=== fetch_unit ===
### Signal wires by layer, fetch_unit

Drawn at 3 px/um.
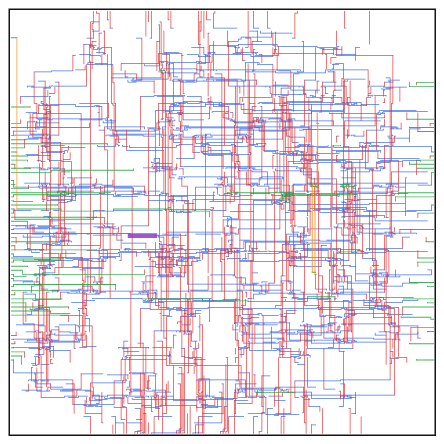

### src/rtl/rv_pkg.sv
// ============================================================================
//  Module      : rv_pkg
//  Description : Shared constants and fetch-state encoding for the RV front end.
//  Revision    : 1.0 - initial release
// ============================================================================
`default_nettype none

package rv_pkg;

    localparam int          XLEN         = 32;
    localparam logic [31:0] NOP_INSTR    = 32'h0000_0013;
    localparam logic [31:0] EBREAK_INSTR = 32'h0010_0073;

    typedef enum logic [1:0] {
        ST_BOOT = 2'd0,
        ST_RUN  = 2'd1,
        ST_HALT = 2'd2
    } fetch_state_t;

endpackage

`default_nettype wire

### src/rtl/fetch_unit_if_id_reg.sv
// ============================================================================
//  Module      : if_id_reg
//  Description : IF/ID pipeline register (valid/pc/instr) with load, flush, hold.
//  Revision    : 1.0 - initial release
// ============================================================================
`default_nettype none

module if_id_reg
    import rv_pkg::*;
#(
    parameter int XLEN = 32
) (
    input  logic            clk,
    input  logic            rst,
    input  logic            i_load,
    input  logic            i_flush,
    input  logic [XLEN-1:0] i_pc,
    input  logic [XLEN-1:0] i_instr,
    output logic            o_valid,
    output logic [XLEN-1:0] o_pc,
    output logic [XLEN-1:0] o_instr
);

    logic            r_valid;
    logic [XLEN-1:0] r_pc;
    logic [XLEN-1:0] r_instr;

    // Flush only drops valid; pc/instr keep their last contents for debug visibility.
    always_ff @(posedge clk) begin
        if (rst) begin
            r_valid <= 1'b0;
            r_pc    <= '0;
            r_instr <= XLEN'(NOP_INSTR);
        end else if (i_load) begin
            r_valid <= 1'b1;
            r_pc    <= i_pc;
            r_instr <= i_instr;
        end else if (i_flush) begin
            r_valid <= 1'b0;
        end
    end

    assign o_valid = r_valid;
    assign o_pc    = r_pc;
    assign o_instr = r_instr;

endmodule

`default_nettype wire

### src/rtl/fetch_unit.sv
// ============================================================================
//  Module      : fetch_unit
//  Description : Instruction fetch stage: PC, imem addressing, IF/ID capture, halt.
//  Revision    : 1.0 - initial release
// ============================================================================
`default_nettype none

module fetch_unit
    import rv_pkg::*;
#(
    parameter int              ADDR_W   = 7,
    parameter int              XLEN     = 32,
    parameter logic [XLEN-1:0] RESET_PC = '0
) (
    input  logic              clk,
    input  logic              rst,
    output logic [ADDR_W-1:0] imem_addr,
    input  logic [XLEN-1:0]   imem_instr,
    input  logic              stall,
    input  logic              redirect_valid,
    input  logic [XLEN-1:0]   redirect_pc,
    output logic              if_valid,
    output logic [XLEN-1:0]   if_pc,
    output logic [XLEN-1:0]   if_instr,
    output logic              halted,
    output logic              fault
);

    fetch_state_t    r_state;
    fetch_state_t    w_state_nxt;
    logic [XLEN-1:0] r_pc;
    logic [XLEN-1:0] w_pc_nxt;
    logic            r_fault;
    logic            w_fault_set;
    logic            w_load;
    logic            w_flush;
    logic            w_pc_legal;

    assign w_pc_legal = (r_pc[1:0] == 2'b00) && (r_pc[XLEN-1:ADDR_W+2] == '0);
    assign imem_addr  = r_pc[ADDR_W+1:2];

    always_ff @(posedge clk) begin
        if (rst) begin
            r_state <= ST_BOOT;
            r_pc    <= RESET_PC;
            r_fault <= 1'b0;
        end else begin
            r_state <= w_state_nxt;
            r_pc    <= w_pc_nxt;
            r_fault <= r_fault | w_fault_set;
        end
    end

    always_comb begin
        w_state_nxt = r_state;
        w_pc_nxt    = r_pc;
        w_load      = 1'b0;
        w_flush     = 1'b0;
        w_fault_set = 1'b0;
        case (r_state)
            ST_BOOT: w_state_nxt = ST_RUN;
            ST_RUN: begin
                if (!w_pc_legal) begin
                    w_state_nxt = ST_HALT;
                    w_flush     = 1'b1;
                    w_fault_set = 1'b1;
                end else if (redirect_valid) begin
                    w_pc_nxt = redirect_pc;
                    w_flush  = 1'b1;
                end else if (!stall) begin
                    w_load = 1'b1;
                    // EBREAK leaves the PC pointing at itself for post-mortem inspection.
                    if (imem_instr == XLEN'(EBREAK_INSTR))
                        w_state_nxt = ST_HALT;
                    else
                        w_pc_nxt = r_pc + XLEN'(4);
                end
            end
            ST_HALT: w_flush = !stall;
            default: w_state_nxt = ST_HALT;
        endcase
    end

    if_id_reg #(
        .XLEN    (XLEN)
    ) u_if_id_reg (
        .clk     (clk),
        .rst     (rst),
        .i_load  (w_load),
        .i_flush (w_flush),
        .i_pc    (r_pc),
        .i_instr (imem_instr),
        .o_valid (if_valid),
        .o_pc    (if_pc),
        .o_instr (if_instr)
    );

    assign halted = (r_state == ST_HALT);
    assign fault  = r_fault;

endmodule

`default_nettype wire

### config.mk
export PLATFORM = sky130hd
export DESIGN_NAME = fetch_unit
export DESIGN_NICKNAME = d
export VERILOG_FILES = /design/src/rtl/rv_pkg.sv /design/src/rtl/fetch_unit_if_id_reg.sv /design/src/rtl/fetch_unit.sv
export SDC_FILE = /design/constraint.sdc
export NUM_CORES = 1
export LEC_CHECK = 0
export ABC_AREA = 1
export CELL_PAD_IN_SITES_DETAIL_PLACEMENT = 0
export CELL_PAD_IN_SITES_GLOBAL_PLACEMENT = 1
export CORE_UTILIZATION = 25
export CTS_BUF_LIST = sky130_fd_sc_hd__clkbuf_2
export CTS_CLUSTER_SIZE = 8
export DETAILED_ROUTE_END_ITERATION = 16
export PLACE_DENSITY_LB_ADDON = 0.12
export SETUP_SLACK_MARGIN = 0.4
export SLEW_MARGIN = 20
export SYNTH_ARGS = -nofsm -noshare
export SYNTH_HDL_FRONTEND = slang
export SYNTH_HIERARCHICAL = 1
export SYNTH_SLANG_ARGS = --single-unit
### constraint.sdc
create_clock -name clk -period 5.3 [get_ports clk]
set_clock_uncertainty 0.2 [all_clocks]
set_input_delay 1.59 -clock clk [delete_from_list [all_inputs] [get_ports clk]]
set_output_delay 1.59 -clock clk [all_outputs]
set_load 0.005 [all_outputs]
=== wb_gpio_irq ===
===== src/rtl/wb_gpio_pkg.sv =====
// Shared definitions for the Wishbone GPIO block: register map, address window,
// bus request payload and small helpers for byte lanes and the pad oeb pattern.
package wb_gpio_pkg;

    localparam int unsigned ADDR_W    = 32;
    localparam int unsigned DATA_W    = 32;
    localparam int unsigned IDX_W     = 3;
    localparam int unsigned SEL_W     = 4;
    localparam int unsigned OEB_MAX_W = 64;

    localparam logic [IDX_W-1:0] REG_OUT      = 3'd0;
    localparam logic [IDX_W-1:0] REG_IN       = 3'd1;
    localparam logic [IDX_W-1:0] REG_SET      = 3'd2;
    localparam logic [IDX_W-1:0] REG_CLR      = 3'd3;
    localparam logic [IDX_W-1:0] REG_IRQ_EN   = 3'd4;
    localparam logic [IDX_W-1:0] REG_IRQ_EDGE = 3'd5;
    localparam logic [IDX_W-1:0] REG_IRQ_STAT = 3'd6;

    // 32-byte window: only address bits above bit 4 take part in the hit decode
    localparam logic [ADDR_W-1:0] ADDR_WIN_MASK = 32'hFFFF_FFE0;

    typedef struct packed {
        logic [ADDR_W-1:0] adr;
        logic [DATA_W-1:0] dat;
        logic [SEL_W-1:0]  sel;
        logic              we;
    } wb_req_t;

    function automatic logic [DATA_W-1:0] lane_mask(input logic [SEL_W-1:0] sel);
        logic [DATA_W-1:0] m;
        m = '0;
        for (int b = 0; b < SEL_W; b++) begin
            m[b*8 +: 8] = {8{sel[b]}};
        end
        return m;
    endfunction

    // Inputs sit above the outputs and are tristated (oeb=1); outputs are driven
    function automatic logic [OEB_MAX_W-1:0] oeb_pattern(input int unsigned n_in,
                                                         input int unsigned n_out);
        logic [OEB_MAX_W-1:0] v;
        v = '0;
        for (int unsigned i = 0; i < OEB_MAX_W; i++) begin
            if (i >= n_out && i < n_in + n_out) begin
                v[i] = 1'b1;
            end
        end
        return v;
    endfunction

endpackage


===== src/rtl/wb_gpio_irq_input_cond.sv =====
// Input conditioning: 2-flop synchroniser per bit, optionally followed by a
// per-bit debouncer when GPIO_DEBOUNCE_EN is defined.
module gpio_input_cond
    import wb_gpio_pkg::*;
#(
    parameter int unsigned N               = 8,
    parameter int unsigned DEBOUNCE_CYCLES = 16
) (
    input  logic         i_clk,
    input  logic         i_rst_n,
    input  logic [N-1:0] i_async,
    output logic [N-1:0] o_in_q
);

    if (DEBOUNCE_CYCLES < 1) begin : g_cfg_err
        $error("gpio_input_cond: DEBOUNCE_CYCLES must be at least 1");
    end

    logic [N-1:0] r_sync1;
    logic [N-1:0] r_sync2;

    always_ff @(posedge i_clk) begin
        if (!i_rst_n) begin
            r_sync1 <= '0;
            r_sync2 <= '0;
        end else begin
            r_sync1 <= i_async;
            r_sync2 <= r_sync1;
        end
    end

`ifdef GPIO_DEBOUNCE_EN
    localparam int unsigned CNT_W = $clog2(DEBOUNCE_CYCLES + 1);
    localparam logic [CNT_W-1:0] CNT_MAX = CNT_W'(DEBOUNCE_CYCLES);

    logic [CNT_W-1:0] r_cnt [N];
    logic [N-1:0]     r_in_q;

    // Counter tracks how long the synced value has disagreed with the accepted value
    always_ff @(posedge i_clk) begin
        if (!i_rst_n) begin
            r_in_q <= '0;
            for (int i = 0; i < N; i++) begin
                r_cnt[i] <= '0;
            end
        end else begin
            for (int i = 0; i < N; i++) begin
                if (r_sync2[i] == r_in_q[i]) begin
                    r_cnt[i] <= '0;
                end else if (r_cnt[i] == CNT_MAX) begin
                    r_in_q[i] <= r_sync2[i];
                    r_cnt[i]  <= '0;
                end else begin
                    r_cnt[i] <= r_cnt[i] + CNT_W'(1);
                end
            end
        end
    end

    assign o_in_q = r_in_q;
`else
    assign o_in_q = r_sync2;
`endif

endmodule


===== src/rtl/wb_gpio_irq.sv =====
// Wishbone GPIO slave with atomic set/clear, edge interrupts (W1C status) and
// optional input debouncing, enabled by defining GPIO_DEBOUNCE_EN.
module wb_gpio_irq
    import wb_gpio_pkg::*;
#(
    parameter logic [ADDR_W-1:0] BASE_ADDRESS    = 32'h3000_0000,
    parameter int unsigned       N_IN            = 8,
    parameter int unsigned       N_OUT           = 8,
    parameter int unsigned       DEBOUNCE_CYCLES = 16
) (
    input  logic                   wb_clk_i,
    input  logic                   wb_rst_ni,
    input  logic                   wbs_cyc_i,
    input  logic                   wbs_stb_i,
    input  logic                   wbs_we_i,
    input  logic [SEL_W-1:0]       wbs_sel_i,
    input  logic [ADDR_W-1:0]      wbs_adr_i,
    input  logic [DATA_W-1:0]      wbs_dat_i,
    output logic                   wbs_ack_o,
    output logic [DATA_W-1:0]      wbs_dat_o,
    input  logic [N_IN-1:0]        buttons,
    output logic [N_OUT-1:0]       leds,
    output logic                   irq,
    output logic [N_IN+N_OUT-1:0]  oeb
);

    if (N_IN < 1 || N_IN > 32 || N_OUT < 1 || N_OUT > 32) begin : g_cfg_err
        $error("wb_gpio_irq: N_IN and N_OUT must be within 1..32");
    end

    localparam logic [OEB_MAX_W-1:0] OEB_ALL = oeb_pattern(N_IN, N_OUT);

    wb_req_t           w_req;
    logic              w_hit;
    logic              w_access;
    logic              w_wr;
    logic              w_rd;
    logic [IDX_W-1:0]  w_idx;
    logic [DATA_W-1:0] w_lane;
    logic [DATA_W-1:0] w_wdat;
    logic              w_unused;

    logic              r_ack;
    logic [DATA_W-1:0] r_dat;
    logic [N_OUT-1:0]  r_out;
    logic [N_IN-1:0]   r_irq_en;
    logic [N_IN-1:0]   r_irq_edge;
    logic [N_IN-1:0]   r_irq_stat;
    logic [N_IN-1:0]   r_in_d;

    logic [N_OUT-1:0]  w_out_nxt;
    logic [N_IN-1:0]   w_irq_en_nxt;
    logic [N_IN-1:0]   w_irq_edge_nxt;
    logic [N_IN-1:0]   w_irq_stat_nxt;
    logic [N_IN-1:0]   w_w1c;
    logic [N_IN-1:0]   w_in_q;
    logic [N_IN-1:0]   w_rise;
    logic [N_IN-1:0]   w_fall;
    logic [N_IN-1:0]   w_evt;
    logic [DATA_W-1:0] w_out32;
    logic [DATA_W-1:0] w_rdata;

    // Bus decode; a held strobe is acknowledged every other cycle
    assign w_req    = '{adr: wbs_adr_i, dat: wbs_dat_i, sel: wbs_sel_i, we: wbs_we_i};
    assign w_hit    = wbs_cyc_i & wbs_stb_i &
                      ((w_req.adr & ADDR_WIN_MASK) == (BASE_ADDRESS & ADDR_WIN_MASK));
    assign w_access = w_hit & ~r_ack;
    assign w_wr     = w_access & w_req.we;
    assign w_rd     = w_access & ~w_req.we;
    assign w_idx    = w_req.adr[4:2];
    assign w_lane   = lane_mask(w_req.sel);
    assign w_wdat   = w_req.dat & w_lane;
    assign w_unused = ^w_req.adr[1:0];

    gpio_input_cond #(
        .N               (N_IN),
        .DEBOUNCE_CYCLES (DEBOUNCE_CYCLES)
    ) u_input_cond (
        .i_clk   (wb_clk_i),
        .i_rst_n (wb_rst_ni),
        .i_async (buttons),
        .o_in_q  (w_in_q)
    );

    assign w_rise = w_in_q & ~r_in_d;
    assign w_fall = ~w_in_q & r_in_d;
    assign w_evt  = (w_rise & r_irq_edge) | (w_fall & ~r_irq_edge);

    assign w_out32 = DATA_W'(r_out);

    // Register-file next state; byte lanes gated, bits above the register width dropped
    always_comb begin
        w_out_nxt      = r_out;
        w_irq_en_nxt   = r_irq_en;
        w_irq_edge_nxt = r_irq_edge;
        w_w1c          = '0;
        if (w_wr) begin
            case (w_idx)
                REG_OUT:      w_out_nxt      = N_OUT'((w_out32 & ~w_lane) | w_wdat);
                REG_SET:      w_out_nxt      = r_out | N_OUT'(w_wdat);
                REG_CLR:      w_out_nxt      = r_out & ~N_OUT'(w_wdat);
                REG_IRQ_EN:   w_irq_en_nxt   = N_IN'((DATA_W'(r_irq_en) & ~w_lane) | w_wdat);
                REG_IRQ_EDGE: w_irq_edge_nxt = N_IN'((DATA_W'(r_irq_edge) & ~w_lane) | w_wdat);
                REG_IRQ_STAT: w_w1c          = N_IN'(w_wdat);
                default:      ;
            endcase
        end
        // A fresh edge overrides a simultaneous clear of the same bit
        w_irq_stat_nxt = (r_irq_stat & ~w_w1c) | w_evt;
    end

    always_comb begin
        w_rdata = '0;
        case (w_idx)
            REG_OUT:      w_rdata = w_out32;
            REG_IN:       w_rdata = DATA_W'(w_in_q);
            REG_IRQ_EN:   w_rdata = DATA_W'(r_irq_en);
            REG_IRQ_EDGE: w_rdata = DATA_W'(r_irq_edge);
            REG_IRQ_STAT: w_rdata = DATA_W'(r_irq_stat);
            default:      w_rdata = '0;
        endcase
    end

    always_ff @(posedge wb_clk_i) begin
        if (!wb_rst_ni) begin
            r_ack      <= 1'b0;
            r_dat      <= '0;
            r_out      <= '0;
            r_irq_en   <= '0;
            r_irq_edge <= '0;
            r_irq_stat <= '0;
            r_in_d     <= '0;
        end else begin
            r_ack      <= w_access;
            if (w_rd) begin
                r_dat <= w_rdata;
            end
            r_out      <= w_out_nxt;
            r_irq_en   <= w_irq_en_nxt;
            r_irq_edge <= w_irq_edge_nxt;
            r_irq_stat <= w_irq_stat_nxt;
            r_in_d     <= w_in_q;
        end
    end

    assign wbs_ack_o = r_ack;
    assign wbs_dat_o = r_dat;
    assign leds      = r_out;
    assign irq       = |(r_irq_stat & r_irq_en);
    assign oeb       = OEB_ALL[N_IN+N_OUT-1:0];

endmodule

===== config.mk =====
export PLATFORM = sky130hd
export DESIGN_NAME = wb_gpio_irq
export DESIGN_NICKNAME = d
export VERILOG_FILES = /design/src/rtl/wb_gpio_pkg.sv /design/src/rtl/wb_gpio_irq_input_cond.sv /design/src/rtl/wb_gpio_irq.sv
export SDC_FILE = /design/constraint.sdc
export NUM_CORES = 1
export LEC_CHECK = 0
export CAP_MARGIN = 20
export CORE_MARGIN = 4
export CORE_UTILIZATION = 46
export CTS_CLUSTER_DIAMETER = 100
export DETAILED_ROUTE_END_ITERATION = 16
export PLACE_DENSITY_LB_ADDON = 0.25
export SETUP_SLACK_MARGIN = 0.4
export SLEW_MARGIN = 20
export SYNTH_ARGS = -nofsm -noshare
export SYNTH_HDL_FRONTEND = slang
export SYNTH_HIERARCHICAL = 1
export SYNTH_SLANG_ARGS = --single-unit

===== constraint.sdc =====
create_clock -name wb_clk_i -period 3.34 [get_ports wb_clk_i]
set_input_delay 0.334 -clock wb_clk_i [delete_from_list [all_inputs] [get_ports wb_clk_i]]
set_output_delay 0.334 -clock wb_clk_i [all_outputs]
set_load 0.03 [all_outputs]

### M3 wires, wb_gpio_irq

Drawn at 3 px/um. Cells faint in the background.
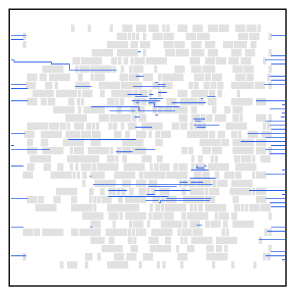
The layer carries 596 um of wire. The wires run mostly horizontal. 77 nets have wire on it. The layer holds 7.6% of the routed length.

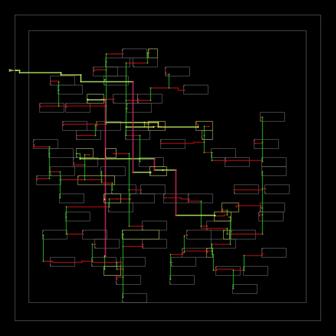
*The clock network, wb_gpio_irq*
# clock sinks: 65
Late-Pin Clk Latency: 340 ps
CTS Buf Count: 9

==> ci_impl_report.md, wb_gpio_irq <==
### Metrics collected by this job

| Metric | Value |
|---|---|
| Setup bufs post-CTS | `0` |
| Hold/Removal Path Class | `reg -> reg` |
| Final design area excluding fillers | `4050 um^2` |
| Worst-path clk slew | `70 ps` |
| Avg Inst Size Synth | `8.89 um^2` |
| Chip Area | `8420 um^2` |
| DIE HEIGHT | `91.8 um` |
| Pre-CTS WS | `823 ps` |
| Hold EP | `u_input_cond/o_in_q[0]` |
| Worst slew margin | `50.4%` |
| Fillers | `612` |
| Reg-to-reg endpoint | `leds[4]` |
| DRC errors left | `0` |
| Top cells, area | `dfxtp_1 (40%), mux2i_1 (9.9%), buf_4 (9.3%)` |
| Adder Area Share | `0%` |
| Fin crit share | `64.8%` |
| Syn-to-layout area delta | `25.3%` |
| Worst hold margin | `448 ps` |
| Antenna diodes | `0` |
| Post-synth EDFFs | `0` |
| Worst-path cell chain | `clkdlybuf4s50_1, nand2b_1, nand2_1, o311ai_0, o21ai_0` |
| Worst setup SP type | `input pin` |
| Setup TNS | `0 ps` |
| Crit path DRT | `3550 ps` |
| Top cell area share | `40.3%` |
| R2r startpoint | `wbs_ack_o` |
| Cell type with the largest total area | `dfxtp_1` |
| Row Count | `30` |
| Fmax | `462 MHz` |
| Leak pwr | `1.52 nW` |
| Register-to-register setup slack | `1470 ps` |
| P_sw | `0.455 mW` |
| Outcome | `completed` |
| Yosys Chip Area | `3230 um^2` |
| Synth flops | `65` |
| Unrepaired setup endpoints after global routing | `false` |
| Grt ovf | `0` |
| Comb area leader | `simple AND/OR/NAND/NOR gates` |
[wb_gpio_irq: cells in the final DEF, fill, tap and decap left out, types with 4 or more instances in the layout]
master / n
a21oi_1: 32
a22oi_1: 4
and2_1: 13
and2_2: 12
buf_4: 5
clkbuf_8: 9
clkdlybuf4s50_1: 69
conb_1: 40
dfxtp_1: 65
inv_1: 9
mux2i_1: 32
nand2_1: 41
nand3_1: 4
nand4_1: 5
nor2_1: 27
nor4_2: 4
o21ai_0: 8
o22a_2: 7
o22ai_1: 8
o311ai_0: 8
o31ai_1: 8
[wb_gpio_irq: metal layers]
metal	part of all wire [%]	vias up	global-route usage [%]
met5	0	-	0
met4	2.4	0	7.30
met3	7.5	21	3.69
met2	49	132	31.1
met1	41	1266	22.9
li1	-	1326	-
[wb_gpio_irq: cell type report]
type	instances	area, um^2	share of cell area (%)
clock inverter	7	95.1	2.35
sequential	65	1300	32.2
multi-input combinational	270	1640	40.5
timing repair buffer	74	728	18.0
clock buffer	9	124	3.06
tap	96	120	2.97
inverter	10	37.5	0.928
[wb_gpio_irq: cells by family after synthesis]
kind of cell | after synthesis
and+or+nand+nor | 120
AOI/OAI and AO/OA | 78
buffers and inverters | 66
DFF | 65
muxes | 32
other | 2
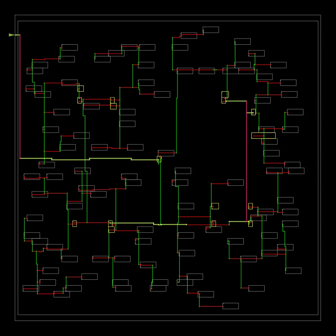
*The clock network, fetch_unit*
# clk buffers: 9
Late-Pin Clk Latency: 610 ps
Clock group: 0.398 mW

About 'Signal wires by layer' of fetch_unit:
Green shows met3, wire length 1010 um. Purple shows met5, wire length 8.30 um. Red shows met2, wire length 7190 um. Blue shows met1, wire length 7230 um. Orange shows met4, wire length 194 um.

==> ci_impl_report.md, fetch_unit <==
### Metrics collected by this job

| Metric | Value |
|---|---|
| Netlist Area Pre-Place | `4860 um^2` |
| Worst Max-Slew Pin Slew | `986 ps` |
| Top cell area share | `41.2%` |
| Outcome | `completed` |
| Fmax | `275 MHz` |
| Xor/xnor share | `0.540%` |
| Syn Inst Count | `742` |
| Inverter count | `56` |
| Final tally of setup violations | `0` |
| Top FF cell, synth | `dfxtp_1` |
| Routed WL | `15600 um` |
| Via density | `4.37` |
| CTS resizes | `0` |
| Syn Nets | `814` |
| Crit path DRT | `3510 ps` |
| # clock sinks | `100` |
| Fin. Hold Viols | `0` |
| M2 GR Usage | `27.1%` |
| Met3 wire length | `1010 um` |
| Vias in the first global route | `4869` |
| P per Cell Area | `309 nW/um^2` |
| Antenna diodes | `1` |
| CTS Buf Count | `9` |
| Chip Area | `20000 um^2` |
| Setup TNS | `0 ps` |
| Tapcells | `260` |
| Final std cells w/o fill | `1126` |
| Tot Pwr | `2.01 mW` |
| Grt ovf | `0` |
| DIE HEIGHT | `141 um` |
| Busiest grt layer | `met2` |
| Tool Warnings | `28` |
| Combinational share of cell area | `36.8%` |
| GR Util All Layers | `16.2%` |
| Clock root buffer | `clkbuf_2` |
| Met3 Use GR | `4.96%` |
| Setup CP Type | `reg -> out` |
| Clock-cell share | `1.85%` |
| Worst hold margin | `278 ps` |
| Post-synth EDFFs | `0` |
| Max Cap Violations | `0` |
| # IOs | `142` |
| Fp util | `25.7%` |
| Fillers | `2123` |
| First-pass GRT wire length | `25200 um` |
| First-pass DRT Iterations | `5` |
| Core area | `18900 um^2` |
| Seq area share | `30.8%` |
| Synth warn | `6` |
| Final core utilization | `34.4%` |
| Adder Area Share | `1.03%` |
| Yosys Chip Area | `4860 um^2` |
| Placed Cells | `1109` |
## fetch_unit: power breakdown
group	switching (mW)	internal, mW	total (mW)	leakage, nW
Clock	0.288	0.110	0.398	0.0645
Sequential	0.0893	0.864	0.954	0.809
Combinational	0.345	0.309	0.654	1.70
Total	0.723	1.28	2.01	2.57
## fetch_unit: state kept, by name (all words and copies together), names as in the netlist
signal               cells
u_if_id_reg/o_pc        32
u_if_id_reg/o_instr     32
fault                    1
u_if_id_reg/o_valid      1
r_state                  2
r_pc                    32
## fetch_unit: cell usage in the layout, fill, tap and decap left out, drive strengths merged, types with 4 or more instances in the layout
master           n
nor2           202
nand2          191
clkdlybuf4s50  141
dfxtp          100
o21ai           74
inv             57
a21oi           36
nand3           22
clkbuf           9
nand4            4
ha               4
buf              4
## fetch_unit: path summary, 6_finish.rpt
kind	start	end	slack (ps)	depth (start not counted)
worst max-delay path	r_state[0]	halted	1670	3
worst min-delay path	fault	fault	280	2
worst max register to register	r_pc[16]	u_if_id_reg/o_pc[20]	2630	10
worst min register to register	fault	fault	280	2
## fetch_unit: worst max-delay path: stages, from the launching register on
cell             delay [ps]
dfxtp_1                 400
inv_1                    90
ha_1                    200
clkdlybuf4s50_1         550

==> notes/layouts.md <==
Pictures saved along the way, in no particular order.

Supply network.
panel A
Drawn at 4 px/um. Pins as bars on the die edge. Tap cells in grey.
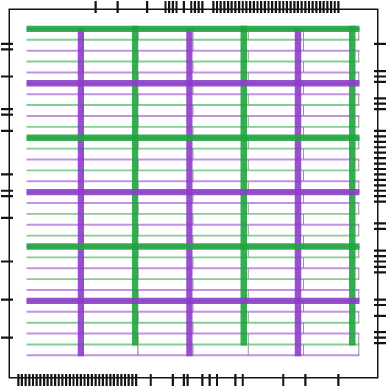
panel B
Drawn at 3 px/um. Pins as bars on the die edge. Tap cells in grey.
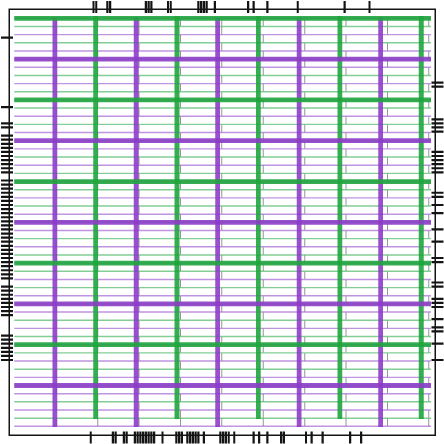
| picture | from |
|---|---|
| panel B | fetch_unit |
| panel A | wb_gpio_irq |


=== pwm_from_counter ===
### The clock network, pwm_from_counter

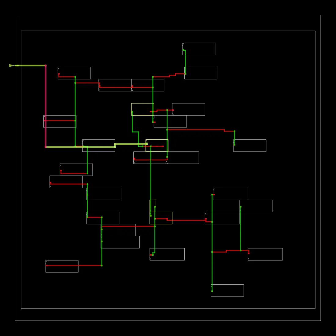

$ cat src/rtl/pwm_from_counter.sv
`default_nettype none
// ============================================================================
// Module      : pwm_from_counter
// Description : PWM generator driven by an upstream modulo counter, with a
//               double-buffered duty config and period-aligned start/stop.
// Revision    : 1.0 - initial release
// ============================================================================
module pwm_from_counter #(
  parameter int WIDTH  = 5,
  parameter int PCNT_W = 8
) (
  input  logic              clk,
  input  logic              reset,
  input  logic              enable,
  input  logic [WIDTH-1:0]  contagem,
  input  logic              fim,
  input  logic [WIDTH:0]    cfg_duty,
  input  logic              cfg_valid,
  output logic              cfg_ready,
  output logic              pwm,
  output logic              period_done,
  output logic              busy,
  output logic [PCNT_W-1:0] period_cnt
);

  localparam logic [PCNT_W-1:0] c_pcnt_one = 1;

  typedef enum logic [1:0] {
    S_IDLE     = 2'd0,
    S_ARMED    = 2'd1,
    S_RUN      = 2'd2,
    S_STOPPING = 2'd3
  } state_t;

  state_t            r_state;
  state_t            w_state_next;
  logic [WIDTH:0]    r_duty_active;
  logic [WIDTH:0]    r_duty_pending;
  logic              r_pending_valid;
  logic              r_pwm;
  logic              r_period_done;
  logic [PCNT_W-1:0] r_period_cnt;

  logic w_running;
  logic w_next_running;
  logic w_accept;
  logic w_apply;
  logic w_pwm_next;

  always_ff @(posedge clk) begin
    if (reset) begin
      r_state <= S_IDLE;
    end else begin
      r_state <= w_state_next;
    end
  end

  // Re-enabling during STOPPING wins over fim so a period boundary never drops a pulse.
  always_comb begin
    w_state_next   = r_state;
    w_running      = 1'b0;
    w_next_running = 1'b0;
    w_accept       = 1'b0;
    w_apply        = 1'b0;
    w_pwm_next     = 1'b0;

    case (r_state)
      S_IDLE: begin
        if (enable) w_state_next = S_ARMED;
      end
      S_ARMED: begin
        if (fim) w_state_next = enable ? S_RUN : S_IDLE;
      end
      S_RUN: begin
        if (!enable) w_state_next = fim ? S_IDLE : S_STOPPING;
      end
      S_STOPPING: begin
        if (enable) begin
          w_state_next = S_RUN;
        end else if (fim) begin
          w_state_next = S_IDLE;
        end
      end
      default: w_state_next = S_IDLE;
    endcase

    w_running      = (r_state == S_RUN) || (r_state == S_STOPPING);
    w_next_running = (w_state_next == S_RUN) || (w_state_next == S_STOPPING);
    w_accept       = cfg_valid && !r_pending_valid;
    w_apply        = r_pending_valid && (fim || (r_state == S_IDLE));
    w_pwm_next     = w_running && w_next_running && ({1'b0, contagem} < r_duty_active);
  end

  always_ff @(posedge clk) begin
    if (reset) begin
      r_duty_active   <= '0;
      r_duty_pending  <= '0;
      r_pending_valid <= 1'b0;
    end else if (w_apply) begin
      r_duty_active   <= r_duty_pending;
      r_pending_valid <= 1'b0;
    end else if (w_accept) begin
      r_duty_pending  <= cfg_duty;
      r_pending_valid <= 1'b1;
    end
  end

  always_ff @(posedge clk) begin
    if (reset) begin
      r_pwm         <= 1'b0;
      r_period_done <= 1'b0;
      r_period_cnt  <= '0;
    end else begin
      r_pwm         <= w_pwm_next;
      r_period_done <= fim && w_running;
      if ((r_state == S_IDLE) && (w_state_next == S_ARMED)) begin
        r_period_cnt <= '0;
      end else if (fim && w_running) begin
        r_period_cnt <= r_period_cnt + c_pcnt_one;
      end
    end
  end

  assign cfg_ready   = !r_pending_valid;
  assign pwm         = r_pwm;
  assign period_done = r_period_done;
  assign busy        = (r_state != S_IDLE);
  assign period_cnt  = r_period_cnt;

endmodule
`default_nettype wire
$ cat config.mk
export PLATFORM = sky130hd
export DESIGN_NAME = pwm_from_counter
export DESIGN_NICKNAME = d
export VERILOG_FILES = /design/src/rtl/pwm_from_counter.sv
export SDC_FILE = /design/constraint.sdc
export NUM_CORES = 1
export LEC_CHECK = 0
export CAP_MARGIN = 0
export CORE_UTILIZATION = 25
export DETAILED_ROUTE_END_ITERATION = 8
export PLACE_DENSITY_LB_ADDON = 0.15
export SYNTH_ARGS = -nofsm -noshare
export SYNTH_HDL_FRONTEND = slang
export SYNTH_SLANG_ARGS = --single-unit
$ cat constraint.sdc
create_clock -name clk -period 1.5 [get_ports clk]
set_clock_uncertainty 0.15 [all_clocks]
set_input_delay 0.3 -clock clk [delete_from_list [all_inputs] [get_ports clk]]
set_output_delay 0.3 -clock clk [all_outputs]
set_load 0.01 [all_outputs]
=== instruction_fetch_unit_flat ===
### src/rtl/instruction_fetch_unit_pkg.sv
// Shared fetch-pipeline definitions: FSM state encoding, reset/NOP defaults
// and the address helper used by the fetch unit.
package instruction_fetch_unit_pkg;

   typedef enum logic [1:0] {
      S_FETCH = 2'd0,
      S_WAIT  = 2'd1,
      S_HOLD  = 2'd2
   } fetch_state_t;

   localparam logic [31:0] RESET_PC_DEFAULT  = 32'h0000_0000;
   localparam logic [31:0] NOP_INSTR_DEFAULT = 32'h0000_0013;
   localparam logic [31:0] INSTR_BYTES       = 32'd4;

   function automatic logic [31:0] word_align(input logic [31:0] addr);
      return {addr[31:2], 2'b00};
   endfunction

endpackage

### src/rtl/instruction_fetch_unit_if.sv
// Fetch unit bus bundle: instruction memory port, redirect input and the
// fetch-to-decode handshake. master = fetch unit, slave = memory/decode side.
interface instruction_fetch_unit_if;

   logic        imem_req_o;
   logic [31:0] imem_addr_o;
   logic        imem_rvalid_i;
   logic [31:0] imem_rdata_i;
   logic        redirect_i;
   logic [31:0] redirect_pc_i;
   logic        d_ready_i;
   logic        f_valid_o;
   logic [31:0] f_instruction_o;
   logic [31:0] f_pc_o;

   modport master (
      output imem_req_o,
      output imem_addr_o,
      input  imem_rvalid_i,
      input  imem_rdata_i,
      input  redirect_i,
      input  redirect_pc_i,
      input  d_ready_i,
      output f_valid_o,
      output f_instruction_o,
      output f_pc_o
   );

   modport slave (
      input  imem_req_o,
      input  imem_addr_o,
      output imem_rvalid_i,
      output imem_rdata_i,
      output redirect_i,
      output redirect_pc_i,
      output d_ready_i,
      input  f_valid_o,
      input  f_instruction_o,
      input  f_pc_o
   );

endinterface

### src/rtl/instruction_fetch_unit.sv
// Instruction fetch unit: one outstanding instruction memory read, a single
// held instruction toward decode, and redirect with highest priority.
//
// state   | meaning
// --------+-----------------------------------------------------------------
// S_FETCH | issue read at pc (suppressed while redirect is asserted)
// S_WAIT  | read outstanding; drop set means the returning data is stale
// S_HOLD  | instruction presented to decode, waiting for d_ready_i
module instruction_fetch_unit
   import instruction_fetch_unit_pkg::*;
#(
   parameter logic [31:0] RESET_PC  = RESET_PC_DEFAULT,
   parameter logic [31:0] NOP_INSTR = NOP_INSTR_DEFAULT
) (
   input logic                      clk_i,
   input logic                      rst_i,
   instruction_fetch_unit_if.master bus
);

   fetch_state_t state;
   logic [31:0]  pc;
   logic         drop;
   logic         f_valid_q;
   logic [31:0]  f_instruction_q;
   logic [31:0]  f_pc_q;

   // The request is the one combinational output: it must vanish in the same
   // cycle a redirect arrives, so it cannot wait for a register stage.
   assign bus.imem_req_o      = (state == S_FETCH) && !bus.redirect_i && !rst_i;
   assign bus.imem_addr_o     = pc;
   assign bus.f_valid_o       = f_valid_q;
   assign bus.f_instruction_o = f_instruction_q;
   assign bus.f_pc_o          = f_pc_q;

   always_ff @(posedge clk_i) begin
      if (rst_i) begin
         state           <= S_FETCH;
         pc              <= word_align(RESET_PC);
         drop            <= 1'b0;
         f_valid_q       <= 1'b0;
         f_instruction_q <= NOP_INSTR;
         f_pc_q          <= 32'h0000_0000;
      end else if (bus.redirect_i) begin
         pc              <= word_align(bus.redirect_pc_i);
         f_valid_q       <= 1'b0;
         f_instruction_q <= NOP_INSTR;
         case (state)
            S_WAIT: begin
               // An unreturned read must still be drained before refetching.
               if (bus.imem_rvalid_i) begin
                  drop  <= 1'b0;
                  state <= S_FETCH;
               end else begin
                  drop  <= 1'b1;
               end
            end
            default: begin
               drop  <= 1'b0;
               state <= S_FETCH;
            end
         endcase
      end else begin
         case (state)
            S_FETCH: begin
               state <= S_WAIT;
            end
            S_WAIT: begin
               if (bus.imem_rvalid_i) begin
                  if (drop) begin
                     drop  <= 1'b0;
                     state <= S_FETCH;
                  end else begin
                     f_instruction_q <= bus.imem_rdata_i;
                     f_pc_q          <= pc;
                     f_valid_q       <= 1'b1;
                     pc              <= pc + INSTR_BYTES;
                     state           <= S_HOLD;
                  end
               end
            end
            S_HOLD: begin
               if (bus.d_ready_i) begin
                  f_valid_q       <= 1'b0;
                  f_instruction_q <= NOP_INSTR;
                  state           <= S_FETCH;
               end
            end
            default: begin
               state <= S_FETCH;
            end
         endcase
      end
   end

endmodule

### src/flat_wrapper.sv
// flat-port wrapper written by rule: the top's interface ports become plain ports
module instruction_fetch_unit_flat import instruction_fetch_unit_pkg::*;
#(
   parameter logic [31:0] RESET_PC  = RESET_PC_DEFAULT,
   parameter logic [31:0] NOP_INSTR = NOP_INSTR_DEFAULT
)
  (clk_i, rst_i, bus_imem_req_o, bus_imem_addr_o, bus_imem_rvalid_i, bus_imem_rdata_i, bus_redirect_i, bus_redirect_pc_i, bus_d_ready_i, bus_f_valid_o, bus_f_instruction_o, bus_f_pc_o);
  instruction_fetch_unit_if bus_i ();
  input logic clk_i;
  input logic rst_i;
  output wire logic [$bits(bus_i.imem_req_o)-1:0] bus_imem_req_o;
  output wire logic [$bits(bus_i.imem_addr_o)-1:0] bus_imem_addr_o;
  input wire logic [$bits(bus_i.imem_rvalid_i)-1:0] bus_imem_rvalid_i;
  input wire logic [$bits(bus_i.imem_rdata_i)-1:0] bus_imem_rdata_i;
  input wire logic [$bits(bus_i.redirect_i)-1:0] bus_redirect_i;
  input wire logic [$bits(bus_i.redirect_pc_i)-1:0] bus_redirect_pc_i;
  input wire logic [$bits(bus_i.d_ready_i)-1:0] bus_d_ready_i;
  output wire logic [$bits(bus_i.f_valid_o)-1:0] bus_f_valid_o;
  output wire logic [$bits(bus_i.f_instruction_o)-1:0] bus_f_instruction_o;
  output wire logic [$bits(bus_i.f_pc_o)-1:0] bus_f_pc_o;
  assign bus_imem_req_o = bus_i.imem_req_o;
  assign bus_imem_addr_o = bus_i.imem_addr_o;
  assign bus_i.imem_rvalid_i = bus_imem_rvalid_i;
  assign bus_i.imem_rdata_i = bus_imem_rdata_i;
  assign bus_i.redirect_i = bus_redirect_i;
  assign bus_i.redirect_pc_i = bus_redirect_pc_i;
  assign bus_i.d_ready_i = bus_d_ready_i;
  assign bus_f_valid_o = bus_i.f_valid_o;
  assign bus_f_instruction_o = bus_i.f_instruction_o;
  assign bus_f_pc_o = bus_i.f_pc_o;
  instruction_fetch_unit #(.RESET_PC(RESET_PC), .NOP_INSTR(NOP_INSTR)) u_core (.clk_i(clk_i), .rst_i(rst_i), .bus(bus_i));
endmodule
### config.mk
export PLATFORM = sky130hd
export DESIGN_NAME = instruction_fetch_unit_flat
export DESIGN_NICKNAME = d
export VERILOG_FILES = /design/src/rtl/instruction_fetch_unit_pkg.sv /design/src/rtl/instruction_fetch_unit_if.sv /design/src/rtl/instruction_fetch_unit.sv /design/src/flat_wrapper.sv
export SDC_FILE = /design/constraint.sdc
export NUM_CORES = 1
export LEC_CHECK = 0
export CORE_MARGIN = 3
export CORE_UTILIZATION = 40
export DETAILED_ROUTE_END_ITERATION = 8
export PLACE_DENSITY = 0.75
export SLEW_MARGIN = 20
export SYNTH_ARGS = -nofsm -noshare
export SYNTH_HDL_FRONTEND = slang
export SYNTH_SLANG_ARGS = --single-unit
### constraint.sdc
create_clock -name clk_i -period 3.25 [get_ports clk_i]
set_clock_uncertainty 0.15 [all_clocks]
set_input_delay 0.325 -clock clk_i [delete_from_list [all_inputs] [get_ports clk_i]]
set_output_delay 0.325 -clock clk_i [all_outputs]
set_load 0.01 [all_outputs]

## Gallery

Supply network.
(a)
Drawn at 3 px/um. Pins as bars on the die edge. Tap cells in grey.
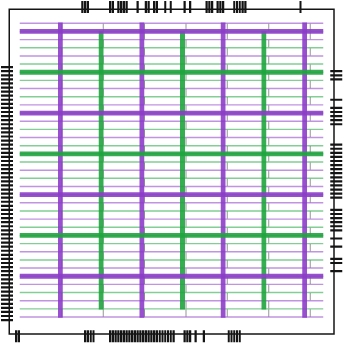
(b)
Drawn at 6 px/um. Pins as bars on the die edge. Tap cells in grey.
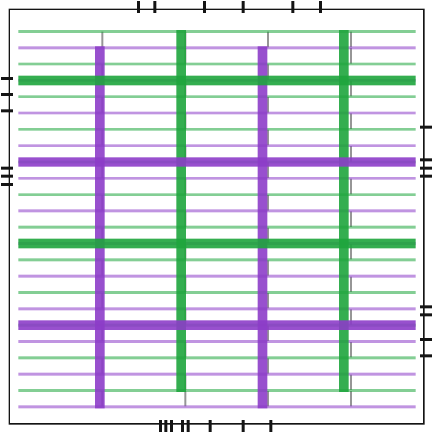
- pwm_from_counter = (b)
- instruction_fetch_unit_flat = (a)
The one with the largest die is (a).

### Signal wires by layer, pwm_from_counter

Drawn at 6 px/um.
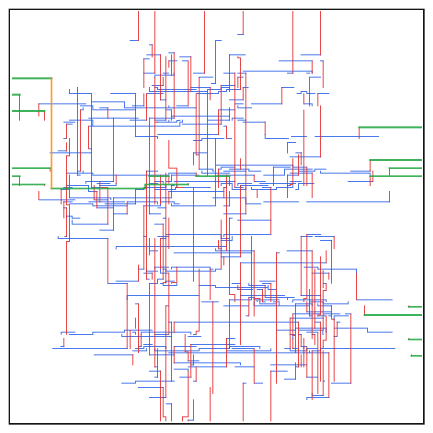
Red shows met2, wire length 1210 um. Blue shows met1, wire length 1230 um. Green shows met3, wire length 106 um. Orange shows met4, wire length 18.4 um.

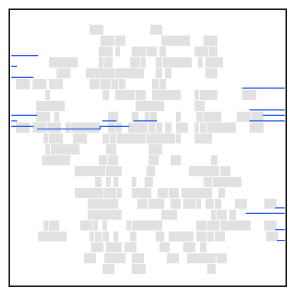
*M3 wires, pwm_from_counter*
Drawn at 4 px/um. Cells faint in the background.
The longest straight run is 15.6 um. The layer carries 106 um of wire. The wires run mostly horizontal.

## Picture notes: 'The clock network' of pwm_from_counter
Late-Pin Clk Latency: 260 ps
CTS Buf Count: 3
flip-flops: 25
# clk buffers: 4
# clock sinks: 25

==> ci_impl_report.md, pwm_from_counter <==
### Metrics collected by this job

| Metric | Value |
|---|---|
| Placed Cells | `212` |
| R2r startpoint | `period_cnt[0]` |
| Mux frac, synth | `5.38%` |
| Tool Warnings | `26` |
| Hold buffers post-CTS | `0` |
| Hold depth | `2` |
| Combinational share of cell area | `36.5%` |
| Post-synth seq share | `44.8%` |
| Multi-input gate area | `586 um^2` |
| Port-buffer cells | `27` |
| Worst Max-Slew Pin Slew | `470 ps` |
| Chip Area | `4740 um^2` |
| Fin. Hold Viols | `0` |
| Hold/Removal Path Class | `reg -> reg` |
| Outcome | `completed` |
| Critical path fanouts, max | `2` |
pwm_from_counter: metal layers:
metal	GRT usage, %	wire [um]	share of wire [%]	up-vias
met3	2.47	105	4.1	2
met1	14.2	1230	48	457
met4	4.59	18	0.70	0
met5	0	0	0	-
met2	19.2	1210	47	19
li1	-	-	-	529
pwm_from_counter: where the power goes:
group	switching, mW	internal [mW]	leakage (nW)
logic	0.0942	0.114	0.419
registers	0.0126	0.685	0.207
clock network	0.209	0.190	0.0228
total	0.316	0.988	0.649
pwm_from_counter: cells by family after synthesis:
logic type                 after synthesis
muxes                                    6
AOI/OAI and AO/OA                       34
xor gates and xnor gates                 2
buffers and inverters                   13
adders and majority gates                5
and+or+nand+nor                         42
DFF                                     25
pwm_from_counter: state kept, by name, summed over array words and instances, names as in the netlist:
| register | flops |
|---|---|
| r_duty_active | 6 |
| period_cnt | 8 |
| r_duty_pending | 6 |
| pwm | 1 |
| r_state | 2 |
| period_done | 1 |
| r_pending_valid | 1 |
pwm_from_counter: worst max-delay path, cell delays in order (launching register included):
cell and delay [ps]:
dfxtp_2 330, or2_2 300, buf_6 130
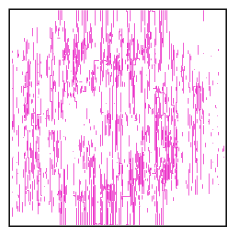
*Signal wires on met2, instruction_fetch_unit_flat*
Drawn at 2 px/um.
The wires run mostly vertical. The layer holds 47% of the routed length.

==> ci_impl_report.md, instruction_fetch_unit_flat <==
### Metrics collected by this job

| Metric | Value |
|---|---|
| Post-synth seq share | `46.4%` |
| Routed WL | `12000 um` |
| Synth flops | `96` |
| Max Cap Violations | `0` |
| RePlAce Congestion | `0.752` |
| First-pass GRT wire length | `19600 um` |
| Clock root buffer | `clkbuf_8` |
| Critical path fanouts, max | `6` |
| Syn-to-layout area delta | `45.6%` |
| Area fraction in compound gates | `19.7%` |
| Detail Route Antenna Nets | `0` |
| Antenna diodes | `0` |
| Hold EP | `u_core.bus.f_pc_o[21]` |
| Final design area excluding fillers | `6030 um^2` |
| H-tree depth | `3` |
| Final core utilization | `60.9%` |
| Tot Pwr | `2.39 mW` |
| Ys async rst share | `0%` |
| Mux frac, synth | `0%` |
| Worst-path clk slew | `90 ps` |
| Max reg flops | `32` |
| Layout cell share with drive strength beyond 1 | `6.22%` |
| Chip Area | `11600 um^2` |
| Placed Cells | `760` |
| 1st-iter DRT viols | `244` |
| Grt ovf | `0` |
| Syn Inst Count | `496` |
| Hold depth | `2` |
| Final #Nets | `708` |
| Xor/xnor share | `2.11%` |
| Crit path capture type | `output port` |
| Unrepaired setup endpoints after global routing | `false` |
| # clock sinks | `96` |
| DIE HEIGHT | `108 um` |
| Most used logic cell in the final layout | `clkdlybuf4s50_1` |
| CP startpoint | `bus_redirect_i` |
| DRC errors left | `0` |
| Outcome | `completed` |
| GR Util All Layers | `20.6%` |
| R2r startpoint | `u_core.bus.imem_addr_o[3]` |
| Worst slew margin | `56.4%` |
| Fin crit share | `76.0%` |
| Tool Warnings | `28` |
| Adder Area Share | `0.302%` |
| CP Capture Point | `bus_imem_req_o` |
| # IOs | `167` |
| Multi-input gate area | `2030 um^2` |
## instruction_fetch_unit_flat: worst max-delay path: stages
cell             delay (ps)
clkdlybuf4s50_1         540
or2_2                   360
nor3_1                  170
clkdlybuf4s50_1         600
## instruction_fetch_unit_flat: through the flow
step / worst slack, ps / hold slack, ps
after floorplan: 1050 / 288
after global placement: 695 / 291
after detailed placement: 648 / 296
after CTS: 786 / 308
after global routing: 463 / 329
final: 779 / 307
## instruction_fetch_unit_flat: area by class of cell
class / instances / area share, %
multi-input combinational: 350 / 33.7
clock buffer: 9 / 2.05
timing repair buffer: 171 / 27.8
sequential: 96 / 31.9
tap: 133 / 2.76
clock inverter: 7 / 1.16
inverter: 10 / 0.622
## instruction_fetch_unit_flat: where the power goes
| part | total (mW) | internal, mW | switching, mW |
|---|---|---|---|
| Combinational | 0.339 | 0.189 | 0.150 |
| Sequential | 1.27 | 1.21 | 0.0565 |
| Clock | 0.784 | 0.358 | 0.426 |
| Total | 2.39 | 1.76 | 0.632 |
## instruction_fetch_unit_flat: layer usage
layer  up-vias  GRT usage (%)  routed length, um
li1       2051              -                  -
met1      1913           26.6               5160
met2       139           33.1               5610
met3        10           7.02               1110
met4         0           5.23                119
met5         -              0                  0

=== spi_cmd_sequencer ===
### Signal wires by layer, spi_cmd_sequencer

Drawn at 3 px/um.
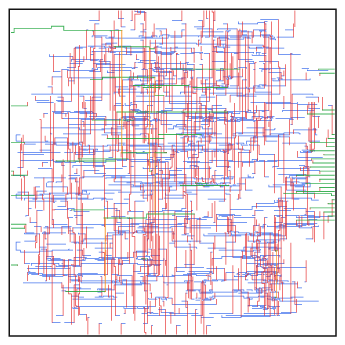

## src/rtl/spi_cmd_sequencer.sv

```systemverilog
// spi_cmd_sequencer
// Host request front-end for the SPI master. Buffers read/write requests in a
// small FIFO, issues them one at a time as packed {wr, addr, wdata} commands,
// and returns exactly one in-order response per read (data or timeout).
//
// Optional build macro: SPI_SEQ_STATS_EN
//    Adds saturating 16-bit counters stat_wr_cnt, stat_rd_cnt, stat_err_cnt.
//
// FSM states:
//    state     | meaning
//    ----------+-----------------------------------------------------------
//    S_IDLE    | no command in flight; pops the FIFO head when non-empty
//    S_ISSUE   | cmd_vld held with stable cmd_out until cmd_rdy accepts it
//    S_WAIT_RD | read accepted by master; waiting for read data or timeout

module spi_cmd_sequencer #(
   parameter int DATA_WIDTH     = 8,
   parameter int FIFO_DEPTH     = 4,
   parameter int TIMEOUT_CYCLES = 255
) (
   input  logic                    clk,
   input  logic                    rst,
   input  logic                    req_vld,
   output logic                    req_rdy,
   input  logic                    req_wr,
   input  logic [DATA_WIDTH-1:0]   req_addr,
   input  logic [DATA_WIDTH-1:0]   req_wdata,
   output logic [2*DATA_WIDTH:0]   cmd_out,
   output logic                    cmd_vld,
   input  logic                    cmd_rdy,
   input  logic                    m_read_vld,
   input  logic [DATA_WIDTH-1:0]   m_read_data,
   output logic                    rsp_vld,
   output logic [DATA_WIDTH-1:0]   rsp_data,
   output logic                    rsp_err,
`ifdef SPI_SEQ_STATS_EN
   output logic [15:0]             stat_wr_cnt,
   output logic [15:0]             stat_rd_cnt,
   output logic [15:0]             stat_err_cnt,
`endif
   output logic                    busy
);

   localparam int CMD_W  = 2*DATA_WIDTH + 1;
   localparam int PTR_W  = (FIFO_DEPTH > 1) ? $clog2(FIFO_DEPTH) : 1;
   localparam int CNT_W  = PTR_W + 1;
   localparam int TMO_W  = (TIMEOUT_CYCLES > 1) ? $clog2(TIMEOUT_CYCLES) : 1;

   localparam logic [CNT_W-1:0] FULL_CNT = CNT_W'(FIFO_DEPTH);
   localparam logic [TMO_W-1:0] TMO_LAST = TMO_W'(TIMEOUT_CYCLES - 1);

   typedef enum logic [1:0] {
      S_IDLE    = 2'd0,
      S_ISSUE   = 2'd1,
      S_WAIT_RD = 2'd2
   } state_t;

   // FIFO storage and bookkeeping
   logic [CMD_W-1:0]      fifo_mem_q [FIFO_DEPTH];
   logic [PTR_W-1:0]      wr_ptr_q, wr_ptr_d;
   logic [PTR_W-1:0]      rd_ptr_q, rd_ptr_d;
   logic [CNT_W-1:0]      count_q, count_d;
   logic                  fifo_full;
   logic                  fifo_empty;
   logic                  push;
   logic                  pop;
   logic [CMD_W-1:0]      push_word;

   // FSM / output registers
   state_t                state_q, state_d;
   logic [CMD_W-1:0]      cmd_out_q, cmd_out_d;
   logic                  cmd_vld_q, cmd_vld_d;
   logic [TMO_W-1:0]      tmo_cnt_q, tmo_cnt_d;
   logic                  rsp_vld_q, rsp_vld_d;
   logic [DATA_WIDTH-1:0] rsp_data_q, rsp_data_d;
   logic                  rsp_err_q, rsp_err_d;

   assign fifo_full  = (count_q == FULL_CNT);
   assign fifo_empty = (count_q == '0);
   assign req_rdy    = !fifo_full;
   assign push       = req_vld && !fifo_full;

   // Read commands carry a zero data field so the host's don't-care wdata
   // never leaks onto the SPI bus.
   assign push_word  = {req_wr, req_addr, (req_wr ? req_wdata : {DATA_WIDTH{1'b0}})};

   // Pointer and occupancy update; full blocks push even when popping
   always_comb begin
      wr_ptr_d = wr_ptr_q;
      rd_ptr_d = rd_ptr_q;
      count_d  = count_q;
      if (push) begin
         wr_ptr_d = wr_ptr_q + PTR_W'(1);
      end
      if (pop) begin
         rd_ptr_d = rd_ptr_q + PTR_W'(1);
      end
      case ({push, pop})
         2'b10:   count_d = count_q + CNT_W'(1);
         2'b01:   count_d = count_q - CNT_W'(1);
         default: count_d = count_q;
      endcase
   end

   // FIFO pointer, count and storage registers
   always_ff @(posedge clk or posedge rst) begin
      if (rst) begin
         wr_ptr_q <= '0;
         rd_ptr_q <= '0;
         count_q  <= '0;
         for (int i = 0; i < FIFO_DEPTH; i++) begin
            fifo_mem_q[i] <= '0;
         end
      end else begin
         wr_ptr_q <= wr_ptr_d;
         rd_ptr_q <= rd_ptr_d;
         count_q  <= count_d;
         if (push) begin
            fifo_mem_q[wr_ptr_q] <= push_word;
         end
      end
   end

   // Next-state and output decode for the issue/wait sequencer
   always_comb begin
      state_d    = state_q;
      cmd_out_d  = cmd_out_q;
      cmd_vld_d  = cmd_vld_q;
      tmo_cnt_d  = tmo_cnt_q;
      rsp_vld_d  = 1'b0;
      rsp_data_d = rsp_data_q;
      rsp_err_d  = rsp_err_q;
      pop        = 1'b0;

      case (state_q)
         S_IDLE: begin
            if (!fifo_empty) begin
               pop       = 1'b1;
               cmd_out_d = fifo_mem_q[rd_ptr_q];
               cmd_vld_d = 1'b1;
               state_d   = S_ISSUE;
            end
         end

         S_ISSUE: begin
            if (cmd_vld_q && cmd_rdy) begin
               cmd_vld_d = 1'b0;
               if (cmd_out_q[CMD_W-1]) begin
                  state_d = S_IDLE;
               end else begin
                  tmo_cnt_d = '0;
                  state_d   = S_WAIT_RD;
               end
            end
         end

         S_WAIT_RD: begin
            // Data arriving on the last timeout cycle still counts as success.
            if (m_read_vld) begin
               rsp_vld_d  = 1'b1;
               rsp_data_d = m_read_data;
               rsp_err_d  = 1'b0;
               state_d    = S_IDLE;
            end else if (tmo_cnt_q == TMO_LAST) begin
               rsp_vld_d  = 1'b1;
               rsp_data_d = '0;
               rsp_err_d  = 1'b1;
               state_d    = S_IDLE;
            end else begin
               tmo_cnt_d = tmo_cnt_q + TMO_W'(1);
            end
         end

         default: begin
            state_d   = S_IDLE;
            cmd_vld_d = 1'b0;
         end
      endcase
   end

   // Sequencer state and registered outputs
   always_ff @(posedge clk or posedge rst) begin
      if (rst) begin
         state_q    <= S_IDLE;
         cmd_out_q  <= '0;
         cmd_vld_q  <= 1'b0;
         tmo_cnt_q  <= '0;
         rsp_vld_q  <= 1'b0;
         rsp_data_q <= '0;
         rsp_err_q  <= 1'b0;
      end else begin
         state_q    <= state_d;
         cmd_out_q  <= cmd_out_d;
         cmd_vld_q  <= cmd_vld_d;
         tmo_cnt_q  <= tmo_cnt_d;
         rsp_vld_q  <= rsp_vld_d;
         rsp_data_q <= rsp_data_d;
         rsp_err_q  <= rsp_err_d;
      end
   end

   assign cmd_out  = cmd_out_q;
   assign cmd_vld  = cmd_vld_q;
   assign rsp_vld  = rsp_vld_q;
   assign rsp_data = rsp_data_q;
   assign rsp_err  = rsp_err_q;
   assign busy     = !fifo_empty || (state_q != S_IDLE);

`ifdef SPI_SEQ_STATS_EN
   logic        wr_fire;
   logic        rd_ok;
   logic        rd_tmo;
   logic [15:0] stat_wr_q;
   logic [15:0] stat_rd_q;
   logic [15:0] stat_err_q;

   assign wr_fire = (state_q == S_ISSUE) && cmd_vld_q && cmd_rdy && cmd_out_q[CMD_W-1];
   assign rd_ok   = (state_q == S_WAIT_RD) && m_read_vld;
   assign rd_tmo  = (state_q == S_WAIT_RD) && !m_read_vld && (tmo_cnt_q == TMO_LAST);

   // Saturating activity counters
   always_ff @(posedge clk or posedge rst) begin
      if (rst) begin
         stat_wr_q  <= '0;
         stat_rd_q  <= '0;
         stat_err_q <= '0;
      end else begin
         if (wr_fire && (stat_wr_q != 16'hFFFF)) begin
            stat_wr_q <= stat_wr_q + 16'd1;
         end
         if (rd_ok && (stat_rd_q != 16'hFFFF)) begin
            stat_rd_q <= stat_rd_q + 16'd1;
         end
         if (rd_tmo && (stat_err_q != 16'hFFFF)) begin
            stat_err_q <= stat_err_q + 16'd1;
         end
      end
   end

   assign stat_wr_cnt  = stat_wr_q;
   assign stat_rd_cnt  = stat_rd_q;
   assign stat_err_cnt = stat_err_q;
`endif

endmodule

```

## config.mk

```make
export PLATFORM = sky130hd
export DESIGN_NAME = spi_cmd_sequencer
export DESIGN_NICKNAME = d
export VERILOG_FILES = /design/src/rtl/spi_cmd_sequencer.sv
export SDC_FILE = /design/constraint.sdc
export NUM_CORES = 1
export LEC_CHECK = 0
export CORE_MARGIN = 2
export CORE_UTILIZATION = 45
export DETAILED_ROUTE_END_ITERATION = 12
export GPL_TIMING_DRIVEN = 0
export PLACE_DENSITY_LB_ADDON = 0.12
export SETUP_SLACK_MARGIN = 0.2
export SLEW_MARGIN = 10
export SYNTH_ARGS = -nofsm -noshare
export SYNTH_HDL_FRONTEND = slang
export SYNTH_SLANG_ARGS = --single-unit
export TNS_END_PERCENT = 20
```

## constraint.sdc

```tcl
create_clock -name clk -period 3.6 [get_ports clk]
set_input_delay 0.54 -clock clk [delete_from_list [all_inputs] [get_ports clk]]
set_output_delay 0.54 -clock clk [all_outputs]
set_load 0.05 [all_outputs]
```

=== ttt_game_ctrl ===
`src/rtl/ttt_game_ctrl.sv`:
```
`default_nettype none
// ============================================================================
// Module      : ttt_game_ctrl
// Description : Tic-tac-toe game controller. Moves a 3x3 cursor, alternates
//               turns, scans the eight lines one per cycle for a win or draw,
//               and publishes board/highlight to the renderer on frame_start.
// Revision    : 1.0 - initial release
// ============================================================================
module ttt_game_ctrl #(
  parameter int FLASH_FRAMES = 30
) (
  input  logic        clk,
  input  logic        reset,
  input  logic        btn_up,
  input  logic        btn_down,
  input  logic        btn_left,
  input  logic        btn_right,
  input  logic        btn_place,
  input  logic        btn_restart,
  input  logic        frame_start,
  output logic [17:0] board,
  output logic [8:0]  cell_select_flag,
  output logic        cur_player,
  output logic [1:0]  winner,
  output logic        game_over,
  output logic        busy
);

  typedef enum logic [1:0] {
    ST_PLAY  = 2'd0,
    ST_CHECK = 2'd1,
    ST_OVER  = 2'd2
  } state_t;

  // Last blink count before the highlight phase flips.
  localparam logic [7:0] c_flash_last = 8'(FLASH_FRAMES - 1);

  state_t      r_state,       w_state_nxt;
  logic [17:0] r_board_int,   w_board_nxt;
  logic [1:0]  r_row,         w_row_nxt;
  logic [1:0]  r_col,         w_col_nxt;
  logic [3:0]  r_move_cnt,    w_move_cnt_nxt;
  logic [2:0]  r_line_idx,    w_line_idx_nxt;
  logic [8:0]  r_win_mask,    w_win_mask_nxt;
  logic [7:0]  r_blink_cnt,   w_blink_cnt_nxt;
  logic        r_blink_phase, w_blink_phase_nxt;
  logic        r_player,      w_player_nxt;
  logic [1:0]  r_winner,      w_winner_nxt;

  logic [3:0]  w_cur_idx;
  logic [1:0]  w_cur_cell;
  logic [1:0]  w_code;
  logic [8:0]  w_line_mask;
  logic [8:0]  w_cell_eq;
  logic        w_line_match;
  logic [8:0]  w_highlight;

  // Cursor cell index and the mark the current player would write.
  assign w_cur_idx  = ({2'b00, r_row} * 4'd3) + {2'b00, r_col};
  assign w_cur_cell = r_board_int[{w_cur_idx, 1'b0} +: 2];
  assign w_code     = {r_player, ~r_player};

  // Per-cell "holds the current player's mark" flags for the line scanner.
  genvar gi;
  generate
    for (gi = 0; gi < 9; gi++) begin : g_cell
      assign w_cell_eq[gi] = (r_board_int[2*gi +: 2] == w_code);
    end
  endgenerate

  // Cells belonging to the line currently being scanned.
  always_comb begin
    w_line_mask = 9'h000;
    case (r_line_idx)
      3'd0: w_line_mask = 9'h007;
      3'd1: w_line_mask = 9'h038;
      3'd2: w_line_mask = 9'h1C0;
      3'd3: w_line_mask = 9'h049;
      3'd4: w_line_mask = 9'h092;
      3'd5: w_line_mask = 9'h124;
      3'd6: w_line_mask = 9'h111;
      3'd7: w_line_mask = 9'h054;
      default: w_line_mask = 9'h000;
    endcase
  end

  assign w_line_match = &(w_cell_eq | ~w_line_mask);

  // Highlight: cursor while playing, blinking winning line once the game ends.
  always_comb begin
    w_highlight = 9'h000;
    if (r_state == ST_OVER) begin
      w_highlight = r_blink_phase ? r_win_mask : 9'h000;
    end else begin
      w_highlight = 9'h001 << w_cur_idx;
    end
  end

  // Next-state and datapath update; restart overrides everything else.
  always_comb begin
    w_state_nxt       = r_state;
    w_board_nxt       = r_board_int;
    w_row_nxt         = r_row;
    w_col_nxt         = r_col;
    w_move_cnt_nxt    = r_move_cnt;
    w_line_idx_nxt    = r_line_idx;
    w_win_mask_nxt    = r_win_mask;
    w_blink_cnt_nxt   = r_blink_cnt;
    w_blink_phase_nxt = r_blink_phase;
    w_player_nxt      = r_player;
    w_winner_nxt      = r_winner;

    if (btn_restart) begin
      w_state_nxt       = ST_PLAY;
      w_board_nxt       = 18'h00000;
      w_row_nxt         = 2'd1;
      w_col_nxt         = 2'd1;
      w_move_cnt_nxt    = 4'd0;
      w_line_idx_nxt    = 3'd0;
      w_win_mask_nxt    = 9'h000;
      w_blink_cnt_nxt   = 8'd0;
      w_blink_phase_nxt = 1'b1;
      w_player_nxt      = 1'b0;
      w_winner_nxt      = 2'b00;
    end else begin
      case (r_state)
        ST_PLAY: begin
          if (btn_place) begin
            // A press on an occupied cell is swallowed without side effects.
            if (w_cur_cell == 2'b00) begin
              w_board_nxt[{w_cur_idx, 1'b0} +: 2] = w_code;
              w_move_cnt_nxt = r_move_cnt + 4'd1;
              w_line_idx_nxt = 3'd0;
              w_state_nxt    = ST_CHECK;
            end
          end else if (btn_up) begin
            w_row_nxt = (r_row == 2'd0) ? 2'd2 : r_row - 2'd1;
          end else if (btn_down) begin
            w_row_nxt = (r_row == 2'd2) ? 2'd0 : r_row + 2'd1;
          end else if (btn_left) begin
            w_col_nxt = (r_col == 2'd0) ? 2'd2 : r_col - 2'd1;
          end else if (btn_right) begin
            w_col_nxt = (r_col == 2'd2) ? 2'd0 : r_col + 2'd1;
          end
        end
        ST_CHECK: begin
          if (w_line_match) begin
            w_winner_nxt   = w_code;
            w_win_mask_nxt = w_line_mask;
            w_state_nxt    = ST_OVER;
          end else if (r_line_idx == 3'd7) begin
            if (r_move_cnt == 4'd9) begin
              w_winner_nxt   = 2'b11;
              w_win_mask_nxt = 9'h000;
              w_state_nxt    = ST_OVER;
            end else begin
              w_player_nxt = ~r_player;
              w_state_nxt  = ST_PLAY;
            end
          end else begin
            w_line_idx_nxt = r_line_idx + 3'd1;
          end
        end
        ST_OVER: begin
          if (frame_start) begin
            if (r_blink_cnt == c_flash_last) begin
              w_blink_cnt_nxt   = 8'd0;
              w_blink_phase_nxt = ~r_blink_phase;
            end else begin
              w_blink_cnt_nxt = r_blink_cnt + 8'd1;
            end
          end
        end
        default: w_state_nxt = ST_PLAY;
      endcase
    end
  end

  // Game state register.
  always_ff @(posedge clk or posedge reset) begin
    if (reset) begin
      r_state       <= ST_PLAY;
      r_board_int   <= 18'h00000;
      r_row         <= 2'd1;
      r_col         <= 2'd1;
      r_move_cnt    <= 4'd0;
      r_line_idx    <= 3'd0;
      r_win_mask    <= 9'h000;
      r_blink_cnt   <= 8'd0;
      r_blink_phase <= 1'b1;
      r_player      <= 1'b0;
      r_winner      <= 2'b00;
    end else begin
      r_state       <= w_state_nxt;
      r_board_int   <= w_board_nxt;
      r_row         <= w_row_nxt;
      r_col         <= w_col_nxt;
      r_move_cnt    <= w_move_cnt_nxt;
      r_line_idx    <= w_line_idx_nxt;
      r_win_mask    <= w_win_mask_nxt;
      r_blink_cnt   <= w_blink_cnt_nxt;
      r_blink_phase <= w_blink_phase_nxt;
      r_player      <= w_player_nxt;
      r_winner      <= w_winner_nxt;
    end
  end

  // Display shadows: sample pre-edge internal values only at vblank start.
  always_ff @(posedge clk or posedge reset) begin
    if (reset) begin
      board            <= 18'h00000;
      cell_select_flag <= 9'h010;
    end else if (frame_start) begin
      board            <= r_board_int;
      cell_select_flag <= w_highlight;
    end
  end

  assign cur_player = r_player;
  assign winner     = r_winner;
  assign game_over  = (r_state == ST_OVER);
  assign busy       = (r_state == ST_CHECK);

endmodule
`default_nettype wire

```
`config.mk`:
```
export PLATFORM = sky130hd
export DESIGN_NAME = ttt_game_ctrl
export DESIGN_NICKNAME = d
export VERILOG_FILES = /design/src/rtl/ttt_game_ctrl.sv
export SDC_FILE = /design/constraint.sdc
export NUM_CORES = 1
export LEC_CHECK = 0
export CORE_ASPECT_RATIO = 2
export CORE_MARGIN = 2
export CORE_UTILIZATION = 50
export CTS_CLUSTER_SIZE = 14
export DETAILED_ROUTE_END_ITERATION = 8
export PLACE_DENSITY = 0.83
export SETUP_SLACK_MARGIN = 0.5
export SLEW_MARGIN = 20
export SYNTH_ARGS = -nofsm -noshare
export SYNTH_HDL_FRONTEND = slang
export SYNTH_SLANG_ARGS = --single-unit
```
`constraint.sdc`:
```
create_clock -name clk -period 3.25 [get_ports clk]
set_input_delay 0.325 -clock clk [delete_from_list [all_inputs] [get_ports clk]]
set_output_delay 0.325 -clock clk [all_outputs]
set_load 0.01 [all_outputs]
```
### The clock network, ttt_game_ctrl

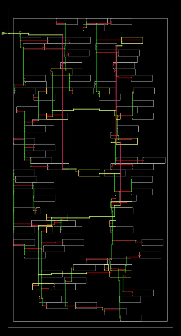
Clock group: 1.01 mW
# clk buffers: 10

==> ci_impl_report.md, ttt_game_ctrl <==
### Metrics collected by this job

| Metric | Value |
|---|---|
| Chip Area | `9760 um^2` |
| Tool Warnings | `43` |
| Layout cell share with drive strength beyond 1 | `20.6%` |
| Tapcells | `100` |
| Final clock skew | `9.00 ps` |
| Pre-CTS WS | `-97.9 ps` |
| Placed Cells | `573` |
| GR Layer Usage met1 | `26.9%` |
| Crit path DRT | `3480 ps` |
| Fillers | `702` |
| Final design area excluding fillers | `5500 um^2` |
| Inverter count | `20` |
| First-pass GRT wire length | `17800 um` |
| DRC errors left | `0` |
| Top FF cell, synth | `dfrtp_1` |
| Adder Area Share | `7.61%` |
| # IOs | `41` |
| CTS tree | `built` |
| Worst setup SP type | `flip-flop` |
| Metal2 WL | `5850 um` |
| Netlist Area Pre-Place | `4470 um^2` |
| Unrepaired setup endpoints after global routing | `true` |
| Flip-flops | `79` |
| Final tally of setup violations | `10` |
| Most instantiated logic cells after routing | `dfrtp_1 (74), clkdlybuf4s50_1 (40), nor2_1 (38)` |
| Fin. Hold Viols | `0` |
| Fin crit share | `102%` |
| Hold/Removal Path Class | `in -> async` |
| R2r startpoint | `r_row[0]` |
| Failing checks | `setup timing` |
| P per Cell Area | `638 nW/um^2` |
| Signal buf overhead | `11.3%` |
| Via density | `6.02` |
| Reg-to-reg endpoint | `r_board_int[12]` |
| M1 WL | `4150 um` |
| H-tree depth | `3` |
| Multi-input gate area | `2390 um^2` |
| Antenna diodes | `0` |
| Crit path time final | `3330 ps` |
| CTS Buf Count | `9` |
| Outcome | `finished with violations` |
| # Cells Yosys | `430` |
| Worst setup margin | `-79.9 ps` |
| Vias | `3577` |
| Routed WL | `10900 um` |
ttt_game_ctrl: where the power goes:
group          switching, mW  leakage (nW)  total [mW]  internal (mW)
Clock                  0.401         0.144        1.01          0.611
Sequential            0.0822          1.07        1.16           1.07
Combinational          0.740          1.26        1.34          0.596
ttt_game_ctrl: synthesized netlist by cell type, drive strengths merged, types with 2 or more instances:
library cell	count
nand4b	4
clkbuf	12
nand4	9
or2	2
nor2	38
o41ai	3
nor3	8
xor2	3
dfrtp	75
nor2b	9
buf	7
a21o	2
a31oi	2
a22oi	6
o21ai	18
a221oi	2
nand3	9
a22o	8
mux2	29
a21oi	21
nand2b	17
o22ai	3
o221ai	4
mux2i	17
dfstp	4
nor4	5
ha	24
fa	2
nor3b	2
or3b	2
o2bb2ai	4
inv	19
nand2	36
nand3b	4
o211ai	5
a32oi	2
ttt_game_ctrl: registers in the layout (all words and copies together), names as in the netlist, 2 cells and up:
| signal | count |
|---|---|
| board | 18 |
| r_board_int | 18 |
| cell_select_flag | 9 |
| r_win_mask | 9 |
| r_blink_cnt | 8 |
| r_move_cnt | 4 |
| r_line_idx | 3 |
| r_col | 2 |
| r_row | 2 |
| r_state | 2 |
| winner | 2 |
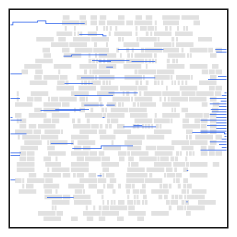
*M3 wires, spi_cmd_sequencer*
Drawn at 2 px/um. Cells faint in the background.
The wires run mostly horizontal. The layer holds 5.3% of the routed length. The longest straight run is 36.8 um. The layer carries 551 um of wire.

## Picture notes: 'Signal wires by layer' of spi_cmd_sequencer
Green shows met3, wire length 551 um. Orange shows met4, wire length 148 um. Blue shows met1, wire length 4650 um. Red shows met2, wire length 5040 um.

==> ci_impl_report.md, spi_cmd_sequencer <==
### Metrics collected by this job

| Metric | Value |
|---|---|
| Flip-flops | `113` |
| Chip Area | `11800 um^2` |
| Synth flops | `113` |
| Most frequent cells after synthesis | `dfrtp_1 (113), nand2_1 (97), mux2_2 (38)` |
| Leading cell kind | `sequential cells` |
| Clock root buffer | `clkbuf_8` |
| Antenna diodes | `0` |
| Logic pwr share | `39.4%` |
| Inverter count | `9` |
| Max Cap Violations | `0` |
| Clock Power Share | `24.6%` |
| CTS resizes | `0` |
| Row Count | `38` |
| R2R cell count | `10` |
| Seq pwr | `2.17 mW` |
| Top cell area share | `57.6%` |
| Final #Nets | `520` |
| Fmax | `329 MHz` |
| Critical path fanouts, max | `10` |
| Outcome | `completed` |
| Grt ovf | `0` |
| Worst EP arrival | `3460 ps` |
| Area fraction in compound gates | `7.42%` |
| P_sw | `2.16 mW` |
| Worst-path clk slew | `50 ps` |
| Fin. Hold Viols | `0` |
| Worst Max-Slew Pin Slew | `695 ps` |
| Clock-cell share | `8.42%` |
-- spi_cmd_sequencer: sequential cells by signal, indices dropped and copies added (netlist names) --
register	flops
fifo_mem_q	68
cmd_out	17
rsp_data	8
tmo_cnt_q	8
count_q	3
rd_ptr_q	2
state_q	2
wr_ptr_q	2
cmd_vld	1
rsp_err	1
rsp_vld	1
-- spi_cmd_sequencer: cell families (layout without fill, tap and decap cells) --
group | count (synthesis) | after routing
mux | 57 | 57
fa+ha+maj | 8 | 8
flops | 113 | 113
buf+inv | 29 | 120
xor+xnor | 6 | 6
simple gates | 130 | 130
compound gates | 59 | 59
-- spi_cmd_sequencer: per-layer routing --
metal | routed length (um) | up-vias | track usage, %
met5 | 0 | - | 0
met3 | 550 | 12 | 5.97
li1 | - | 1572 | -
met4 | 148 | 0 | 7.60
met2 | 5040 | 81 | 31.3
met1 | 4650 | 1617 | 26.3
-- spi_cmd_sequencer: critical path: cells and delay by family (launching register included) --
kind	cells	cell delay [ps]
xor gates and xnor gates	2	320
and+or+nand+nor	3	580
buffers and inverters	3	960
adders and majority gates	2	640
DFF	1	440

=== adder_arbiter ===
### Supply network, adder_arbiter

Drawn at 4 px/um. Pins as bars on the die edge. Tap cells in grey.
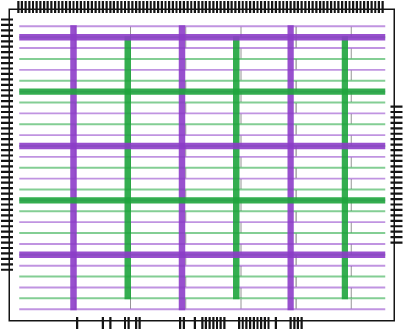

$ cat src/rtl/adder_arbiter.sv
// adder_arbiter: round-robin sharing of the single combinational address adder
// among the fetch PC increment, branch target and jump/JAL target requesters.
// The winner drives the adder operands this cycle; the result is registered and
// returned to the winner one cycle later with a one-hot response strobe.
module adder_arbiter #(
  parameter int WORD = 16,
  parameter int NREQ = 3
) (
  input  logic                 clk,
  input  logic                 reset_n,
  input  logic [NREQ-1:0]      req,
  input  logic [NREQ*WORD-1:0] req_a,
  input  logic [NREQ*WORD-1:0] req_b,
  input  logic [NREQ*4-1:0]    req_op,
  input  logic                 flush,
  output logic [NREQ-1:0]      gnt,
  output logic [WORD-1:0]      add_a,
  output logic [WORD-1:0]      add_b,
  output logic [3:0]           add_op,
  input  logic [WORD-1:0]      add_result,
  output logic [NREQ-1:0]      rsp_valid,
  output logic [WORD-1:0]      rsp_data,
  output logic [15:0]          op_count
);

  localparam int PW = (NREQ > 1) ? $clog2(NREQ) : 1;

  logic [PW-1:0] ptr;
  logic [PW-1:0] win_idx;
  logic [PW-1:0] scan_idx;
  logic [PW-1:0] ptr_next;
  logic          win_valid;

  // Search for the first requester starting at the rotating pointer; reset and
  // flush block issue entirely.
  always_comb begin
    win_valid = 1'b0;
    win_idx   = '0;
    scan_idx  = '0;
    if (reset_n && !flush) begin
      for (int k = 0; k < NREQ; k++) begin
        scan_idx = PW'((int'(ptr) + k) % NREQ);
        if (!win_valid && req[scan_idx]) begin
          win_valid = 1'b1;
          win_idx   = scan_idx;
        end
      end
    end
  end

  // One-hot grant and operand mux; an idle adder sees all-zero operands.
  always_comb begin
    gnt    = '0;
    add_a  = '0;
    add_b  = '0;
    add_op = '0;
    for (int i = 0; i < NREQ; i++) begin
      if (win_valid && (win_idx == PW'(i))) begin
        gnt[i] = 1'b1;
        add_a  = req_a[i*WORD +: WORD];
        add_b  = req_b[i*WORD +: WORD];
        add_op = req_op[i*4 +: 4];
      end
    end
  end

  // Pointer moves to the requester just after the winner, wrapping at NREQ.
  always_comb begin
    ptr_next = (win_idx == PW'(NREQ - 1)) ? '0 : win_idx + PW'(1);
  end

  // Capture the adder result for the winner; the strobe lasts a single cycle
  // while rsp_data holds until the next issue.
  always_ff @(posedge clk) begin
    if (!reset_n) begin
      ptr       <= '0;
      rsp_valid <= '0;
      rsp_data  <= '0;
      op_count  <= '0;
    end else if (win_valid) begin
      ptr       <= ptr_next;
      rsp_valid <= gnt;
      rsp_data  <= add_result;
      if (op_count != 16'hFFFF) op_count <= op_count + 16'd1;
    end else begin
      rsp_valid <= '0;
    end
  end

endmodule
$ cat config.mk
export PLATFORM = sky130hd
export DESIGN_NAME = adder_arbiter
export DESIGN_NICKNAME = d
export VERILOG_FILES = /design/src/rtl/adder_arbiter.sv
export SDC_FILE = /design/constraint.sdc
export NUM_CORES = 1
export LEC_CHECK = 0
export CAP_MARGIN = 20
export CORE_ASPECT_RATIO = 0.8
export CORE_MARGIN = 2
export CORE_UTILIZATION = 35
export CTS_CLUSTER_DIAMETER = 30
export DETAILED_ROUTE_END_ITERATION = 8
export HOLD_SLACK_MARGIN = 0.12
export PLACE_DENSITY = 0.95
export SLEW_MARGIN = 5
export SYNTH_ARGS = -nofsm -noshare
export SYNTH_HDL_FRONTEND = slang
export SYNTH_SLANG_ARGS = --single-unit
$ cat constraint.sdc
create_clock -name clk -period 5.48 [get_ports clk]
set_clock_uncertainty 0.1 [all_clocks]
set_input_delay 1.096 -clock clk [delete_from_list [all_inputs] [get_ports clk]]
set_output_delay 1.096 -clock clk [all_outputs]
set_load 0.005 [all_outputs]
=== odo_round_sequencer_flat ===
===== src/rtl/odo_round_sequencer_if.sv =====
// odo_round_sequencer_if: job control and round/key stream between a job controller and the round sequencer
interface odo_round_sequencer_if #(parameter int RIDX_W = 7);
    logic              start;
    logic              abort;
    logic              dp_ready;
    logic [3:0]        period;
    logic              round_valid;
    logic [RIDX_W-1:0] round_idx;
    logic              round_last;
    logic              busy;
    logic              done;
    modport master (output start, abort, dp_ready,
                    input  period, round_valid, round_idx, round_last, busy, done);
    modport slave  (input  start, abort, dp_ready,
                    output period, round_valid, round_idx, round_last, busy, done);
endinterface


===== src/rtl/odo_round_sequencer.sv =====
// odo_round_sequencer: steps the Odo round-key ROM period across the rounds of one job and
// presents a valid/ready round stream aligned with the ROM's one-cycle registered latency.
module odo_round_sequencer #(
    parameter int NUM_ROUNDS = 84,
    parameter int KEY_PERIOD = 10,
    parameter int RIDX_W     = 7
) (
    input logic                  clk,
    input logic                  rst_n,
    odo_round_sequencer_if.slave bus
);
    typedef enum logic [1:0] {IDLE, PRIME, RUN, DONE} state_t;
    localparam logic [RIDX_W-1:0] LAST   = RIDX_W'(NUM_ROUNDS - 1);
    localparam logic [3:0]        P_LAST = 4'(KEY_PERIOD - 1);
    state_t            state;
    logic [RIDX_W-1:0] r;
    logic [3:0]        p;
    logic [3:0]        next_p;
    logic              fire;
    logic              round_valid;
    logic              round_last;
    logic              busy;
    logic              done;
    always_comb begin
        fire   = round_valid & bus.dp_ready & ~bus.abort;
        next_p = (p == P_LAST) ? 4'd0 : p + 4'd1;
    end
    // Lookahead: on a fire edge the ROM already captures the next round's key.
    assign bus.period      = (state == RUN) ? (fire ? next_p : p) : 4'd0;
    assign bus.round_valid = round_valid;
    assign bus.round_idx   = r;
    assign bus.round_last  = round_last;
    assign bus.busy        = busy;
    assign bus.done        = done;
    always_ff @(posedge clk or negedge rst_n) begin
        if (!rst_n) begin
            state       <= IDLE;
            r           <= '0;
            p           <= '0;
            round_valid <= 1'b0;
            round_last  <= 1'b0;
            busy        <= 1'b0;
            done        <= 1'b0;
        end else begin
            done <= 1'b0;
            case (state)
                IDLE: if (bus.start && !bus.abort) begin
                    state <= PRIME;
                    r     <= '0;
                    p     <= '0;
                    busy  <= 1'b1;
                end
                PRIME: if (bus.abort) begin
                    state <= IDLE;
                    busy  <= 1'b0;
                end else begin
                    state       <= RUN;
                    round_valid <= 1'b1;
                    round_last  <= (r == LAST);
                end
                RUN: if (bus.abort) begin
                    state       <= IDLE;
                    r           <= '0;
                    p           <= '0;
                    round_valid <= 1'b0;
                    round_last  <= 1'b0;
                    busy        <= 1'b0;
                end else if (fire && round_last) begin
                    state       <= DONE;
                    round_valid <= 1'b0;
                    round_last  <= 1'b0;
                    done        <= 1'b1;
                end else if (fire) begin
                    r          <= r + RIDX_W'(1);
                    p          <= next_p;
                    round_last <= ((r + RIDX_W'(1)) == LAST);
                end
                default: begin
                    state <= IDLE;
                    r     <= '0;
                    p     <= '0;
                    busy  <= 1'b0;
                end
            endcase
        end
    end
endmodule


===== src/flat_wrapper.sv =====
// flat-port wrapper written by rule: the top's interface ports become plain ports
module odo_round_sequencer_flat 
#(
    parameter int NUM_ROUNDS = 84,
    parameter int KEY_PERIOD = 10,
    parameter int RIDX_W     = 7
)
  (clk, rst_n, bus_start, bus_abort, bus_dp_ready, bus_period, bus_round_valid, bus_round_idx, bus_round_last, bus_busy, bus_done);
  odo_round_sequencer_if #(.RIDX_W(RIDX_W)) bus_i ();
  input logic clk;
  input logic rst_n;
  input wire logic [$bits(bus_i.start)-1:0] bus_start;
  input wire logic [$bits(bus_i.abort)-1:0] bus_abort;
  input wire logic [$bits(bus_i.dp_ready)-1:0] bus_dp_ready;
  output wire logic [$bits(bus_i.period)-1:0] bus_period;
  output wire logic [$bits(bus_i.round_valid)-1:0] bus_round_valid;
  output wire logic [$bits(bus_i.round_idx)-1:0] bus_round_idx;
  output wire logic [$bits(bus_i.round_last)-1:0] bus_round_last;
  output wire logic [$bits(bus_i.busy)-1:0] bus_busy;
  output wire logic [$bits(bus_i.done)-1:0] bus_done;
  assign bus_i.start = bus_start;
  assign bus_i.abort = bus_abort;
  assign bus_i.dp_ready = bus_dp_ready;
  assign bus_period = bus_i.period;
  assign bus_round_valid = bus_i.round_valid;
  assign bus_round_idx = bus_i.round_idx;
  assign bus_round_last = bus_i.round_last;
  assign bus_busy = bus_i.busy;
  assign bus_done = bus_i.done;
  odo_round_sequencer #(.NUM_ROUNDS(NUM_ROUNDS), .KEY_PERIOD(KEY_PERIOD), .RIDX_W(RIDX_W)) u_core (.clk(clk), .rst_n(rst_n), .bus(bus_i));
endmodule

===== config.mk =====
export PLATFORM = sky130hd
export DESIGN_NAME = odo_round_sequencer_flat
export DESIGN_NICKNAME = d
export VERILOG_FILES = /design/src/rtl/odo_round_sequencer_if.sv /design/src/rtl/odo_round_sequencer.sv /design/src/flat_wrapper.sv
export SDC_FILE = /design/constraint.sdc
export NUM_CORES = 1
export LEC_CHECK = 0
export CAP_MARGIN = 20
export CORE_MARGIN = 1
export CORE_UTILIZATION = 45
export CTS_BUF_LIST = sky130_fd_sc_hd__clkbuf_16
export CTS_CLUSTER_DIAMETER = 50
export DETAILED_ROUTE_END_ITERATION = 6
export HOLD_SLACK_MARGIN = 0.15
export PLACE_DENSITY = 0.7
export SYNTH_ARGS = -nofsm -noshare
export SYNTH_HDL_FRONTEND = slang
export SYNTH_SLANG_ARGS = --single-unit
export TNS_END_PERCENT = 50

===== constraint.sdc =====
create_clock -name clk -period 3.4 [get_ports clk]
set_input_delay 0.85 -clock clk [delete_from_list [all_inputs] [get_ports clk]]
set_output_delay 0.85 -clock clk [all_outputs]
set_load 0.01 [all_outputs]


==> notes/layouts.md <==
Pictures saved along the way, in no particular order.

Signal wires on met2.
Plate I
Drawn at 3 px/um.
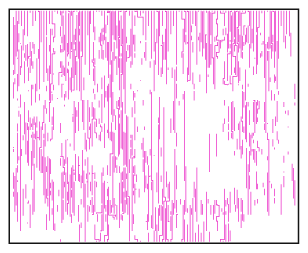
Plate II
Drawn at 6 px/um.
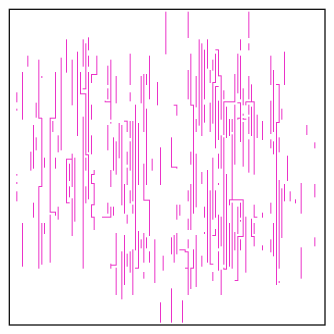
adder_arbiter: Plate I
odo_round_sequencer_flat: Plate II
The one with the largest die is Plate I.

Key to Plate II:
The wires run mostly vertical. The layer holds 46% of the routed length. 140 nets have wire on it. The longest straight run is 27.0 um.

### M3 wires, odo_round_sequencer_flat

Drawn at 6 px/um. Cells faint in the background.
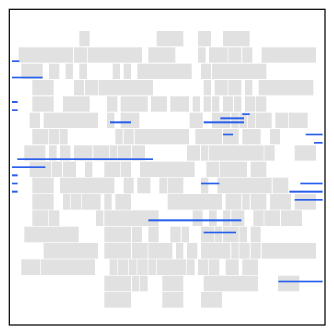
22 nets have wire on it. The layer carries 99.4 um of wire. The wires run mostly horizontal.

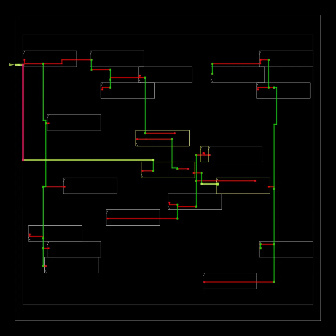
*The clock network, odo_round_sequencer_flat*
Clock group: 0.236 mW
# clock sinks: 17
# clk buffers: 3

==> ci_impl_report.md, odo_round_sequencer_flat <==
### Metrics collected by this job

| Metric | Value |
|---|---|
| Late-Pin Clk Latency | `250 ps` |
| Reg-to-reg endpoint | `u_core.bus.round_idx[5]` |
| Flip-flops | `17` |
| CTS Buf Count | `3` |
| Final std cells w/o fill | `193` |
| Placed Cells | `189` |
| P_sw | `0.306 mW` |
| Hold EP | `u_core.bus.busy` |
| Worst setup SP type | `input pin` |
| Ys async rst share | `100%` |
| Switch share | `37.2%` |
| Fmax | `313 MHz` |
| Pre-CTS WS | `-47.2 ps` |
| Crit path DRT | `2550 ps` |
| Fin. Hold Viols | `0` |
| Met3 Use GR | `4.35%` |
| Comb area leader | `AND-OR/OR-AND gates` |
| Synth cell types | `34` |
| Biggest consumer | `combinational logic` |
| Post-synth EDFFs | `0` |
| Placed Instance Area | `1400 um^2` |
| Leading cell kind | `multi-input combinational cells` |
| Setup CP Type | `in -> out` |
| Signal buf overhead | `16.2%` |
| Row Count | `17` |
| Chip Area | `2740 um^2` |
| Levels on crit path | `7` |
| First-pass GRT wire length | `4690 um` |
| Avg Inst Size Synth | `8.28 um^2` |
| Die width | `52.4 um` |
| First-pass DRT Iterations | `4` |
| Hold depth | `2` |
| Xor/xnor share | `1.53%` |
| Synth warn | `0` |
| Largest net degree at the start of global routing | `18` |
| Final tally of setup violations | `0` |
| Yosys Chip Area | `1140 um^2` |
| Busiest grt layer | `met2` |
| CTS tree | `built` |
| Port-buffer cells | `19` |
| Crit path buffers/inverters | `3` |
| Layout cell share with drive strength beyond 1 | `9.70%` |
| Outcome | `completed` |
| DRC errors left | `0` |
| Netlist Area Pre-Place | `1140 um^2` |
| Antenna diodes | `0` |
| Fp util | `49.7%` |
| Register-to-register setup slack | `1280 ps` |
| CTS resizes | `4` |
==> odo_round_sequencer_flat: synthesized netlist by cell type, types with 2 or more instances <==
cell / instances / area share [%]
dfrtp_1: 17 / 37
nand2b_4: 2 / 2.4
o31ai_1: 3 / 2.0
nand2b_1: 4 / 2.2
and2_1: 4 / 2.2
a21oi_1: 9 / 3.9
nor2_1: 12 / 3.9
o21ai_0: 19 / 8.3
inv_1: 10 / 3.3
o21ai_1: 2 / 0.88
nand2_1: 19 / 6.2
o22ai_1: 2 / 1.1
a22o_1: 2 / 1.5
nand3b_1: 3 / 2.0
a31oi_1: 2 / 1.1
ha_1: 8 / 8.8
nor3_1: 2 / 0.88
nand3_1: 2 / 0.88
==> odo_round_sequencer_flat: cells in the final DEF, fill, tap and decap left out, types with 2 or more instances in the layout <==
cell type and instances:
nor2_1 10, o31ai_1 3, a22o_1 2, and2_1 4, buf_4 6, clkbuf_16 3, a31oi_1 2, ha_1 8
o21ai_1 4, nand2_1 19, nor3_1 2, nor2_2 2, o22ai_1 2, nand2b_4 2, nand2b_1 4, inv_1 11
nand3_1 2, dlymetal6s2s_1 3, clkdlybuf4s50_1 15, nand3b_1 3, o21ai_0 16, a21oi_1 9, dfrtp_1 17
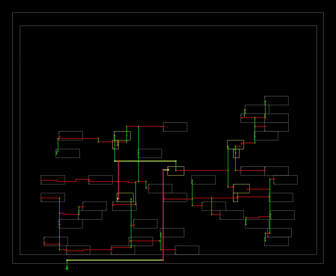
*The clock network, adder_arbiter*
# clock sinks: 37
Late-Pin Clk Latency: 290 ps
flip-flops: 37

Notes on 'Supply network' of adder_arbiter above:
Green shows VDD. Purple shows VSS.
5 straps on met5. 84 tap cells. 6 straps on met4.

==> ci_impl_report.md, adder_arbiter <==
### Metrics collected by this job

| Metric | Value |
|---|---|
| Most frequent cells after synthesis | `nand2_1 (49), nor2_1 (40), a21oi_1 (39)` |
| Synth cell types | `40` |
| Cell type with the largest total area | `dfxtp_1` |
| Worst slew margin | `54.4%` |
| Flop area | `741 um^2` |
| CTS resizes | `0` |
| Outcome | `completed` |
| Hold buffers post-CTS | `0` |
| Top cells, area | `dfxtp_1 (31%), a22oi_1 (11%), a21oi_1 (8.3%)` |
| CP startpoint | `req[2]` |
| Worst setup SP type | `input pin` |
| Simple-Gate Fraction of Synth Area | `29.6%` |
| First-pass DRT Iterations | `5` |
| CTS Buf Count | `5` |
| Longest Clk Path Bufs | `2` |
| DIE HEIGHT | `77.5 um` |
| Layout cell share with drive strength beyond 1 | `3.85%` |
| Fin crit share | `90.3%` |
| Tool Warnings | `27` |
-- adder_arbiter: worst max-delay path, cell delays in order --
cell             delay [ps]
clkdlybuf4s50_1         640
o21bai_1                100
a31o_2                  320
a211oi_4                440
buf_4                   270
a22oi_1                  80
a21oi_1                 240
clkdlybuf4s50_1         550
-- adder_arbiter: report_power, final --
part / leakage (nW) / switching [mW] / internal, mW / total [mW]
clock network: 0.0450 / 0.0962 / 0.0882 / 0.184
registers: 0.302 / 0.00799 / 0.282 / 0.290
logic: 1.48 / 0.0913 / 0.171 / 0.262
total: 1.82 / 0.196 / 0.541 / 0.736
-- adder_arbiter: routing by layer --
| layer | up-vias | wire length [um] | global-route usage [%] |
|---|---|---|---|
| met5 | - | 0 | 0 |
| met4 | 0 | 246 | 8.43 |
| met3 | 20 | 591 | 5.92 |
| met2 | 122 | 4890 | 44.3 |
| met1 | 1432 | 3850 | 29.0 |
| li1 | 1555 | - | - |
-- adder_arbiter: stage by stage --
stage / util (%) / hold WS, ps
finish: 70.6 / 357
CTS: 70.5 / 362
global route: 70.6 / 373
floorplan: - / 350
detailed placement: 69.3 / 351
global placement: 69.3 / 340

=== apb_timer_multi_flat ===
### Supply network, apb_timer_multi_flat

Drawn at 2 px/um. Pins as bars on the die edge. Tap cells in grey.
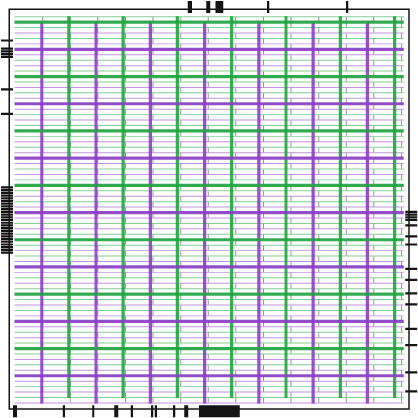

[src/rtl/apb_timer_multi_if.sv]
// APB slave bus bundle for apb_timer_multi.
// Carries the select/enable/write/address/data request signals and the
// registered read data plus one-cycle completion pulse back to the master.
interface apb_timer_multi_if;
  logic        psel;
  logic        penable;
  logic        pwrite;
  logic [15:0] paddr;
  logic [31:0] pwdata;
  logic [31:0] prdata;
  logic        pready;

  modport master (
    output psel, penable, pwrite, paddr, pwdata,
    input  prdata, pready
  );

  modport slave (
    input  psel, penable, pwrite, paddr, pwdata,
    output prdata, pready
  );
endinterface

[src/rtl/apb_timer_multi.sv]
// apb_timer_multi: NCH independent CWIDTH-bit down-counters behind an APB slave.
// Each channel has one-shot/periodic mode, interrupt enable and a sticky W1C
// pending flag; o_irq is pending & IE per channel, o_done is the OR of o_irq.
// Optional feature macro: APB_TIMER_MULTI_PRESCALE_EN adds a shared 16-bit
// prescaler at 0x104; without it every clock is a tick and 0x104 reads 0.
// Register map: channel n at 0x10*n (+0 CTRL, +4 LOAD, +8 COUNT, +C STATUS),
// 0x100 IRQSUM, 0x104 PRESCALE. Address bits [1:0] are ignored.
module apb_timer_multi #(
  parameter int NCH    = 4,
  parameter int CWIDTH = 32
) (
  input  logic               i_clk,
  input  logic               i_rst_n,
  apb_timer_multi_if.slave   s_apb,
  output logic [NCH-1:0]     o_irq,
  output logic               o_done
);

  logic              r_pready;
  logic [31:0]       r_prdata;

  logic [NCH-1:0]    r_en;
  logic [NCH-1:0]    r_periodic;
  logic [NCH-1:0]    r_ie;
  logic [NCH-1:0]    r_pend;
  logic [CWIDTH-1:0] r_load  [NCH];
  logic [CWIDTH-1:0] r_count [NCH];

  logic              w_access;
  logic              w_wr;
  logic              w_rd;
  logic              w_chRegion;
  logic [3:0]        w_chIdx;
  logic [1:0]        w_regSel;
  logic              w_isIrqSum;
  logic              w_isPrescale;
  logic              w_tick;
  logic [31:0]       w_rdata;
  logic [NCH-1:0]    w_irq;
  logic [NCH-1:0]    w_wrCtrl;
  logic [NCH-1:0]    w_wrLoad;
  logic [NCH-1:0]    w_w1c;
  logic [NCH-1:0]    w_expire;
  logic              w_unused;

  // A new access is only accepted while the previous completion pulse is low,
  // which makes back-to-back transfers complete every second cycle.
  assign w_access     = s_apb.psel & s_apb.penable & ~r_pready;
  assign w_wr         = w_access & s_apb.pwrite;
  assign w_rd         = w_access & ~s_apb.pwrite;
  assign w_chRegion   = (s_apb.paddr[15:8] == 8'h00);
  assign w_chIdx      = s_apb.paddr[7:4];
  assign w_regSel     = s_apb.paddr[3:2];
  assign w_isIrqSum   = (s_apb.paddr[15:2] == 14'h0040);
  assign w_isPrescale = (s_apb.paddr[15:2] == 14'h0041);

  // Byte-lane bits and data bits beyond the implemented fields are ignored.
  assign w_unused = &{1'b0, s_apb.paddr[1:0], s_apb.pwdata};

`ifdef APB_TIMER_MULTI_PRESCALE_EN
  logic [15:0] r_prescale;
  logic [15:0] r_psCnt;
  logic        w_wrPrescale;

  assign w_wrPrescale = w_wr & w_isPrescale;
  assign w_tick       = (r_psCnt == r_prescale);

  // Shared prescaler: counts 0..PRESCALE, ticks and wraps; a PRESCALE write restarts it.
  always_ff @(posedge i_clk or negedge i_rst_n) begin
    if (!i_rst_n) begin
      r_prescale <= '0;
      r_psCnt    <= '0;
    end else if (w_wrPrescale) begin
      r_prescale <= s_apb.pwdata[15:0];
      r_psCnt    <= '0;
    end else if (w_tick) begin
      r_psCnt    <= '0;
    end else begin
      r_psCnt    <= r_psCnt + 16'd1;
    end
  end
`else
  assign w_tick = 1'b1;
`endif

  // Per-channel write strobes decoded from the accepted bus write.
  always_comb begin
    w_wrCtrl = '0;
    w_wrLoad = '0;
    w_w1c    = '0;
    for (int n = 0; n < NCH; n++) begin
      if (w_wr && w_chRegion && (w_chIdx == 4'(n))) begin
        w_wrCtrl[n] = (w_regSel == 2'd0);
        w_wrLoad[n] = (w_regSel == 2'd1);
        w_w1c[n]    = (w_regSel == 2'd3) & s_apb.pwdata[0];
      end
    end
  end

  // A channel expires on a tick while enabled at zero; a same-cycle LOAD write pre-empts the tick.
  always_comb begin
    w_expire = '0;
    for (int n = 0; n < NCH; n++) begin
      w_expire[n] = w_tick & r_en[n] & ~w_wrLoad[n] & (r_count[n] == '0);
    end
  end

  // Channel state: LOAD write beats the tick, CTRL write beats the one-shot EN clear,
  // and an expiry beats a simultaneous W1C of PEND.
  always_ff @(posedge i_clk or negedge i_rst_n) begin
    if (!i_rst_n) begin
      r_en       <= '0;
      r_periodic <= '0;
      r_ie       <= '0;
      r_pend     <= '0;
      for (int n = 0; n < NCH; n++) begin
        r_load[n]  <= '0;
        r_count[n] <= '0;
      end
    end else begin
      for (int n = 0; n < NCH; n++) begin
        if (w_wrLoad[n]) begin
          r_load[n]  <= s_apb.pwdata[CWIDTH-1:0];
          r_count[n] <= s_apb.pwdata[CWIDTH-1:0];
        end else if (w_tick && r_en[n]) begin
          if (r_count[n] != '0) begin
            r_count[n] <= r_count[n] - 1'b1;
          end else if (r_periodic[n]) begin
            r_count[n] <= r_load[n];
          end
        end

        if (w_wrCtrl[n]) begin
          r_en[n]       <= s_apb.pwdata[0];
          r_periodic[n] <= s_apb.pwdata[1];
          r_ie[n]       <= s_apb.pwdata[2];
        end else if (w_expire[n] && !r_periodic[n]) begin
          r_en[n]       <= 1'b0;
        end

        if (w_expire[n]) begin
          r_pend[n] <= 1'b1;
        end else if (w_w1c[n]) begin
          r_pend[n] <= 1'b0;
        end
      end
    end
  end

  assign w_irq  = r_pend & r_ie;
  assign o_irq  = w_irq;
  assign o_done = |w_irq;

  // Read multiplexer: unmapped addresses and channels at or above NCH read 0.
  always_comb begin
    w_rdata = '0;
    if (w_chRegion) begin
      for (int n = 0; n < NCH; n++) begin
        if (w_chIdx == 4'(n)) begin
          case (w_regSel)
            2'd0:    w_rdata[2:0]        = {r_ie[n], r_periodic[n], r_en[n]};
            2'd1:    w_rdata[CWIDTH-1:0] = r_load[n];
            2'd2:    w_rdata[CWIDTH-1:0] = r_count[n];
            default: w_rdata[0]          = r_pend[n];
          endcase
        end
      end
    end else if (w_isIrqSum) begin
      w_rdata[NCH-1:0] = w_irq;
    end else if (w_isPrescale) begin
`ifdef APB_TIMER_MULTI_PRESCALE_EN
      w_rdata[15:0] = r_prescale;
`else
      w_rdata = '0;
`endif
    end
  end

  // Completion pulse and registered read data; data is forced to 0 outside the pulse.
  always_ff @(posedge i_clk or negedge i_rst_n) begin
    if (!i_rst_n) begin
      r_pready <= 1'b0;
      r_prdata <= '0;
    end else begin
      r_pready <= w_access;
      r_prdata <= w_rd ? w_rdata : 32'h0;
    end
  end

  assign s_apb.pready = r_pready;
  assign s_apb.prdata = r_prdata;

endmodule

[src/flat_wrapper.sv]
// flat-port wrapper written by rule: the top's interface ports become plain ports
module apb_timer_multi_flat 
#(
  parameter int NCH    = 4,
  parameter int CWIDTH = 32
)
  (i_clk, i_rst_n, o_irq, o_done, s_apb_psel, s_apb_penable, s_apb_pwrite, s_apb_paddr, s_apb_pwdata, s_apb_prdata, s_apb_pready);
  apb_timer_multi_if s_apb_i ();
  input  logic i_clk;
  input  logic i_rst_n;
  output logic [NCH-1:0] o_irq;
  output logic o_done;
  input wire logic [$bits(s_apb_i.psel)-1:0] s_apb_psel;
  input wire logic [$bits(s_apb_i.penable)-1:0] s_apb_penable;
  input wire logic [$bits(s_apb_i.pwrite)-1:0] s_apb_pwrite;
  input wire logic [$bits(s_apb_i.paddr)-1:0] s_apb_paddr;
  input wire logic [$bits(s_apb_i.pwdata)-1:0] s_apb_pwdata;
  output wire logic [$bits(s_apb_i.prdata)-1:0] s_apb_prdata;
  output wire logic [$bits(s_apb_i.pready)-1:0] s_apb_pready;
  assign s_apb_i.psel = s_apb_psel;
  assign s_apb_i.penable = s_apb_penable;
  assign s_apb_i.pwrite = s_apb_pwrite;
  assign s_apb_i.paddr = s_apb_paddr;
  assign s_apb_i.pwdata = s_apb_pwdata;
  assign s_apb_prdata = s_apb_i.prdata;
  assign s_apb_pready = s_apb_i.pready;
  apb_timer_multi #(.NCH(NCH), .CWIDTH(CWIDTH)) u_core (.i_clk(i_clk), .i_rst_n(i_rst_n), .s_apb(s_apb_i), .o_irq(o_irq), .o_done(o_done));
endmodule
[config.mk]
export PLATFORM = sky130hd
export DESIGN_NAME = apb_timer_multi_flat
export DESIGN_NICKNAME = d
export VERILOG_FILES = /design/src/rtl/apb_timer_multi_if.sv /design/src/rtl/apb_timer_multi.sv /design/src/flat_wrapper.sv
export SDC_FILE = /design/constraint.sdc
export NUM_CORES = 1
export LEC_CHECK = 0
export CORE_MARGIN = 2
export CORE_UTILIZATION = 48
export CTS_CLUSTER_SIZE = 25
export DETAILED_ROUTE_END_ITERATION = 8
export PLACE_DENSITY = 0.65
export SLEW_MARGIN = 10
export SYNTH_ARGS = -nofsm -noshare
export SYNTH_HDL_FRONTEND = slang
export SYNTH_SLANG_ARGS = --single-unit
[constraint.sdc]
create_clock -name i_clk -period 2.5 [get_ports i_clk]
set_clock_uncertainty 0.05 [all_clocks]
set_input_delay 0.5 -clock i_clk [delete_from_list [all_inputs] [get_ports i_clk]]
set_output_delay 0.5 -clock i_clk [all_outputs]
set_load 0.1 [all_outputs]
=== fetch_stage ===
## config.mk

```make
export PLATFORM = sky130hd
export DESIGN_NAME = fetch_stage
export DESIGN_NICKNAME = d
export VERILOG_FILES = /design/src/rtl/fetch_stage_pkg.sv /design/src/rtl/fetch_hold_buf.sv /design/src/rtl/fetch_stage.sv
export SDC_FILE = /design/constraint.sdc
export NUM_CORES = 1
export LEC_CHECK = 0
export CORE_ASPECT_RATIO = 0.9
export CORE_MARGIN = 1.5
export CORE_UTILIZATION = 46
export CTS_CLUSTER_DIAMETER = 120
export CTS_CLUSTER_SIZE = 10
export DETAILED_ROUTE_END_ITERATION = 16
export PLACE_DENSITY_LB_ADDON = 0.05
export SYNTH_ARGS = -nofsm -noshare
export SYNTH_HDL_FRONTEND = slang
export SYNTH_SLANG_ARGS = --single-unit
```

## constraint.sdc

```tcl
create_clock -name clk -period 3.6 [get_ports clk]
set_input_delay 0.72 -clock clk [delete_from_list [all_inputs] [get_ports clk]]
set_output_delay 0.72 -clock clk [all_outputs]
set_load 0.005 [all_outputs]
```

## src/rtl/fetch_stage_pkg.sv

```systemverilog
// Shared encodings for the instruction fetch stage: NOP, region nibbles,
// fetch-source selects and the PC region decoder.
package fetch_stage_pkg;

    localparam logic [31:0] NOP_INSTR = 32'h0000_0013;
    localparam logic [3:0]  BIOS_NIB  = 4'h4;
    localparam logic [3:0]  IMEM_NIB  = 4'h1;

    typedef enum logic [1:0] {
        SRC_NONE = 2'b00,
        SRC_BIOS = 2'b01,
        SRC_IMEM = 2'b10
    } fetch_src_e;

    function automatic fetch_src_e region_of(input logic [31:0] pc);
        fetch_src_e src;
        src = SRC_NONE;
        if (pc[31:28] == BIOS_NIB)
            src = SRC_BIOS;
        else if (pc[31:28] == IMEM_NIB)
            src = SRC_IMEM;
        return src;
    endfunction

endpackage

```

## src/rtl/fetch_hold_buf.sv

```systemverilog
// One-entry hold register for the fetch output. Flush and release both empty
// it and take priority over capture.
module fetch_hold_buf
    import fetch_stage_pkg::*;
#(
    parameter int WIDTH = 32
) (
    input  logic             clk,
    input  logic             rst,
    input  logic             capture_i,
    input  logic             release_i,
    input  logic             flush_i,
    input  logic [WIDTH-1:0] data_i,
    output logic [WIDTH-1:0] data_o,
    output logic             valid_o
);

    logic [WIDTH-1:0] data_q, data_d;
    logic             valid_q, valid_d;

    always_comb begin
        data_d  = data_q;
        valid_d = valid_q;
        if (flush_i || release_i) begin
            valid_d = 1'b0;
        end else if (capture_i) begin
            valid_d = 1'b1;
            data_d  = data_i;
        end
    end

    always_ff @(posedge clk) begin
        if (rst) begin
            valid_q <= 1'b0;
            data_q  <= WIDTH'(NOP_INSTR);
        end else begin
            valid_q <= valid_d;
            data_q  <= data_d;
        end
    end

    assign data_o  = data_q;
    assign valid_o = valid_q;

endmodule

```

## src/rtl/fetch_stage.sv

```systemverilog
// Instruction fetch: owns the PC, drives BIOS/IMEM sync-read ports, and
// presents one instruction per cycle with stall hold and zero-penalty redirect.
module fetch_stage
    import fetch_stage_pkg::*;
#(
    parameter logic [31:0] RESET_PC    = 32'h4000_0000,
    parameter int          BIOS_AWIDTH = 12,
    parameter int          IMEM_AWIDTH = 14
) (
    input  logic                   clk,
    input  logic                   rst,
    input  logic                   stall,
    input  logic                   redirect_valid,
    input  logic [31:0]            redirect_pc,
    output logic [BIOS_AWIDTH-1:0] bios_addr,
    input  logic [31:0]            bios_dout,
    output logic [IMEM_AWIDTH-1:0] imem_addr,
    input  logic [31:0]            imem_dout,
    output logic [31:0]            instr,
    output logic [31:0]            instr_pc,
    output logic                   instr_valid,
    output logic                   fetch_fault
);

    logic [31:0] pc_q, pc_d;
    logic [31:0] out_pc_q, out_pc_d;
    logic        out_valid_q, out_valid_d;
    fetch_src_e  out_src_q, out_src_d;

    logic [31:0] req_pc;
    logic [31:0] mem_instr;
    logic [31:0] hold_data;
    logic        hold_v;
    logic        advance;

    assign req_pc    = redirect_valid ? redirect_pc : pc_q;
    assign bios_addr = req_pc[BIOS_AWIDTH+1:2];
    assign imem_addr = req_pc[IMEM_AWIDTH+1:2];

    // A redirect always moves the pipe, even under stall.
    assign advance = redirect_valid || !stall;

    always_comb begin
        mem_instr = NOP_INSTR;
        if (out_valid_q) begin
            case (out_src_q)
                SRC_BIOS: mem_instr = bios_dout;
                SRC_IMEM: mem_instr = imem_dout;
                default:  mem_instr = NOP_INSTR;
            endcase
        end
    end

    // Memory output moves on after the first stalled cycle, so grab it then.
    fetch_hold_buf #(.WIDTH(32)) u_hold (
        .clk       (clk),
        .rst       (rst),
        .capture_i (stall && !redirect_valid && out_valid_q && !hold_v),
        .release_i (!stall && hold_v),
        .flush_i   (redirect_valid),
        .data_i    (mem_instr),
        .data_o    (hold_data),
        .valid_o   (hold_v)
    );

    always_comb begin
        pc_d        = pc_q;
        out_pc_d    = out_pc_q;
        out_valid_d = out_valid_q;
        out_src_d   = out_src_q;
        if (advance) begin
            pc_d        = req_pc + 32'd4;
            out_pc_d    = req_pc;
            out_valid_d = 1'b1;
            out_src_d   = region_of(req_pc);
        end
    end

    always_ff @(posedge clk) begin
        if (rst) begin
            pc_q        <= RESET_PC;
            out_pc_q    <= RESET_PC;
            out_valid_q <= 1'b0;
            out_src_q   <= SRC_NONE;
        end else begin
            pc_q        <= pc_d;
            out_pc_q    <= out_pc_d;
            out_valid_q <= out_valid_d;
            out_src_q   <= out_src_d;
        end
    end

    assign instr       = hold_v ? hold_data : mem_instr;
    assign instr_pc    = out_pc_q;
    assign instr_valid = out_valid_q;
    assign fetch_fault = out_valid_q && (out_src_q == SRC_NONE);

endmodule

```

=== microcode_sequencer ===
`config.mk`:
```
export PLATFORM = sky130hd
export DESIGN_NAME = microcode_sequencer
export DESIGN_NICKNAME = d
export VERILOG_FILES = /design/src/rtl/microcode_sequencer.sv
export SDC_FILE = /design/constraint.sdc
export NUM_CORES = 1
export LEC_CHECK = 0
export CAP_MARGIN = 10
export CELL_PAD_IN_SITES_DETAIL_PLACEMENT = 0
export CELL_PAD_IN_SITES_GLOBAL_PLACEMENT = 1
export CORE_ASPECT_RATIO = 1.5
export CORE_MARGIN = 5
export CORE_UTILIZATION = 29
export DETAILED_ROUTE_END_ITERATION = 12
export PLACE_DENSITY = 0.95
export REMOVE_ABC_BUFFERS = 1
export SYNTH_ARGS = -nofsm -noshare
export SYNTH_HDL_FRONTEND = slang
export SYNTH_SLANG_ARGS = --single-unit
```
`constraint.sdc`:
```
create_clock -name clk -period 3.28 [get_ports clk]
set_input_delay 0.328 -clock clk [delete_from_list [all_inputs] [get_ports clk]]
set_output_delay 0.328 -clock clk [all_outputs]
set_load 0.02 [all_outputs]
```
`src/rtl/microcode_sequencer.sv`:
```
// microcode_sequencer
//   Produces the registered 10-bit micro-address (upc) for a combinational
//   microcode ROM. It decodes instruction bytes from fetch, including the
//   CB prefix page. It steps through micro-sequences using the ROM's
//   next/flow bits, and it handles interrupt dispatch and HALT.
//
// Ports
//   clk, reset           clock, synchronous active-high reset
//   ibyte/ibyte_valid    instruction byte from fetch
//   ibyte_ready          byte accepted this cycle (FETCH without irq, PREFIX)
//   irq_pending, ime     pending enabled interrupt, master enable
//   uc_next/last/cond    flow fields of the control word at upc
//   cond_true            condition result for uc_cond
//   uc_mem_wait/mem_done memory stall handshake for the current step
//   uc_halt              current step is HALT
//   upc/upc_valid        ROM address, valid while executing
//   irq_ack              one-cycle pulse on the first IRQ_ENTRY cycle
//   halted               sequencer is halted
module microcode_sequencer #(
  parameter logic [9:0] IRQ_ENTRY = 10'h200,
  parameter logic [9:0] IDLE_ADDR = 10'h000,
  parameter logic [7:0] CB_BYTE   = 8'hCB
) (
  input  logic       clk,
  input  logic       reset,
  input  logic [7:0] ibyte,
  input  logic       ibyte_valid,
  output logic       ibyte_ready,
  input  logic       irq_pending,
  input  logic       ime,
  input  logic [9:0] uc_next,
  input  logic       uc_last,
  input  logic       uc_cond,
  input  logic       cond_true,
  input  logic       uc_mem_wait,
  input  logic       mem_done,
  input  logic       uc_halt,
  output logic [9:0] upc,
  output logic       upc_valid,
  output logic       irq_ack,
  output logic       halted
);

  typedef enum logic [1:0] {FETCH, PREFIX, EXEC, HALT} state_t;

  state_t     state, state_n;
  logic [9:0] upc_n;
  logic       ack_n;
  logic       take_irq;

  assign take_irq    = irq_pending && ime;
  assign ibyte_ready = ((state == FETCH) && !take_irq) || (state == PREFIX);
  assign halted      = (state == HALT);
  assign upc_valid   = (state == EXEC);

  always_ff @(posedge clk) begin
    if (reset) begin
      state   <= FETCH;
      upc     <= IDLE_ADDR;
      irq_ack <= 1'b0;
    end else begin
      state   <= state_n;
      upc     <= upc_n;
      irq_ack <= ack_n;
    end
  end

  always_comb begin
    state_n = state;
    upc_n   = upc;
    ack_n   = 1'b0;
    case (state)
      FETCH: begin
        // Interrupt wins over a waiting byte; the byte stays with fetch.
        if (take_irq) begin
          state_n = EXEC;
          upc_n   = IRQ_ENTRY;
          ack_n   = 1'b1;
        end else if (ibyte_valid) begin
          if (ibyte == CB_BYTE) begin
            state_n = PREFIX;
            upc_n   = IDLE_ADDR;
          end else begin
            state_n = EXEC;
            upc_n   = {2'b00, ibyte};
          end
        end
      end
      PREFIX: begin
        // Prefix + opcode are atomic: no interrupt check between them.
        if (ibyte_valid) begin
          state_n = EXEC;
          upc_n   = {2'b01, ibyte};
        end
      end
      EXEC: begin
        if (uc_mem_wait && !mem_done) begin
          upc_n = upc;
        end else if ((uc_cond && !cond_true) || (!uc_halt && uc_last)) begin
          // Instruction boundary: dispatch back-to-back or return to fetch.
          if (take_irq) begin
            upc_n = IRQ_ENTRY;
            ack_n = 1'b1;
          end else begin
            state_n = FETCH;
            upc_n   = IDLE_ADDR;
          end
        end else if (uc_halt) begin
          state_n = HALT;
          upc_n   = IDLE_ADDR;
        end else begin
          upc_n = uc_next;
        end
      end
      HALT: begin
        // A pending interrupt always wakes; it dispatches only with ime.
        if (irq_pending) begin
          if (ime) begin
            state_n = EXEC;
            upc_n   = IRQ_ENTRY;
            ack_n   = 1'b1;
          end else begin
            state_n = FETCH;
            upc_n   = IDLE_ADDR;
          end
        end
      end
      default: begin
        state_n = FETCH;
        upc_n   = IDLE_ADDR;
      end
    endcase
  end

endmodule

```
### M3 wires, microcode_sequencer

Drawn at 4 px/um. Cells faint in the background.
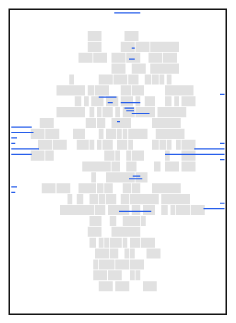
The layer carries 93.2 um of wire. The layer holds 3.6% of the routed length.

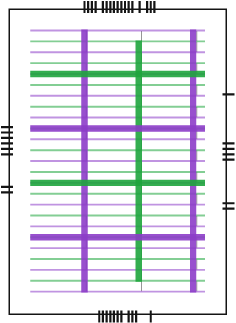
*Supply network, microcode_sequencer*
Drawn at 4 px/um. Pins as bars on the die edge. Tap cells in grey.
Purple shows VSS. Green shows VDD.
25 met1 rails follow the rows. 4 straps on met5. 43 signal pins sit on the boundary. 39 tap cells. The core has 24 rows.

==> ci_impl_report.md, microcode_sequencer <==
### Metrics collected by this job

| Metric | Value |
|---|---|
| Busiest grt layer | `met2` |
| Flip-flops | `13` |
| Clock root buffer | `clkbuf_8` |
| Final clock skew | `2.20 ps` |
| Fmax | `478 MHz` |
| Placed Cells | `180` |
| Fp util | `29.4%` |
| Top cell area share | `31.0%` |
| Worst setup SP type | `input pin` |
| Slowest CP cell | `clkdlybuf4s50_1` |
| Synth flops | `13` |
| Crit-path max cell delay | `610 ps` |
| Area fraction in compound gates | `29.4%` |
| Routed WL | `2570 um` |
| Ys async rst share | `0%` |
| Fillers | `293` |
| Outcome | `completed` |
| R2R cell count | `5` |
microcode_sequencer: per-layer routing:
metal | vias to the layer above | routed length, um
li1 | 472 | -
met1 | 448 | 991
met2 | 33 | 1390
met3 | 8 | 93
met4 | 0 | 89
met5 | - | 0
microcode_sequencer: per-stage QoR:
| step | setup WS [ps] | total power, mW | util, % |
|---|---|---|---|
| after floorplan | 1720 | 0.326 | - |
| after global routing | 1130 | 0.601 | 46.3 |
| after CTS | 1190 | 0.573 | 46.3 |
| final | 1190 | 0.570 | 46.3 |
| after detailed placement | 1190 | 0.435 | 44.7 |
| after global placement | 1200 | 0.430 | 44.7 |
microcode_sequencer: how the worst min path moves through the flow:
stage                       from        to  slack, ps
after floorplan            reset  state[0]        390
after global placement    upc[8]    upc[8]        480
after detailed placement  upc[3]    upc[3]        480
after CTS                 upc[3]    upc[3]        490
after global routing      upc[3]    upc[3]        520
final                     upc[3]    upc[3]        490
microcode_sequencer: power breakdown:
group	internal, mW	total, mW	switching, mW
registers	0.180	0.197	0.0172
logic	0.116	0.235	0.119
clock network	0.0855	0.138	0.0524
total	0.381	0.570	0.188
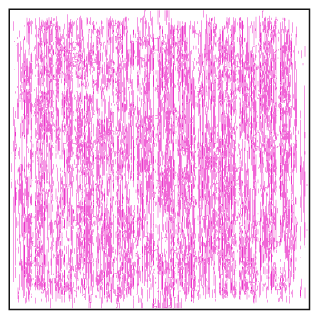
*Signal wires on met2, apb_timer_multi_flat*
Drawn at 1.5 px/um.
The layer holds 43% of the routed length. The layer carries 37.9 mm of wire. The longest straight run is 106 um.

## Picture notes: 'Supply network' of apb_timer_multi_flat
Purple shows VSS. Green shows VDD.
14 straps on met4. 511 tap cells. 14 straps on met5.

==> ci_impl_report.md, apb_timer_multi_flat <==
### Metrics collected by this job

| Metric | Value |
|---|---|
| Outcome | `finished with violations` |
| Failing checks | `setup timing` |
| Post-synth EDFFs | `0` |
| Max Cap Violations | `0` |
| DRC errors left | `0` |
| Biggest consumer | `clock` |
| CTS tree | `built` |
| Simple-Gate Fraction of Synth Area | `24.5%` |
| Avg Inst Size Synth | `8.19 um^2` |
| Worst-path clk slew | `60 ps` |
| Worst hold margin | `361 ps` |
| Top cell area share | `41.7%` |
| Tot Pwr | `12.4 mW` |
| 1st-iter DRT viols | `2747` |
| # IOs | `91` |
| H-tree depth | `2` |
| Detail Route Antenna Nets | `0` |
| Yosys Chip Area | `18300 um^2` |
| Met3 Use GR | `11.8%` |
| Top FF cell, synth | `dfrtp_1` |
| CP Capture Point | `u_core.r_count[84]` |
| Adder Area Share | `0.889%` |
| Fmax | `369 MHz` |
| Die width | `199 um` |
| Critical path's top delay family | `simple AND/OR/NAND/NOR gates` |
| CP most frequent cell | `or4_4` |
| Flop pwr share | `41.8%` |
| P_sw | `3.30 mW` |
| Logic pwr share | `11.3%` |
| CTS Buf Count | `37` |
| Syn-to-layout area delta | `41.9%` |
| Placed Cells | `3104` |
| Routed WL | `87800 um` |
| Hold buffers post-CTS | `1` |
| Register-to-register setup slack | `-210 ps` |
| Cell type with the largest total area | `dfrtp_1` |
| # clock sinks | `305` |
| Syn Inst Count | `2233` |
| Slowest CP cell | `or4_4` |
| Met3 wire length | `10400 um` |
| Post-synth seq share | `41.7%` |
| Final tally of setup violations | `59` |
| Synth cell types | `85` |
| Worst setup margin | `-213 ps` |
| Worst EP arrival | `3120 ps` |
| Pre-CTS WS | `-637 ps` |
| Area fraction in compound gates | `24.2%` |
==> apb_timer_multi_flat: area by class of cell <==
class                           count  area, um^2
Clock buffer                       53        1120
Timing Repair Buffer              602        5430
Fill cell                        3057       11600
Sequential cell                   305        7630
Clock inverter                     10         150
Inverter                           37         139
Multi-Input combinational cell   1718       10800
Tap cell                          511         639
==> apb_timer_multi_flat: cells in the mapped netlist, types with 6 or more instances <==
library cell / count
a211o_1: 14
a211oi_1: 26
a21o_1: 12
a21oi_1: 109
a221o_1: 21
a22o_1: 36
a22oi_1: 94
a2bb2oi_1: 6
a31oi_1: 17
and2_1: 11
and3_1: 10
buf_1: 9
buf_2: 10
clkbuf_1: 145
dfrtp_1: 305
ha_1: 13
inv_1: 36
mux2_2: 10
mux2i_1: 19
nand2_1: 526
nand3_1: 82
nand4_1: 17
nor2_1: 131
nor3_1: 49
nor3b_1: 7
nor4_1: 43
nor4b_1: 8
o2111ai_1: 6
o211ai_1: 41
o21ai_0: 119
o21ai_1: 13
o22a_1: 9
o22ai_1: 41
o31a_1: 6
o31ai_1: 14
o41ai_1: 7
or2_2: 6
or3_1: 38
or4_1: 21
xnor2_1: 31
xor2_1: 17
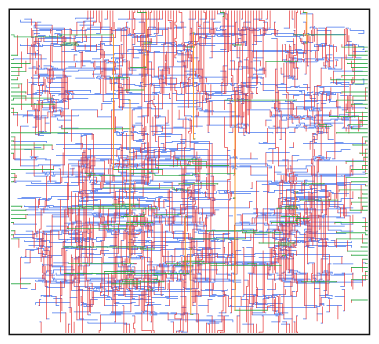
*Signal wires by layer, fetch_stage*
Drawn at 3 px/um.
Green shows met3, wire length 1190 um. Orange shows met4, wire length 299 um. Red shows met2, wire length 7500 um. Blue shows met1, wire length 7030 um.

==> ci_impl_report.md, fetch_stage <==
### Metrics collected by this job

| Metric | Value |
|---|---|
| Outcome | `completed` |
| Ys async rst share | `0%` |
| First-pass GRT wire length | `25400 um` |
| Simple-Gate Fraction of Synth Area | `23.7%` |
| Flip-flops | `98` |
| Max Slew Vio Count | `0` |
| Fin crit share | `90.7%` |
| Via density | `5.69` |
| Largest net degree at the start of global routing | `87` |
| Busiest grt layer | `met2` |
| # IOs | `192` |
| Vias in the first global route | `5219` |
| Late-Pin Clk Latency | `350 ps` |
| Logic pwr share | `18.8%` |
| Biggest consumer | `registers` |
| Worst-path clk slew | `70 ps` |
| Unrepaired setup endpoints after global routing | `false` |
| R2r startpoint | `pc_q[2]` |
| Netlist Area Pre-Place | `5630 um^2` |
| Critical path fanouts, max | `27` |
| Clock Power Share | `39.2%` |
| Final core utilization | `65.0%` |
| Synth cell types | `47` |
| GR Util All Layers | `24.3%` |
| Tool Warnings | `28` |
| Final #Nets | `963` |
| Fin. Hold Viols | `0` |
| 1st-iter DRT viols | `472` |
| #MultiIn Comb | `527` |
| Most instantiated logic cells after routing | `clkdlybuf4s50_1 (189), dfxtp_1 (97), nor2_1 (86)` |
| Worst slew margin | `37.2%` |
| Fp util | `47.0%` |
| Dpl hpwl | `11200 um` |
| Signal buf overhead | `26.5%` |
fetch_stage: registers in the layout, summed over array words and instances, names as in the netlist:
signal	flops
out_src_q	2
u_hold.data_o	32
pc_q	32
instr_pc	30
u_hold.valid_o	1
instr_valid	1
fetch_stage: Yosys cell counts (all sizes together), types with 2 or more instances:
cell    count
dfxtp      98
nor2       86
nand2      79
a21oi      59
clkbuf     46
nor3       44
buf        41
mux2i      33
a22oi      32
o31ai      30
a211oi     25
nand3      24
o21ai      17
inv        14
nand4      12
xnor2      10
xor2        9
nand3b      8
nand4b      7
mux2        6
ha          4
nor4        4
o21a        4
a221o       3
a311o       3
and2        3
and3        3
nand2b      3
a222oi      2
a31oi       2
and3b       2
and4        2
nor4b       2
o311ai      2
fetch_stage: path summary, 6_finish.rpt:
check	endpoint	depth (start not counted)
max	instr[11]	6
min	pc_q[17]	2
max reg2reg	pc_q[20]	9
min reg2reg	pc_q[17]	2
fetch_stage: critical path: stages, from the launching register on:
cell,delay (ps)
dfxtp_1,360
inv_1,70
ha_1,290
nand2_2,300
buf_4,350
o31ai_1,250
clkdlybuf4s50_1,570

=== pipe_skid_reg ===
### Supply network, pipe_skid_reg

Drawn at 3 px/um. Pins as bars on the die edge. Tap cells in grey.
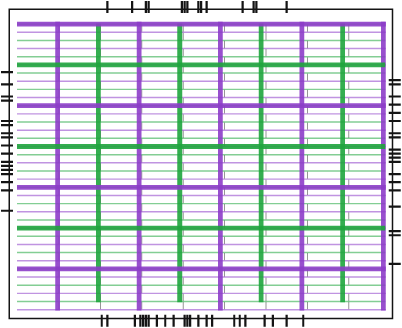

**src/rtl/pipe_skid_reg.sv**
```systemverilog
// Two-entry skid register stage with valid/ready handshake on both sides.
// Registered outputs, flush kill and synchronous active-low reset.
module pipe_skid_reg #(
  parameter int               WIDTH     = 32,
  parameter logic [WIDTH-1:0] RESET_VAL = '0
) (
  input  logic             clk,
  input  logic             reset,
  input  logic             in_valid,
  input  logic [WIDTH-1:0] in_data,
  output logic             in_ready,
  output logic             out_valid,
  output logic [WIDTH-1:0] out_data,
  input  logic             out_ready,
  input  logic             flush,
  output logic [1:0]       occupancy
);

  typedef enum logic [1:0] {
    EMPTY = 2'd0,
    ONE   = 2'd1,
    FULL  = 2'd2
  } state_t;

  state_t           state;
  state_t           state_nxt;
  logic [WIDTH-1:0] main_q;
  logic [WIDTH-1:0] main_nxt;
  logic [WIDTH-1:0] skid_q;
  logic [WIDTH-1:0] skid_nxt;
  logic             accept;
  logic             pop;

  assign out_valid = (state != EMPTY);
  assign out_data  = main_q;
  assign in_ready  = (state != FULL) & reset;
  assign occupancy = state;

  assign accept = in_valid & in_ready;
  assign pop    = out_valid & out_ready;

  // Next state and data: main always heads the queue, skid holds the overflow.
  always_comb begin
    state_nxt = state;
    main_nxt  = main_q;
    skid_nxt  = skid_q;
    unique case (state)
      EMPTY: begin
        if (accept) begin
          main_nxt  = in_data;
          state_nxt = ONE;
        end
      end
      ONE: begin
        if (accept && pop) begin
          main_nxt = in_data;
        end else if (accept) begin
          skid_nxt  = in_data;
          state_nxt = FULL;
        end else if (pop) begin
          main_nxt  = RESET_VAL;
          state_nxt = EMPTY;
        end
      end
      FULL: begin
        if (pop) begin
          main_nxt  = skid_q;
          skid_nxt  = RESET_VAL;
          state_nxt = ONE;
        end
      end
      default: begin
        main_nxt  = RESET_VAL;
        skid_nxt  = RESET_VAL;
        state_nxt = EMPTY;
      end
    endcase
    if (flush) begin
      main_nxt  = RESET_VAL;
      skid_nxt  = RESET_VAL;
      state_nxt = EMPTY;
    end
  end

  // State and payload registers; reset wins over flush and handshakes.
  always_ff @(posedge clk) begin
    if (!reset) begin
      state  <= EMPTY;
      main_q <= RESET_VAL;
      skid_q <= RESET_VAL;
    end else begin
      state  <= state_nxt;
      main_q <= main_nxt;
      skid_q <= skid_nxt;
    end
  end

endmodule

```
**config.mk**
```make
export PLATFORM = sky130hd
export DESIGN_NAME = pipe_skid_reg
export DESIGN_NICKNAME = d
export VERILOG_FILES = /design/src/rtl/pipe_skid_reg.sv
export SDC_FILE = /design/constraint.sdc
export NUM_CORES = 1
export LEC_CHECK = 0
export CAP_MARGIN = 10
export CORE_ASPECT_RATIO = 0.8
export CORE_MARGIN = 2
export CORE_UTILIZATION = 30
export DETAILED_ROUTE_END_ITERATION = 12
export GPL_ROUTABILITY_DRIVEN = 1
export PLACE_DENSITY_LB_ADDON = 0.2
export SETUP_SLACK_MARGIN = 0.1
export SYNTH_ARGS = -nofsm -noshare
export SYNTH_HDL_FRONTEND = slang
export SYNTH_SLANG_ARGS = --single-unit
```
**constraint.sdc**
```tcl
create_clock -name clk -period 3.6 [get_ports clk]
set_clock_uncertainty 0.1 [all_clocks]
set_input_delay 0.72 -clock clk [delete_from_list [all_inputs] [get_ports clk]]
set_output_delay 0.72 -clock clk [all_outputs]
set_load 0.05 [all_outputs]
```
=== instruction_fetch ===
## src/rtl/instruction_fetch.sv

```systemverilog
// instruction_fetch: single-outstanding instruction fetch FSM with alignment, timeout and bus-error faults
module instruction_fetch #(
  parameter int TIMEOUT_CYCLES = 16
) (
  input  logic        clk,
  input  logic        rst,
  input  logic [31:0] pc,
  input  logic        halt,
  input  logic        fetch_start,
  output logic        mem_req,
  output logic [31:0] mem_addr,
  input  logic        mem_ack,
  input  logic [31:0] mem_rdata,
  input  logic        mem_err,
  output logic [31:0] instr,
  output logic        instr_valid,
  input  logic        instr_consume,
  output logic [5:0]  opcode,
  output logic [25:0] jump_target,
  output logic        busy,
  output logic        fetch_fault,
  output logic [1:0]  fault_code,
  output logic [31:0] fetch_count
);
  typedef enum logic [1:0] {IDLE, WAIT, HOLD, FAULT} state_t;
  state_t state, state_nx;
  logic [7:0] wait_cnt;
  logic accept, timeout, misaligned;
  assign misaligned = pc[1:0] != 2'b00;
  assign accept = (state == IDLE || (state == HOLD && instr_consume)) && fetch_start && !halt;
  // mem_ack in the final wait cycle wins over the timeout
  assign timeout = state == WAIT && !mem_ack && wait_cnt == 8'(TIMEOUT_CYCLES - 1);
  always_ff @(posedge clk)
    if (!rst) state <= IDLE;
    else state <= state_nx;
  always_comb begin
    state_nx = state;
    if (accept) state_nx = misaligned ? FAULT : WAIT;
    else if (state == HOLD && instr_consume) state_nx = IDLE;
    else if (state == WAIT && mem_ack) state_nx = mem_err ? FAULT : HOLD;
    else if (timeout) state_nx = FAULT;
  end
  always_ff @(posedge clk)
    if (!rst) begin
      mem_addr    <= 32'h0100_0000;
      instr       <= '0;
      fault_code  <= 2'b00;
      fetch_count <= '0;
      wait_cnt    <= '0;
    end else begin
      if (accept) begin
        mem_addr <= pc;
        wait_cnt <= '0;
        if (misaligned) fault_code <= 2'b01;
      end
      if (state == WAIT) begin
        if (mem_ack && !mem_err) begin
          instr       <= mem_rdata;
          fetch_count <= fetch_count + 32'd1;
        end
        if (mem_ack && mem_err) fault_code <= 2'b11;
        if (!mem_ack) wait_cnt <= wait_cnt + 8'd1;
        if (timeout) fault_code <= 2'b10;
      end
    end
  assign mem_req     = state == WAIT;
  assign busy        = state == WAIT;
  assign fetch_fault = state == FAULT;
  // an instruction is held exactly while in HOLD; consuming it leaves HOLD
  assign instr_valid = state == HOLD;
  assign opcode      = instr[31:26];
  assign jump_target = instr[25:0];
endmodule

```

## config.mk

```make
export PLATFORM = sky130hd
export DESIGN_NAME = instruction_fetch
export DESIGN_NICKNAME = d
export VERILOG_FILES = /design/src/rtl/instruction_fetch.sv
export SDC_FILE = /design/constraint.sdc
export NUM_CORES = 1
export LEC_CHECK = 0
export ABC_AREA = 0
export CAP_MARGIN = 10
export CORE_UTILIZATION = 42
export CTS_BUF_LIST = sky130_fd_sc_hd__clkbuf_16
export DETAILED_ROUTE_END_ITERATION = 8
export GPL_TIMING_DRIVEN = 0
export PLACE_DENSITY_LB_ADDON = 0.25
export SLEW_MARGIN = 20
export SYNTH_ARGS = -nofsm -noshare
export SYNTH_HDL_FRONTEND = slang
export SYNTH_SLANG_ARGS = --single-unit
```

## constraint.sdc

```tcl
create_clock -name clk -period 2.3 [get_ports clk]
set_input_delay 0.46 -clock clk [delete_from_list [all_inputs] [get_ports clk]]
set_output_delay 0.46 -clock clk [all_outputs]
set_load 0.02 [all_outputs]
```

=== pkt_out_sched ===
--- src/rtl/pkt_out_sched.sv ---
// pkt_out_sched: shares the single rule FIFO + packet bus toward the CDP
// between two upstream packet sources. Round-robin per packet; forwarded
// packets get one egress rule then stream once tx_enable is seen, dropped
// packets are drained without touching the CDP side.
//
// state   | meaning
// --------+-----------------------------------------------------------
// IDLE    | arbitrate between eligible sources, pop verdict on grant
// RULE    | egress rule write strobe is on the bus this cycle
// WAIT_TX | rule written, holding until the CDP can take the packet
// SEND    | popping selected packet FIFO onto um2cdp_data until tail
// DROP    | popping selected packet FIFO with no output until tail
module pkt_out_sched #(
  parameter int         RULE_THRESH  = 30,
  parameter logic [3:0] EGRESS_P0    = 4'd2,
  parameter logic [3:0] EGRESS_OTHER = 4'd1
) (
  input  logic         clk,
  input  logic         reset,
  input  logic         src0_pkt_empty,
  input  logic [138:0] src0_pkt_q,
  output logic         src0_pkt_rdreq,
  input  logic         src0_vd_empty,
  input  logic         src0_vd_q,
  output logic         src0_vd_rdreq,
  input  logic         src1_pkt_empty,
  input  logic [138:0] src1_pkt_q,
  output logic         src1_pkt_rdreq,
  input  logic         src1_vd_empty,
  input  logic         src1_vd_q,
  output logic         src1_vd_rdreq,
  input  logic [4:0]   cdp2um_rule_usedw,
  output logic         um2cdp_rule_wrreq,
  output logic [29:0]  um2cdp_rule,
  input  logic         cdp2um_tx_enable,
  output logic         um2cdp_data_valid,
  output logic [138:0] um2cdp_data,
  output logic [31:0]  fwd_pkt_cnt,
  output logic [31:0]  drop_pkt_cnt
);

  typedef enum logic [2:0] {IDLE, RULE, WAIT_TX, SEND, DROP} state_t;

  localparam logic [5:0] THRESH    = 6'(RULE_THRESH);
  localparam logic [2:0] CODE_TAIL = 3'b110;

  state_t       state, state_nxt;
  logic         sel, last;
  logic         rule_ok, elig0, elig1;
  logic         grant, gnt_idx, gnt_vd;
  logic [138:0] gnt_q, sel_q;
  logic         sel_empty, sel_tail, pop;
  logic [3:0]   egress;

  // A full rule FIFO only blocks forwards; drops never need a rule slot.
  assign rule_ok = ({1'b0, cdp2um_rule_usedw} < THRESH);
  assign elig0   = !src0_vd_empty && !src0_pkt_empty && (!src0_vd_q || rule_ok);
  assign elig1   = !src1_vd_empty && !src1_pkt_empty && (!src1_vd_q || rule_ok);

  // Round-robin grant, only evaluated while idle
  always_comb begin
    grant   = 1'b0;
    gnt_idx = 1'b0;
    if (state == IDLE) begin
      if (elig0 && elig1) begin
        grant   = 1'b1;
        gnt_idx = ~last;
      end else if (elig0) begin
        grant   = 1'b1;
      end else if (elig1) begin
        grant   = 1'b1;
        gnt_idx = 1'b1;
      end
    end
  end

  assign gnt_q  = gnt_idx ? src1_pkt_q : src0_pkt_q;
  assign gnt_vd = gnt_idx ? src1_vd_q  : src0_vd_q;
  assign egress = (gnt_q[131:128] == 4'd0) ? EGRESS_P0 : EGRESS_OTHER;

  assign sel_q     = sel ? src1_pkt_q     : src0_pkt_q;
  assign sel_empty = sel ? src1_pkt_empty : src0_pkt_empty;
  assign sel_tail  = (sel_q[138:136] == CODE_TAIL);
  assign pop       = ((state == SEND) || (state == DROP)) && !sel_empty;

  assign src0_pkt_rdreq = pop && !sel;
  assign src1_pkt_rdreq = pop &&  sel;
  assign src0_vd_rdreq  = grant && !gnt_idx;
  assign src1_vd_rdreq  = grant &&  gnt_idx;

  // Next-state decode
  always_comb begin
    state_nxt = state;
    case (state)
      IDLE:       if (grant) state_nxt = gnt_vd ? RULE : DROP;
      RULE:       state_nxt = WAIT_TX;
      WAIT_TX:    if (cdp2um_tx_enable) state_nxt = SEND;
      SEND, DROP: if (pop && sel_tail) state_nxt = IDLE;
      default:    state_nxt = IDLE;
    endcase
  end

  // State register plus granted/last-granted source bookkeeping
  always_ff @(posedge clk or negedge reset) begin
    if (!reset) begin
      state <= IDLE;
      sel   <= 1'b0;
      last  <= 1'b1;
    end else begin
      state <= state_nxt;
      if (grant) begin
        sel  <= gnt_idx;
        last <= gnt_idx;
      end
    end
  end

  // Rule strobe lands the cycle after grant; head word is still unpopped then
  always_ff @(posedge clk or negedge reset) begin
    if (!reset) begin
      um2cdp_rule_wrreq <= 1'b0;
      um2cdp_rule       <= 30'b0;
    end else begin
      um2cdp_rule_wrreq <= grant && gnt_vd;
      if (grant && gnt_vd) um2cdp_rule <= {26'b0, egress};
    end
  end

  // Register each popped word of a forwarded packet onto the CDP bus
  always_ff @(posedge clk or negedge reset) begin
    if (!reset) begin
      um2cdp_data_valid <= 1'b0;
      um2cdp_data       <= 139'b0;
    end else begin
      um2cdp_data_valid <= (state == SEND) && pop;
      if ((state == SEND) && pop) um2cdp_data <= sel_q;
    end
  end

  // Packet statistics, counted on the tail pop
  always_ff @(posedge clk or negedge reset) begin
    if (!reset) begin
      fwd_pkt_cnt  <= 32'b0;
      drop_pkt_cnt <= 32'b0;
    end else if (pop && sel_tail) begin
      if (state == SEND) fwd_pkt_cnt  <= fwd_pkt_cnt + 32'd1;
      else               drop_pkt_cnt <= drop_pkt_cnt + 32'd1;
    end
  end

endmodule

--- config.mk ---
export PLATFORM = sky130hd
export DESIGN_NAME = pkt_out_sched
export DESIGN_NICKNAME = d
export VERILOG_FILES = /design/src/rtl/pkt_out_sched.sv
export SDC_FILE = /design/constraint.sdc
export NUM_CORES = 1
export LEC_CHECK = 0
export CAP_MARGIN = 0
export CORE_AREA = 5 5 201 203
export DETAILED_ROUTE_END_ITERATION = 8
export DIE_AREA = 0 0 206 208
export GPL_ROUTABILITY_DRIVEN = 0
export PLACE_DENSITY_LB_ADDON = 0.08
export SLEW_MARGIN = 10
export SYNTH_ARGS = -nofsm -noshare
export SYNTH_HDL_FRONTEND = slang
export SYNTH_SLANG_ARGS = --single-unit
export TNS_END_PERCENT = 20
--- constraint.sdc ---
create_clock -name clk -period 3 [get_ports clk]
set_input_delay 0.6 -clock clk [delete_from_list [all_inputs] [get_ports clk]]
set_output_delay 0.6 -clock clk [all_outputs]
set_load 0.03 [all_outputs]

==> screenshots <==
The clock network.
image #1
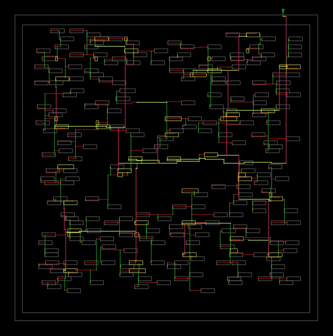
image #2
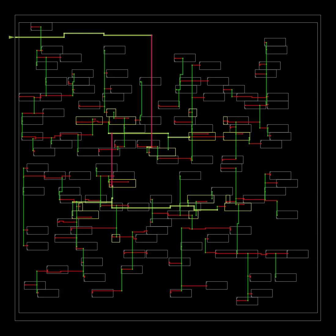
image #3
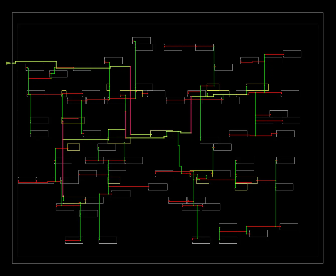
pkt_out_sched is image #1.
pipe_skid_reg is image #3.
instruction_fetch is image #2.

### M3 wires, pkt_out_sched

Drawn at 1.5 px/um. Cells faint in the background.
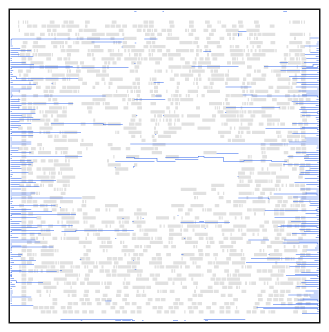
The longest straight run is 125 um. 290 nets have wire on it.

==> ci_impl_report.md, pkt_out_sched <==
### Metrics collected by this job

| Metric | Value |
|---|---|
| Flop pwr share | `31.5%` |
| Fp util | `26.3%` |
| Syn Inst Count | `972` |
| Chip Area | `42800 um^2` |
| P_sw | `4.77 mW` |
| Post-synth EDFFs | `0` |
| Comb area leader | `multiplexers` |
| Clock-cell share | `5.62%` |
| Outcome | `completed` |
| Ys async rst share | `100%` |
| Largest net degree at the start of global routing | `109` |
| Buffers, non-clock | `519` |
| Core area | `38300 um^2` |
| Most flop-heavy register | `um2cdp_data` |
| Synth flops | `212` |
| Inverter count | `9` |
| Simple-Gate Fraction of Synth Area | `13.8%` |
| Avg Inst Size Synth | `10.4 um^2` |
| Max reg flops | `139` |
| Routed WL | `38800 um` |
| Die width | `206 um` |
| Yosys Chip Area | `10100 um^2` |
| Fin. Hold Viols | `0` |
| Syn-to-layout area delta | `64.3%` |
| Crit-path max cell delay | `420 ps` |
| Combinational share of cell area | `26.6%` |
| Crit path buffers/inverters | `2` |
| Multi-input gate area | `4410 um^2` |
| Synth cell types | `50` |
| Vias | `8691` |
| First-pass GRT wire length | `57400 um` |
| Dpl hpwl | `30400 um` |
| Antenna diodes | `3` |
| Fmax | `355 MHz` |
| Row Count | `72` |
| Setup bufs post-CTS | `0` |
| Tool Warnings | `30` |
| Clock group | `3.41 mW` |
| CP startpoint | `src1_pkt_empty` |
| Slowest CP cell | `clkdlybuf4s50_1` |
| GR Util All Layers | `17.3%` |
| Crit path time final | `2820 ps` |
| Hold/Removal Path Class | `in -> async` |
| Tot Pwr | `12.7 mW` |
| Fillers | `3712` |
| Cell type with the largest total area | `dfrtp_1` |
==> pkt_out_sched: per-stage QoR <==
| step | area [um^2] | std cells | worst slack, ps |
|---|---|---|---|
| floorplan | 10200 | 999 | 525 |
| global placement | 15600 | 1955 | 165 |
| detailed placement | 15600 | 1955 | 216 |
| CTS | 16600 | 2002 | 10.9 |
| global route | 16600 | 2004 | 102 |
| finish | 16600 | 2005 | 185 |
==> pkt_out_sched: routing by layer <==
| metal | global-route usage [%] | wire length, um | up-vias |
|---|---|---|---|
| met3 | 6.48 | 3800 | 60 |
| met4 | 4.89 | 1190 | 2 |
| met1 | 20.1 | 15100 | 3982 |
| met5 | 0 | 13 | - |
| li1 | - | - | 4303 |
| met2 | 29.6 | 18700 | 344 |
==> pkt_out_sched: cell usage in the layout (no fill, tap or decap), drive strengths merged, types with 19 or more instances in the layout <==
| master | instances |
|---|---|
| nor3 | 23 |
| o21ai | 141 |
| nand2 | 173 |
| nand3 | 19 |
| clkbuf | 32 |
| buf | 21 |
| xnor2 | 30 |
| conb | 28 |
| nor2 | 25 |
| dfrtp | 211 |
| clkdlybuf4s50 | 496 |
| xor2 | 32 |
| nand4 | 20 |
| mux2i | 143 |
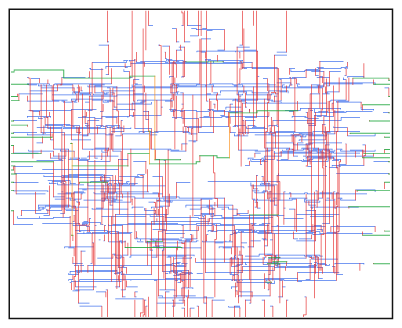
*Signal wires by layer, pipe_skid_reg*
Drawn at 3 px/um.
Orange shows met4, wire length 84.3 um. Green shows met3, wire length 378 um. Blue shows met1, wire length 4230 um. Red shows met2, wire length 4070 um.

Notes on 'Supply network' of pipe_skid_reg above:
Green shows VDD. Purple shows VSS.
The core has 35 rows. 9 straps on met4. 148 tap cells.

==> ci_impl_report.md, pipe_skid_reg <==
### Metrics collected by this job

| Metric | Value |
|---|---|
| Outcome | `completed` |
| Critical path fanouts, max | `6` |
| Max Cap Violations | `0` |
| Ys async rst share | `0%` |
| Routed WL | `8760 um` |
| Clock root buffer | `clkbuf_16` |
| Setup TNS | `0 ps` |
| Synth warn | `0` |
| R2R cell count | `5` |
| H-tree depth | `3` |
| Layout cell share with drive strength beyond 1 | `20.1%` |
| Slowest CP cell | `clkdlybuf4s50_1` |
| Leak pwr | `1.49 nW` |
| Worst EP arrival | `2310 ps` |
| Worst-path cell chain | `clkdlybuf4s50_1, nor2b_1, clkdlybuf4s50_1` |
| Synth cell types | `32` |
| Longest Clk Path Bufs | `2` |
| Placed Cells | `539` |
| Final core utilization | `39.9%` |
| Syn-to-layout area delta | `27.8%` |
| 1st-iter DRT viols | `119` |
| Avg Inst Size Synth | `10.6 um^2` |
| Worst Max-Slew Pin Slew | `1040 ps` |
| Top cell area share | `36.2%` |
| CTS resizes | `0` |
| Fin. Hold Viols | `0` |
| Via density | `4.85` |
| Unrepaired setup endpoints after global routing | `false` |
| Crit path DRT | `2780 ps` |
| Row Count | `35` |
| Levels on crit path | `3` |
| Late-Pin Clk Latency | `330 ps` |
| First-pass GRT wire length | `14700 um` |
| Critical path's top delay family | `buffers and inverters` |
| Cell type with the largest total area | `dfxtp_1` |
| Placed Instance Area | `4360 um^2` |
| Hold/Removal Path Class | `reg -> reg` |
| DRC errors left | `0` |
| Die width | `127 um` |
| Final std cells w/o fill | `555` |
| Final design area excluding fillers | `4660 um^2` |
pipe_skid_reg: logic make-up (layout without fill, tap and decap cells):
logic type | Yosys count | in the layout | share of synthesized area (%)
AND/OR/NAND/NOR | 110 | 110 | 15.2
AND-OR/OR-AND | 71 | 71 | 23.5
flip-flops | 66 | 66 | 36.2
multiplexers | 65 | 65 | 17.8
buffers and inverters | 33 | 95 | 7.24
pipe_skid_reg: worst paths after layout:
kind	from	endpoint	slack [ps]
max	reset	in_ready	470
min reg2reg	skid_q[5]	skid_q[5]	390
max reg2reg	occupancy[0]	out_data[19]	1400
min	skid_q[5]	skid_q[5]	390
pipe_skid_reg: state kept, by name, indices dropped and copies added, names as in the netlist:
signal     count
occupancy      2
out_data      32
skid_q        32
pipe_skid_reg: power breakdown:
group / internal (mW) / switching [mW]
Combinational: 0.127 / 0.178
Sequential: 0.743 / 0.00967
Clock: 0.560 / 0.314
Total: 1.43 / 0.501
pipe_skid_reg: area by class of cell:
cell class	count	area, um^2	area share, %
Clock inverter	1	5.00	0.107
Tap cell	148	185	3.97
Clock buffer	15	298	6.39
Inverter	1	3.75	0.0806
Timing Repair Buffer	78	778	16.7
Sequential cell	66	1320	28.4
Multi-Input combinational cell	246	2070	44.3
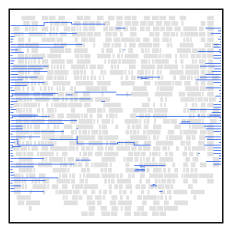
*M3 wires, instruction_fetch*
Drawn at 2 px/um. Cells faint in the background.
The layer carries 1100 um of wire. The wires run mostly horizontal. The longest straight run is 41.9 um. 126 nets have wire on it. The layer holds 8.3% of the routed length.

==> ci_impl_report.md, instruction_fetch <==
### Metrics collected by this job

| Metric | Value |
|---|---|
| Slowest CP cell | `or3b_2` |
| Synth warn | `0` |
| # IOs | `205` |
| RePlAce Congestion | `0.822` |
| Dominant cell by count in the synthesized netlist | `nand2_1` |
| Crit path capture type | `flip-flop` |
| Comb area leader | `simple AND/OR/NAND/NOR gates` |
| Top FF cell, synth | `dfxtp_1` |
| Worst EP arrival | `2410 ps` |
| DRC errors left | `0` |
| Final core utilization | `68.1%` |
| Largest net degree at the start of global routing | `18` |
| Flop area | `2160 um^2` |
| DIE HEIGHT | `106 um` |
| Outcome | `completed` |
| Flip-flops | `108` |
| Tool Warnings | `28` |
| Hold buffers post-CTS | `0` |
| Most used logic cell in the final layout | `clkdlybuf4s50_1` |
| Flop pwr share | `50.5%` |
| #MultiIn Comb | `377` |
| Final tally of setup violations | `0` |
| WL per Instance | `14.5 um` |
| P per Cell Area | `543 nW/um^2` |
| # Cells Yosys | `561` |
| Worst slew margin | `65.3%` |
| Hold/Removal Path Class | `reg -> reg` |
| Crit path DRT | `2510 ps` |
| Post-synth seq share | `47.6%` |
| Yosys Chip Area | `4540 um^2` |
| Most instantiated logic cells after routing | `clkdlybuf4s50_1 (200), nand2_1 (150), dfxtp_1 (106)` |
| CTS resizes | `6` |
| Adder Area Share | `0.551%` |
| Worst hold margin | `456 ps` |
| Combinational share of cell area | `28.1%` |
[instruction_fetch: path summary, 6_finish.rpt]
| path | to | cells after the start | start | slack, ps |
|---|---|---|---|---|
| worst min-delay path | mem_addr[7] | 2 | mem_addr[7] | 460 |
| worst max-delay path | mem_addr[19] | 7 | fetch_start | 100 |
| worst min register to register | mem_addr[7] | 2 | mem_addr[7] | 460 |
| worst max register to register | mem_addr[19] | 7 | state[0] | 100 |
[instruction_fetch: power by group through the flow]
stage          Sequential, mW  Clock (mW)  Combinational, mW
2_1_floorplan            2.03           0              0.160
3_3_place_gp             1.99           0              0.482
3_5_place_dp             1.99           0              0.489
4_1_cts                  1.95        1.44              0.493
5_1_grt                  1.95        1.52              0.531
6_report                 1.95        1.41              0.493
[instruction_fetch: critical path: cells and delay by family]
| family | cells | cell delay, ps |
|---|---|---|
| buffers and inverters | 3 | 950 |
| and+or+nand+nor | 3 | 920 |
| AOI/OAI and AO/OA | 1 | 70 |
[instruction_fetch: registers in the layout, summed over array words and instances, names as in the netlist]
register     count
wait_cnt         8
mem_addr        32
instr           32
state            2
fetch_count     32
fault_code       2

=== dma_hold_arbiter ===
### Supply network, dma_hold_arbiter

Drawn at 8 px/um. Pins as bars on the die edge. Tap cells in grey.
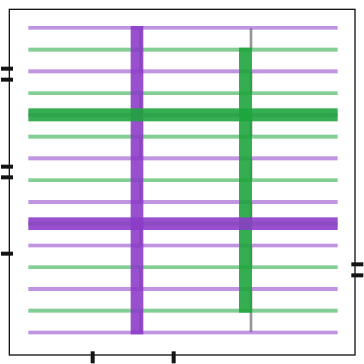

### src/rtl/dma_hold_arbiter.sv
// Hold arbiter between a DMA controller's HRQ/HLDA handshake and the CPU bus unit.
// Optional sticky grant-length watchdog built only when DMA_HOLD_TIMEOUT_EN is defined.
module dma_hold_arbiter #(
    parameter int unsigned SETTLE_CYCLES  = 2,
    parameter int unsigned RELEASE_CYCLES = 1,
    parameter int unsigned TIMEOUT_CYCLES = 1024
) (
    input  logic CLK,
    input  logic RESET,
    input  logic HRQ,
    input  logic CPU_HOLDACK,
    input  logic CPU_LOCK,
    output logic HLDA,
    output logic CPU_HOLD,
    output logic AEN,
    output logic TIMEOUT
);

    typedef enum logic [2:0] {
        ST_IDLE    = 3'd0,
        ST_REQ     = 3'd1,
        ST_SETTLE  = 3'd2,
        ST_GRANT   = 3'd3,
        ST_RELEASE = 3'd4
    } state_t;

    // Settle exits on the edge where the counter is already zero, so it loads one less.
    localparam logic [3:0] SETTLE_LOAD  = 4'(SETTLE_CYCLES - 1);
    localparam logic [3:0] RELEASE_LOAD = 4'(RELEASE_CYCLES);

    state_t     r_state;
    state_t     w_next_state;
    logic [3:0] r_cnt;
    logic [3:0] w_cnt_next;
    logic       r_hlda;
    logic       r_cpu_hold;
    logic       r_aen;
    logic       w_hlda_d;
    logic       w_cpu_hold_d;
    logic       w_aen_d;

    // State, phase counter and output registers.
    always_ff @(posedge CLK or negedge RESET) begin
        if (!RESET) begin
            r_state    <= ST_IDLE;
            r_cnt      <= 4'd0;
            r_hlda     <= 1'b0;
            r_cpu_hold <= 1'b0;
            r_aen      <= 1'b0;
        end else begin
            r_state    <= w_next_state;
            r_cnt      <= w_cnt_next;
            r_hlda     <= w_hlda_d;
            r_cpu_hold <= w_cpu_hold_d;
            r_aen      <= w_aen_d;
        end
    end

    // Next-state and counter logic; CPU_LOCK only gates the IDLE exit.
    always_comb begin
        w_next_state = r_state;
        w_cnt_next   = r_cnt;
        case (r_state)
            ST_IDLE: begin
                w_cnt_next = 4'd0;
                if (HRQ && !CPU_LOCK && !CPU_HOLDACK) begin
                    w_next_state = ST_REQ;
                end else begin
                    w_next_state = ST_IDLE;
                end
            end
            ST_REQ: begin
                if (!HRQ) begin
                    if (CPU_HOLDACK) begin
                        w_next_state = ST_RELEASE;
                        w_cnt_next   = RELEASE_LOAD;
                    end else begin
                        w_next_state = ST_IDLE;
                        w_cnt_next   = 4'd0;
                    end
                end else if (CPU_HOLDACK) begin
                    w_next_state = ST_SETTLE;
                    w_cnt_next   = SETTLE_LOAD;
                end else begin
                    w_next_state = ST_REQ;
                end
            end
            ST_SETTLE: begin
                if (!HRQ) begin
                    w_next_state = ST_RELEASE;
                    w_cnt_next   = RELEASE_LOAD;
                end else if (r_cnt == 4'd0) begin
                    w_next_state = ST_GRANT;
                end else begin
                    w_cnt_next   = r_cnt - 4'd1;
                end
            end
            ST_GRANT: begin
                if (!HRQ) begin
                    w_next_state = ST_RELEASE;
                    w_cnt_next   = RELEASE_LOAD;
                end else begin
                    w_next_state = ST_GRANT;
                    w_cnt_next   = 4'd0;
                end
            end
            ST_RELEASE: begin
                if (r_cnt == 4'd0) begin
                    w_next_state = ST_IDLE;
                end else begin
                    w_cnt_next   = r_cnt - 4'd1;
                end
            end
            default: begin
                w_next_state = ST_IDLE;
                w_cnt_next   = 4'd0;
            end
        endcase
    end

    // Outputs decoded from the next state so they register in step with it.
    always_comb begin
        w_hlda_d     = 1'b0;
        w_aen_d      = 1'b0;
        w_cpu_hold_d = 1'b0;
        case (w_next_state)
            ST_IDLE: begin
                w_cpu_hold_d = 1'b0;
            end
            ST_REQ, ST_SETTLE, ST_RELEASE: begin
                w_cpu_hold_d = 1'b1;
            end
            ST_GRANT: begin
                w_cpu_hold_d = 1'b1;
                w_hlda_d     = 1'b1;
                w_aen_d      = 1'b1;
            end
            default: begin
                w_cpu_hold_d = 1'b0;
            end
        endcase
    end

    assign HLDA     = r_hlda;
    assign CPU_HOLD = r_cpu_hold;
    assign AEN      = r_aen;

`ifdef DMA_HOLD_TIMEOUT_EN
    localparam logic [15:0] GCNT_LAST = 16'(TIMEOUT_CYCLES - 1);

    logic [15:0] r_gcnt;
    logic        r_timeout;

    // Grant-length counter; held at zero outside GRANT so every grant starts fresh.
    always_ff @(posedge CLK or negedge RESET) begin
        if (!RESET) begin
            r_gcnt    <= 16'd0;
            r_timeout <= 1'b0;
        end else begin
            if (r_state != ST_GRANT) begin
                r_gcnt <= 16'd0;
            end else if (r_gcnt != 16'hFFFF) begin
                r_gcnt <= r_gcnt + 16'd1;
            end else begin
                r_gcnt <= r_gcnt;
            end
            if ((r_state == ST_GRANT) && (r_gcnt == GCNT_LAST)) begin
                r_timeout <= 1'b1;
            end else begin
                r_timeout <= r_timeout;
            end
        end
    end

    assign TIMEOUT = r_timeout;
`else
    assign TIMEOUT = 1'b0;
`endif

endmodule

### config.mk
export PLATFORM = sky130hd
export DESIGN_NAME = dma_hold_arbiter
export DESIGN_NICKNAME = d
export VERILOG_FILES = /design/src/rtl/dma_hold_arbiter.sv
export SDC_FILE = /design/constraint.sdc
export NUM_CORES = 1
export LEC_CHECK = 0
export ABC_AREA = 1
export CAP_MARGIN = 40
export CORE_MARGIN = 2
export CORE_UTILIZATION = 40
export DETAILED_ROUTE_END_ITERATION = 6
export DONT_BUFFER_PORTS = 1
export PLACE_DENSITY = 0.55
export SYNTH_ARGS = -nofsm -noshare
export SYNTH_HDL_FRONTEND = slang
export SYNTH_SLANG_ARGS = --single-unit
### constraint.sdc
create_clock -name CLK -period 1.2 [get_ports CLK]
set_input_delay 0.24 -clock CLK [delete_from_list [all_inputs] [get_ports CLK]]
set_output_delay 0.24 -clock CLK [all_outputs]
set_load 0.01 [all_outputs]
=== axis_pixel_packer_flat ===
**src/rtl/axis_pixel_packer_if.sv**
```systemverilog
// Stream bundle around the pixel packer: the single-pixel input stream
// and the packed multi-pixel output stream.
// The slave modport is the packer's own view. The master modport is the
// view of the surrounding logic (pixel source plus beat sink).
interface axis_pixel_packer_if #(
  parameter int DATA_WIDTH = 8,
  parameter int RATIO      = 4
);
  logic                        s_axis_tvalid;
  logic                        s_axis_tready;
  logic [DATA_WIDTH-1:0]       s_axis_tdata;
  logic                        s_axis_tlast;
  logic                        s_axis_tuser;

  logic                        m_axis_tvalid;
  logic                        m_axis_tready;
  logic [DATA_WIDTH*RATIO-1:0] m_axis_tdata;
  logic [RATIO-1:0]            m_axis_tkeep;
  logic                        m_axis_tlast;
  logic                        m_axis_tuser;

  modport slave (
    input  s_axis_tvalid, s_axis_tdata, s_axis_tlast, s_axis_tuser, m_axis_tready,
    output s_axis_tready, m_axis_tvalid, m_axis_tdata, m_axis_tkeep,
           m_axis_tlast, m_axis_tuser
  );

  modport master (
    output s_axis_tvalid, s_axis_tdata, s_axis_tlast, s_axis_tuser, m_axis_tready,
    input  s_axis_tready, m_axis_tvalid, m_axis_tdata, m_axis_tkeep,
           m_axis_tlast, m_axis_tuser
  );
endinterface

```
**src/rtl/axis_pixel_packer.sv**
```systemverilog
// Packs RATIO consecutive pixels of a single-pixel AXI4-Stream into one
// wide little-endian beat with tkeep, splits words at end of line and at
// an unexpected start of frame, and checks every line length against
// IMG_WIDTH.
module axis_pixel_packer #(
  parameter int DATA_WIDTH = 8,
  parameter int RATIO      = 4,
  parameter int IMG_WIDTH  = 640
) (
  input  logic               aclk,
  input  logic               areset,
  axis_pixel_packer_if.slave bus,
  output logic               line_len_err,
  output logic               sof_err
);

  localparam int LANE_W = $clog2(RATIO);
  localparam int CNT_W  = $clog2(IMG_WIDTH + 2);

  typedef logic [RATIO-1:0][DATA_WIDTH-1:0] word_t;

  // ST_FLUSH: a start-of-frame pixel that also ended its line sits alone in
  // the accumulator and must be emitted before more input is taken.
  typedef enum logic {ST_RUN, ST_FLUSH} state_t;

  state_t            state_q, state_d;
  word_t             acc_q, acc_d;
  logic [LANE_W-1:0] lane_q, lane_d;
  logic              acc_user_q, acc_user_d;

  logic              out_valid_q;
  word_t             out_data_q;
  logic [RATIO-1:0]  out_keep_q;
  logic              out_last_q;
  logic              out_user_q;

  logic              load;
  word_t             load_data;
  logic [RATIO-1:0]  load_keep;
  logic              load_last;
  logic              load_user;

  logic              out_free;
  logic              s_ready;
  logic              accept;
  logic              sof_split;
  logic              word_done;
  word_t             merged;

  logic [CNT_W-1:0]  cnt_q;
  logic [CNT_W-1:0]  cnt_incl;

  // Handshake decode, accumulator update and word hand-off to the output.
  always_comb begin
    // NOTE: every signal written here gets a default first, so no path can
    // leave a value unassigned and infer a latch.
    state_d    = state_q;
    acc_d      = acc_q;
    lane_d     = lane_q;
    acc_user_d = acc_user_q;
    load       = 1'b0;
    load_data  = '0;
    load_keep  = '0;
    load_last  = 1'b0;
    load_user  = 1'b0;

    merged         = acc_q;
    merged[lane_q] = bus.s_axis_tdata;

    // tready depends only on registered state and the downstream ready.
    out_free  = !out_valid_q || bus.m_axis_tready;
    s_ready   = out_free && (state_q == ST_RUN);
    accept    = bus.s_axis_tvalid && s_ready;
    sof_split = accept && bus.s_axis_tuser && (lane_q != '0);
    word_done = accept && !sof_split &&
                ((lane_q == LANE_W'(RATIO - 1)) || bus.s_axis_tlast);

    case (state_q)
      ST_FLUSH: begin
        if (out_free) begin
          load       = 1'b1;
          load_data  = acc_q;
          load_keep  = RATIO'(1);
          load_last  = 1'b1;
          load_user  = acc_user_q;
          acc_d      = '0;
          acc_user_d = 1'b0;
          state_d    = ST_RUN;
        end
      end
      default: begin
        if (sof_split) begin
          // Close the pending partial word as a line end, restart at lane 0.
          load      = 1'b1;
          load_data = acc_q;
          for (int k = 0; k < RATIO; k++) load_keep[k] = (k < int'(lane_q));
          load_last  = 1'b1;
          load_user  = acc_user_q;
          acc_d      = '0;
          acc_d[0]   = bus.s_axis_tdata;
          acc_user_d = 1'b1;
          if (bus.s_axis_tlast) begin
            lane_d  = '0;
            state_d = ST_FLUSH;
          end else begin
            lane_d = LANE_W'(1);
          end
        end else if (word_done) begin
          load      = 1'b1;
          load_data = merged;
          for (int k = 0; k < RATIO; k++) load_keep[k] = (k <= int'(lane_q));
          load_last  = bus.s_axis_tlast;
          load_user  = acc_user_q | bus.s_axis_tuser;
          acc_d      = '0;
          lane_d     = '0;
          acc_user_d = 1'b0;
        end else if (accept) begin
          acc_d      = merged;
          lane_d     = lane_q + LANE_W'(1);
          acc_user_d = acc_user_q | bus.s_axis_tuser;
        end
      end
    endcase
  end

  // Line length including the pixel on the input, saturating above IMG_WIDTH.
  always_comb begin
    cnt_incl = cnt_q;
    if (bus.s_axis_tuser)                        cnt_incl = CNT_W'(1);
    else if (cnt_q != CNT_W'(IMG_WIDTH + 1))     cnt_incl = cnt_q + CNT_W'(1);
  end

  // FSM state register.
  always_ff @(posedge aclk) begin
    // NOTE: sequential state uses non-blocking assignments so every register
    // samples the pre-edge values and updates together.
    if (areset) state_q <= ST_RUN;
    else        state_q <= state_d;
  end

  // Accumulator, lane index and merged tuser of the word being built.
  always_ff @(posedge aclk) begin
    if (areset) begin
      acc_q      <= '0;
      lane_q     <= '0;
      acc_user_q <= 1'b0;
    end else begin
      acc_q      <= acc_d;
      lane_q     <= lane_d;
      acc_user_q <= acc_user_d;
    end
  end

  // Output register: load a finished word, hold while stalled, drop on handshake.
  always_ff @(posedge aclk) begin
    if (areset) begin
      out_valid_q <= 1'b0;
      out_data_q  <= '0;
      out_keep_q  <= '0;
      out_last_q  <= 1'b0;
      out_user_q  <= 1'b0;
    end else if (load) begin
      out_valid_q <= 1'b1;
      out_data_q  <= load_data;
      out_keep_q  <= load_keep;
      out_last_q  <= load_last;
      out_user_q  <= load_user;
    end else if (bus.m_axis_tready) begin
      out_valid_q <= 1'b0;
    end
  end

  // Pixel counter and the one-cycle error pulses.
  always_ff @(posedge aclk) begin
    if (areset) begin
      cnt_q        <= '0;
      line_len_err <= 1'b0;
      sof_err      <= 1'b0;
    end else begin
      line_len_err <= 1'b0;
      sof_err      <= sof_split;
      if (accept) begin
        if (bus.s_axis_tlast) begin
          line_len_err <= (cnt_incl != CNT_W'(IMG_WIDTH));
          cnt_q        <= '0;
        end else begin
          cnt_q <= cnt_incl;
        end
      end
    end
  end

  assign bus.s_axis_tready = s_ready;
  assign bus.m_axis_tvalid = out_valid_q;
  assign bus.m_axis_tdata  = out_data_q;
  assign bus.m_axis_tkeep  = out_keep_q;
  assign bus.m_axis_tlast  = out_last_q;
  assign bus.m_axis_tuser  = out_user_q;

endmodule

```
**src/flat_wrapper.sv**
```systemverilog
// flat-port wrapper written by rule: the top's interface ports become plain ports
module axis_pixel_packer_flat 
#(
  parameter int DATA_WIDTH = 8,
  parameter int RATIO      = 4,
  parameter int IMG_WIDTH  = 640
)
  (aclk, areset, line_len_err, sof_err, bus_s_axis_tvalid, bus_s_axis_tdata, bus_s_axis_tlast, bus_s_axis_tuser, bus_m_axis_tready, bus_s_axis_tready, bus_m_axis_tvalid, bus_m_axis_tdata, bus_m_axis_tkeep, bus_m_axis_tlast, bus_m_axis_tuser);
  axis_pixel_packer_if #(.DATA_WIDTH(DATA_WIDTH), .RATIO(RATIO)) bus_i ();
  input  logic aclk;
  input  logic areset;
  output logic line_len_err;
  output logic sof_err;
  input wire logic [$bits(bus_i.s_axis_tvalid)-1:0] bus_s_axis_tvalid;
  input wire logic [$bits(bus_i.s_axis_tdata)-1:0] bus_s_axis_tdata;
  input wire logic [$bits(bus_i.s_axis_tlast)-1:0] bus_s_axis_tlast;
  input wire logic [$bits(bus_i.s_axis_tuser)-1:0] bus_s_axis_tuser;
  input wire logic [$bits(bus_i.m_axis_tready)-1:0] bus_m_axis_tready;
  output wire logic [$bits(bus_i.s_axis_tready)-1:0] bus_s_axis_tready;
  output wire logic [$bits(bus_i.m_axis_tvalid)-1:0] bus_m_axis_tvalid;
  output wire logic [$bits(bus_i.m_axis_tdata)-1:0] bus_m_axis_tdata;
  output wire logic [$bits(bus_i.m_axis_tkeep)-1:0] bus_m_axis_tkeep;
  output wire logic [$bits(bus_i.m_axis_tlast)-1:0] bus_m_axis_tlast;
  output wire logic [$bits(bus_i.m_axis_tuser)-1:0] bus_m_axis_tuser;
  assign bus_i.s_axis_tvalid = bus_s_axis_tvalid;
  assign bus_i.s_axis_tdata = bus_s_axis_tdata;
  assign bus_i.s_axis_tlast = bus_s_axis_tlast;
  assign bus_i.s_axis_tuser = bus_s_axis_tuser;
  assign bus_i.m_axis_tready = bus_m_axis_tready;
  assign bus_s_axis_tready = bus_i.s_axis_tready;
  assign bus_m_axis_tvalid = bus_i.m_axis_tvalid;
  assign bus_m_axis_tdata = bus_i.m_axis_tdata;
  assign bus_m_axis_tkeep = bus_i.m_axis_tkeep;
  assign bus_m_axis_tlast = bus_i.m_axis_tlast;
  assign bus_m_axis_tuser = bus_i.m_axis_tuser;
  axis_pixel_packer #(.DATA_WIDTH(DATA_WIDTH), .RATIO(RATIO), .IMG_WIDTH(IMG_WIDTH)) u_core (.aclk(aclk), .areset(areset), .bus(bus_i), .line_len_err(line_len_err), .sof_err(sof_err));
endmodule
```
**config.mk**
```make
export PLATFORM = sky130hd
export DESIGN_NAME = axis_pixel_packer_flat
export DESIGN_NICKNAME = d
export VERILOG_FILES = /design/src/rtl/axis_pixel_packer_if.sv /design/src/rtl/axis_pixel_packer.sv /design/src/flat_wrapper.sv
export SDC_FILE = /design/constraint.sdc
export NUM_CORES = 1
export LEC_CHECK = 0
export CORE_MARGIN = 2
export CORE_UTILIZATION = 54
export CTS_BUF_LIST = sky130_fd_sc_hd__clkbuf_16
export CTS_CLUSTER_SIZE = 25
export DETAILED_ROUTE_END_ITERATION = 10
export PLACE_DENSITY = 0.79
export SLEW_MARGIN = 5
export SYNTH_ARGS = -nofsm -noshare
export SYNTH_HDL_FRONTEND = slang
export SYNTH_SLANG_ARGS = --single-unit
```
**constraint.sdc**
```tcl
create_clock -name aclk -period 2.6 [get_ports aclk]
set_clock_uncertainty 0.2 [all_clocks]
set_input_delay 0.39 -clock aclk [delete_from_list [all_inputs] [get_ports aclk]]
set_output_delay 0.39 -clock aclk [all_outputs]
set_load 0.03 [all_outputs]
```

==> layout pictures side by side <==
M3 wires.
shot_01.png
Drawn at 3 px/um. Cells faint in the background.
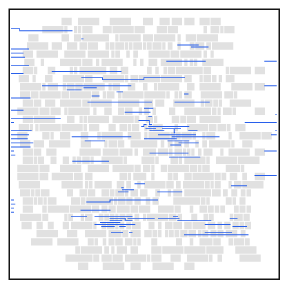
shot_02.png
Drawn at 6 px/um. Cells faint in the background.
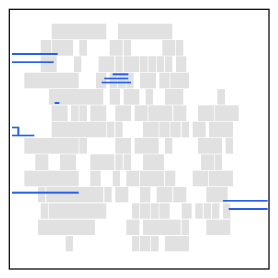
Of these, largest die: shot_01.png
shot_02.png: dma_hold_arbiter
shot_01.png: axis_pixel_packer_flat

### Signal wires on met2, axis_pixel_packer_flat

Drawn at 3 px/um.
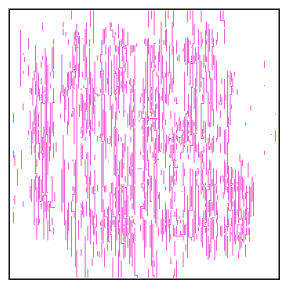
459 nets have wire on it. The layer carries 4900 um of wire. The wires run mostly vertical. The layer holds 48% of the routed length.

==> ci_impl_report.md, axis_pixel_packer_flat <==
### Metrics collected by this job

| Metric | Value |
|---|---|
| Clock-cell share | `5.57%` |
| Logic pwr share | `16.3%` |
| Setup bufs post-CTS | `0` |
| CTS tree | `built` |
| Hold/Removal Path Class | `reg -> reg` |
| Layout cell share with drive strength beyond 1 | `8.69%` |
| Vias | `3679` |
| Crit path DRT | `2010 ps` |
| Final core utilization | `68.3%` |
| Core area | `7180 um^2` |
| Routed WL | `10200 um` |
| Longest Clk Path Bufs | `2` |
| Worst EP arrival | `1770 ps` |
| Detail Route Antenna Nets | `0` |
| # IOs | `56` |
| First-pass DRT Iterations | `5` |
| Initial antenna violation count | `0` |
| Outcome | `completed` |
| P_sw | `0.886 mW` |
| Fin. Hold Viols | `0` |
| Most instantiated logic cells after routing | `dfxtp_1 (87), nor2_1 (85), clkdlybuf4s50_1 (54)` |
| Register-to-register setup slack | `250 ps` |
| Dominant cell by count in the synthesized netlist | `dfxtp_1` |
| RePlAce Congestion | `0.875` |
axis_pixel_packer_flat: sequential cells by signal, summed over array words and instances (netlist names), 2 cells and up:
name / flops
u_core.cnt_q: 10
u_core.bus.m_axis_tkeep: 4
u_core.bus.m_axis_tdata: 32
u_core.lane_q: 2
u_core.acc_q: 32
axis_pixel_packer_flat: cell families after synthesis:
kind of cell	share of synthesized area, %
buffers and inverters	4.78
adder cells (fa/ha/maj)	2.53
flip-flops	44.1
multiplexers	3.30
XOR/XNOR	0.222
AND/OR/NAND/NOR	23.9
AND-OR/OR-AND	21.1
axis_pixel_packer_flat: worst max-delay path, cell delays in order:
cell             delay, ps
clkdlybuf4s50_1        480
nor2b_1                 70
nor2_1                 150
clkdlybuf4s50_1        690
axis_pixel_packer_flat: power by group through the flow:
stage	registers, mW	clock network [mW]	logic (mW)
floorplan	1.54	0	0.215
global placement	1.45	0	0.494
detailed placement	1.45	0	0.502
CTS	1.42	1.20	0.506
global route	1.43	1.26	0.549
finish	1.42	1.19	0.508
axis_pixel_packer_flat: layer usage:
metal	up-vias	track usage [%]	share of wire [%]
met4	0	8.14	0.92
li1	1772	-	-
met5	-	0	0
met3	11	5.91	6.5
met2	157	42.1	48
met1	1739	35.8	44
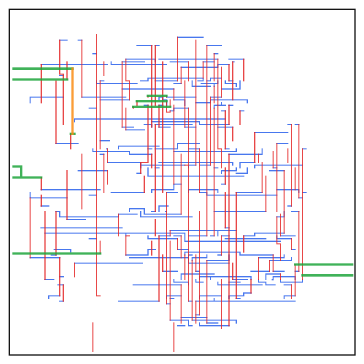
*Signal wires by layer, dma_hold_arbiter*
Drawn at 8 px/um.
Blue shows met1, wire length 602 um. Red shows met2, wire length 641 um. Green shows met3, wire length 54.7 um. Orange shows met4, wire length 8.20 um.

## Picture notes: 'Supply network' of dma_hold_arbiter
Purple shows VSS. Green shows VDD.
The core has 14 rows. 2 straps on met5. 9 signal pins sit on the boundary. 2 straps on met4.

==> ci_impl_report.md, dma_hold_arbiter <==
### Metrics collected by this job

| Metric | Value |
|---|---|
| Outcome | `completed` |
| Vias | `587` |
| First-pass GRT wire length | `2280 um` |
| Busiest grt layer | `met2` |
| Critical path fanouts, max | `8` |
| Setup bufs post-CTS | `1` |
| Initial antenna violation count | `0` |
| Seq pwr | `0.466 mW` |
| CP most frequent cell | `nor2_4` |
| Syn Nets | `95` |
| Placed Instance Area | `662 um^2` |
| Clock group | `0.218 mW` |
| Hold EP | `r_state[1]` |
| First-pass DRT Iterations | `4` |
| Reg-to-reg endpoint | `CPU_HOLD` |
| # clock sinks | `9` |
| P per Cell Area | `1920 nW/um^2` |
| Switch share | `40.7%` |
| Most used logic cell in the final layout | `nand2_1` |
| CTS resizes | `1` |
| Port-buffer cells | `0` |
| Fin crit share | `98.3%` |
| Row Count | `14` |
| Via density | `4.89` |
| Hold depth | `4` |
| Final core utilization | `57.2%` |
| Final #Nets | `111` |
| Die width | `43.0 um` |
| Worst-path clk slew | `60 ps` |
| Final tally of setup violations | `0` |
| CP startpoint | `r_state[0]` |
| Comb pwr | `0.933 mW` |
| Critical path's top delay family | `simple AND/OR/NAND/NOR gates` |
| Fmax | `848 MHz` |
| Most instantiated logic cells after routing | `nand2_1 (17), buf_4 (11), nand3_1 (10)` |
## dma_hold_arbiter: layout make-up
type                       instances  area share, %
sequential                         9           27.2
clock inverter                     1          0.594
timing repair buffer              13           12.3
inverter                          14           6.54
multi-input combinational         64           48.3
tap                               16           2.38
clock buffer                       3           2.67
## dma_hold_arbiter: synth_stat cells
master | count | area, um^2
a21oi_1 | 4 | 20.0
buf_4 | 2 | 15.0
conb_1 | 1 | 3.75
dfrtp_1 | 9 | 225
ha_1 | 1 | 12.5
inv_1 | 12 | 45.0
inv_2 | 2 | 7.51
nand2_1 | 22 | 82.6
nand2_2 | 2 | 12.5
nand3_1 | 10 | 50.1
nand3_2 | 1 | 10.0
nand3_4 | 1 | 17.5
nand4_1 | 2 | 12.5
nor2_1 | 13 | 48.8
nor2_2 | 4 | 25.0
nor2_4 | 1 | 11.3
nor3_1 | 1 | 5.00
o21ai_0 | 1 | 5.00
## dma_hold_arbiter: worst max path at each step
stage | slack [ps] | to | depth (start not counted)
after floorplan | 10 | CPU_HOLD | 7
after global placement | -7 | CPU_HOLD | 7
after detailed placement | -20 | r_cnt[1] | 7
after CTS | -10 | r_cnt[2] | 7
after global routing | -50 | r_cnt[0] | 7
final | 20 | CPU_HOLD | 6

=== pipe_stage_reg ===
### M3 wires, pipe_stage_reg

Drawn at 2 px/um. Cells faint in the background.
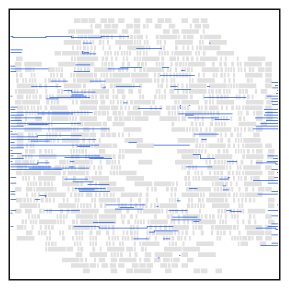

`config.mk`:
```
export PLATFORM = sky130hd
export DESIGN_NAME = pipe_stage_reg
export DESIGN_NICKNAME = d
export VERILOG_FILES = /design/src/rtl/pipe_stage_reg.sv
export SDC_FILE = /design/constraint.sdc
export NUM_CORES = 1
export LEC_CHECK = 0
export ABC_AREA = 1
export CORE_MARGIN = 2
export CORE_UTILIZATION = 46
export DETAILED_ROUTE_END_ITERATION = 10
export GPL_ROUTABILITY_DRIVEN = 0
export PLACE_DENSITY = 0.77
export SLEW_MARGIN = 10
export SYNTH_ARGS = -nofsm -noshare
export SYNTH_HDL_FRONTEND = slang
export SYNTH_SLANG_ARGS = --single-unit
```
`constraint.sdc`:
```
create_clock -name clk -period 2.9 [get_ports clk]
set_input_delay 0.435 -clock clk [delete_from_list [all_inputs] [get_ports clk]]
set_output_delay 0.435 -clock clk [all_outputs]
set_load 0.05 [all_outputs]
```
`src/rtl/pipe_stage_reg.sv`:
```
// Handshaked pipeline stage register for a PC/instruction pair, with flush-to-bubble
// and an optional one-entry skid buffer that keeps in_ready registered.
module pipe_stage_reg #(
  parameter int unsigned        INSTR_W   = 32,
  parameter int unsigned        ADDR_W    = 32,
  parameter logic [INSTR_W-1:0] NOP_INSTR = {INSTR_W{1'b0}},
  parameter bit                 SKID      = 1'b1
) (
  input  logic               clk,
  input  logic               rst,
  input  logic               in_valid,
  output logic               in_ready,
  input  logic [ADDR_W-1:0]  in_pc,
  input  logic [INSTR_W-1:0] in_instr,
  input  logic               flush,
  output logic               out_valid,
  input  logic               out_ready,
  output logic [ADDR_W-1:0]  out_pc,
  output logic [INSTR_W-1:0] out_instr,
  output logic [1:0]         occupancy
);

  localparam logic [ADDR_W-1:0] PC_ZERO = {ADDR_W{1'b0}};

  typedef enum logic [1:0] {
    ST_EMPTY = 2'd0,
    ST_ONE   = 2'd1,
    ST_TWO   = 2'd2
  } state_e;

  state_e             state_q, state_d;
  logic [ADDR_W-1:0]  main_pc_q, main_pc_d;
  logic [INSTR_W-1:0] main_instr_q, main_instr_d;
  logic [ADDR_W-1:0]  skid_pc_q, skid_pc_d;
  logic [INSTR_W-1:0] skid_instr_q, skid_instr_d;
  logic               out_valid_q, out_valid_d;
  logic               in_ready_q, in_ready_d;
  logic               in_ready_s;
  logic               accept_s;
  logic               emit_s;

  // Without the skid entry the stage can only take a beat when its single slot frees up.
  assign in_ready_s = SKID ? in_ready_q : (!out_valid_q || out_ready);
  assign accept_s   = in_valid && in_ready_s;
  assign emit_s     = out_valid_q && out_ready;

  // Next-state and datapath selection; flush overrides every handshake.
  always_comb begin
    state_d      = state_q;
    main_pc_d    = main_pc_q;
    main_instr_d = main_instr_q;
    skid_pc_d    = skid_pc_q;
    skid_instr_d = skid_instr_q;
    if (flush) begin
      state_d      = ST_EMPTY;
      main_pc_d    = PC_ZERO;
      main_instr_d = NOP_INSTR;
      skid_pc_d    = PC_ZERO;
      skid_instr_d = NOP_INSTR;
    end else begin
      case (state_q)
        ST_EMPTY: begin
          if (accept_s) begin
            state_d      = ST_ONE;
            main_pc_d    = in_pc;
            main_instr_d = in_instr;
          end else begin
            state_d = ST_EMPTY;
          end
        end
        ST_ONE: begin
          if (accept_s && emit_s) begin
            main_pc_d    = in_pc;
            main_instr_d = in_instr;
          end else if (accept_s && SKID) begin
            state_d      = ST_TWO;
            skid_pc_d    = in_pc;
            skid_instr_d = in_instr;
          end else if (emit_s) begin
            state_d      = ST_EMPTY;
            main_pc_d    = PC_ZERO;
            main_instr_d = NOP_INSTR;
          end else begin
            state_d = ST_ONE;
          end
        end
        ST_TWO: begin
          if (emit_s) begin
            state_d      = ST_ONE;
            main_pc_d    = skid_pc_q;
            main_instr_d = skid_instr_q;
            skid_pc_d    = PC_ZERO;
            skid_instr_d = NOP_INSTR;
          end else begin
            state_d = ST_TWO;
          end
        end
        default: begin
          state_d      = ST_EMPTY;
          main_pc_d    = PC_ZERO;
          main_instr_d = NOP_INSTR;
          skid_pc_d    = PC_ZERO;
          skid_instr_d = NOP_INSTR;
        end
      endcase
    end
    out_valid_d = (state_d != ST_EMPTY);
    in_ready_d  = (state_d != ST_TWO);
  end

  // State, payload and registered handshake flags.
  always_ff @(posedge clk or negedge rst) begin
    if (!rst) begin
      state_q      <= ST_EMPTY;
      main_pc_q    <= PC_ZERO;
      main_instr_q <= NOP_INSTR;
      skid_pc_q    <= PC_ZERO;
      skid_instr_q <= NOP_INSTR;
      out_valid_q  <= 1'b0;
      in_ready_q   <= 1'b1;
    end else begin
      state_q      <= state_d;
      main_pc_q    <= main_pc_d;
      main_instr_q <= main_instr_d;
      skid_pc_q    <= skid_pc_d;
      skid_instr_q <= skid_instr_d;
      out_valid_q  <= out_valid_d;
      in_ready_q   <= in_ready_d;
    end
  end

  assign in_ready  = in_ready_s;
  assign out_valid = out_valid_q;
  assign out_pc    = main_pc_q;
  assign out_instr = main_instr_q;
  assign occupancy = state_q;

endmodule

```
=== sort_input_packer ===
[config.mk]
export PLATFORM = sky130hd
export DESIGN_NAME = sort_input_packer
export DESIGN_NICKNAME = d
export VERILOG_FILES = /design/src/rtl/sort_input_packer.sv
export SDC_FILE = /design/constraint.sdc
export NUM_CORES = 1
export LEC_CHECK = 0
export ABC_CLOCK_PERIOD_IN_PS = 2000
export CORE_ASPECT_RATIO = 1.2
export CORE_MARGIN = 2
export CORE_UTILIZATION = 46
export DETAILED_ROUTE_END_ITERATION = 8
export PLACE_DENSITY = 0.8
export SLEW_MARGIN = 20
export SYNTH_ARGS = -nofsm -noshare
export SYNTH_HDL_FRONTEND = slang
export SYNTH_SLANG_ARGS = --single-unit
[constraint.sdc]
create_clock -name clk -period 2 [get_ports clk]
set_clock_uncertainty 0.15 [all_clocks]
set_input_delay 0.3 -clock clk [delete_from_list [all_inputs] [get_ports clk]]
set_output_delay 0.3 -clock clk [all_outputs]
set_load 0.01 [all_outputs]
[src/rtl/sort_input_packer.sv]
`default_nettype none
// ============================================================================
// Module   : sort_input_packer
// Purpose  : Front end for the bitonic sorter. Packs a serial element stream
//            into a NUM_INPUT-slot parallel word and pads short frames with
//            PAD_VALUE. It presents the frame with sort_valid until the
//            sorter reports done, then waits for done to drop before it
//            re-arms for the next frame.
// Ports    : clk        - rising-edge clock
//            reset      - asynchronous, active-high reset
//            in_data    - stream element
//            in_valid   - in_data is valid
//            in_last    - last element of the frame (qualified by in_valid)
//            in_ready   - packer can accept an element (FILL only)
//            sort_data  - packed frame, slot k at [DW*(k+1)-1 -: DW]
//            sort_valid - frame presented to the sorter (BUSY only)
//            sort_done  - sorter completion flag
//            elem_count - number of real (non-pad) elements in the frame
// Revision : 1.0 - initial release
// ============================================================================
module sort_input_packer #(
    parameter int                    NUM_INPUT  = 8,
    parameter int                    DATA_WIDTH = 8,
    parameter logic [DATA_WIDTH-1:0] PAD_VALUE  = {DATA_WIDTH{1'b1}}
) (
    input  logic                                clk,
    input  logic                                reset,
    input  logic [DATA_WIDTH-1:0]               in_data,
    input  logic                                in_valid,
    input  logic                                in_last,
    output logic                                in_ready,
    output logic [NUM_INPUT*DATA_WIDTH-1:0]     sort_data,
    output logic                                sort_valid,
    input  logic                                sort_done,
    output logic [$clog2(NUM_INPUT+1)-1:0]      elem_count
);

    localparam int c_cnt_w = $clog2(NUM_INPUT + 1);
    localparam int c_idx_w = $clog2(NUM_INPUT);

    localparam logic [c_cnt_w-1:0] c_last_slot = c_cnt_w'(NUM_INPUT - 1);
    localparam logic [c_cnt_w-1:0] c_full      = c_cnt_w'(NUM_INPUT);

    localparam logic [1:0] c_fill    = 2'd0;
    localparam logic [1:0] c_busy    = 2'd1;
    localparam logic [1:0] c_release = 2'd2;

    logic [1:0]            r_state;
    logic [1:0]            w_next_state;
    logic [DATA_WIDTH-1:0] r_slots [NUM_INPUT];
    logic [c_cnt_w-1:0]    r_count;
    logic                  w_accept;
    logic                  w_frame_end;
    logic                  w_rearm;
    logic [c_idx_w-1:0]    w_wr_idx;

    // Handshake outputs come straight from the state register so that no
    // input can reach in_ready or sort_valid combinationally.
    assign in_ready   = (r_state == c_fill);
    assign sort_valid = (r_state == c_busy);
    assign elem_count = r_count;

    assign w_accept    = in_valid && (r_state == c_fill);
    // A frame closes on in_last or when the final slot is written, whichever
    // comes first; a full frame without in_last is still a complete frame.
    assign w_frame_end = w_accept && (in_last || (r_count == c_last_slot));
    // Leave RELEASE only once the sorter's done has dropped, so a stale done
    // can never be read as completion of the next frame.
    assign w_rearm     = (r_state == c_release) && !sort_done;
    // r_count never exceeds NUM_INPUT-1 while in FILL, so the low bits are a
    // valid slot index.
    assign w_wr_idx    = r_count[c_idx_w-1:0];

    always_ff @(posedge clk or posedge reset) begin
        if (reset) begin
            r_state <= c_fill;
        end else begin
            r_state <= w_next_state;
        end
    end

    always_comb begin
        w_next_state = r_state;
        case (r_state)
            c_fill:    if (w_frame_end) w_next_state = c_busy;
            // done on the edge BUSY is entered is not seen here because the
            // transition is evaluated from BUSY only on later edges.
            c_busy:    if (sort_done)   w_next_state = c_release;
            c_release: if (!sort_done)  w_next_state = c_fill;
            default:                    w_next_state = c_fill;
        endcase
    end

    always_ff @(posedge clk or posedge reset) begin
        if (reset) begin
            r_count <= '0;
            for (int k = 0; k < NUM_INPUT; k++) begin
                r_slots[k] <= PAD_VALUE;
            end
        end else if (w_accept) begin
            r_slots[w_wr_idx] <= in_data;
            if (r_count != c_full) begin
                r_count <= r_count + 1'b1;
            end
            // Slots above the closing element are forced to the pad value on
            // the closing edge, independent of what the slots held before.
            if (w_frame_end) begin
                for (int k = 0; k < NUM_INPUT; k++) begin
                    if (c_cnt_w'(k) > r_count) begin
                        r_slots[k] <= PAD_VALUE;
                    end
                end
            end
        end else if (w_rearm) begin
            r_count <= '0;
            for (int k = 0; k < NUM_INPUT; k++) begin
                r_slots[k] <= PAD_VALUE;
            end
        end
    end

    generate
        for (genvar k = 0; k < NUM_INPUT; k++) begin : g_pack
            assign sort_data[DATA_WIDTH*(k+1)-1 -: DATA_WIDTH] = r_slots[k];
        end
    endgenerate

endmodule
`default_nettype wire

### Signal wires on met2, pipe_stage_reg

Drawn at 2 px/um.
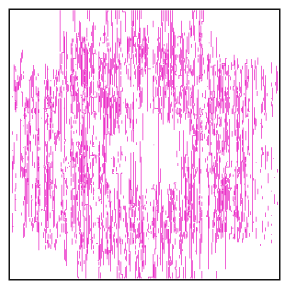
970 nets have wire on it. The layer holds 48% of the routed length. The wires run mostly vertical. The layer carries 10400 um of wire. The longest straight run is 83.3 um.

## Picture notes: 'M3 wires' of pipe_stage_reg
The layer holds 6.7% of the routed length. The wires run mostly horizontal. The longest straight run is 49.0 um. 116 nets have wire on it. The layer carries 1460 um of wire.

==> ci_impl_report.md, pipe_stage_reg <==
### Metrics collected by this job

| Metric | Value |
|---|---|
| Outcome | `completed` |
| Multi-input gate area | `3620 um^2` |
| Switch share | `36.5%` |
| Placed Cells | `1502` |
| Ys async rst share | `100%` |
| Layout cell share with drive strength beyond 1 | `4.95%` |
| Syn Nets | `1284` |
| Placed Instance Area | `9270 um^2` |
| Logic pwr share | `30.6%` |
| Inverter count | `134` |
| # clock sinks | `132` |
| P_sw | `2.21 mW` |
| Initial antenna violation count | `1` |
| Vias in the first global route | `7427` |
| Max Cap Violations | `0` |
| Fin crit share | `78.7%` |
| Via density | `5.02` |
| Fillers | `1529` |
| Crit path time final | `2280 ps` |
| Core area | `16600 um^2` |
| Syn-to-layout area delta | `25.4%` |
| Crit-path max cell delay | `910 ps` |
| WL per Instance | `14.2 um` |
| Hold/Removal Path Class | `reg -> reg` |
| Hold Startpoint | `skid_instr_q[3]` |
| R2R cell count | `7` |
| Post-synth seq share | `42.2%` |
| Final design area excluding fillers | `9830 um^2` |
| Avg Inst Size Synth | `6.45 um^2` |
| Yosys Chip Area | `7840 um^2` |
| Dominant cell by count in the synthesized netlist | `nand2_1` |
| Most used logic cell in the final layout | `nand2_1` |
| Largest net degree at the start of global routing | `131` |
| First-pass GRT wire length | `36500 um` |
| Flop area | `3310 um^2` |
| Biggest consumer | `registers` |
| Top cell area share | `41.8%` |
| H-tree depth | `4` |
| Final #Nets | `1371` |
| Seq area share | `33.6%` |
| Signal buf overhead | `16.0%` |
| Netlist Area Pre-Place | `7840 um^2` |
| Clock group | `2.04 mW` |
| Hold EP | `skid_instr_q[3]` |
| Chip Area | `18100 um^2` |
| Peak VDD IR | `0.000456 V` |
| Tapcells | `220` |
-- pipe_stage_reg: metrics by stage --
stage,hold WS [ps],utilization (%),total power [mW],worst slack (ps)
final,472,59.1,6.04,617
after global routing,483,59.1,6.35,547
after CTS,472,59.1,6.08,602
after detailed placement,427,55.7,4.03,553
after global placement,427,55.7,4.01,615
after floorplan,139,-,3.40,1200
-- pipe_stage_reg: logic make-up after synthesis --
logic type	share of synthesized area [%]
AND-OR/OR-AND	4.28
AND/OR/NAND/NOR	41.2
flip-flops	42.2
buffers and inverters	12.3
-- pipe_stage_reg: worst max path at each step --
stage,from,endpoint,slack [ps],depth (start not counted)
2_1_floorplan,in_ready,out_pc[12],1200,8
3_3_place_gp,out_ready,out_pc[28],610,8
3_5_place_dp,out_ready,out_instr[14],550,8
4_1_cts,occupancy[0],occupancy[0],600,1
5_1_grt,occupancy[0],occupancy[0],550,1
6_report,occupancy[0],occupancy[0],620,1
-- pipe_stage_reg: flip-flops by register name (all words and copies together), names as in the netlist --
register and flops:
in_ready 1, occupancy 2, out_instr 32, out_pc 32
out_valid 1, skid_instr_q 32, skid_pc_q 32
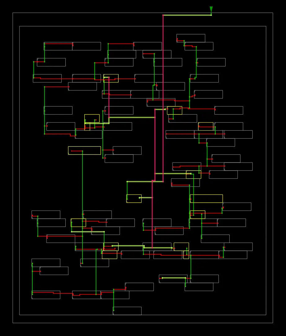
*The clock network, sort_input_packer*
# clock sinks: 70
CTS Buf Count: 9

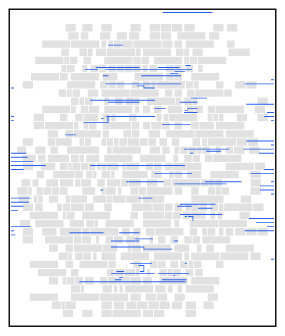
*M3 wires, sort_input_packer*
Drawn at 3 px/um. Cells faint in the background.
71 nets have wire on it. The layer carries 661 um of wire. The longest straight run is 35.2 um.

==> ci_impl_report.md, sort_input_packer <==
### Metrics collected by this job

| Metric | Value |
|---|---|
| Layout cell share with drive strength beyond 1 | `30.8%` |
| CTS tree | `built` |
| Register-to-register setup slack | `120 ps` |
| Fin crit share | `95.0%` |
| Crit path time final | `1900 ps` |
| Vias in the first global route | `3336` |
| Adder Area Share | `1.27%` |
| M1 WL | `4580 um` |
| Late-Pin Clk Latency | `340 ps` |
| Flop area | `1840 um^2` |
| H-tree depth | `3` |
| Outcome | `completed` |
| Fillers | `665` |
| DIE HEIGHT | `105 um` |
| Cell type with the largest total area | `dfstp_2` |
| Fmax | `526 MHz` |
| Tool Warnings | `29` |
| Crit-path max cell delay | `540 ps` |
| CP startpoint | `r_state[0]` |
| Antenna diodes | `0` |
| Top cells, area | `dfstp_2 (43%), o211ai_1 (12%), o31ai_1 (9.4%)` |
sort_input_packer: cell families after synthesis:
logic type | Yosys count
flops | 70
buf+inv | 77
compound gates | 146
fa+ha+maj | 4
mux | 2
simple gates | 83
sort_input_packer: power groups by stage:
stage | Combinational [mW] | Clock (mW) | Sequential (mW)
final | 4.05 | 1.29 | 2.90
after global routing | 4.38 | 1.36 | 2.97
after CTS | 4.02 | 1.30 | 2.91
after detailed placement | 3.97 | 0 | 2.94
after global placement | 3.84 | 0 | 2.91
after floorplan | 1.89 | 0 | 3.10
sort_input_packer: placed cells by master, fill, tap and decap left out, drive strengths merged, types with 2 or more instances in the layout:
cell type	count
o2111ai	9
clkdlybuf4s50	79
a21oi	3
ha	4
o211ai	65
o21ai	5
nand2b	2
nor4b	3
nor4bb	2
nand4b	2
inv	21
nor3b	5
nand4bb	2
dfstp	64
nand3	49
nor2	3
o31ai	49
dfrtp	6
o221ai	8
nor2b	3
bufinv	2
clkinv	2
buf	40
dlygate4sd2	2
clkbuf	12
a31oi	4
nand2	2
and4b	2
or4b	2
sort_input_packer: registers in the layout, indices dropped and copies added (netlist names):
| signal | count |
|---|---|
| sort_data | 64 |
| elem_count | 4 |
| r_state | 2 |

## Gallery

Supply network.
picture 1
Drawn at 4 px/um. Pins as bars on the die edge. Tap cells in grey.
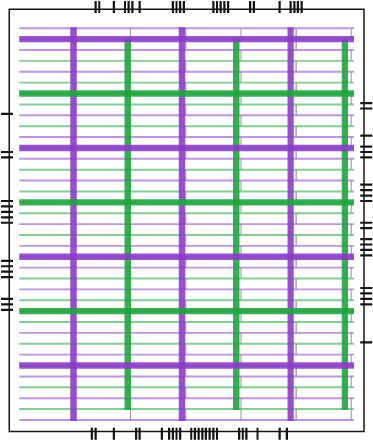
picture 2
Drawn at 3 px/um. Pins as bars on the die edge. Tap cells in grey.
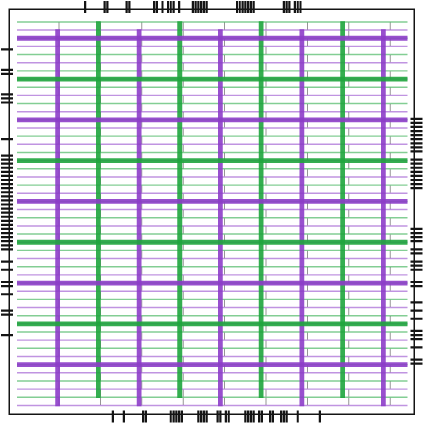
For pipe_stage_reg, see picture 2.
For sort_input_packer, see picture 1.


=== wb_priority_controller ===
### Supply network, wb_priority_controller

Drawn at 2 px/um. Pins as bars on the die edge. Tap cells in grey.
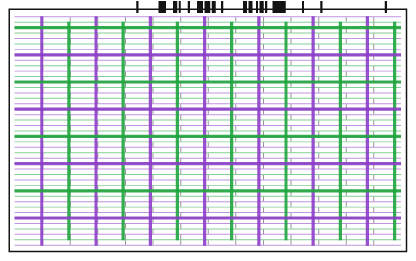

[src/rtl/riscv_types.sv]
// Shared writeback types: the priority-mux select encoding and the
// requester-index to select mapping used by the writeback arbiter.
package riscv_types;

    typedef enum logic [3:0] {
        FDIV_unit     = 4'd0,
        FSQRT_unit    = 4'd1,
        R4_unit       = 4'd2,
        FMUL_unit     = 4'd3,
        FADD_SUB_unit = 4'd4,
        DIV_unit      = 4'd5,
        MUL_unit      = 4'd6,
        FP_unit       = 4'd7,
        ALU_unit      = 4'd8,
        DEFAULT_unit  = 4'd9
    } priority_t;

    localparam int UNIT_MAP_LEN = 9;

    localparam priority_t UNIT_PRIORITY [UNIT_MAP_LEN] = '{
        FDIV_unit, FSQRT_unit, R4_unit, FMUL_unit, FADD_SUB_unit,
        DIV_unit, MUL_unit, FP_unit, ALU_unit
    };

    // Requester indices beyond the table have no mux input, so they map to the idle select.
    function automatic priority_t index_to_priority(input int idx);
        if (idx >= 0 && idx < UNIT_MAP_LEN) begin
            return UNIT_PRIORITY[idx];
        end
        return DEFAULT_unit;
    endfunction

endpackage

[src/rtl/wb_age_counter.sv]
// Per-requester wait-age counter: counts cycles spent waiting, saturating
// at the starvation threshold; clear wins over increment.
module wb_age_counter #(
    parameter int AGE_W     = 4,
    parameter int AGE_LIMIT = 8
) (
    input  logic             clk,
    input  logic             reset_n,
    input  logic             clear,
    input  logic             inc,
    output logic [AGE_W-1:0] age
);

    always_ff @(posedge clk) begin
        if (!reset_n || clear) begin
            age <= '0;
        end else if (inc && age != AGE_W'(AGE_LIMIT)) begin
            age <= age + AGE_W'(1);
        end
    end

endmodule

[src/rtl/wb_priority_controller.sv]
// Writeback arbiter: fixed priority by unit index, with an aging round-robin
// override that rescues requesters held off for AGE_LIMIT cycles.
module wb_priority_controller
    import riscv_types::*;
#(
    parameter int NUM_UNITS = 9,
    parameter int AGE_LIMIT = 8,
    parameter int AGE_W     = 4
) (
    input  logic                 clk,
    input  logic                 reset_n,
    input  logic [NUM_UNITS-1:0] unit_valid_i,
    input  logic                 wb_stall_i,
    input  logic                 flush_i,
    output priority_t            p_sel_o,
    output logic [NUM_UNITS-1:0] grant_o,
    output logic [NUM_UNITS-1:0] unit_stall_o,
    output logic                 starved_o
);

    localparam int PTR_W = (NUM_UNITS > 1) ? $clog2(NUM_UNITS) : 1;

    logic [AGE_W-1:0]     age [NUM_UNITS];
    logic [NUM_UNITS-1:0] starved_vec;
    logic [NUM_UNITS-1:0] age_clear;
    logic [NUM_UNITS-1:0] age_inc;
    logic [PTR_W-1:0]     rr_ptr;
    logic [PTR_W-1:0]     rr_ptr_next;
    priority_t            last_sel;
    priority_t            last_sel_next;

    for (genvar g = 0; g < NUM_UNITS; g++) begin : g_age
        wb_age_counter #(
            .AGE_W    (AGE_W),
            .AGE_LIMIT(AGE_LIMIT)
        ) u_age (
            .clk    (clk),
            .reset_n(reset_n),
            .clear  (age_clear[g]),
            .inc    (age_inc[g]),
            .age    (age[g])
        );
        assign starved_vec[g] = unit_valid_i[g] && (age[g] == AGE_W'(AGE_LIMIT));
    end

    always_comb begin
        int  win;
        int  cand;
        int  nxt;
        logic found;
        logic override;

        grant_o       = '0;
        unit_stall_o  = '0;
        starved_o     = 1'b0;
        p_sel_o       = DEFAULT_unit;
        age_clear     = '0;
        age_inc       = '0;
        rr_ptr_next   = rr_ptr;
        last_sel_next = last_sel;
        win           = 0;
        cand          = 0;
        nxt           = 0;
        found         = 1'b0;
        override      = 1'b0;

        if (!reset_n) begin
            rr_ptr_next   = '0;
            last_sel_next = DEFAULT_unit;
        end else if (flush_i) begin
            unit_stall_o  = unit_valid_i;
            age_clear     = '1;
            rr_ptr_next   = '0;
            last_sel_next = DEFAULT_unit;
        end else if (wb_stall_i) begin
            unit_stall_o = unit_valid_i;
            p_sel_o      = last_sel;
        end else begin
            // Any starved requester pre-empts fixed priority; search starts at rr_ptr so starved units rotate fairly.
            if (|starved_vec) begin
                override = 1'b1;
                for (int k = 0; k < NUM_UNITS; k++) begin
                    cand = int'(rr_ptr) + k;
                    if (cand >= NUM_UNITS) begin
                        cand = cand - NUM_UNITS;
                    end
                    if (!found && starved_vec[cand[PTR_W-1:0]]) begin
                        found = 1'b1;
                        win   = cand;
                    end
                end
            end else begin
                for (int i = NUM_UNITS - 1; i >= 0; i--) begin
                    if (unit_valid_i[i[PTR_W-1:0]]) begin
                        found = 1'b1;
                        win   = i;
                    end
                end
            end

            if (found) begin
                grant_o = {{(NUM_UNITS-1){1'b0}}, 1'b1} << win;
                p_sel_o = index_to_priority(win);
                if (override) begin
                    starved_o = 1'b1;
                    nxt = win + 1;
                    if (nxt >= NUM_UNITS) begin
                        nxt = 0;
                    end
                    rr_ptr_next = nxt[PTR_W-1:0];
                end
            end

            unit_stall_o  = unit_valid_i & ~grant_o;
            age_clear     = grant_o | ~unit_valid_i;
            age_inc       = unit_valid_i & ~grant_o;
            last_sel_next = p_sel_o;
        end
    end

    always_ff @(posedge clk) begin
        if (!reset_n) begin
            rr_ptr   <= '0;
            last_sel <= DEFAULT_unit;
        end else begin
            rr_ptr   <= rr_ptr_next;
            last_sel <= last_sel_next;
        end
    end

endmodule

[config.mk]
export PLATFORM = sky130hd
export DESIGN_NAME = wb_priority_controller
export DESIGN_NICKNAME = d
export VERILOG_FILES = /design/src/rtl/riscv_types.sv /design/src/rtl/wb_age_counter.sv /design/src/rtl/wb_priority_controller.sv
export SDC_FILE = /design/constraint.sdc
export NUM_CORES = 1
export LEC_CHECK = 0
export CORE_ASPECT_RATIO = 0.6
export CORE_MARGIN = 2
export CORE_UTILIZATION = 35
export CTS_CLUSTER_SIZE = 10
export DETAILED_ROUTE_END_ITERATION = 6
export PLACE_DENSITY = 0.61
export SYNTH_ARGS = -nofsm -noshare
export SYNTH_HDL_FRONTEND = slang
export SYNTH_SLANG_ARGS = --single-unit
[constraint.sdc]
create_clock -name clk -period 5.6 [get_ports clk]
set_input_delay 1.12 -clock clk [delete_from_list [all_inputs] [get_ports clk]]
set_output_delay 1.12 -clock clk [all_outputs]
set_load 0.02 [all_outputs]
=== lane_stripe_writer ===
**src/rtl/lane_stripe_writer.sv**
```systemverilog
// Frame-buffer writer for a 1 bpp display: scans every pixel address and paints
// scrolling dashed stripes into NUM_LANES vertical lane columns, with a full-frame lane erase.
module lane_stripe_writer #(
    parameter int H_RES       = 320,
    parameter int V_RES       = 240,
    parameter int H_ADDR_WDTH = 9,
    parameter int V_ADDR_WDTH = 8,
    parameter int NUM_LANES   = 2,
    parameter int LANE_X0     = 100,
    parameter int LANE_PITCH  = 115,
    parameter int LANE_WIDTH  = 6,
    parameter int INTERVAL    = 40,
    parameter int STRIPE_LEN  = 20,
    parameter int PRESCALE    = 1499999
) (
    input  logic                               CLK,
    input  logic                               RESET,
    input  logic                               ENABLE,
    input  logic                               DIR,
    input  logic [5:0]                         SPEED,
    input  logic                               CLEAR,
    output logic                               WE,
    output logic [V_ADDR_WDTH+H_ADDR_WDTH-1:0] ADDR,
    output logic                               DATA_OUT,
    output logic                               BUSY,
    output logic                               FRAME_START,
    output logic [7:0]                         OFFSET
);

    localparam int PRE_W = (PRESCALE > 0) ? $clog2(PRESCALE + 1) : 1;

    typedef enum logic {
        DRAW  = 1'b0,
        ERASE = 1'b1
    } state_t;

    logic [H_ADDR_WDTH-1:0] h;
    logic [V_ADDR_WDTH-1:0] v;
    logic [PRE_W-1:0]       pre_cnt;
    logic                   tick_pending;
    logic                   clear_pending;
    logic [7:0]             phase;
    state_t                 state;

    logic       h_last;
    logic       v_last;
    logic       frame_end;
    logic       pre_wrap;
    logic       clear_req;
    logic       do_step;
    logic [7:0] step;
    logic [8:0] sum_down;
    logic [7:0] offset_down;
    logic [7:0] offset_up;
    logic [7:0] offset_next;
    logic [7:0] phase_base;
    logic [7:0] phase_inc;
    logic       stripe_row;
    logic       lane_hit;

    assign h_last    = (h == H_ADDR_WDTH'(H_RES - 1));
    assign v_last    = (v == V_ADDR_WDTH'(V_RES - 1));
    assign frame_end = h_last && v_last;
    assign pre_wrap  = (pre_cnt == PRE_W'(PRESCALE));
    assign clear_req = clear_pending || CLEAR;

    // A tick landing on the boundary cycle itself still counts for this frame.
    assign do_step = (tick_pending || pre_wrap) && ENABLE && (state == DRAW) && !clear_req;

    assign step        = ({2'b00, SPEED} > 8'(INTERVAL - 1)) ? 8'(INTERVAL - 1) : {2'b00, SPEED};
    assign sum_down    = {1'b0, OFFSET} + {1'b0, step};
    assign offset_down = (sum_down >= 9'(INTERVAL)) ? 8'(sum_down - 9'(INTERVAL)) : sum_down[7:0];
    assign offset_up   = (OFFSET >= step) ? (OFFSET - step) : (OFFSET + 8'(INTERVAL) - step);
    assign offset_next = do_step ? (DIR ? offset_up : offset_down) : OFFSET;

    // Row 0 starts at the phase that puts the stripe start OFFSET rows down.
    assign phase_base = (offset_next == 8'd0) ? 8'd0 : (8'(INTERVAL) - offset_next);
    assign phase_inc  = (phase == 8'(INTERVAL - 1)) ? 8'd0 : (phase + 8'd1);
    assign stripe_row = (phase < 8'(STRIPE_LEN));

    always_comb begin
        // NOTE: default before the loop so no path leaves lane_hit unassigned (no latch).
        lane_hit = 1'b0;
        for (int k = 0; k < NUM_LANES; k++) begin
            if ((int'(h) >= LANE_X0 + k * LANE_PITCH) &&
                (int'(h) <  LANE_X0 + k * LANE_PITCH + LANE_WIDTH))
                lane_hit = 1'b1;
        end
    end

    // NOTE: all state uses non-blocking assignments so every register sees pre-edge values.
    always_ff @(posedge CLK or posedge RESET) begin
        if (RESET) begin
            h             <= '0;
            v             <= '0;
            pre_cnt       <= '0;
            tick_pending  <= 1'b0;
            clear_pending <= 1'b0;
            phase         <= 8'd0;
            state         <= DRAW;
            OFFSET        <= 8'd0;
            WE            <= 1'b0;
            ADDR          <= '0;
            DATA_OUT      <= 1'b1;
            BUSY          <= 1'b0;
            FRAME_START   <= 1'b0;
        end else begin
            h <= h_last ? '0 : h + 1'b1;
            if (h_last) begin
                v     <= v_last ? '0 : v + 1'b1;
                phase <= v_last ? phase_base : phase_inc;
            end

            pre_cnt <= pre_wrap ? '0 : pre_cnt + 1'b1;
            if (frame_end)
                tick_pending <= 1'b0;
            else if (pre_wrap)
                tick_pending <= 1'b1;

            if (frame_end) begin
                OFFSET <= offset_next;
                case (state)
                    DRAW: begin
                        if (clear_req) begin
                            state         <= ERASE;
                            clear_pending <= 1'b0;
                        end
                    end
                    ERASE: begin
                        state         <= DRAW;
                        clear_pending <= clear_req;
                    end
                    default: state <= DRAW;
                endcase
            end else if (CLEAR) begin
                clear_pending <= 1'b1;
            end

            // Output stage: all four registered from the same scan state, so they stay aligned.
            ADDR        <= {v, h};
            FRAME_START <= (h == '0) && (v == '0);
            BUSY        <= (state == ERASE);
            WE          <= lane_hit;
            DATA_OUT    <= !(lane_hit && (state == DRAW) && stripe_row);
        end
    end

endmodule

```
**config.mk**
```make
export PLATFORM = sky130hd
export DESIGN_NAME = lane_stripe_writer
export DESIGN_NICKNAME = d
export VERILOG_FILES = /design/src/rtl/lane_stripe_writer.sv
export SDC_FILE = /design/constraint.sdc
export NUM_CORES = 1
export LEC_CHECK = 0
export CAP_MARGIN = 20
export CELL_PAD_IN_SITES_DETAIL_PLACEMENT = 1
export CELL_PAD_IN_SITES_GLOBAL_PLACEMENT = 1
export CORE_ASPECT_RATIO = 0.6
export CORE_UTILIZATION = 45
export DETAILED_ROUTE_END_ITERATION = 16
export PLACE_DENSITY_LB_ADDON = 0.05
export SLEW_MARGIN = 25
export SYNTH_ARGS = -nofsm -noshare
export SYNTH_HDL_FRONTEND = slang
export SYNTH_SLANG_ARGS = --single-unit
```
**constraint.sdc**
```tcl
create_clock -name CLK -period 10.19 [get_ports CLK]
set_input_delay 2.038 -clock CLK [delete_from_list [all_inputs] [get_ports CLK]]
set_output_delay 2.038 -clock CLK [all_outputs]
set_load 0.01 [all_outputs]
```
=== keypad_scanner ===
**config.mk**
```make
export PLATFORM = sky130hd
export DESIGN_NAME = keypad_scanner
export DESIGN_NICKNAME = d
export VERILOG_FILES = /design/src/rtl/keypad_scanner.sv
export SDC_FILE = /design/constraint.sdc
export NUM_CORES = 1
export LEC_CHECK = 0
export CAP_MARGIN = 20
export CORE_MARGIN = 10
export CORE_UTILIZATION = 60
export CTS_CLUSTER_DIAMETER = 120
export DETAILED_ROUTE_END_ITERATION = 7
export DONT_BUFFER_PORTS = 1
export PLACE_DENSITY_LB_ADDON = 0.1
export SYNTH_ARGS = -nofsm -noshare
export SYNTH_HDL_FRONTEND = slang
export SYNTH_SLANG_ARGS = --single-unit
```
**constraint.sdc**
```tcl
create_clock -name clk -period 4.85 [get_ports clk]
set_clock_uncertainty 0.05 [all_clocks]
set_input_delay 1.455 -clock clk [delete_from_list [all_inputs] [get_ports clk]]
set_output_delay 1.455 -clock clk [all_outputs]
set_load 0.01 [all_outputs]
```
**src/rtl/keypad_scanner.sv**
```systemverilog
// 4x4 matrix keypad scanner with frame-level debounce.
// Optional build macro KEYPAD_MULTI_REJECT_EN: multi-key frames read as no key.
module keypad_scanner #(
    parameter int SCAN_DIV       = 2000,
    parameter int DEBOUNCE_SCANS = 4
) (
    input  logic        clk,
    input  logic        reset,
    input  logic [3:0]  row_in,
    output logic [3:0]  col_out,
    output logic [15:0] key,
    output logic        key_change,
    output logic        any_key
);

    typedef enum logic {SCAN, EVAL} state_t;

    localparam logic [15:0] DIV_LAST = 16'(SCAN_DIV - 1);
    localparam logic [3:0]  DB       = 4'(DEBOUNCE_SCANS);

    state_t      state, state_next;
    logic [3:0]  row_s1, row_s2;
    logic [15:0] div, div_next;
    logic [1:0]  column, column_next;
    logic [15:0] frame, frame_next;
    logic [15:0] prev, prev_next;
    logic [15:0] cand, key_next;
    logic [3:0]  stable, stable_next;
    logic        change_next;

    always_ff @(posedge clk or negedge reset) begin
        if (!reset) begin
            row_s1 <= 4'b1111;
            row_s2 <= 4'b1111;
        end else begin
            row_s1 <= row_in;
            row_s2 <= row_s1;
        end
    end

    always_ff @(posedge clk or negedge reset) begin
        if (!reset) state <= SCAN;
        else        state <= state_next;
    end

    always_ff @(posedge clk or negedge reset) begin
        if (!reset) begin
            div        <= '0;
            column     <= '0;
            frame      <= 16'hFFFF;
            prev       <= 16'hFFFF;
            stable     <= '0;
            key        <= 16'hFFFF;
            key_change <= 1'b0;
            any_key    <= 1'b0;
        end else begin
            div        <= div_next;
            column     <= column_next;
            frame      <= frame_next;
            prev       <= prev_next;
            stable     <= stable_next;
            key        <= key_next;
            key_change <= change_next;
            any_key    <= ~&key_next;
        end
    end

    always_comb begin
        state_next  = state;
        div_next    = div;
        column_next = column;
        frame_next  = frame;
        prev_next   = prev;
        stable_next = stable;
        key_next    = key;
        change_next = 1'b0;
        col_out     = 4'b1111;
        cand        = frame;
`ifdef KEYPAD_MULTI_REJECT_EN
        // More than one zero bit: clear lowest zero and see if any remain
        if (((~frame) & ((~frame) - 16'd1)) != 16'd0)
            cand = 16'hFFFF;
`endif
        unique case (state)
            SCAN: begin
                col_out = ~(4'b0001 << column);
                if (div == DIV_LAST) begin
                    div_next = '0;
                    for (int r = 0; r < 4; r++)
                        frame_next[{r[1:0], column}] = row_s2[r];
                    if (column == 2'd3) begin
                        column_next = 2'd0;
                        state_next  = EVAL;
                    end else begin
                        column_next = column + 2'd1;
                    end
                end else begin
                    div_next = div + 16'd1;
                end
            end
            EVAL: begin
                if (cand == prev)
                    stable_next = (stable >= DB) ? DB : stable + 4'd1;
                else
                    stable_next = 4'd1;
                prev_next = cand;
                if (stable_next >= DB && cand != key) begin
                    key_next    = cand;
                    change_next = 1'b1;
                end
                state_next = SCAN;
            end
        endcase
    end

endmodule
```
=== hamm_req_sched ===
==> src/rtl/hamm_req_sched.sv <==
// Round-robin scheduler sharing one Hamming encode/check engine among N_REQ requesters.
// Grants one requester at a time, runs a start/done handshake with timeout, returns a tagged response.
module hamm_req_sched #(
    parameter int unsigned N_REQ   = 4,
    parameter int unsigned DW      = 16,
    parameter int unsigned TIMEOUT = 8,
    localparam int unsigned IDW    = $clog2(N_REQ)
) (
    input  logic                  clk,
    input  logic                  rst_n,
    input  logic [N_REQ-1:0]      req,
    input  logic [N_REQ-1:0]      req_op,
    input  logic [N_REQ*DW-1:0]   req_din,
    output logic [N_REQ-1:0]      gnt,
    output logic                  eng_start,
    output logic                  eng_op,
    output logic [DW-1:0]         eng_din,
    input  logic                  eng_done,
    input  logic [DW-1:0]         eng_dout,
    input  logic [1:0]            eng_err,
    output logic                  rsp_valid,
    output logic [IDW-1:0]        rsp_id,
    output logic [DW-1:0]         rsp_data,
    output logic [1:0]            rsp_err,
    output logic                  rsp_timeout,
    output logic                  busy
);

    localparam int unsigned TW = $clog2(TIMEOUT);

    typedef enum logic [1:0] {
        IDLE  = 2'd0,
        ISSUE = 2'd1,
        WAIT  = 2'd2,
        RESP  = 2'd3
    } state_e;

    state_e             state_q, state_d;
    logic [IDW-1:0]     ptr_q, ptr_d;
    logic [IDW-1:0]     id_q, id_d;
    logic [TW-1:0]      timer_q, timer_d;
    logic [N_REQ-1:0]   gnt_q, gnt_d;
    logic               eng_start_q, eng_start_d;
    logic               eng_op_q, eng_op_d;
    logic [DW-1:0]      eng_din_q, eng_din_d;
    logic               rsp_valid_q, rsp_valid_d;
    logic [IDW-1:0]     rsp_id_q, rsp_id_d;
    logic [DW-1:0]      rsp_data_q, rsp_data_d;
    logic [1:0]         rsp_err_q, rsp_err_d;
    logic               rsp_timeout_q, rsp_timeout_d;
    logic               busy_q, busy_d;

    logic               arb_found;
    logic [IDW-1:0]     arb_id;
    logic [DW-1:0]      din_arr [N_REQ];

    for (genvar g = 0; g < N_REQ; g++) begin : g_din
        assign din_arr[g] = req_din[g*DW +: DW];
    end

    // Cyclic first-set search starting at the round-robin pointer
    always_comb begin
        arb_found = 1'b0;
        arb_id    = '0;
        for (int unsigned off = 0; off < N_REQ; off++) begin
            if (!arb_found && req[IDW'((32'(ptr_q) + off) % N_REQ)]) begin
                arb_found = 1'b1;
                arb_id    = IDW'((32'(ptr_q) + off) % N_REQ);
            end
        end
    end

    always_comb begin
        state_d       = state_q;
        ptr_d         = ptr_q;
        id_d          = id_q;
        timer_d       = timer_q;
        gnt_d         = '0;
        eng_start_d   = 1'b0;
        eng_op_d      = eng_op_q;
        eng_din_d     = eng_din_q;
        rsp_valid_d   = 1'b0;
        rsp_id_d      = rsp_id_q;
        rsp_data_d    = rsp_data_q;
        rsp_err_d     = rsp_err_q;
        rsp_timeout_d = rsp_timeout_q;

        unique case (state_q)
            IDLE: begin
                if (arb_found) begin
                    state_d     = ISSUE;
                    id_d        = arb_id;
                    eng_op_d    = req_op[arb_id];
                    eng_din_d   = din_arr[arb_id];
                    gnt_d       = N_REQ'(1) << arb_id;
                    eng_start_d = 1'b1;
                end
            end
            ISSUE: begin
                timer_d = '0;
                state_d = WAIT;
            end
            // Done has priority over an expiring timer in the same cycle
            WAIT: begin
                if (eng_done) begin
                    rsp_valid_d   = 1'b1;
                    rsp_id_d      = id_q;
                    rsp_data_d    = eng_dout;
                    rsp_err_d     = eng_err;
                    rsp_timeout_d = 1'b0;
                    state_d       = RESP;
                end else if (timer_q == TW'(TIMEOUT - 1)) begin
                    rsp_valid_d   = 1'b1;
                    rsp_id_d      = id_q;
                    rsp_data_d    = '0;
                    rsp_err_d     = 2'b00;
                    rsp_timeout_d = 1'b1;
                    state_d       = RESP;
                end else begin
                    timer_d = timer_q + TW'(1);
                end
            end
            RESP: begin
                ptr_d   = (id_q == IDW'(N_REQ - 1)) ? '0 : id_q + IDW'(1);
                state_d = IDLE;
            end
            default: state_d = IDLE;
        endcase

        busy_d = (state_d != IDLE);
    end

    always_ff @(posedge clk or negedge rst_n) begin
        if (!rst_n) begin
            state_q       <= IDLE;
            ptr_q         <= '0;
            id_q          <= '0;
            timer_q       <= '0;
            gnt_q         <= '0;
            eng_start_q   <= 1'b0;
            eng_op_q      <= 1'b0;
            eng_din_q     <= '0;
            rsp_valid_q   <= 1'b0;
            rsp_id_q      <= '0;
            rsp_data_q    <= '0;
            rsp_err_q     <= 2'b00;
            rsp_timeout_q <= 1'b0;
            busy_q        <= 1'b0;
        end else begin
            state_q       <= state_d;
            ptr_q         <= ptr_d;
            id_q          <= id_d;
            timer_q       <= timer_d;
            gnt_q         <= gnt_d;
            eng_start_q   <= eng_start_d;
            eng_op_q      <= eng_op_d;
            eng_din_q     <= eng_din_d;
            rsp_valid_q   <= rsp_valid_d;
            rsp_id_q      <= rsp_id_d;
            rsp_data_q    <= rsp_data_d;
            rsp_err_q     <= rsp_err_d;
            rsp_timeout_q <= rsp_timeout_d;
            busy_q        <= busy_d;
        end
    end

    assign gnt         = gnt_q;
    assign eng_start   = eng_start_q;
    assign eng_op      = eng_op_q;
    assign eng_din     = eng_din_q;
    assign rsp_valid   = rsp_valid_q;
    assign rsp_id      = rsp_id_q;
    assign rsp_data    = rsp_data_q;
    assign rsp_err     = rsp_err_q;
    assign rsp_timeout = rsp_timeout_q;
    assign busy        = busy_q;

endmodule

==> config.mk <==
export PLATFORM = sky130hd
export DESIGN_NAME = hamm_req_sched
export DESIGN_NICKNAME = d
export VERILOG_FILES = /design/src/rtl/hamm_req_sched.sv
export SDC_FILE = /design/constraint.sdc
export NUM_CORES = 1
export LEC_CHECK = 0
export ABC_AREA = 1
export CAP_MARGIN = 20
export CORE_UTILIZATION = 45
export DETAILED_ROUTE_END_ITERATION = 8
export PLACE_DENSITY = 0.89
export SETUP_SLACK_MARGIN = 0.05
export SYNTH_ARGS = -nofsm -noshare
export SYNTH_HDL_FRONTEND = slang
export SYNTH_SLANG_ARGS = --single-unit
==> constraint.sdc <==
create_clock -name clk -period 4.39 [get_ports clk]
set_input_delay 0.878 -clock clk [delete_from_list [all_inputs] [get_ports clk]]
set_output_delay 0.878 -clock clk [all_outputs]
set_load 0.005 [all_outputs]

==> screenshots <==
Signal wires by layer.
picture 1
Drawn at 4 px/um.
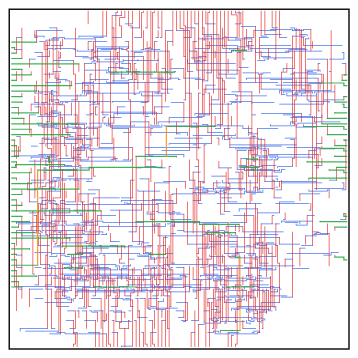
picture 2
Drawn at 4 px/um.
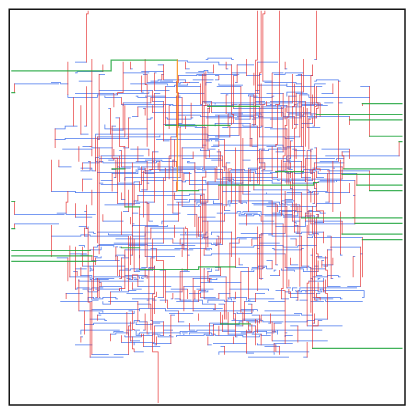
picture 3
Drawn at 2 px/um.
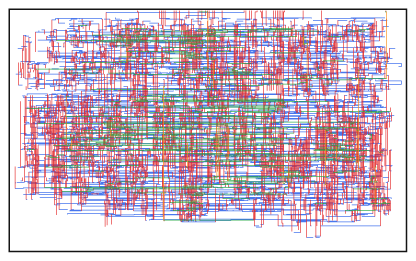
picture 4
Drawn at 3 px/um.
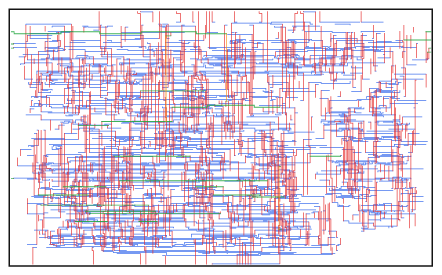
Picture 3 is wb_priority_controller.
Picture 4 is lane_stripe_writer.
Picture 1 is hamm_req_sched.
Picture 2 is keypad_scanner.
Of these, least wire: picture 2
Of these, smallest die: picture 1

Key to picture 4:
Red shows met2, wire length 5910 um. Green shows met3, wire length 454 um. Orange shows met4, wire length 72.1 um. Blue shows met1, wire length 7520 um.

### M3 wires, hamm_req_sched

Drawn at 3 px/um. Cells faint in the background.
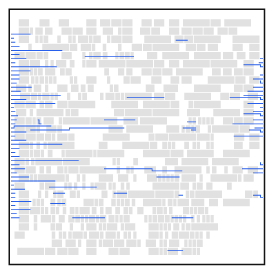
83 nets have wire on it. The layer carries 509 um of wire. The wires run mostly horizontal. The longest straight run is 22.3 um.

==> ci_impl_report.md, hamm_req_sched <==
### Metrics collected by this job

| Metric | Value |
|---|---|
| Outcome | `finished with violations` |
| Fmax | `284 MHz` |
| Detail Route Antenna Nets | `0` |
| Synth warn | `0` |
| DRC errors left | `7` |
| Synth cell types | `29` |
| # clock sinks | `54` |
| Failing checks | `DRC` |
| DIE HEIGHT | `84.6 um` |
| #MultiIn Comb | `247` |
| Comb pwr | `1.88 mW` |
| Syn Inst Count | `385` |
| Worst setup margin | `872 ps` |
| Signal buf overhead | `30.5%` |
| Biggest consumer | `combinational logic` |
hamm_req_sched: sequential cells by signal, indices dropped and copies added (netlist names):
signal	flops
rsp_id	2
eng_op	1
rsp_valid	1
busy	1
rsp_err	2
state_q	2
id_q	2
eng_start	1
gnt	4
eng_din	16
ptr_q	2
timer_q	3
rsp_timeout	1
rsp_data	16
hamm_req_sched: worst reg2reg max path, delay by kind of cell, from the launching register on:
kind	cells	cell delay (ps)
DFF	1	530
AOI/OAI and AO/OA	1	560
and+or+nand+nor	8	1740
buffers and inverters	1	160
hamm_req_sched: final timing paths:
path	endpoint	cells past startpoint	from	slack [ps]
hold / removal	timer_q[2]	2	timer_q[2]	490
setup / recovery	eng_din[14]	10	req[1]	870
min in group asynchronous	timer_q[1]	2	rst_n	680
setup reg to reg	eng_din[14]	10	ptr_q[0]	1260
hold reg to reg	timer_q[2]	2	timer_q[2]	490
max in group asynchronous	state_q[1]	2	rst_n	3260
hamm_req_sched: logic make-up (layout without fill, tap and decap cells):
family | Yosys count | in the layout
flops | 54 | 54
simple gates | 200 | 200
compound gates | 40 | 40
fa+ha+maj | 7 | 7
buf+inv | 84 | 213
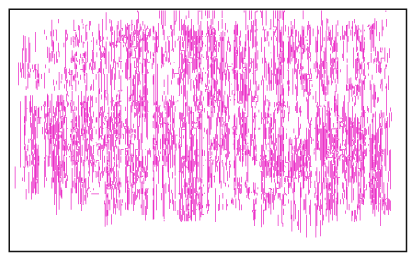
*Signal wires on met2, wb_priority_controller*
Drawn at 2 px/um.
The longest straight run is 56.1 um. The wires run mostly vertical. The layer carries 15400 um of wire.

Notes on 'Supply network' of wb_priority_controller above:
Green shows VDD. Purple shows VSS.
The core has 42 rows. 43 met1 rails follow the rows. 286 tap cells.

==> ci_impl_report.md, wb_priority_controller <==
### Metrics collected by this job

| Metric | Value |
|---|---|
| First-pass GRT wire length | `56600 um` |
| Failing checks | `setup timing` |
| Final clock skew | `7.95 ps` |
| Hold/Removal Path Class | `reg -> reg` |
| Busiest grt layer | `met1` |
| Fin. Hold Viols | `0` |
| Largest net degree at the start of global routing | `40` |
| # clk buffers | `6` |
| Avg Inst Size Synth | `7.54 um^2` |
| DIE HEIGHT | `120 um` |
| Tool Warnings | `58` |
| Crit path capture type | `output port` |
| Final std cells w/o fill | `1787` |
| Metal2 WL | `15400 um` |
| Internal Power | `0.544 mW` |
| Netlist Area Pre-Place | `7890 um^2` |
| Top cells, area | `dfxtp_1 (11%), ha_1 (7.9%), nor2_1 (4.4%)` |
| Peak VDD IR | `0.000129 V` |
| DRC errors left | `0` |
| Ys async rst share | `0%` |
| Multi-input gate area | `7830 um^2` |
| Worst Max-Slew Pin Slew | `775 ps` |
| Switch share | `28.9%` |
| First-pass DRT Iterations | `5` |
| Pre-CTS WS | `-1220 ps` |
| Initial antenna violation count | `0` |
| Crit path DRT | `4480 ps` |
| Final tally of setup violations | `19` |
| # Cells Yosys | `1047` |
| Worst hold margin | `513 ps` |
| Top cell area share | `11.2%` |
| Outcome | `finished with violations` |
| Detail Route Antenna Nets | `0` |
| Longest Clk Path Bufs | `2` |
| Port-buffer cells | `35` |
| CTS tree | `built` |
| # clock sinks | `44` |
| Logic pwr share | `20.2%` |
| Worst setup margin | `-330 ps` |
| P per Cell Area | `56.6 nW/um^2` |
-- wb_priority_controller: how the worst min path moves through the flow --
stage	start	slack (ps)	cells past startpoint	end
after detailed placement	g_age[5].u_age.age[3]	510	2	g_age[5].u_age.age[3]
final	g_age[4].u_age.age[3]	510	2	g_age[4].u_age.age[3]
after floorplan	g_age[4].u_age.age[0]	470	1	g_age[4].u_age.age[0]
after global routing	g_age[5].u_age.age[3]	550	2	g_age[5].u_age.age[3]
after global placement	g_age[4].u_age.age[3]	490	2	g_age[4].u_age.age[3]
after CTS	g_age[4].u_age.age[3]	520	2	g_age[4].u_age.age[3]
-- wb_priority_controller: kinds of logic after synthesis --
| group | after synthesis | synth area share (%) |
|---|---|---|
| flip-flops | 44 | 11.2 |
| AND-OR/OR-AND | 352 | 35.0 |
| XOR/XNOR | 31 | 3.82 |
| adder cells (fa/ha/maj) | 50 | 7.93 |
| buffers and inverters | 104 | 6.09 |
| multiplexers | 34 | 5.55 |
| other | 1 | 0.0475 |
| AND/OR/NAND/NOR | 431 | 30.4 |
-- wb_priority_controller: sequential cells by signal, summed over array words and instances, names as in the netlist --
register / count
g_age.u_age.age: 36
last_sel: 4
rr_ptr: 4
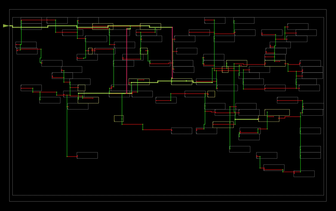
*The clock network, lane_stripe_writer*
# clk buffers: 9
final clock skew: 6.31 ps
# clock sinks: 78
Clock group: 0.332 mW

==> ci_impl_report.md, lane_stripe_writer <==
### Metrics collected by this job

| Metric | Value |
|---|---|
| Outcome | `completed` |
| Adder Area Share | `9.80%` |
| Comb area leader | `simple AND/OR/NAND/NOR gates` |
| Busiest grt layer | `met1` |
| Worst Max-Slew Pin Slew | `908 ps` |
| Clock Power Share | `46.0%` |
| Internal Power | `0.534 mW` |
| Ys async rst share | `100%` |
| RePlAce Congestion | `0.889` |
| # Cells Yosys | `558` |
| Fin crit share | `60.8%` |
| Slowest CP cell | `clkdlybuf4s50_1` |
| Hold/Removal Path Class | `reg -> reg` |
| Dpl hpwl | `10600 um` |
| 1st-iter DRT viols | `246` |
| DRC errors left | `0` |
| DR top layer | `met4` |
| Register-to-register setup slack | `6100 ps` |
| Via density | `5.79` |
| Metal2 WL | `5910 um` |
| H-tree depth | `3` |
| Largest net degree at the start of global routing | `79` |
| Seq pwr | `0.310 mW` |
| Vias in the first global route | `4470` |
| # IOs | `40` |
| Late-Pin Clk Latency | `340 ps` |
| Crit path capture type | `flip-flop` |
| First-pass GRT wire length | `23500 um` |
| Top FF cell, synth | `dfrtp_1` |
| Flop pwr share | `43.0%` |
| Port-buffer cells | `39` |
| Max Cap Violations | `0` |
| Fillers | `1232` |
| Switch share | `26.0%` |
-- lane_stripe_writer: how the worst max path moves through the flow --
| stage | to | slack [ps] | cells after the start |
|---|---|---|---|
| 5_1_grt | phase[5] | 3740 | 15 |
| 3_5_place_dp | phase[5] | 3700 | 15 |
| 3_3_place_gp | phase[5] | 3900 | 15 |
| 4_1_cts | phase[5] | 4040 | 15 |
| 6_report | phase[5] | 4000 | 15 |
| 2_1_floorplan | phase[3] | 4420 | 15 |
-- lane_stripe_writer: metrics by stage --
stage               hold WS (ps)  power [mW]  setup slack (ps)  cells
finish                       458       0.721              4000    736
global route                 475       0.748              3740    736
CTS                          454       0.728              4040    736
detailed placement           440       0.394              3700    720
global placement             438       0.392              3900    720
floorplan                    352       0.373              4420    558
-- lane_stripe_writer: Yosys cell counts, drive strengths merged (3+ instances only) --
cell type and count:
nor3 16, clkbuf 9, dfrtp 77, nor4b 5
a21oi 23, nand3 25, fa 6, o21ai 48
a211oi 4, xor2 24, and2 6, a21o 3
mux2i 6, and3 13, o221ai 3, nor3b 4
a31o 3, xnor2 17, o22ai 6, or3 5
a31oi 6, nor2 50, ha 31, nand4 6
nand2 55, nor4 5, inv 37, nor2b 6
nand2b 8, buf 7
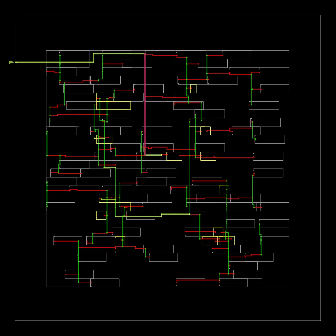
*The clock network, keypad_scanner*
flip-flops: 81
Late-Pin Clk Latency: 340 ps

==> ci_impl_report.md, keypad_scanner <==
### Metrics collected by this job

| Metric | Value |
|---|---|
| Worst setup margin | `2120 ps` |
| Setup TNS | `0 ps` |
| Dpl hpwl | `4600 um` |
| Chip Area | `9710 um^2` |
| Hold buffers post-CTS | `0` |
| Final std cells w/o fill | `362` |
| Flop area | `2100 um^2` |
| Inverter count | `6` |
| Fillers | `449` |
| Dominant cell by count in the synthesized netlist | `dfstp_2` |
| P_sw | `0.253 mW` |
| Leak pwr | `1.63 nW` |
| Synth cell types | `33` |
| Post-synth EDFFs | `0` |
| Cell type with the largest total area | `dfstp_2` |
| CP startpoint | `cand[15]` |
| Tool Warnings | `29` |
| Avg Inst Size Synth | `13.4 um^2` |
| Ys async rst share | `100%` |
| Slowest CP cell | `or4b_1` |
| Core area | `5960 um^2` |
| M1 WL | `3290 um` |
| Final core utilization | `66.4%` |
| Hold/Removal Path Class | `reg -> reg` |
| # IOs | `28` |
| Top FF cell, synth | `dfstp_2` |
| Fp util | `62.1%` |
| Top cells, area | `dfstp_2 (40%), dfrtp_1 (17%), mux2_2 (13%)` |
| Register-to-register setup slack | `2120 ps` |
| Initial antenna violation count | `0` |
| Crit path time final | `2730 ps` |
| Outcome | `completed` |
[keypad_scanner: worst max-delay path, delay by kind of cell (launching register included)]
| family | cells | cell delay [ps] |
|---|---|---|
| AND/OR/NAND/NOR | 3 | 1390 |
| flip-flops | 1 | 630 |
| multiplexers | 1 | 440 |
| XOR/XNOR | 1 | 140 |
[keypad_scanner: through the flow]
stage | total power, mW | area [um^2] | hold slack [ps]
6_report | 1.18 | 3960 | 310
3_3_place_gp | 0.697 | 3750 | 295
5_1_grt | 1.23 | 3960 | 313
4_1_cts | 1.20 | 3960 | 309
3_5_place_dp | 0.697 | 3750 | 297
2_1_floorplan | 0.696 | 3700 | 295
[keypad_scanner: kinds of logic (layout without fill, tap and decap cells)]
kind of cell / Yosys count / after routing / synth area share (%)
fa+ha+maj: 6 / 6 / 2.03
compound gates: 8 / 8 / 1.32
simple gates: 73 / 73 / 11.1
buf+inv: 13 / 23 / 1.96
xor+xnor: 44 / 44 / 10.4
mux: 52 / 52 / 16.6
flops: 81 / 81 / 56.7
[keypad_scanner: flip-flops by register name (all words and copies together), names as in the netlist]
name / flops
cand: 16
any_key: 1
column: 2
prev: 16
state: 1
key: 16
row_s2: 4
div: 16
key_change: 1
stable: 4
row_s1: 4

=== dmem_port_arbiter ===
### The clock network, dmem_port_arbiter

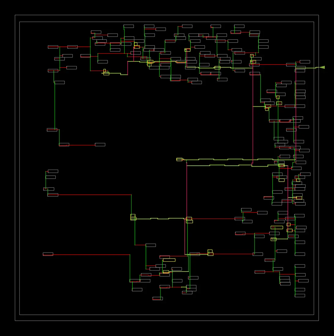

`config.mk`:
```
export PLATFORM = sky130hd
export DESIGN_NAME = dmem_port_arbiter
export DESIGN_NICKNAME = d
export VERILOG_FILES = /design/src/rtl/dmem_arb_pkg.sv /design/src/rtl/rd_return_pipe.sv /design/src/rtl/dmem_port_arbiter.sv
export SDC_FILE = /design/constraint.sdc
export NUM_CORES = 1
export LEC_CHECK = 0
export CAP_MARGIN = 25
export CORE_AREA = 4 4 275 277
export CTS_BUF_LIST = sky130_fd_sc_hd__clkbuf_4 sky130_fd_sc_hd__clkbuf_8
export DETAILED_ROUTE_END_ITERATION = 8
export DIE_AREA = 0 0 279 281
export SKIP_LAST_GASP = 1
export SLEW_MARGIN = 0
export SYNTH_ARGS = -nofsm -noshare
export SYNTH_HDL_FRONTEND = slang
export SYNTH_SLANG_ARGS = --single-unit
```
`constraint.sdc`:
```
create_clock -name clk -period 18.91 [get_ports clk]
set_input_delay 5.673 -clock clk [delete_from_list [all_inputs] [get_ports clk]]
set_output_delay 5.673 -clock clk [all_outputs]
set_load 0.005 [all_outputs]
```
`src/rtl/dmem_arb_pkg.sv`:
```
// Shared types and constants for the data-memory port arbiter.
`timescale 1ns/1ps
package dmem_arb_pkg;

  // Widths the arbiter is built for: a 128-bit RAM line holding four 32-bit words.
  localparam int WORD_W_P = 32;
  localparam int LINE_W_P = 128;
  localparam int LANES    = LINE_W_P / WORD_W_P;
  localparam int BE_W     = LINE_W_P / 8;
  localparam int LANE_W   = $clog2(LANES);

  // Owner tag carried down the read-return pipeline.
  localparam logic OWN_S = 1'b0;
  localparam logic OWN_V = 1'b1;

  // Which requester wins the next simultaneous request.
  typedef enum logic {
    PRI_S = 1'b0,
    PRI_V = 1'b1
  } pri_e;

  // One in-flight read: who asked for it and which scalar lane to pick.
  typedef struct packed {
    logic              valid;
    logic              owner;
    logic [LANE_W-1:0] lane;
  } ret_entry_t;

endpackage

```
`src/rtl/rd_return_pipe.sv`:
```
// Fixed-latency read-return tracker. A granted read enters stage 0; when it
// reaches the last stage the RAM data is valid and is routed to its owner.
//
// Handshake: o_s_rvalid / o_v_rvalid are single-cycle pulses with no
// backpressure. During the pulse the rdata output carries the returning data
// directly; the value is captured in a register at the same edge and held
// until the next pulse for that owner.
`timescale 1ns/1ps
module rd_return_pipe
  import dmem_arb_pkg::*;
#(
  parameter int RD_LAT = 1,
  parameter int WORD_W = 32,
  parameter int LINE_W = 128
) (
  input  logic              clk,
  input  logic              reset,
  input  logic              i_load,
  input  logic              i_owner,
  input  logic [LANE_W-1:0] i_lane,
  input  logic [LINE_W-1:0] i_mem_rdata,
  output logic              o_s_rvalid,
  output logic [WORD_W-1:0] o_s_rdata,
  output logic              o_v_rvalid,
  output logic [LINE_W-1:0] o_v_rdata
);

  ret_entry_t        r_pipe [RD_LAT];
  ret_entry_t        w_out;
  logic [WORD_W-1:0] w_slice;
  logic [WORD_W-1:0] r_s_rdata;
  logic [LINE_W-1:0] r_v_rdata;

  assign w_out      = r_pipe[RD_LAT-1];
  assign w_slice    = i_mem_rdata[w_out.lane * WORD_W +: WORD_W];
  assign o_s_rvalid = w_out.valid & (w_out.owner == OWN_S);
  assign o_v_rvalid = w_out.valid & (w_out.owner == OWN_V);
  assign o_s_rdata  = o_s_rvalid ? w_slice : r_s_rdata;
  assign o_v_rdata  = o_v_rvalid ? i_mem_rdata : r_v_rdata;

  // Shift in-flight read tags one stage per cycle; reset drops them all.
  always_ff @(posedge clk or posedge reset) begin
    if (reset) begin
      for (int k = 0; k < RD_LAT; k++) r_pipe[k] <= '0;
    end else begin
      r_pipe[0].valid <= i_load;
      r_pipe[0].owner <= i_owner;
      r_pipe[0].lane  <= i_lane;
      for (int k = 1; k < RD_LAT; k++) r_pipe[k] <= r_pipe[k-1];
    end
  end

  // Hold the last returned data per owner between return pulses.
  always_ff @(posedge clk or posedge reset) begin
    if (reset) begin
      r_s_rdata <= '0;
      r_v_rdata <= '0;
    end else begin
      if (o_s_rvalid) r_s_rdata <= w_slice;
      if (o_v_rvalid) r_v_rdata <= i_mem_rdata;
    end
  end

endmodule

```
`src/rtl/dmem_port_arbiter.sv`:
```
// Round-robin arbiter sharing one 128-bit single-port data RAM between the
// 32-bit scalar and 128-bit vector load/store paths.
//
// Handshake: a requester raises req with its fields stable and keeps them
// stable until gnt. gnt is combinational in the request cycle; the RAM is
// accessed in that same cycle. stall = req & ~gnt and is the memory-stage
// stall for the losing side. Reads return as a one-cycle rvalid pulse
// RD_LAT cycles after the grant; writes never return anything.
`timescale 1ns/1ps
module dmem_port_arbiter
  import dmem_arb_pkg::*;
#(
  parameter int ADDR_W = 32,
  parameter int WORD_W = 32,
  parameter int LINE_W = 128,
  parameter int RD_LAT = 1,
  parameter int CNT_W  = 16
) (
  input  logic                                   clk,
  input  logic                                   reset,
  input  logic                                   s_req,
  input  logic                                   s_we,
  input  logic [ADDR_W-1:0]                      s_addr,
  input  logic [WORD_W-1:0]                      s_wdata,
  output logic                                   s_gnt,
  output logic                                   s_stall,
  output logic                                   s_rvalid,
  output logic [WORD_W-1:0]                      s_rdata,
  input  logic                                   v_req,
  input  logic                                   v_we,
  input  logic [ADDR_W-1:0]                      v_addr,
  input  logic [LINE_W-1:0]                      v_wdata,
  output logic                                   v_gnt,
  output logic                                   v_stall,
  output logic                                   v_rvalid,
  output logic [LINE_W-1:0]                      v_rdata,
  output logic                                   mem_en,
  output logic                                   mem_we,
  output logic [ADDR_W-$clog2(LINE_W/8)-1:0]     mem_addr,
  output logic [LINE_W/8-1:0]                    mem_be,
  output logic [LINE_W-1:0]                      mem_wdata,
  input  logic [LINE_W-1:0]                      mem_rdata,
  output logic [CNT_W-1:0]                       conflict_cnt,
  output pri_e                                   dbg_state
);

  localparam int OFF_W   = $clog2(LINE_W / 8);
  localparam int WB      = WORD_W / 8;
  localparam int WB_SH   = $clog2(WB);
  localparam int L_LANES = LINE_W / WORD_W;
  localparam int BEW     = LINE_W / 8;

  pri_e              r_state;
  logic [CNT_W-1:0]  r_conflict_cnt;
  logic              w_s_gnt;
  logic              w_v_gnt;
  logic              w_rd_load;
  logic [LANE_W-1:0] w_lane;
  logic [BEW-1:0]    w_s_be;

  // Scalar lane inside the line and its write byte-enable pattern.
  assign w_lane = s_addr[WB_SH +: LANE_W];
  assign w_s_be = {{(BEW-WB){1'b0}}, {WB{1'b1}}} << (WB * w_lane);

  // Grant: the priority holder wins a conflict, a lone requester always wins.
  always_comb begin
    w_s_gnt = 1'b0;
    w_v_gnt = 1'b0;
    if (!reset) begin
      if (s_req && v_req) begin
        w_s_gnt = (r_state == PRI_S);
        w_v_gnt = (r_state == PRI_V);
      end else begin
        w_s_gnt = s_req;
        w_v_gnt = v_req;
      end
    end
  end

  // RAM port mux; idle cycles present the scalar-side address/data.
  always_comb begin
    mem_en    = w_s_gnt | w_v_gnt;
    mem_we    = 1'b0;
    mem_be    = '0;
    mem_addr  = '0;
    mem_wdata = '0;
    if (!reset) begin
      mem_addr  = s_addr[ADDR_W-1:OFF_W];
      mem_wdata = {L_LANES{s_wdata}};
      if (w_v_gnt) begin
        mem_we    = v_we;
        mem_be    = '1;
        mem_addr  = v_addr[ADDR_W-1:OFF_W];
        mem_wdata = v_wdata;
      end else if (w_s_gnt) begin
        mem_we = s_we;
        mem_be = s_we ? w_s_be : '0;
      end
    end
  end

  // Priority FSM: after any grant the other side gets priority; idle holds.
  always_ff @(posedge clk or posedge reset) begin
    if (reset) begin
      r_state <= PRI_S;
    end else if (w_s_gnt) begin
      r_state <= PRI_V;
    end else if (w_v_gnt) begin
      r_state <= PRI_S;
    end
  end

  // Count cycles where both sides want the RAM, sticking at all-ones.
  always_ff @(posedge clk or posedge reset) begin
    if (reset) begin
      r_conflict_cnt <= '0;
    end else if (s_req && v_req && (r_conflict_cnt != {CNT_W{1'b1}})) begin
      r_conflict_cnt <= r_conflict_cnt + 1'b1;
    end
  end

  assign w_rd_load    = mem_en & ~mem_we;
  assign s_gnt        = w_s_gnt;
  assign v_gnt        = w_v_gnt;
  assign s_stall      = s_req & ~w_s_gnt & ~reset;
  assign v_stall      = v_req & ~w_v_gnt & ~reset;
  assign conflict_cnt = r_conflict_cnt;
  assign dbg_state    = r_state;

  rd_return_pipe #(
    .RD_LAT (RD_LAT),
    .WORD_W (WORD_W),
    .LINE_W (LINE_W)
  ) u_ret (
    .clk         (clk),
    .reset       (reset),
    .i_load      (w_rd_load),
    .i_owner     (w_v_gnt ? OWN_V : OWN_S),
    .i_lane      (w_lane),
    .i_mem_rdata (mem_rdata),
    .o_s_rvalid  (s_rvalid),
    .o_s_rdata   (s_rdata),
    .o_v_rvalid  (v_rvalid),
    .o_v_rdata   (v_rdata)
  );

endmodule
```
=== decoder_n_scan_flat ===
**config.mk**
```make
export PLATFORM = sky130hd
export DESIGN_NAME = decoder_n_scan_flat
export DESIGN_NICKNAME = d
export VERILOG_FILES = /design/src/rtl/decoder_n_scan_pkg.sv /design/src/rtl/decoder_n_scan_if.sv /design/src/rtl/decoder_n_scan_onehot.sv /design/src/rtl/decoder_n_scan.sv /design/src/flat_wrapper.sv
export SDC_FILE = /design/constraint.sdc
export NUM_CORES = 1
export LEC_CHECK = 0
export CAP_MARGIN = 25
export CORE_AREA = 3 3 64 66
export DETAILED_ROUTE_END_ITERATION = 8
export DIE_AREA = 0 0 67 69
export PLACE_DENSITY = 0.73
export SLEW_MARGIN = 10
export SYNTH_ARGS = -nofsm -noshare
export SYNTH_HDL_FRONTEND = slang
export SYNTH_SLANG_ARGS = --single-unit
```
**constraint.sdc**
```tcl
create_clock -name clk -period 2.38 [get_ports clk]
set_input_delay 0.476 -clock clk [delete_from_list [all_inputs] [get_ports clk]]
set_output_delay 0.476 -clock clk [all_outputs]
set_load 0.03 [all_outputs]
```
**src/rtl/decoder_n_scan_pkg.sv**
```systemverilog
// Shared types for the registered one-hot select driver (decoder_n_scan).
// FSM state encoding and the OUT_W = 2**IN_W width helper.
package dec_scan_pkg;

    typedef enum logic [1:0] {
        StIdle,
        StHold,
        StScan
    } state_e;

    function automatic int unsigned out_width(input int unsigned in_w);
        return 32'd1 << in_w;
    endfunction

endpackage

```
**src/rtl/decoder_n_scan_if.sv**
```systemverilog
// Request/select bundle between a controller (master) and decoder_n_scan (slave).
interface decoder_n_scan_if #(
    parameter int unsigned IN_W = 3,
    parameter int unsigned DW_W = 4
);
    import dec_scan_pkg::*;

    localparam int unsigned OUT_W = out_width(IN_W);

    logic            en;
    logic            mode;
    logic            in_valid;
    logic            in_ready;
    logic [IN_W-1:0] in_addr;
    logic [DW_W-1:0] dwell;
    logic [OUT_W-1:0] out;
    logic            busy;
    logic            scan_done;

    modport master (
        output en, mode, in_valid, in_addr, dwell,
        input  in_ready, out, busy, scan_done
    );

    modport slave (
        input  en, mode, in_valid, in_addr, dwell,
        output in_ready, out, busy, scan_done
    );

endinterface

```
**src/rtl/decoder_n_scan_onehot.sv**
```systemverilog
// Combinational IN_W-to-2**IN_W one-hot decoder; all-zero when disabled.
module dec_onehot
    import dec_scan_pkg::*;
#(
    parameter int unsigned IN_W = 3
) (
    input  logic [IN_W-1:0]            addr,
    input  logic                       en,
    output logic [out_width(IN_W)-1:0] onehot
);

    always_comb begin
        onehot = '0;
        if (en) begin
            onehot[addr] = 1'b1;
        end
    end

endmodule

```
**src/rtl/decoder_n_scan.sv**
```systemverilog
// Registered one-hot select driver with dwell time and wrap-around auto-scan.
// Define DECODER_N_SCAN_BLANK_EN to insert an all-zero cycle between scan positions.
module decoder_n_scan
    import dec_scan_pkg::*;
#(
    parameter int unsigned IN_W = 3,
    parameter int unsigned DW_W = 4
) (
    input logic             clk,
    input logic             rst_n,
    decoder_n_scan_if.slave bus
);

    localparam int unsigned     OUT_W    = out_width(IN_W);
    localparam logic [IN_W-1:0] LastStep = IN_W'(OUT_W - 1);
    localparam logic [DW_W-1:0] One      = DW_W'(1);

    state_e            state_q;
    logic [OUT_W-1:0]  out_q;
    logic              busy_q;
    logic              done_q;
    logic [DW_W-1:0]   cnt_q;
    logic [DW_W-1:0]   dwell_q;
    logic [IN_W-1:0]   pos_q;
    logic [IN_W-1:0]   steps_q;
`ifdef DECODER_N_SCAN_BLANK_EN
    logic              blank_q;
`endif

    logic [IN_W-1:0]   dec_addr;
    logic [OUT_W-1:0]  dec_out;
    logic [DW_W-1:0]   dwell_eff;

    assign bus.in_ready  = (state_q == StIdle) && bus.en;
    assign bus.out       = out_q;
    assign bus.busy      = busy_q;
    assign bus.scan_done = done_q;

    assign dwell_eff = (bus.dwell == '0) ? One : bus.dwell;
    // Idle decodes the incoming address; otherwise the next scan position.
    assign dec_addr  = (state_q == StIdle) ? bus.in_addr : pos_q + IN_W'(1);

    dec_onehot #(
        .IN_W (IN_W)
    ) u_dec (
        .addr   (dec_addr),
        .en     (bus.en),
        .onehot (dec_out)
    );

    always_ff @(posedge clk or negedge rst_n) begin
        if (!rst_n) begin
            state_q <= StIdle;
            out_q   <= '0;
            busy_q  <= 1'b0;
            done_q  <= 1'b0;
            cnt_q   <= '0;
            dwell_q <= '0;
            pos_q   <= '0;
            steps_q <= '0;
`ifdef DECODER_N_SCAN_BLANK_EN
            blank_q <= 1'b0;
`endif
        end else begin
            done_q <= 1'b0;
            if (state_q != StIdle && !bus.en) begin
                state_q <= StIdle;
                out_q   <= '0;
                busy_q  <= 1'b0;
                cnt_q   <= '0;
`ifdef DECODER_N_SCAN_BLANK_EN
                blank_q <= 1'b0;
`endif
            end else begin
                case (state_q)
                    StIdle: begin
                        if (bus.in_valid && bus.en) begin
                            out_q   <= dec_out;
                            busy_q  <= 1'b1;
                            cnt_q   <= dwell_eff;
                            dwell_q <= dwell_eff;
                            pos_q   <= bus.in_addr;
                            steps_q <= '0;
                            state_q <= bus.mode ? StScan : StHold;
                        end
                    end
                    StHold: begin
                        if (cnt_q == One) begin
                            out_q   <= '0;
                            busy_q  <= 1'b0;
                            state_q <= StIdle;
                        end else begin
                            cnt_q <= cnt_q - One;
                        end
                    end
                    StScan: begin
`ifdef DECODER_N_SCAN_BLANK_EN
                        if (blank_q) begin
                            blank_q <= 1'b0;
                            out_q   <= dec_out;
                            pos_q   <= pos_q + IN_W'(1);
                            cnt_q   <= dwell_q;
                        end else
`endif
                        if (cnt_q != One) begin
                            cnt_q <= cnt_q - One;
                        end else if (steps_q == LastStep) begin
                            out_q   <= '0;
                            busy_q  <= 1'b0;
                            done_q  <= 1'b1;
                            state_q <= StIdle;
                        end else begin
                            steps_q <= steps_q + IN_W'(1);
`ifdef DECODER_N_SCAN_BLANK_EN
                            out_q   <= '0;
                            blank_q <= 1'b1;
`else
                            out_q   <= dec_out;
                            pos_q   <= pos_q + IN_W'(1);
                            cnt_q   <= dwell_q;
`endif
                        end
                    end
                    default: state_q <= StIdle;
                endcase
            end
        end
    end

endmodule
```
**src/flat_wrapper.sv**
```systemverilog
// flat-port wrapper written by rule: the top's interface ports become plain ports
module decoder_n_scan_flat import dec_scan_pkg::*;
#(
    parameter int unsigned IN_W = 3,
    parameter int unsigned DW_W = 4
)
  (clk, rst_n, bus_en, bus_mode, bus_in_valid, bus_in_addr, bus_dwell, bus_in_ready, bus_out, bus_busy, bus_scan_done);
  decoder_n_scan_if #(.IN_W(IN_W), .DW_W(DW_W)) bus_i ();
  input logic clk;
  input logic rst_n;
  input wire logic [$bits(bus_i.en)-1:0] bus_en;
  input wire logic [$bits(bus_i.mode)-1:0] bus_mode;
  input wire logic [$bits(bus_i.in_valid)-1:0] bus_in_valid;
  input wire logic [$bits(bus_i.in_addr)-1:0] bus_in_addr;
  input wire logic [$bits(bus_i.dwell)-1:0] bus_dwell;
  output wire logic [$bits(bus_i.in_ready)-1:0] bus_in_ready;
  output wire logic [$bits(bus_i.out)-1:0] bus_out;
  output wire logic [$bits(bus_i.busy)-1:0] bus_busy;
  output wire logic [$bits(bus_i.scan_done)-1:0] bus_scan_done;
  assign bus_i.en = bus_en;
  assign bus_i.mode = bus_mode;
  assign bus_i.in_valid = bus_in_valid;
  assign bus_i.in_addr = bus_in_addr;
  assign bus_i.dwell = bus_dwell;
  assign bus_in_ready = bus_i.in_ready;
  assign bus_out = bus_i.out;
  assign bus_busy = bus_i.busy;
  assign bus_scan_done = bus_i.scan_done;
  decoder_n_scan #(.IN_W(IN_W), .DW_W(DW_W)) u_core (.clk(clk), .rst_n(rst_n), .bus(bus_i));
endmodule
```
=== adc_temp_reader ===
`src/rtl/adc_temp_reader.sv`:
```
// adc_temp_reader: scans NUM_CH thermistor channels over a 16-bit SPI ADC frame and latches 12-bit codes.
// Optional range-fault detection is built only when ADC_RANGE_CHECK_EN is defined.
module adc_temp_reader #(
  parameter int CLK_DIV = 25,
  parameter int NUM_CH  = 2
) (
  input  logic                  clk,
  input  logic                  rst_n,
  input  logic                  enable,
  output logic                  adc_cs_n,
  output logic                  adc_sclk,
  output logic                  adc_din,
  input  logic                  adc_dout,
  output logic [NUM_CH*12-1:0]  temp_bus,
  output logic                  sample_valid,
  output logic [2:0]            sample_ch,
  output logic [NUM_CH-1:0]     fault
);
  typedef enum logic [1:0] {IDLE, SHIFT, GAP} state_t;
  state_t state_q, state_d;
  logic [8:0] div_q, div_d;
  logic [4:0] cnt_q, cnt_d;
  logic [11:0] sh_q, sh_d;
  logic [2:0] next_q, next_d, prev_q, prev_d, ch_q, ch_d;
  logic cs_q, cs_d, sclk_q, sclk_d, din_q, din_d;
  logic discard_q, discard_d, wr_q, wr_d, valid_q, valid_d;
  logic [NUM_CH*12-1:0] temp_q, temp_d;
  logic half_end, gap_end;
  assign half_end = div_q == 9'(CLK_DIV - 1);
  assign gap_end  = div_q == 9'(2 * CLK_DIV - 1);
  always_comb begin
    state_d   = state_q;
    div_d     = div_q;
    cnt_d     = cnt_q;
    sh_d      = sh_q;
    next_d    = next_q;
    prev_d    = prev_q;
    ch_d      = ch_q;
    cs_d      = cs_q;
    sclk_d    = sclk_q;
    din_d     = din_q;
    discard_d = discard_q;
    wr_d      = 1'b0;
    valid_d   = 1'b0;
    temp_d    = temp_q;
    for (int c = 0; c < NUM_CH; c++)
      if (wr_q && ch_q == 3'(c)) temp_d[12*c +: 12] = sh_q;
    valid_d = wr_q;
    case (state_q)
      IDLE: if (enable) begin
        state_d = SHIFT;
        cs_d    = 1'b0;
        div_d   = '0;
        cnt_d   = '0;
      end
      SHIFT: begin
        div_d = half_end ? 9'd0 : div_q + 9'd1;
        if (half_end) begin
          sclk_d = !sclk_q;
          if (sclk_q) begin
            // falling edge: bits 2..4 carry the next address MSB first
            din_d = (cnt_q == 5'd2 && next_q[2]) || (cnt_q == 5'd3 && next_q[1]) ||
                    (cnt_q == 5'd4 && next_q[0]);
            cnt_d = cnt_q + 5'd1;
          end else begin
            sh_d = {sh_q[10:0], adc_dout};
            if (cnt_q == 5'd16) begin
              state_d   = GAP;
              cs_d      = 1'b1;
              din_d     = 1'b0;
              div_d     = '0;
              wr_d      = !discard_q;
              ch_d      = discard_q ? ch_q : prev_q;
              prev_d    = next_q;
              next_d    = (next_q == 3'(NUM_CH - 1)) ? 3'd0 : next_q + 3'd1;
              discard_d = 1'b0;
            end
          end
        end
      end
      GAP: begin
        div_d = gap_end ? 9'd0 : div_q + 9'd1;
        if (gap_end) begin
          cnt_d     = '0;
          state_d   = enable ? SHIFT : IDLE;
          cs_d      = !enable;
          discard_d = !enable;
        end
      end
      default: state_d = IDLE;
    endcase
  end
  always_ff @(posedge clk) begin
    if (!rst_n) begin
      state_q   <= IDLE;
      div_q     <= '0;
      cnt_q     <= '0;
      sh_q      <= '0;
      next_q    <= '0;
      prev_q    <= '0;
      ch_q      <= '0;
      cs_q      <= 1'b1;
      sclk_q    <= 1'b1;
      din_q     <= 1'b0;
      discard_q <= 1'b1;
      wr_q      <= 1'b0;
      valid_q   <= 1'b0;
      temp_q    <= '0;
    end else begin
      state_q   <= state_d;
      div_q     <= div_d;
      cnt_q     <= cnt_d;
      sh_q      <= sh_d;
      next_q    <= next_d;
      prev_q    <= prev_d;
      ch_q      <= ch_d;
      cs_q      <= cs_d;
      sclk_q    <= sclk_d;
      din_q     <= din_d;
      discard_q <= discard_d;
      wr_q      <= wr_d;
      valid_q   <= valid_d;
      temp_q    <= temp_d;
    end
  end
`ifdef ADC_RANGE_CHECK_EN
  logic [NUM_CH-1:0] fault_q;
  always_ff @(posedge clk) begin
    if (!rst_n) fault_q <= '0;
    else
      for (int c = 0; c < NUM_CH; c++)
        if (wr_q && ch_q == 3'(c)) fault_q[c] <= (sh_q >= 12'd4090) || (sh_q <= 12'd5);
  end
  assign fault = fault_q;
`else
  assign fault = '0;
`endif
  assign adc_cs_n     = cs_q;
  assign adc_sclk     = sclk_q;
  assign adc_din      = din_q;
  assign temp_bus     = temp_q;
  assign sample_valid = valid_q;
  assign sample_ch    = ch_q;
endmodule

```
`config.mk`:
```
export PLATFORM = sky130hd
export DESIGN_NAME = adc_temp_reader
export DESIGN_NICKNAME = d
export VERILOG_FILES = /design/src/rtl/adc_temp_reader.sv
export SDC_FILE = /design/constraint.sdc
export NUM_CORES = 1
export LEC_CHECK = 0
export ABC_AREA = 1
export CAP_MARGIN = 20
export CORE_ASPECT_RATIO = 0.5
export CORE_UTILIZATION = 50
export DETAILED_ROUTE_END_ITERATION = 7
export PLACE_DENSITY = 0.73
export SYNTH_ARGS = -nofsm -noshare
export SYNTH_HDL_FRONTEND = slang
export SYNTH_SLANG_ARGS = --single-unit
```
`constraint.sdc`:
```
create_clock -name clk -period 1.9 [get_ports clk]
set_input_delay 0.285 -clock clk [delete_from_list [all_inputs] [get_ports clk]]
set_output_delay 0.285 -clock clk [all_outputs]
set_load 0.02 [all_outputs]
```
### Supply network, decoder_n_scan_flat

Drawn at 6 px/um. Pins as bars on the die edge. Tap cells in grey.
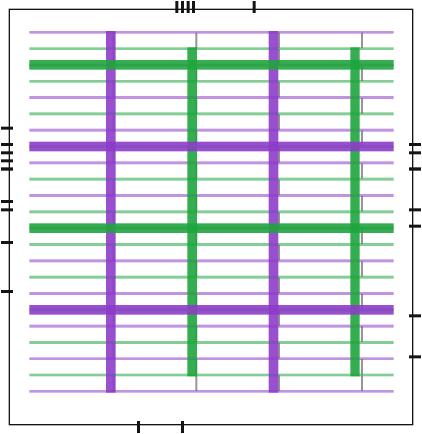
Purple shows VSS. Green shows VDD.
23 met1 rails follow the rows. 23 signal pins sit on the boundary. The core has 22 rows. 48 tap cells.

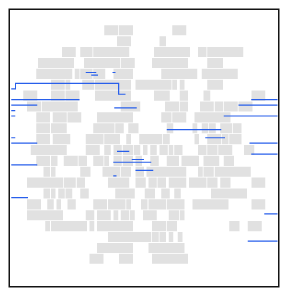
*M3 wires, decoder_n_scan_flat*
Drawn at 4 px/um. Cells faint in the background.
The longest straight run is 25.8 um. The wires run mostly horizontal.

==> ci_impl_report.md, decoder_n_scan_flat <==
### Metrics collected by this job

| Metric | Value |
|---|---|
| Outcome | `completed` |
| Vias in the first global route | `1315` |
| Setup CP Type | `reg -> reg` |
| Buffers, non-clock | `27` |
| Area fraction in compound gates | `22.0%` |
| Clock Power Share | `13.7%` |
| Crit-path max cell delay | `480 ps` |
| Comb area leader | `AND-OR/OR-AND gates` |
| Reg-to-reg endpoint | `u_core.pos_q[2]` |
| Final clock skew | `2.91 ps` |
| # clk buffers | `3` |
| Seq area share | `33.6%` |
| Post-synth seq share | `41.4%` |
| Tapcells | `48` |
| Final design area excluding fillers | `1940 um^2` |
| Via density | `5.74` |
| Logic pwr share | `57.2%` |
| Worst setup margin | `296 ps` |
| Hold EP | `u_core.bus.out[7]` |
| Vias | `1292` |
| # IOs | `23` |
| Worst EP arrival | `2290 ps` |
| DIE HEIGHT | `69 um` |
| Worst setup SP type | `flip-flop` |
| Worst-path cell chain | `inv_1, ha_1, or3b_4, a2111oi_4, buf_4, a21oi_1, o21ai_1` |
| Peak VDD IR | `0.000643 V` |
[decoder_n_scan_flat: Yosys cell counts, types with 2 or more instances]
library cell	number
o21ai_1	5
buf_2	2
or2_2	3
clkbuf_1	4
mux2_2	5
o31a_1	2
o22ai_1	2
nor3_1	2
a22oi_1	2
ha_1	8
and2_1	2
nand2b_1	5
nand3_1	2
mux2i_1	6
nor2b_1	6
a32o_1	8
nand3b_1	2
or3_1	2
nor2_1	10
o21ai_0	5
dfrtp_1	26
a21oi_1	7
nor3b_1	3
nand2_1	7
o211ai_1	2
a22o_1	4
inv_1	5
[decoder_n_scan_flat: per-layer routing]
layer | track usage (%) | wire, um | vias to the layer above
met5 | 0 | 0 | -
met4 | 3.38 | 25 | 0
met3 | 2.93 | 171 | 3
met2 | 27.3 | 1810 | 36
met1 | 22.1 | 1510 | 632
li1 | - | - | 621
[decoder_n_scan_flat: per-stage QoR]
| step | total power, mW | util [%] |
|---|---|---|
| 6_report | 2.65 | 53.3 |
| 3_3_place_gp | 2.21 | 51.3 |
| 4_1_cts | 2.65 | 53.2 |
| 2_1_floorplan | 1.84 | - |
| 3_5_place_dp | 2.28 | 51.3 |
| 5_1_grt | 2.85 | 53.3 |
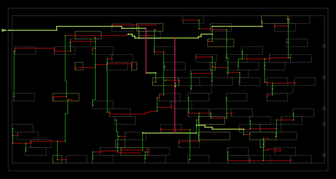
*The clock network, adc_temp_reader*
CTS Buf Count: 9
Late-Pin Clk Latency: 340 ps

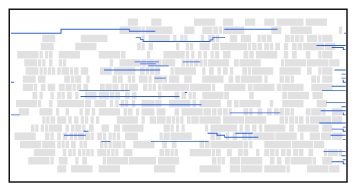
*M3 wires, adc_temp_reader*
Drawn at 3 px/um. Cells faint in the background.
The layer holds 6.0% of the routed length. The layer carries 380 um of wire. The longest straight run is 32.7 um. The wires run mostly horizontal. 38 nets have wire on it.

==> ci_impl_report.md, adc_temp_reader <==
### Metrics collected by this job

| Metric | Value |
|---|---|
| Critical path's top delay family | `buffers and inverters` |
| Placed Instance Area | `3450 um^2` |
| Met3 Use GR | `8.18%` |
| Worst setup SP type | `flip-flop` |
| Simple-Gate Fraction of Synth Area | `24.4%` |
| DR top layer | `met4` |
| Syn-to-layout area delta | `23.4%` |
| 1st-iter DRT viols | `165` |
| Synth cell types | `31` |
| Post-synth seq share | `44.2%` |
| DRC errors left | `5` |
| Synth flops | `67` |
| Synth warn | `0` |
| Port-buffer cells | `34` |
| Row Count | `19` |
| Worst-path clk slew | `60 ps` |
| Outcome | `finished with violations` |
| Failing checks | `DRC` |
| Crit-path max cell delay | `660 ps` |
## adc_temp_reader: layout make-up
class,count,area [um^2]
Clock inverter,6,65.1
Clock buffer,10,229
Fill cell,481,1920
Timing Repair Buffer,42,400
Sequential cell,67,1340
Tap cell,73,91.3
Multi-Input combinational cell,268,1380
Inverter,61,233
## adc_temp_reader: state kept, by name, indices dropped and copies added, names as in the netlist
register	cells
adc_cs_n	1
adc_din	1
adc_sclk	1
cnt_q	5
discard_q	1
div_q	9
next_q	3
prev_q	3
sample_ch	3
sample_valid	1
sh_q	12
state_q	2
temp_bus	24
valid_d	1
## adc_temp_reader: through the flow
step,setup slack [ps],util [%],hold WS (ps)
5_1_grt,51.8,66.1,454
2_1_floorplan,359,-,421
6_report,144,66.1,440
3_5_place_dp,170,60.9,435
4_1_cts,124,66.1,444
3_3_place_gp,213,60.9,432
## adc_temp_reader: final timing paths
| path | from | to |
|---|---|---|
| worst max-delay path | adc_sclk | adc_sclk |
| worst min-delay path | temp_bus[1] | temp_bus[1] |
| worst max register to register | div_q[0] | sh_q[7] |
| worst min register to register | temp_bus[1] | temp_bus[1] |
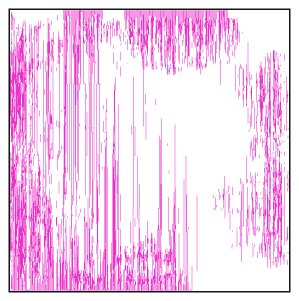
*Signal wires on met2, dmem_port_arbiter*
Drawn at 1 px/um.
The wires run mostly vertical. The layer holds 52% of the routed length.

## Picture notes: 'The clock network' of dmem_port_arbiter
flip-flops: 181
final clock skew: 23.1 ps

==> ci_impl_report.md, dmem_port_arbiter <==
### Metrics collected by this job

| Metric | Value |
|---|---|
| CP startpoint | `reset` |
| Vias | `9376` |
| Fp util | `12.7%` |
| #MultiIn Comb | `419` |
| Critical path's top delay family | `buffers and inverters` |
| Clock-cell share | `2.29%` |
| Routed WL | `68700 um` |
| Syn Inst Count | `676` |
| Unrepaired setup endpoints after global routing | `false` |
| Worst Max-Slew Pin Slew | `1030 ps` |
| Leak pwr | `6.86 nW` |
| Crit-path max cell delay | `590 ps` |
| Final tally of setup violations | `0` |
| Worst EP arrival | `9170 ps` |
| H-tree depth | `4` |
| Initial antenna violation count | `71` |
| Crit path DRT | `13240 ps` |
| Synth warn | `0` |
| Levels on crit path | `7` |
| Peak VDD IR | `0.0000518 V` |
| Via density | `4.02` |
| Top cells, area | `dfrtp_1 (49%), mux2_2 (19%), a22o_1 (15%)` |
| Core area | `72800 um^2` |
| Hold/Removal Path Class | `reg -> reg` |
| Comb area leader | `multiplexers` |
| Outcome | `completed` |
| # Cells Yosys | `676` |
| Register-to-register setup slack | `16320 ps` |
| Buffers, non-clock | `720` |
| CTS tree | `built` |
| Xor/xnor share | `1.23%` |
| Worst-path cell chain | `clkdlybuf4s50_1, inv_8, nand3_1, inv_4, buf_4, a22o_1, clkdlybuf4s50_1` |
| CP most frequent cell | `clkdlybuf4s50_1` |
| Post-synth seq share | `48.8%` |
| Late-Pin Clk Latency | `550 ps` |
| Simple-Gate Fraction of Synth Area | `3.23%` |
| Largest net degree at the start of global routing | `92` |
| Dpl hpwl | `58100 um` |
| Max Cap Violations | `0` |
| Hold buffers post-CTS | `0` |
| Fillers | `7701` |
| Die width | `279 um` |
dmem_port_arbiter: state kept, by name, indices dropped and copies added (netlist names):
| name | count |
|---|---|
| dbg_state | 1 |
| conflict_cnt | 16 |
| u_ret.r_pipe | 4 |
| u_ret.r_s_rdata | 32 |
| u_ret.r_v_rdata | 128 |
dmem_port_arbiter: metal layers:
metal	routed length, um	track usage, %	part of all wire [%]
met1	24900	17.8	36
met2	35500	31.0	52
met3	5420	6.11	7.9
met4	2800	6.42	4.1
met5	81	0	0.12
dmem_port_arbiter: kinds of logic after synthesis:
logic type	count (synthesis)
multiplexers	193
XOR/XNOR	13
AND/OR/NAND/NOR	46
AND-OR/OR-AND	166
flip-flops	181
adder cells (fa/ha/maj)	1
buffers and inverters	76
dmem_port_arbiter: power by group through the flow:
| stage | Sequential [mW] | Clock [mW] | Combinational, mW |
|---|---|---|---|
| 6_report | 0.557 | 0.293 | 0.761 |
| 5_1_grt | 0.570 | 0.328 | 0.812 |
| 4_1_cts | 0.557 | 0.318 | 0.777 |
| 3_5_place_dp | 0.566 | 0 | 0.771 |
| 3_3_place_gp | 0.558 | 0 | 0.766 |
| 2_1_floorplan | 0.552 | 0 | 0.257 |


==> layout pictures side by side <==
M3 wires.
image #1
Drawn at 3 px/um. Cells faint in the background.
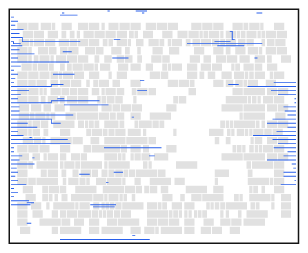
image #2
Drawn at 3 px/um. Cells faint in the background.
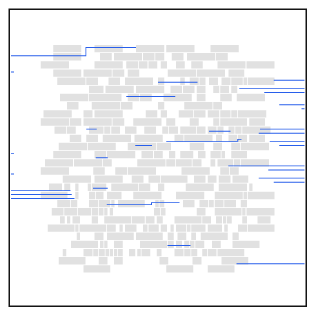
image #3
Drawn at 1 px/um. Cells faint in the background.
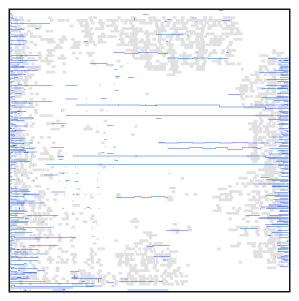
image #4
Drawn at 2 px/um. Cells faint in the background.
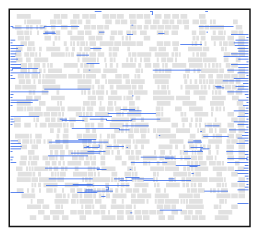
image #5
Drawn at 2 px/um. Cells faint in the background.
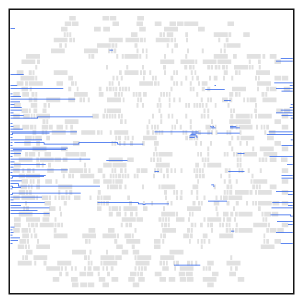
image #6
Drawn at 3 px/um. Cells faint in the background.
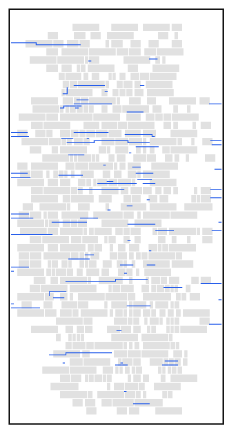
- image #4 = fetch_stage
- image #2 = keypad_scanner
- image #5 = fetch_unit
- image #6 = ttt_game_ctrl
- image #1 = adder_arbiter
- image #3 = dmem_port_arbiter
The one with the smallest die is image #1.
The one with the largest die is image #3.

Key to image #1:
95 nets have wire on it. The layer carries 592 um of wire. The layer holds 6.2% of the routed length.


==> gallery <==
Signal wires by layer.
Plate I
Drawn at 4 px/um.
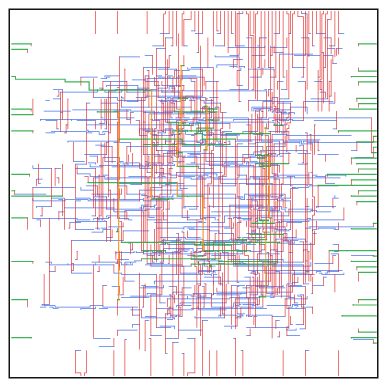
Plate II
Drawn at 2 px/um.
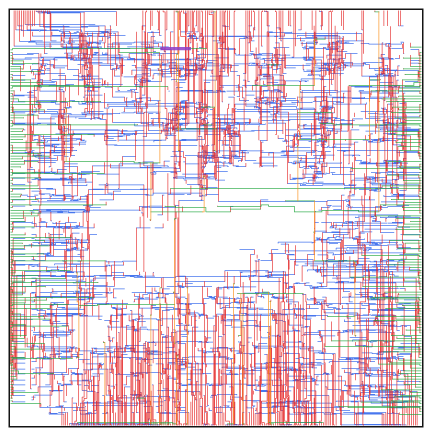
Plate III
Drawn at 4 px/um.
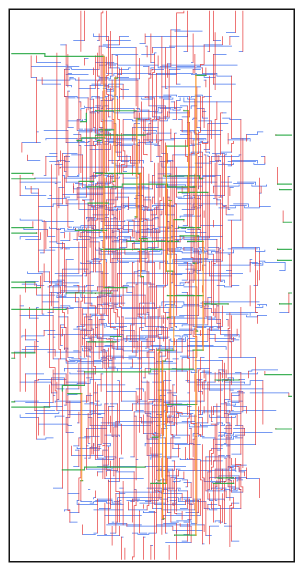
Plate IV
Drawn at 8 px/um.
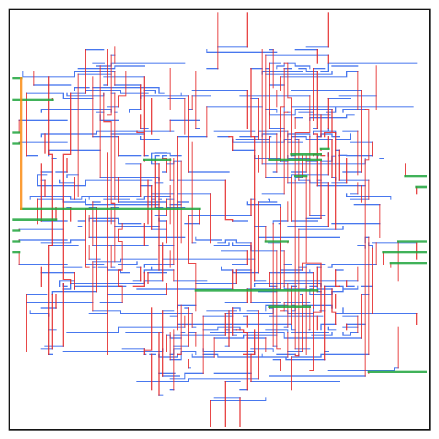
Plate V
Drawn at 4 px/um.
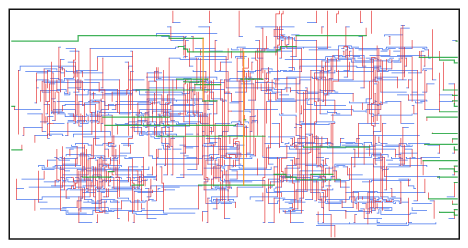
Plate VI
Drawn at 3 px/um.
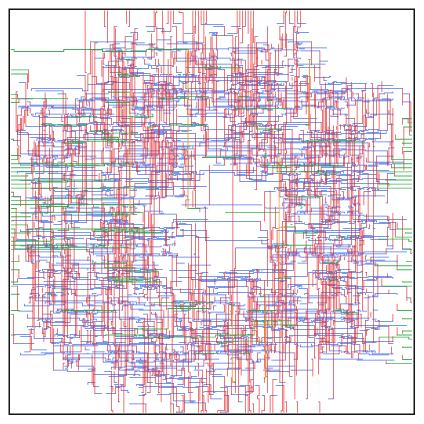
- smallest die: Plate IV
- largest die: Plate II
Plate III -> ttt_game_ctrl
Plate VI -> pipe_stage_reg
Plate V -> adc_temp_reader
Plate IV -> odo_round_sequencer_flat
Plate I -> wb_gpio_irq
Plate II -> pkt_out_sched

Power and IR drop assume default switching activity.
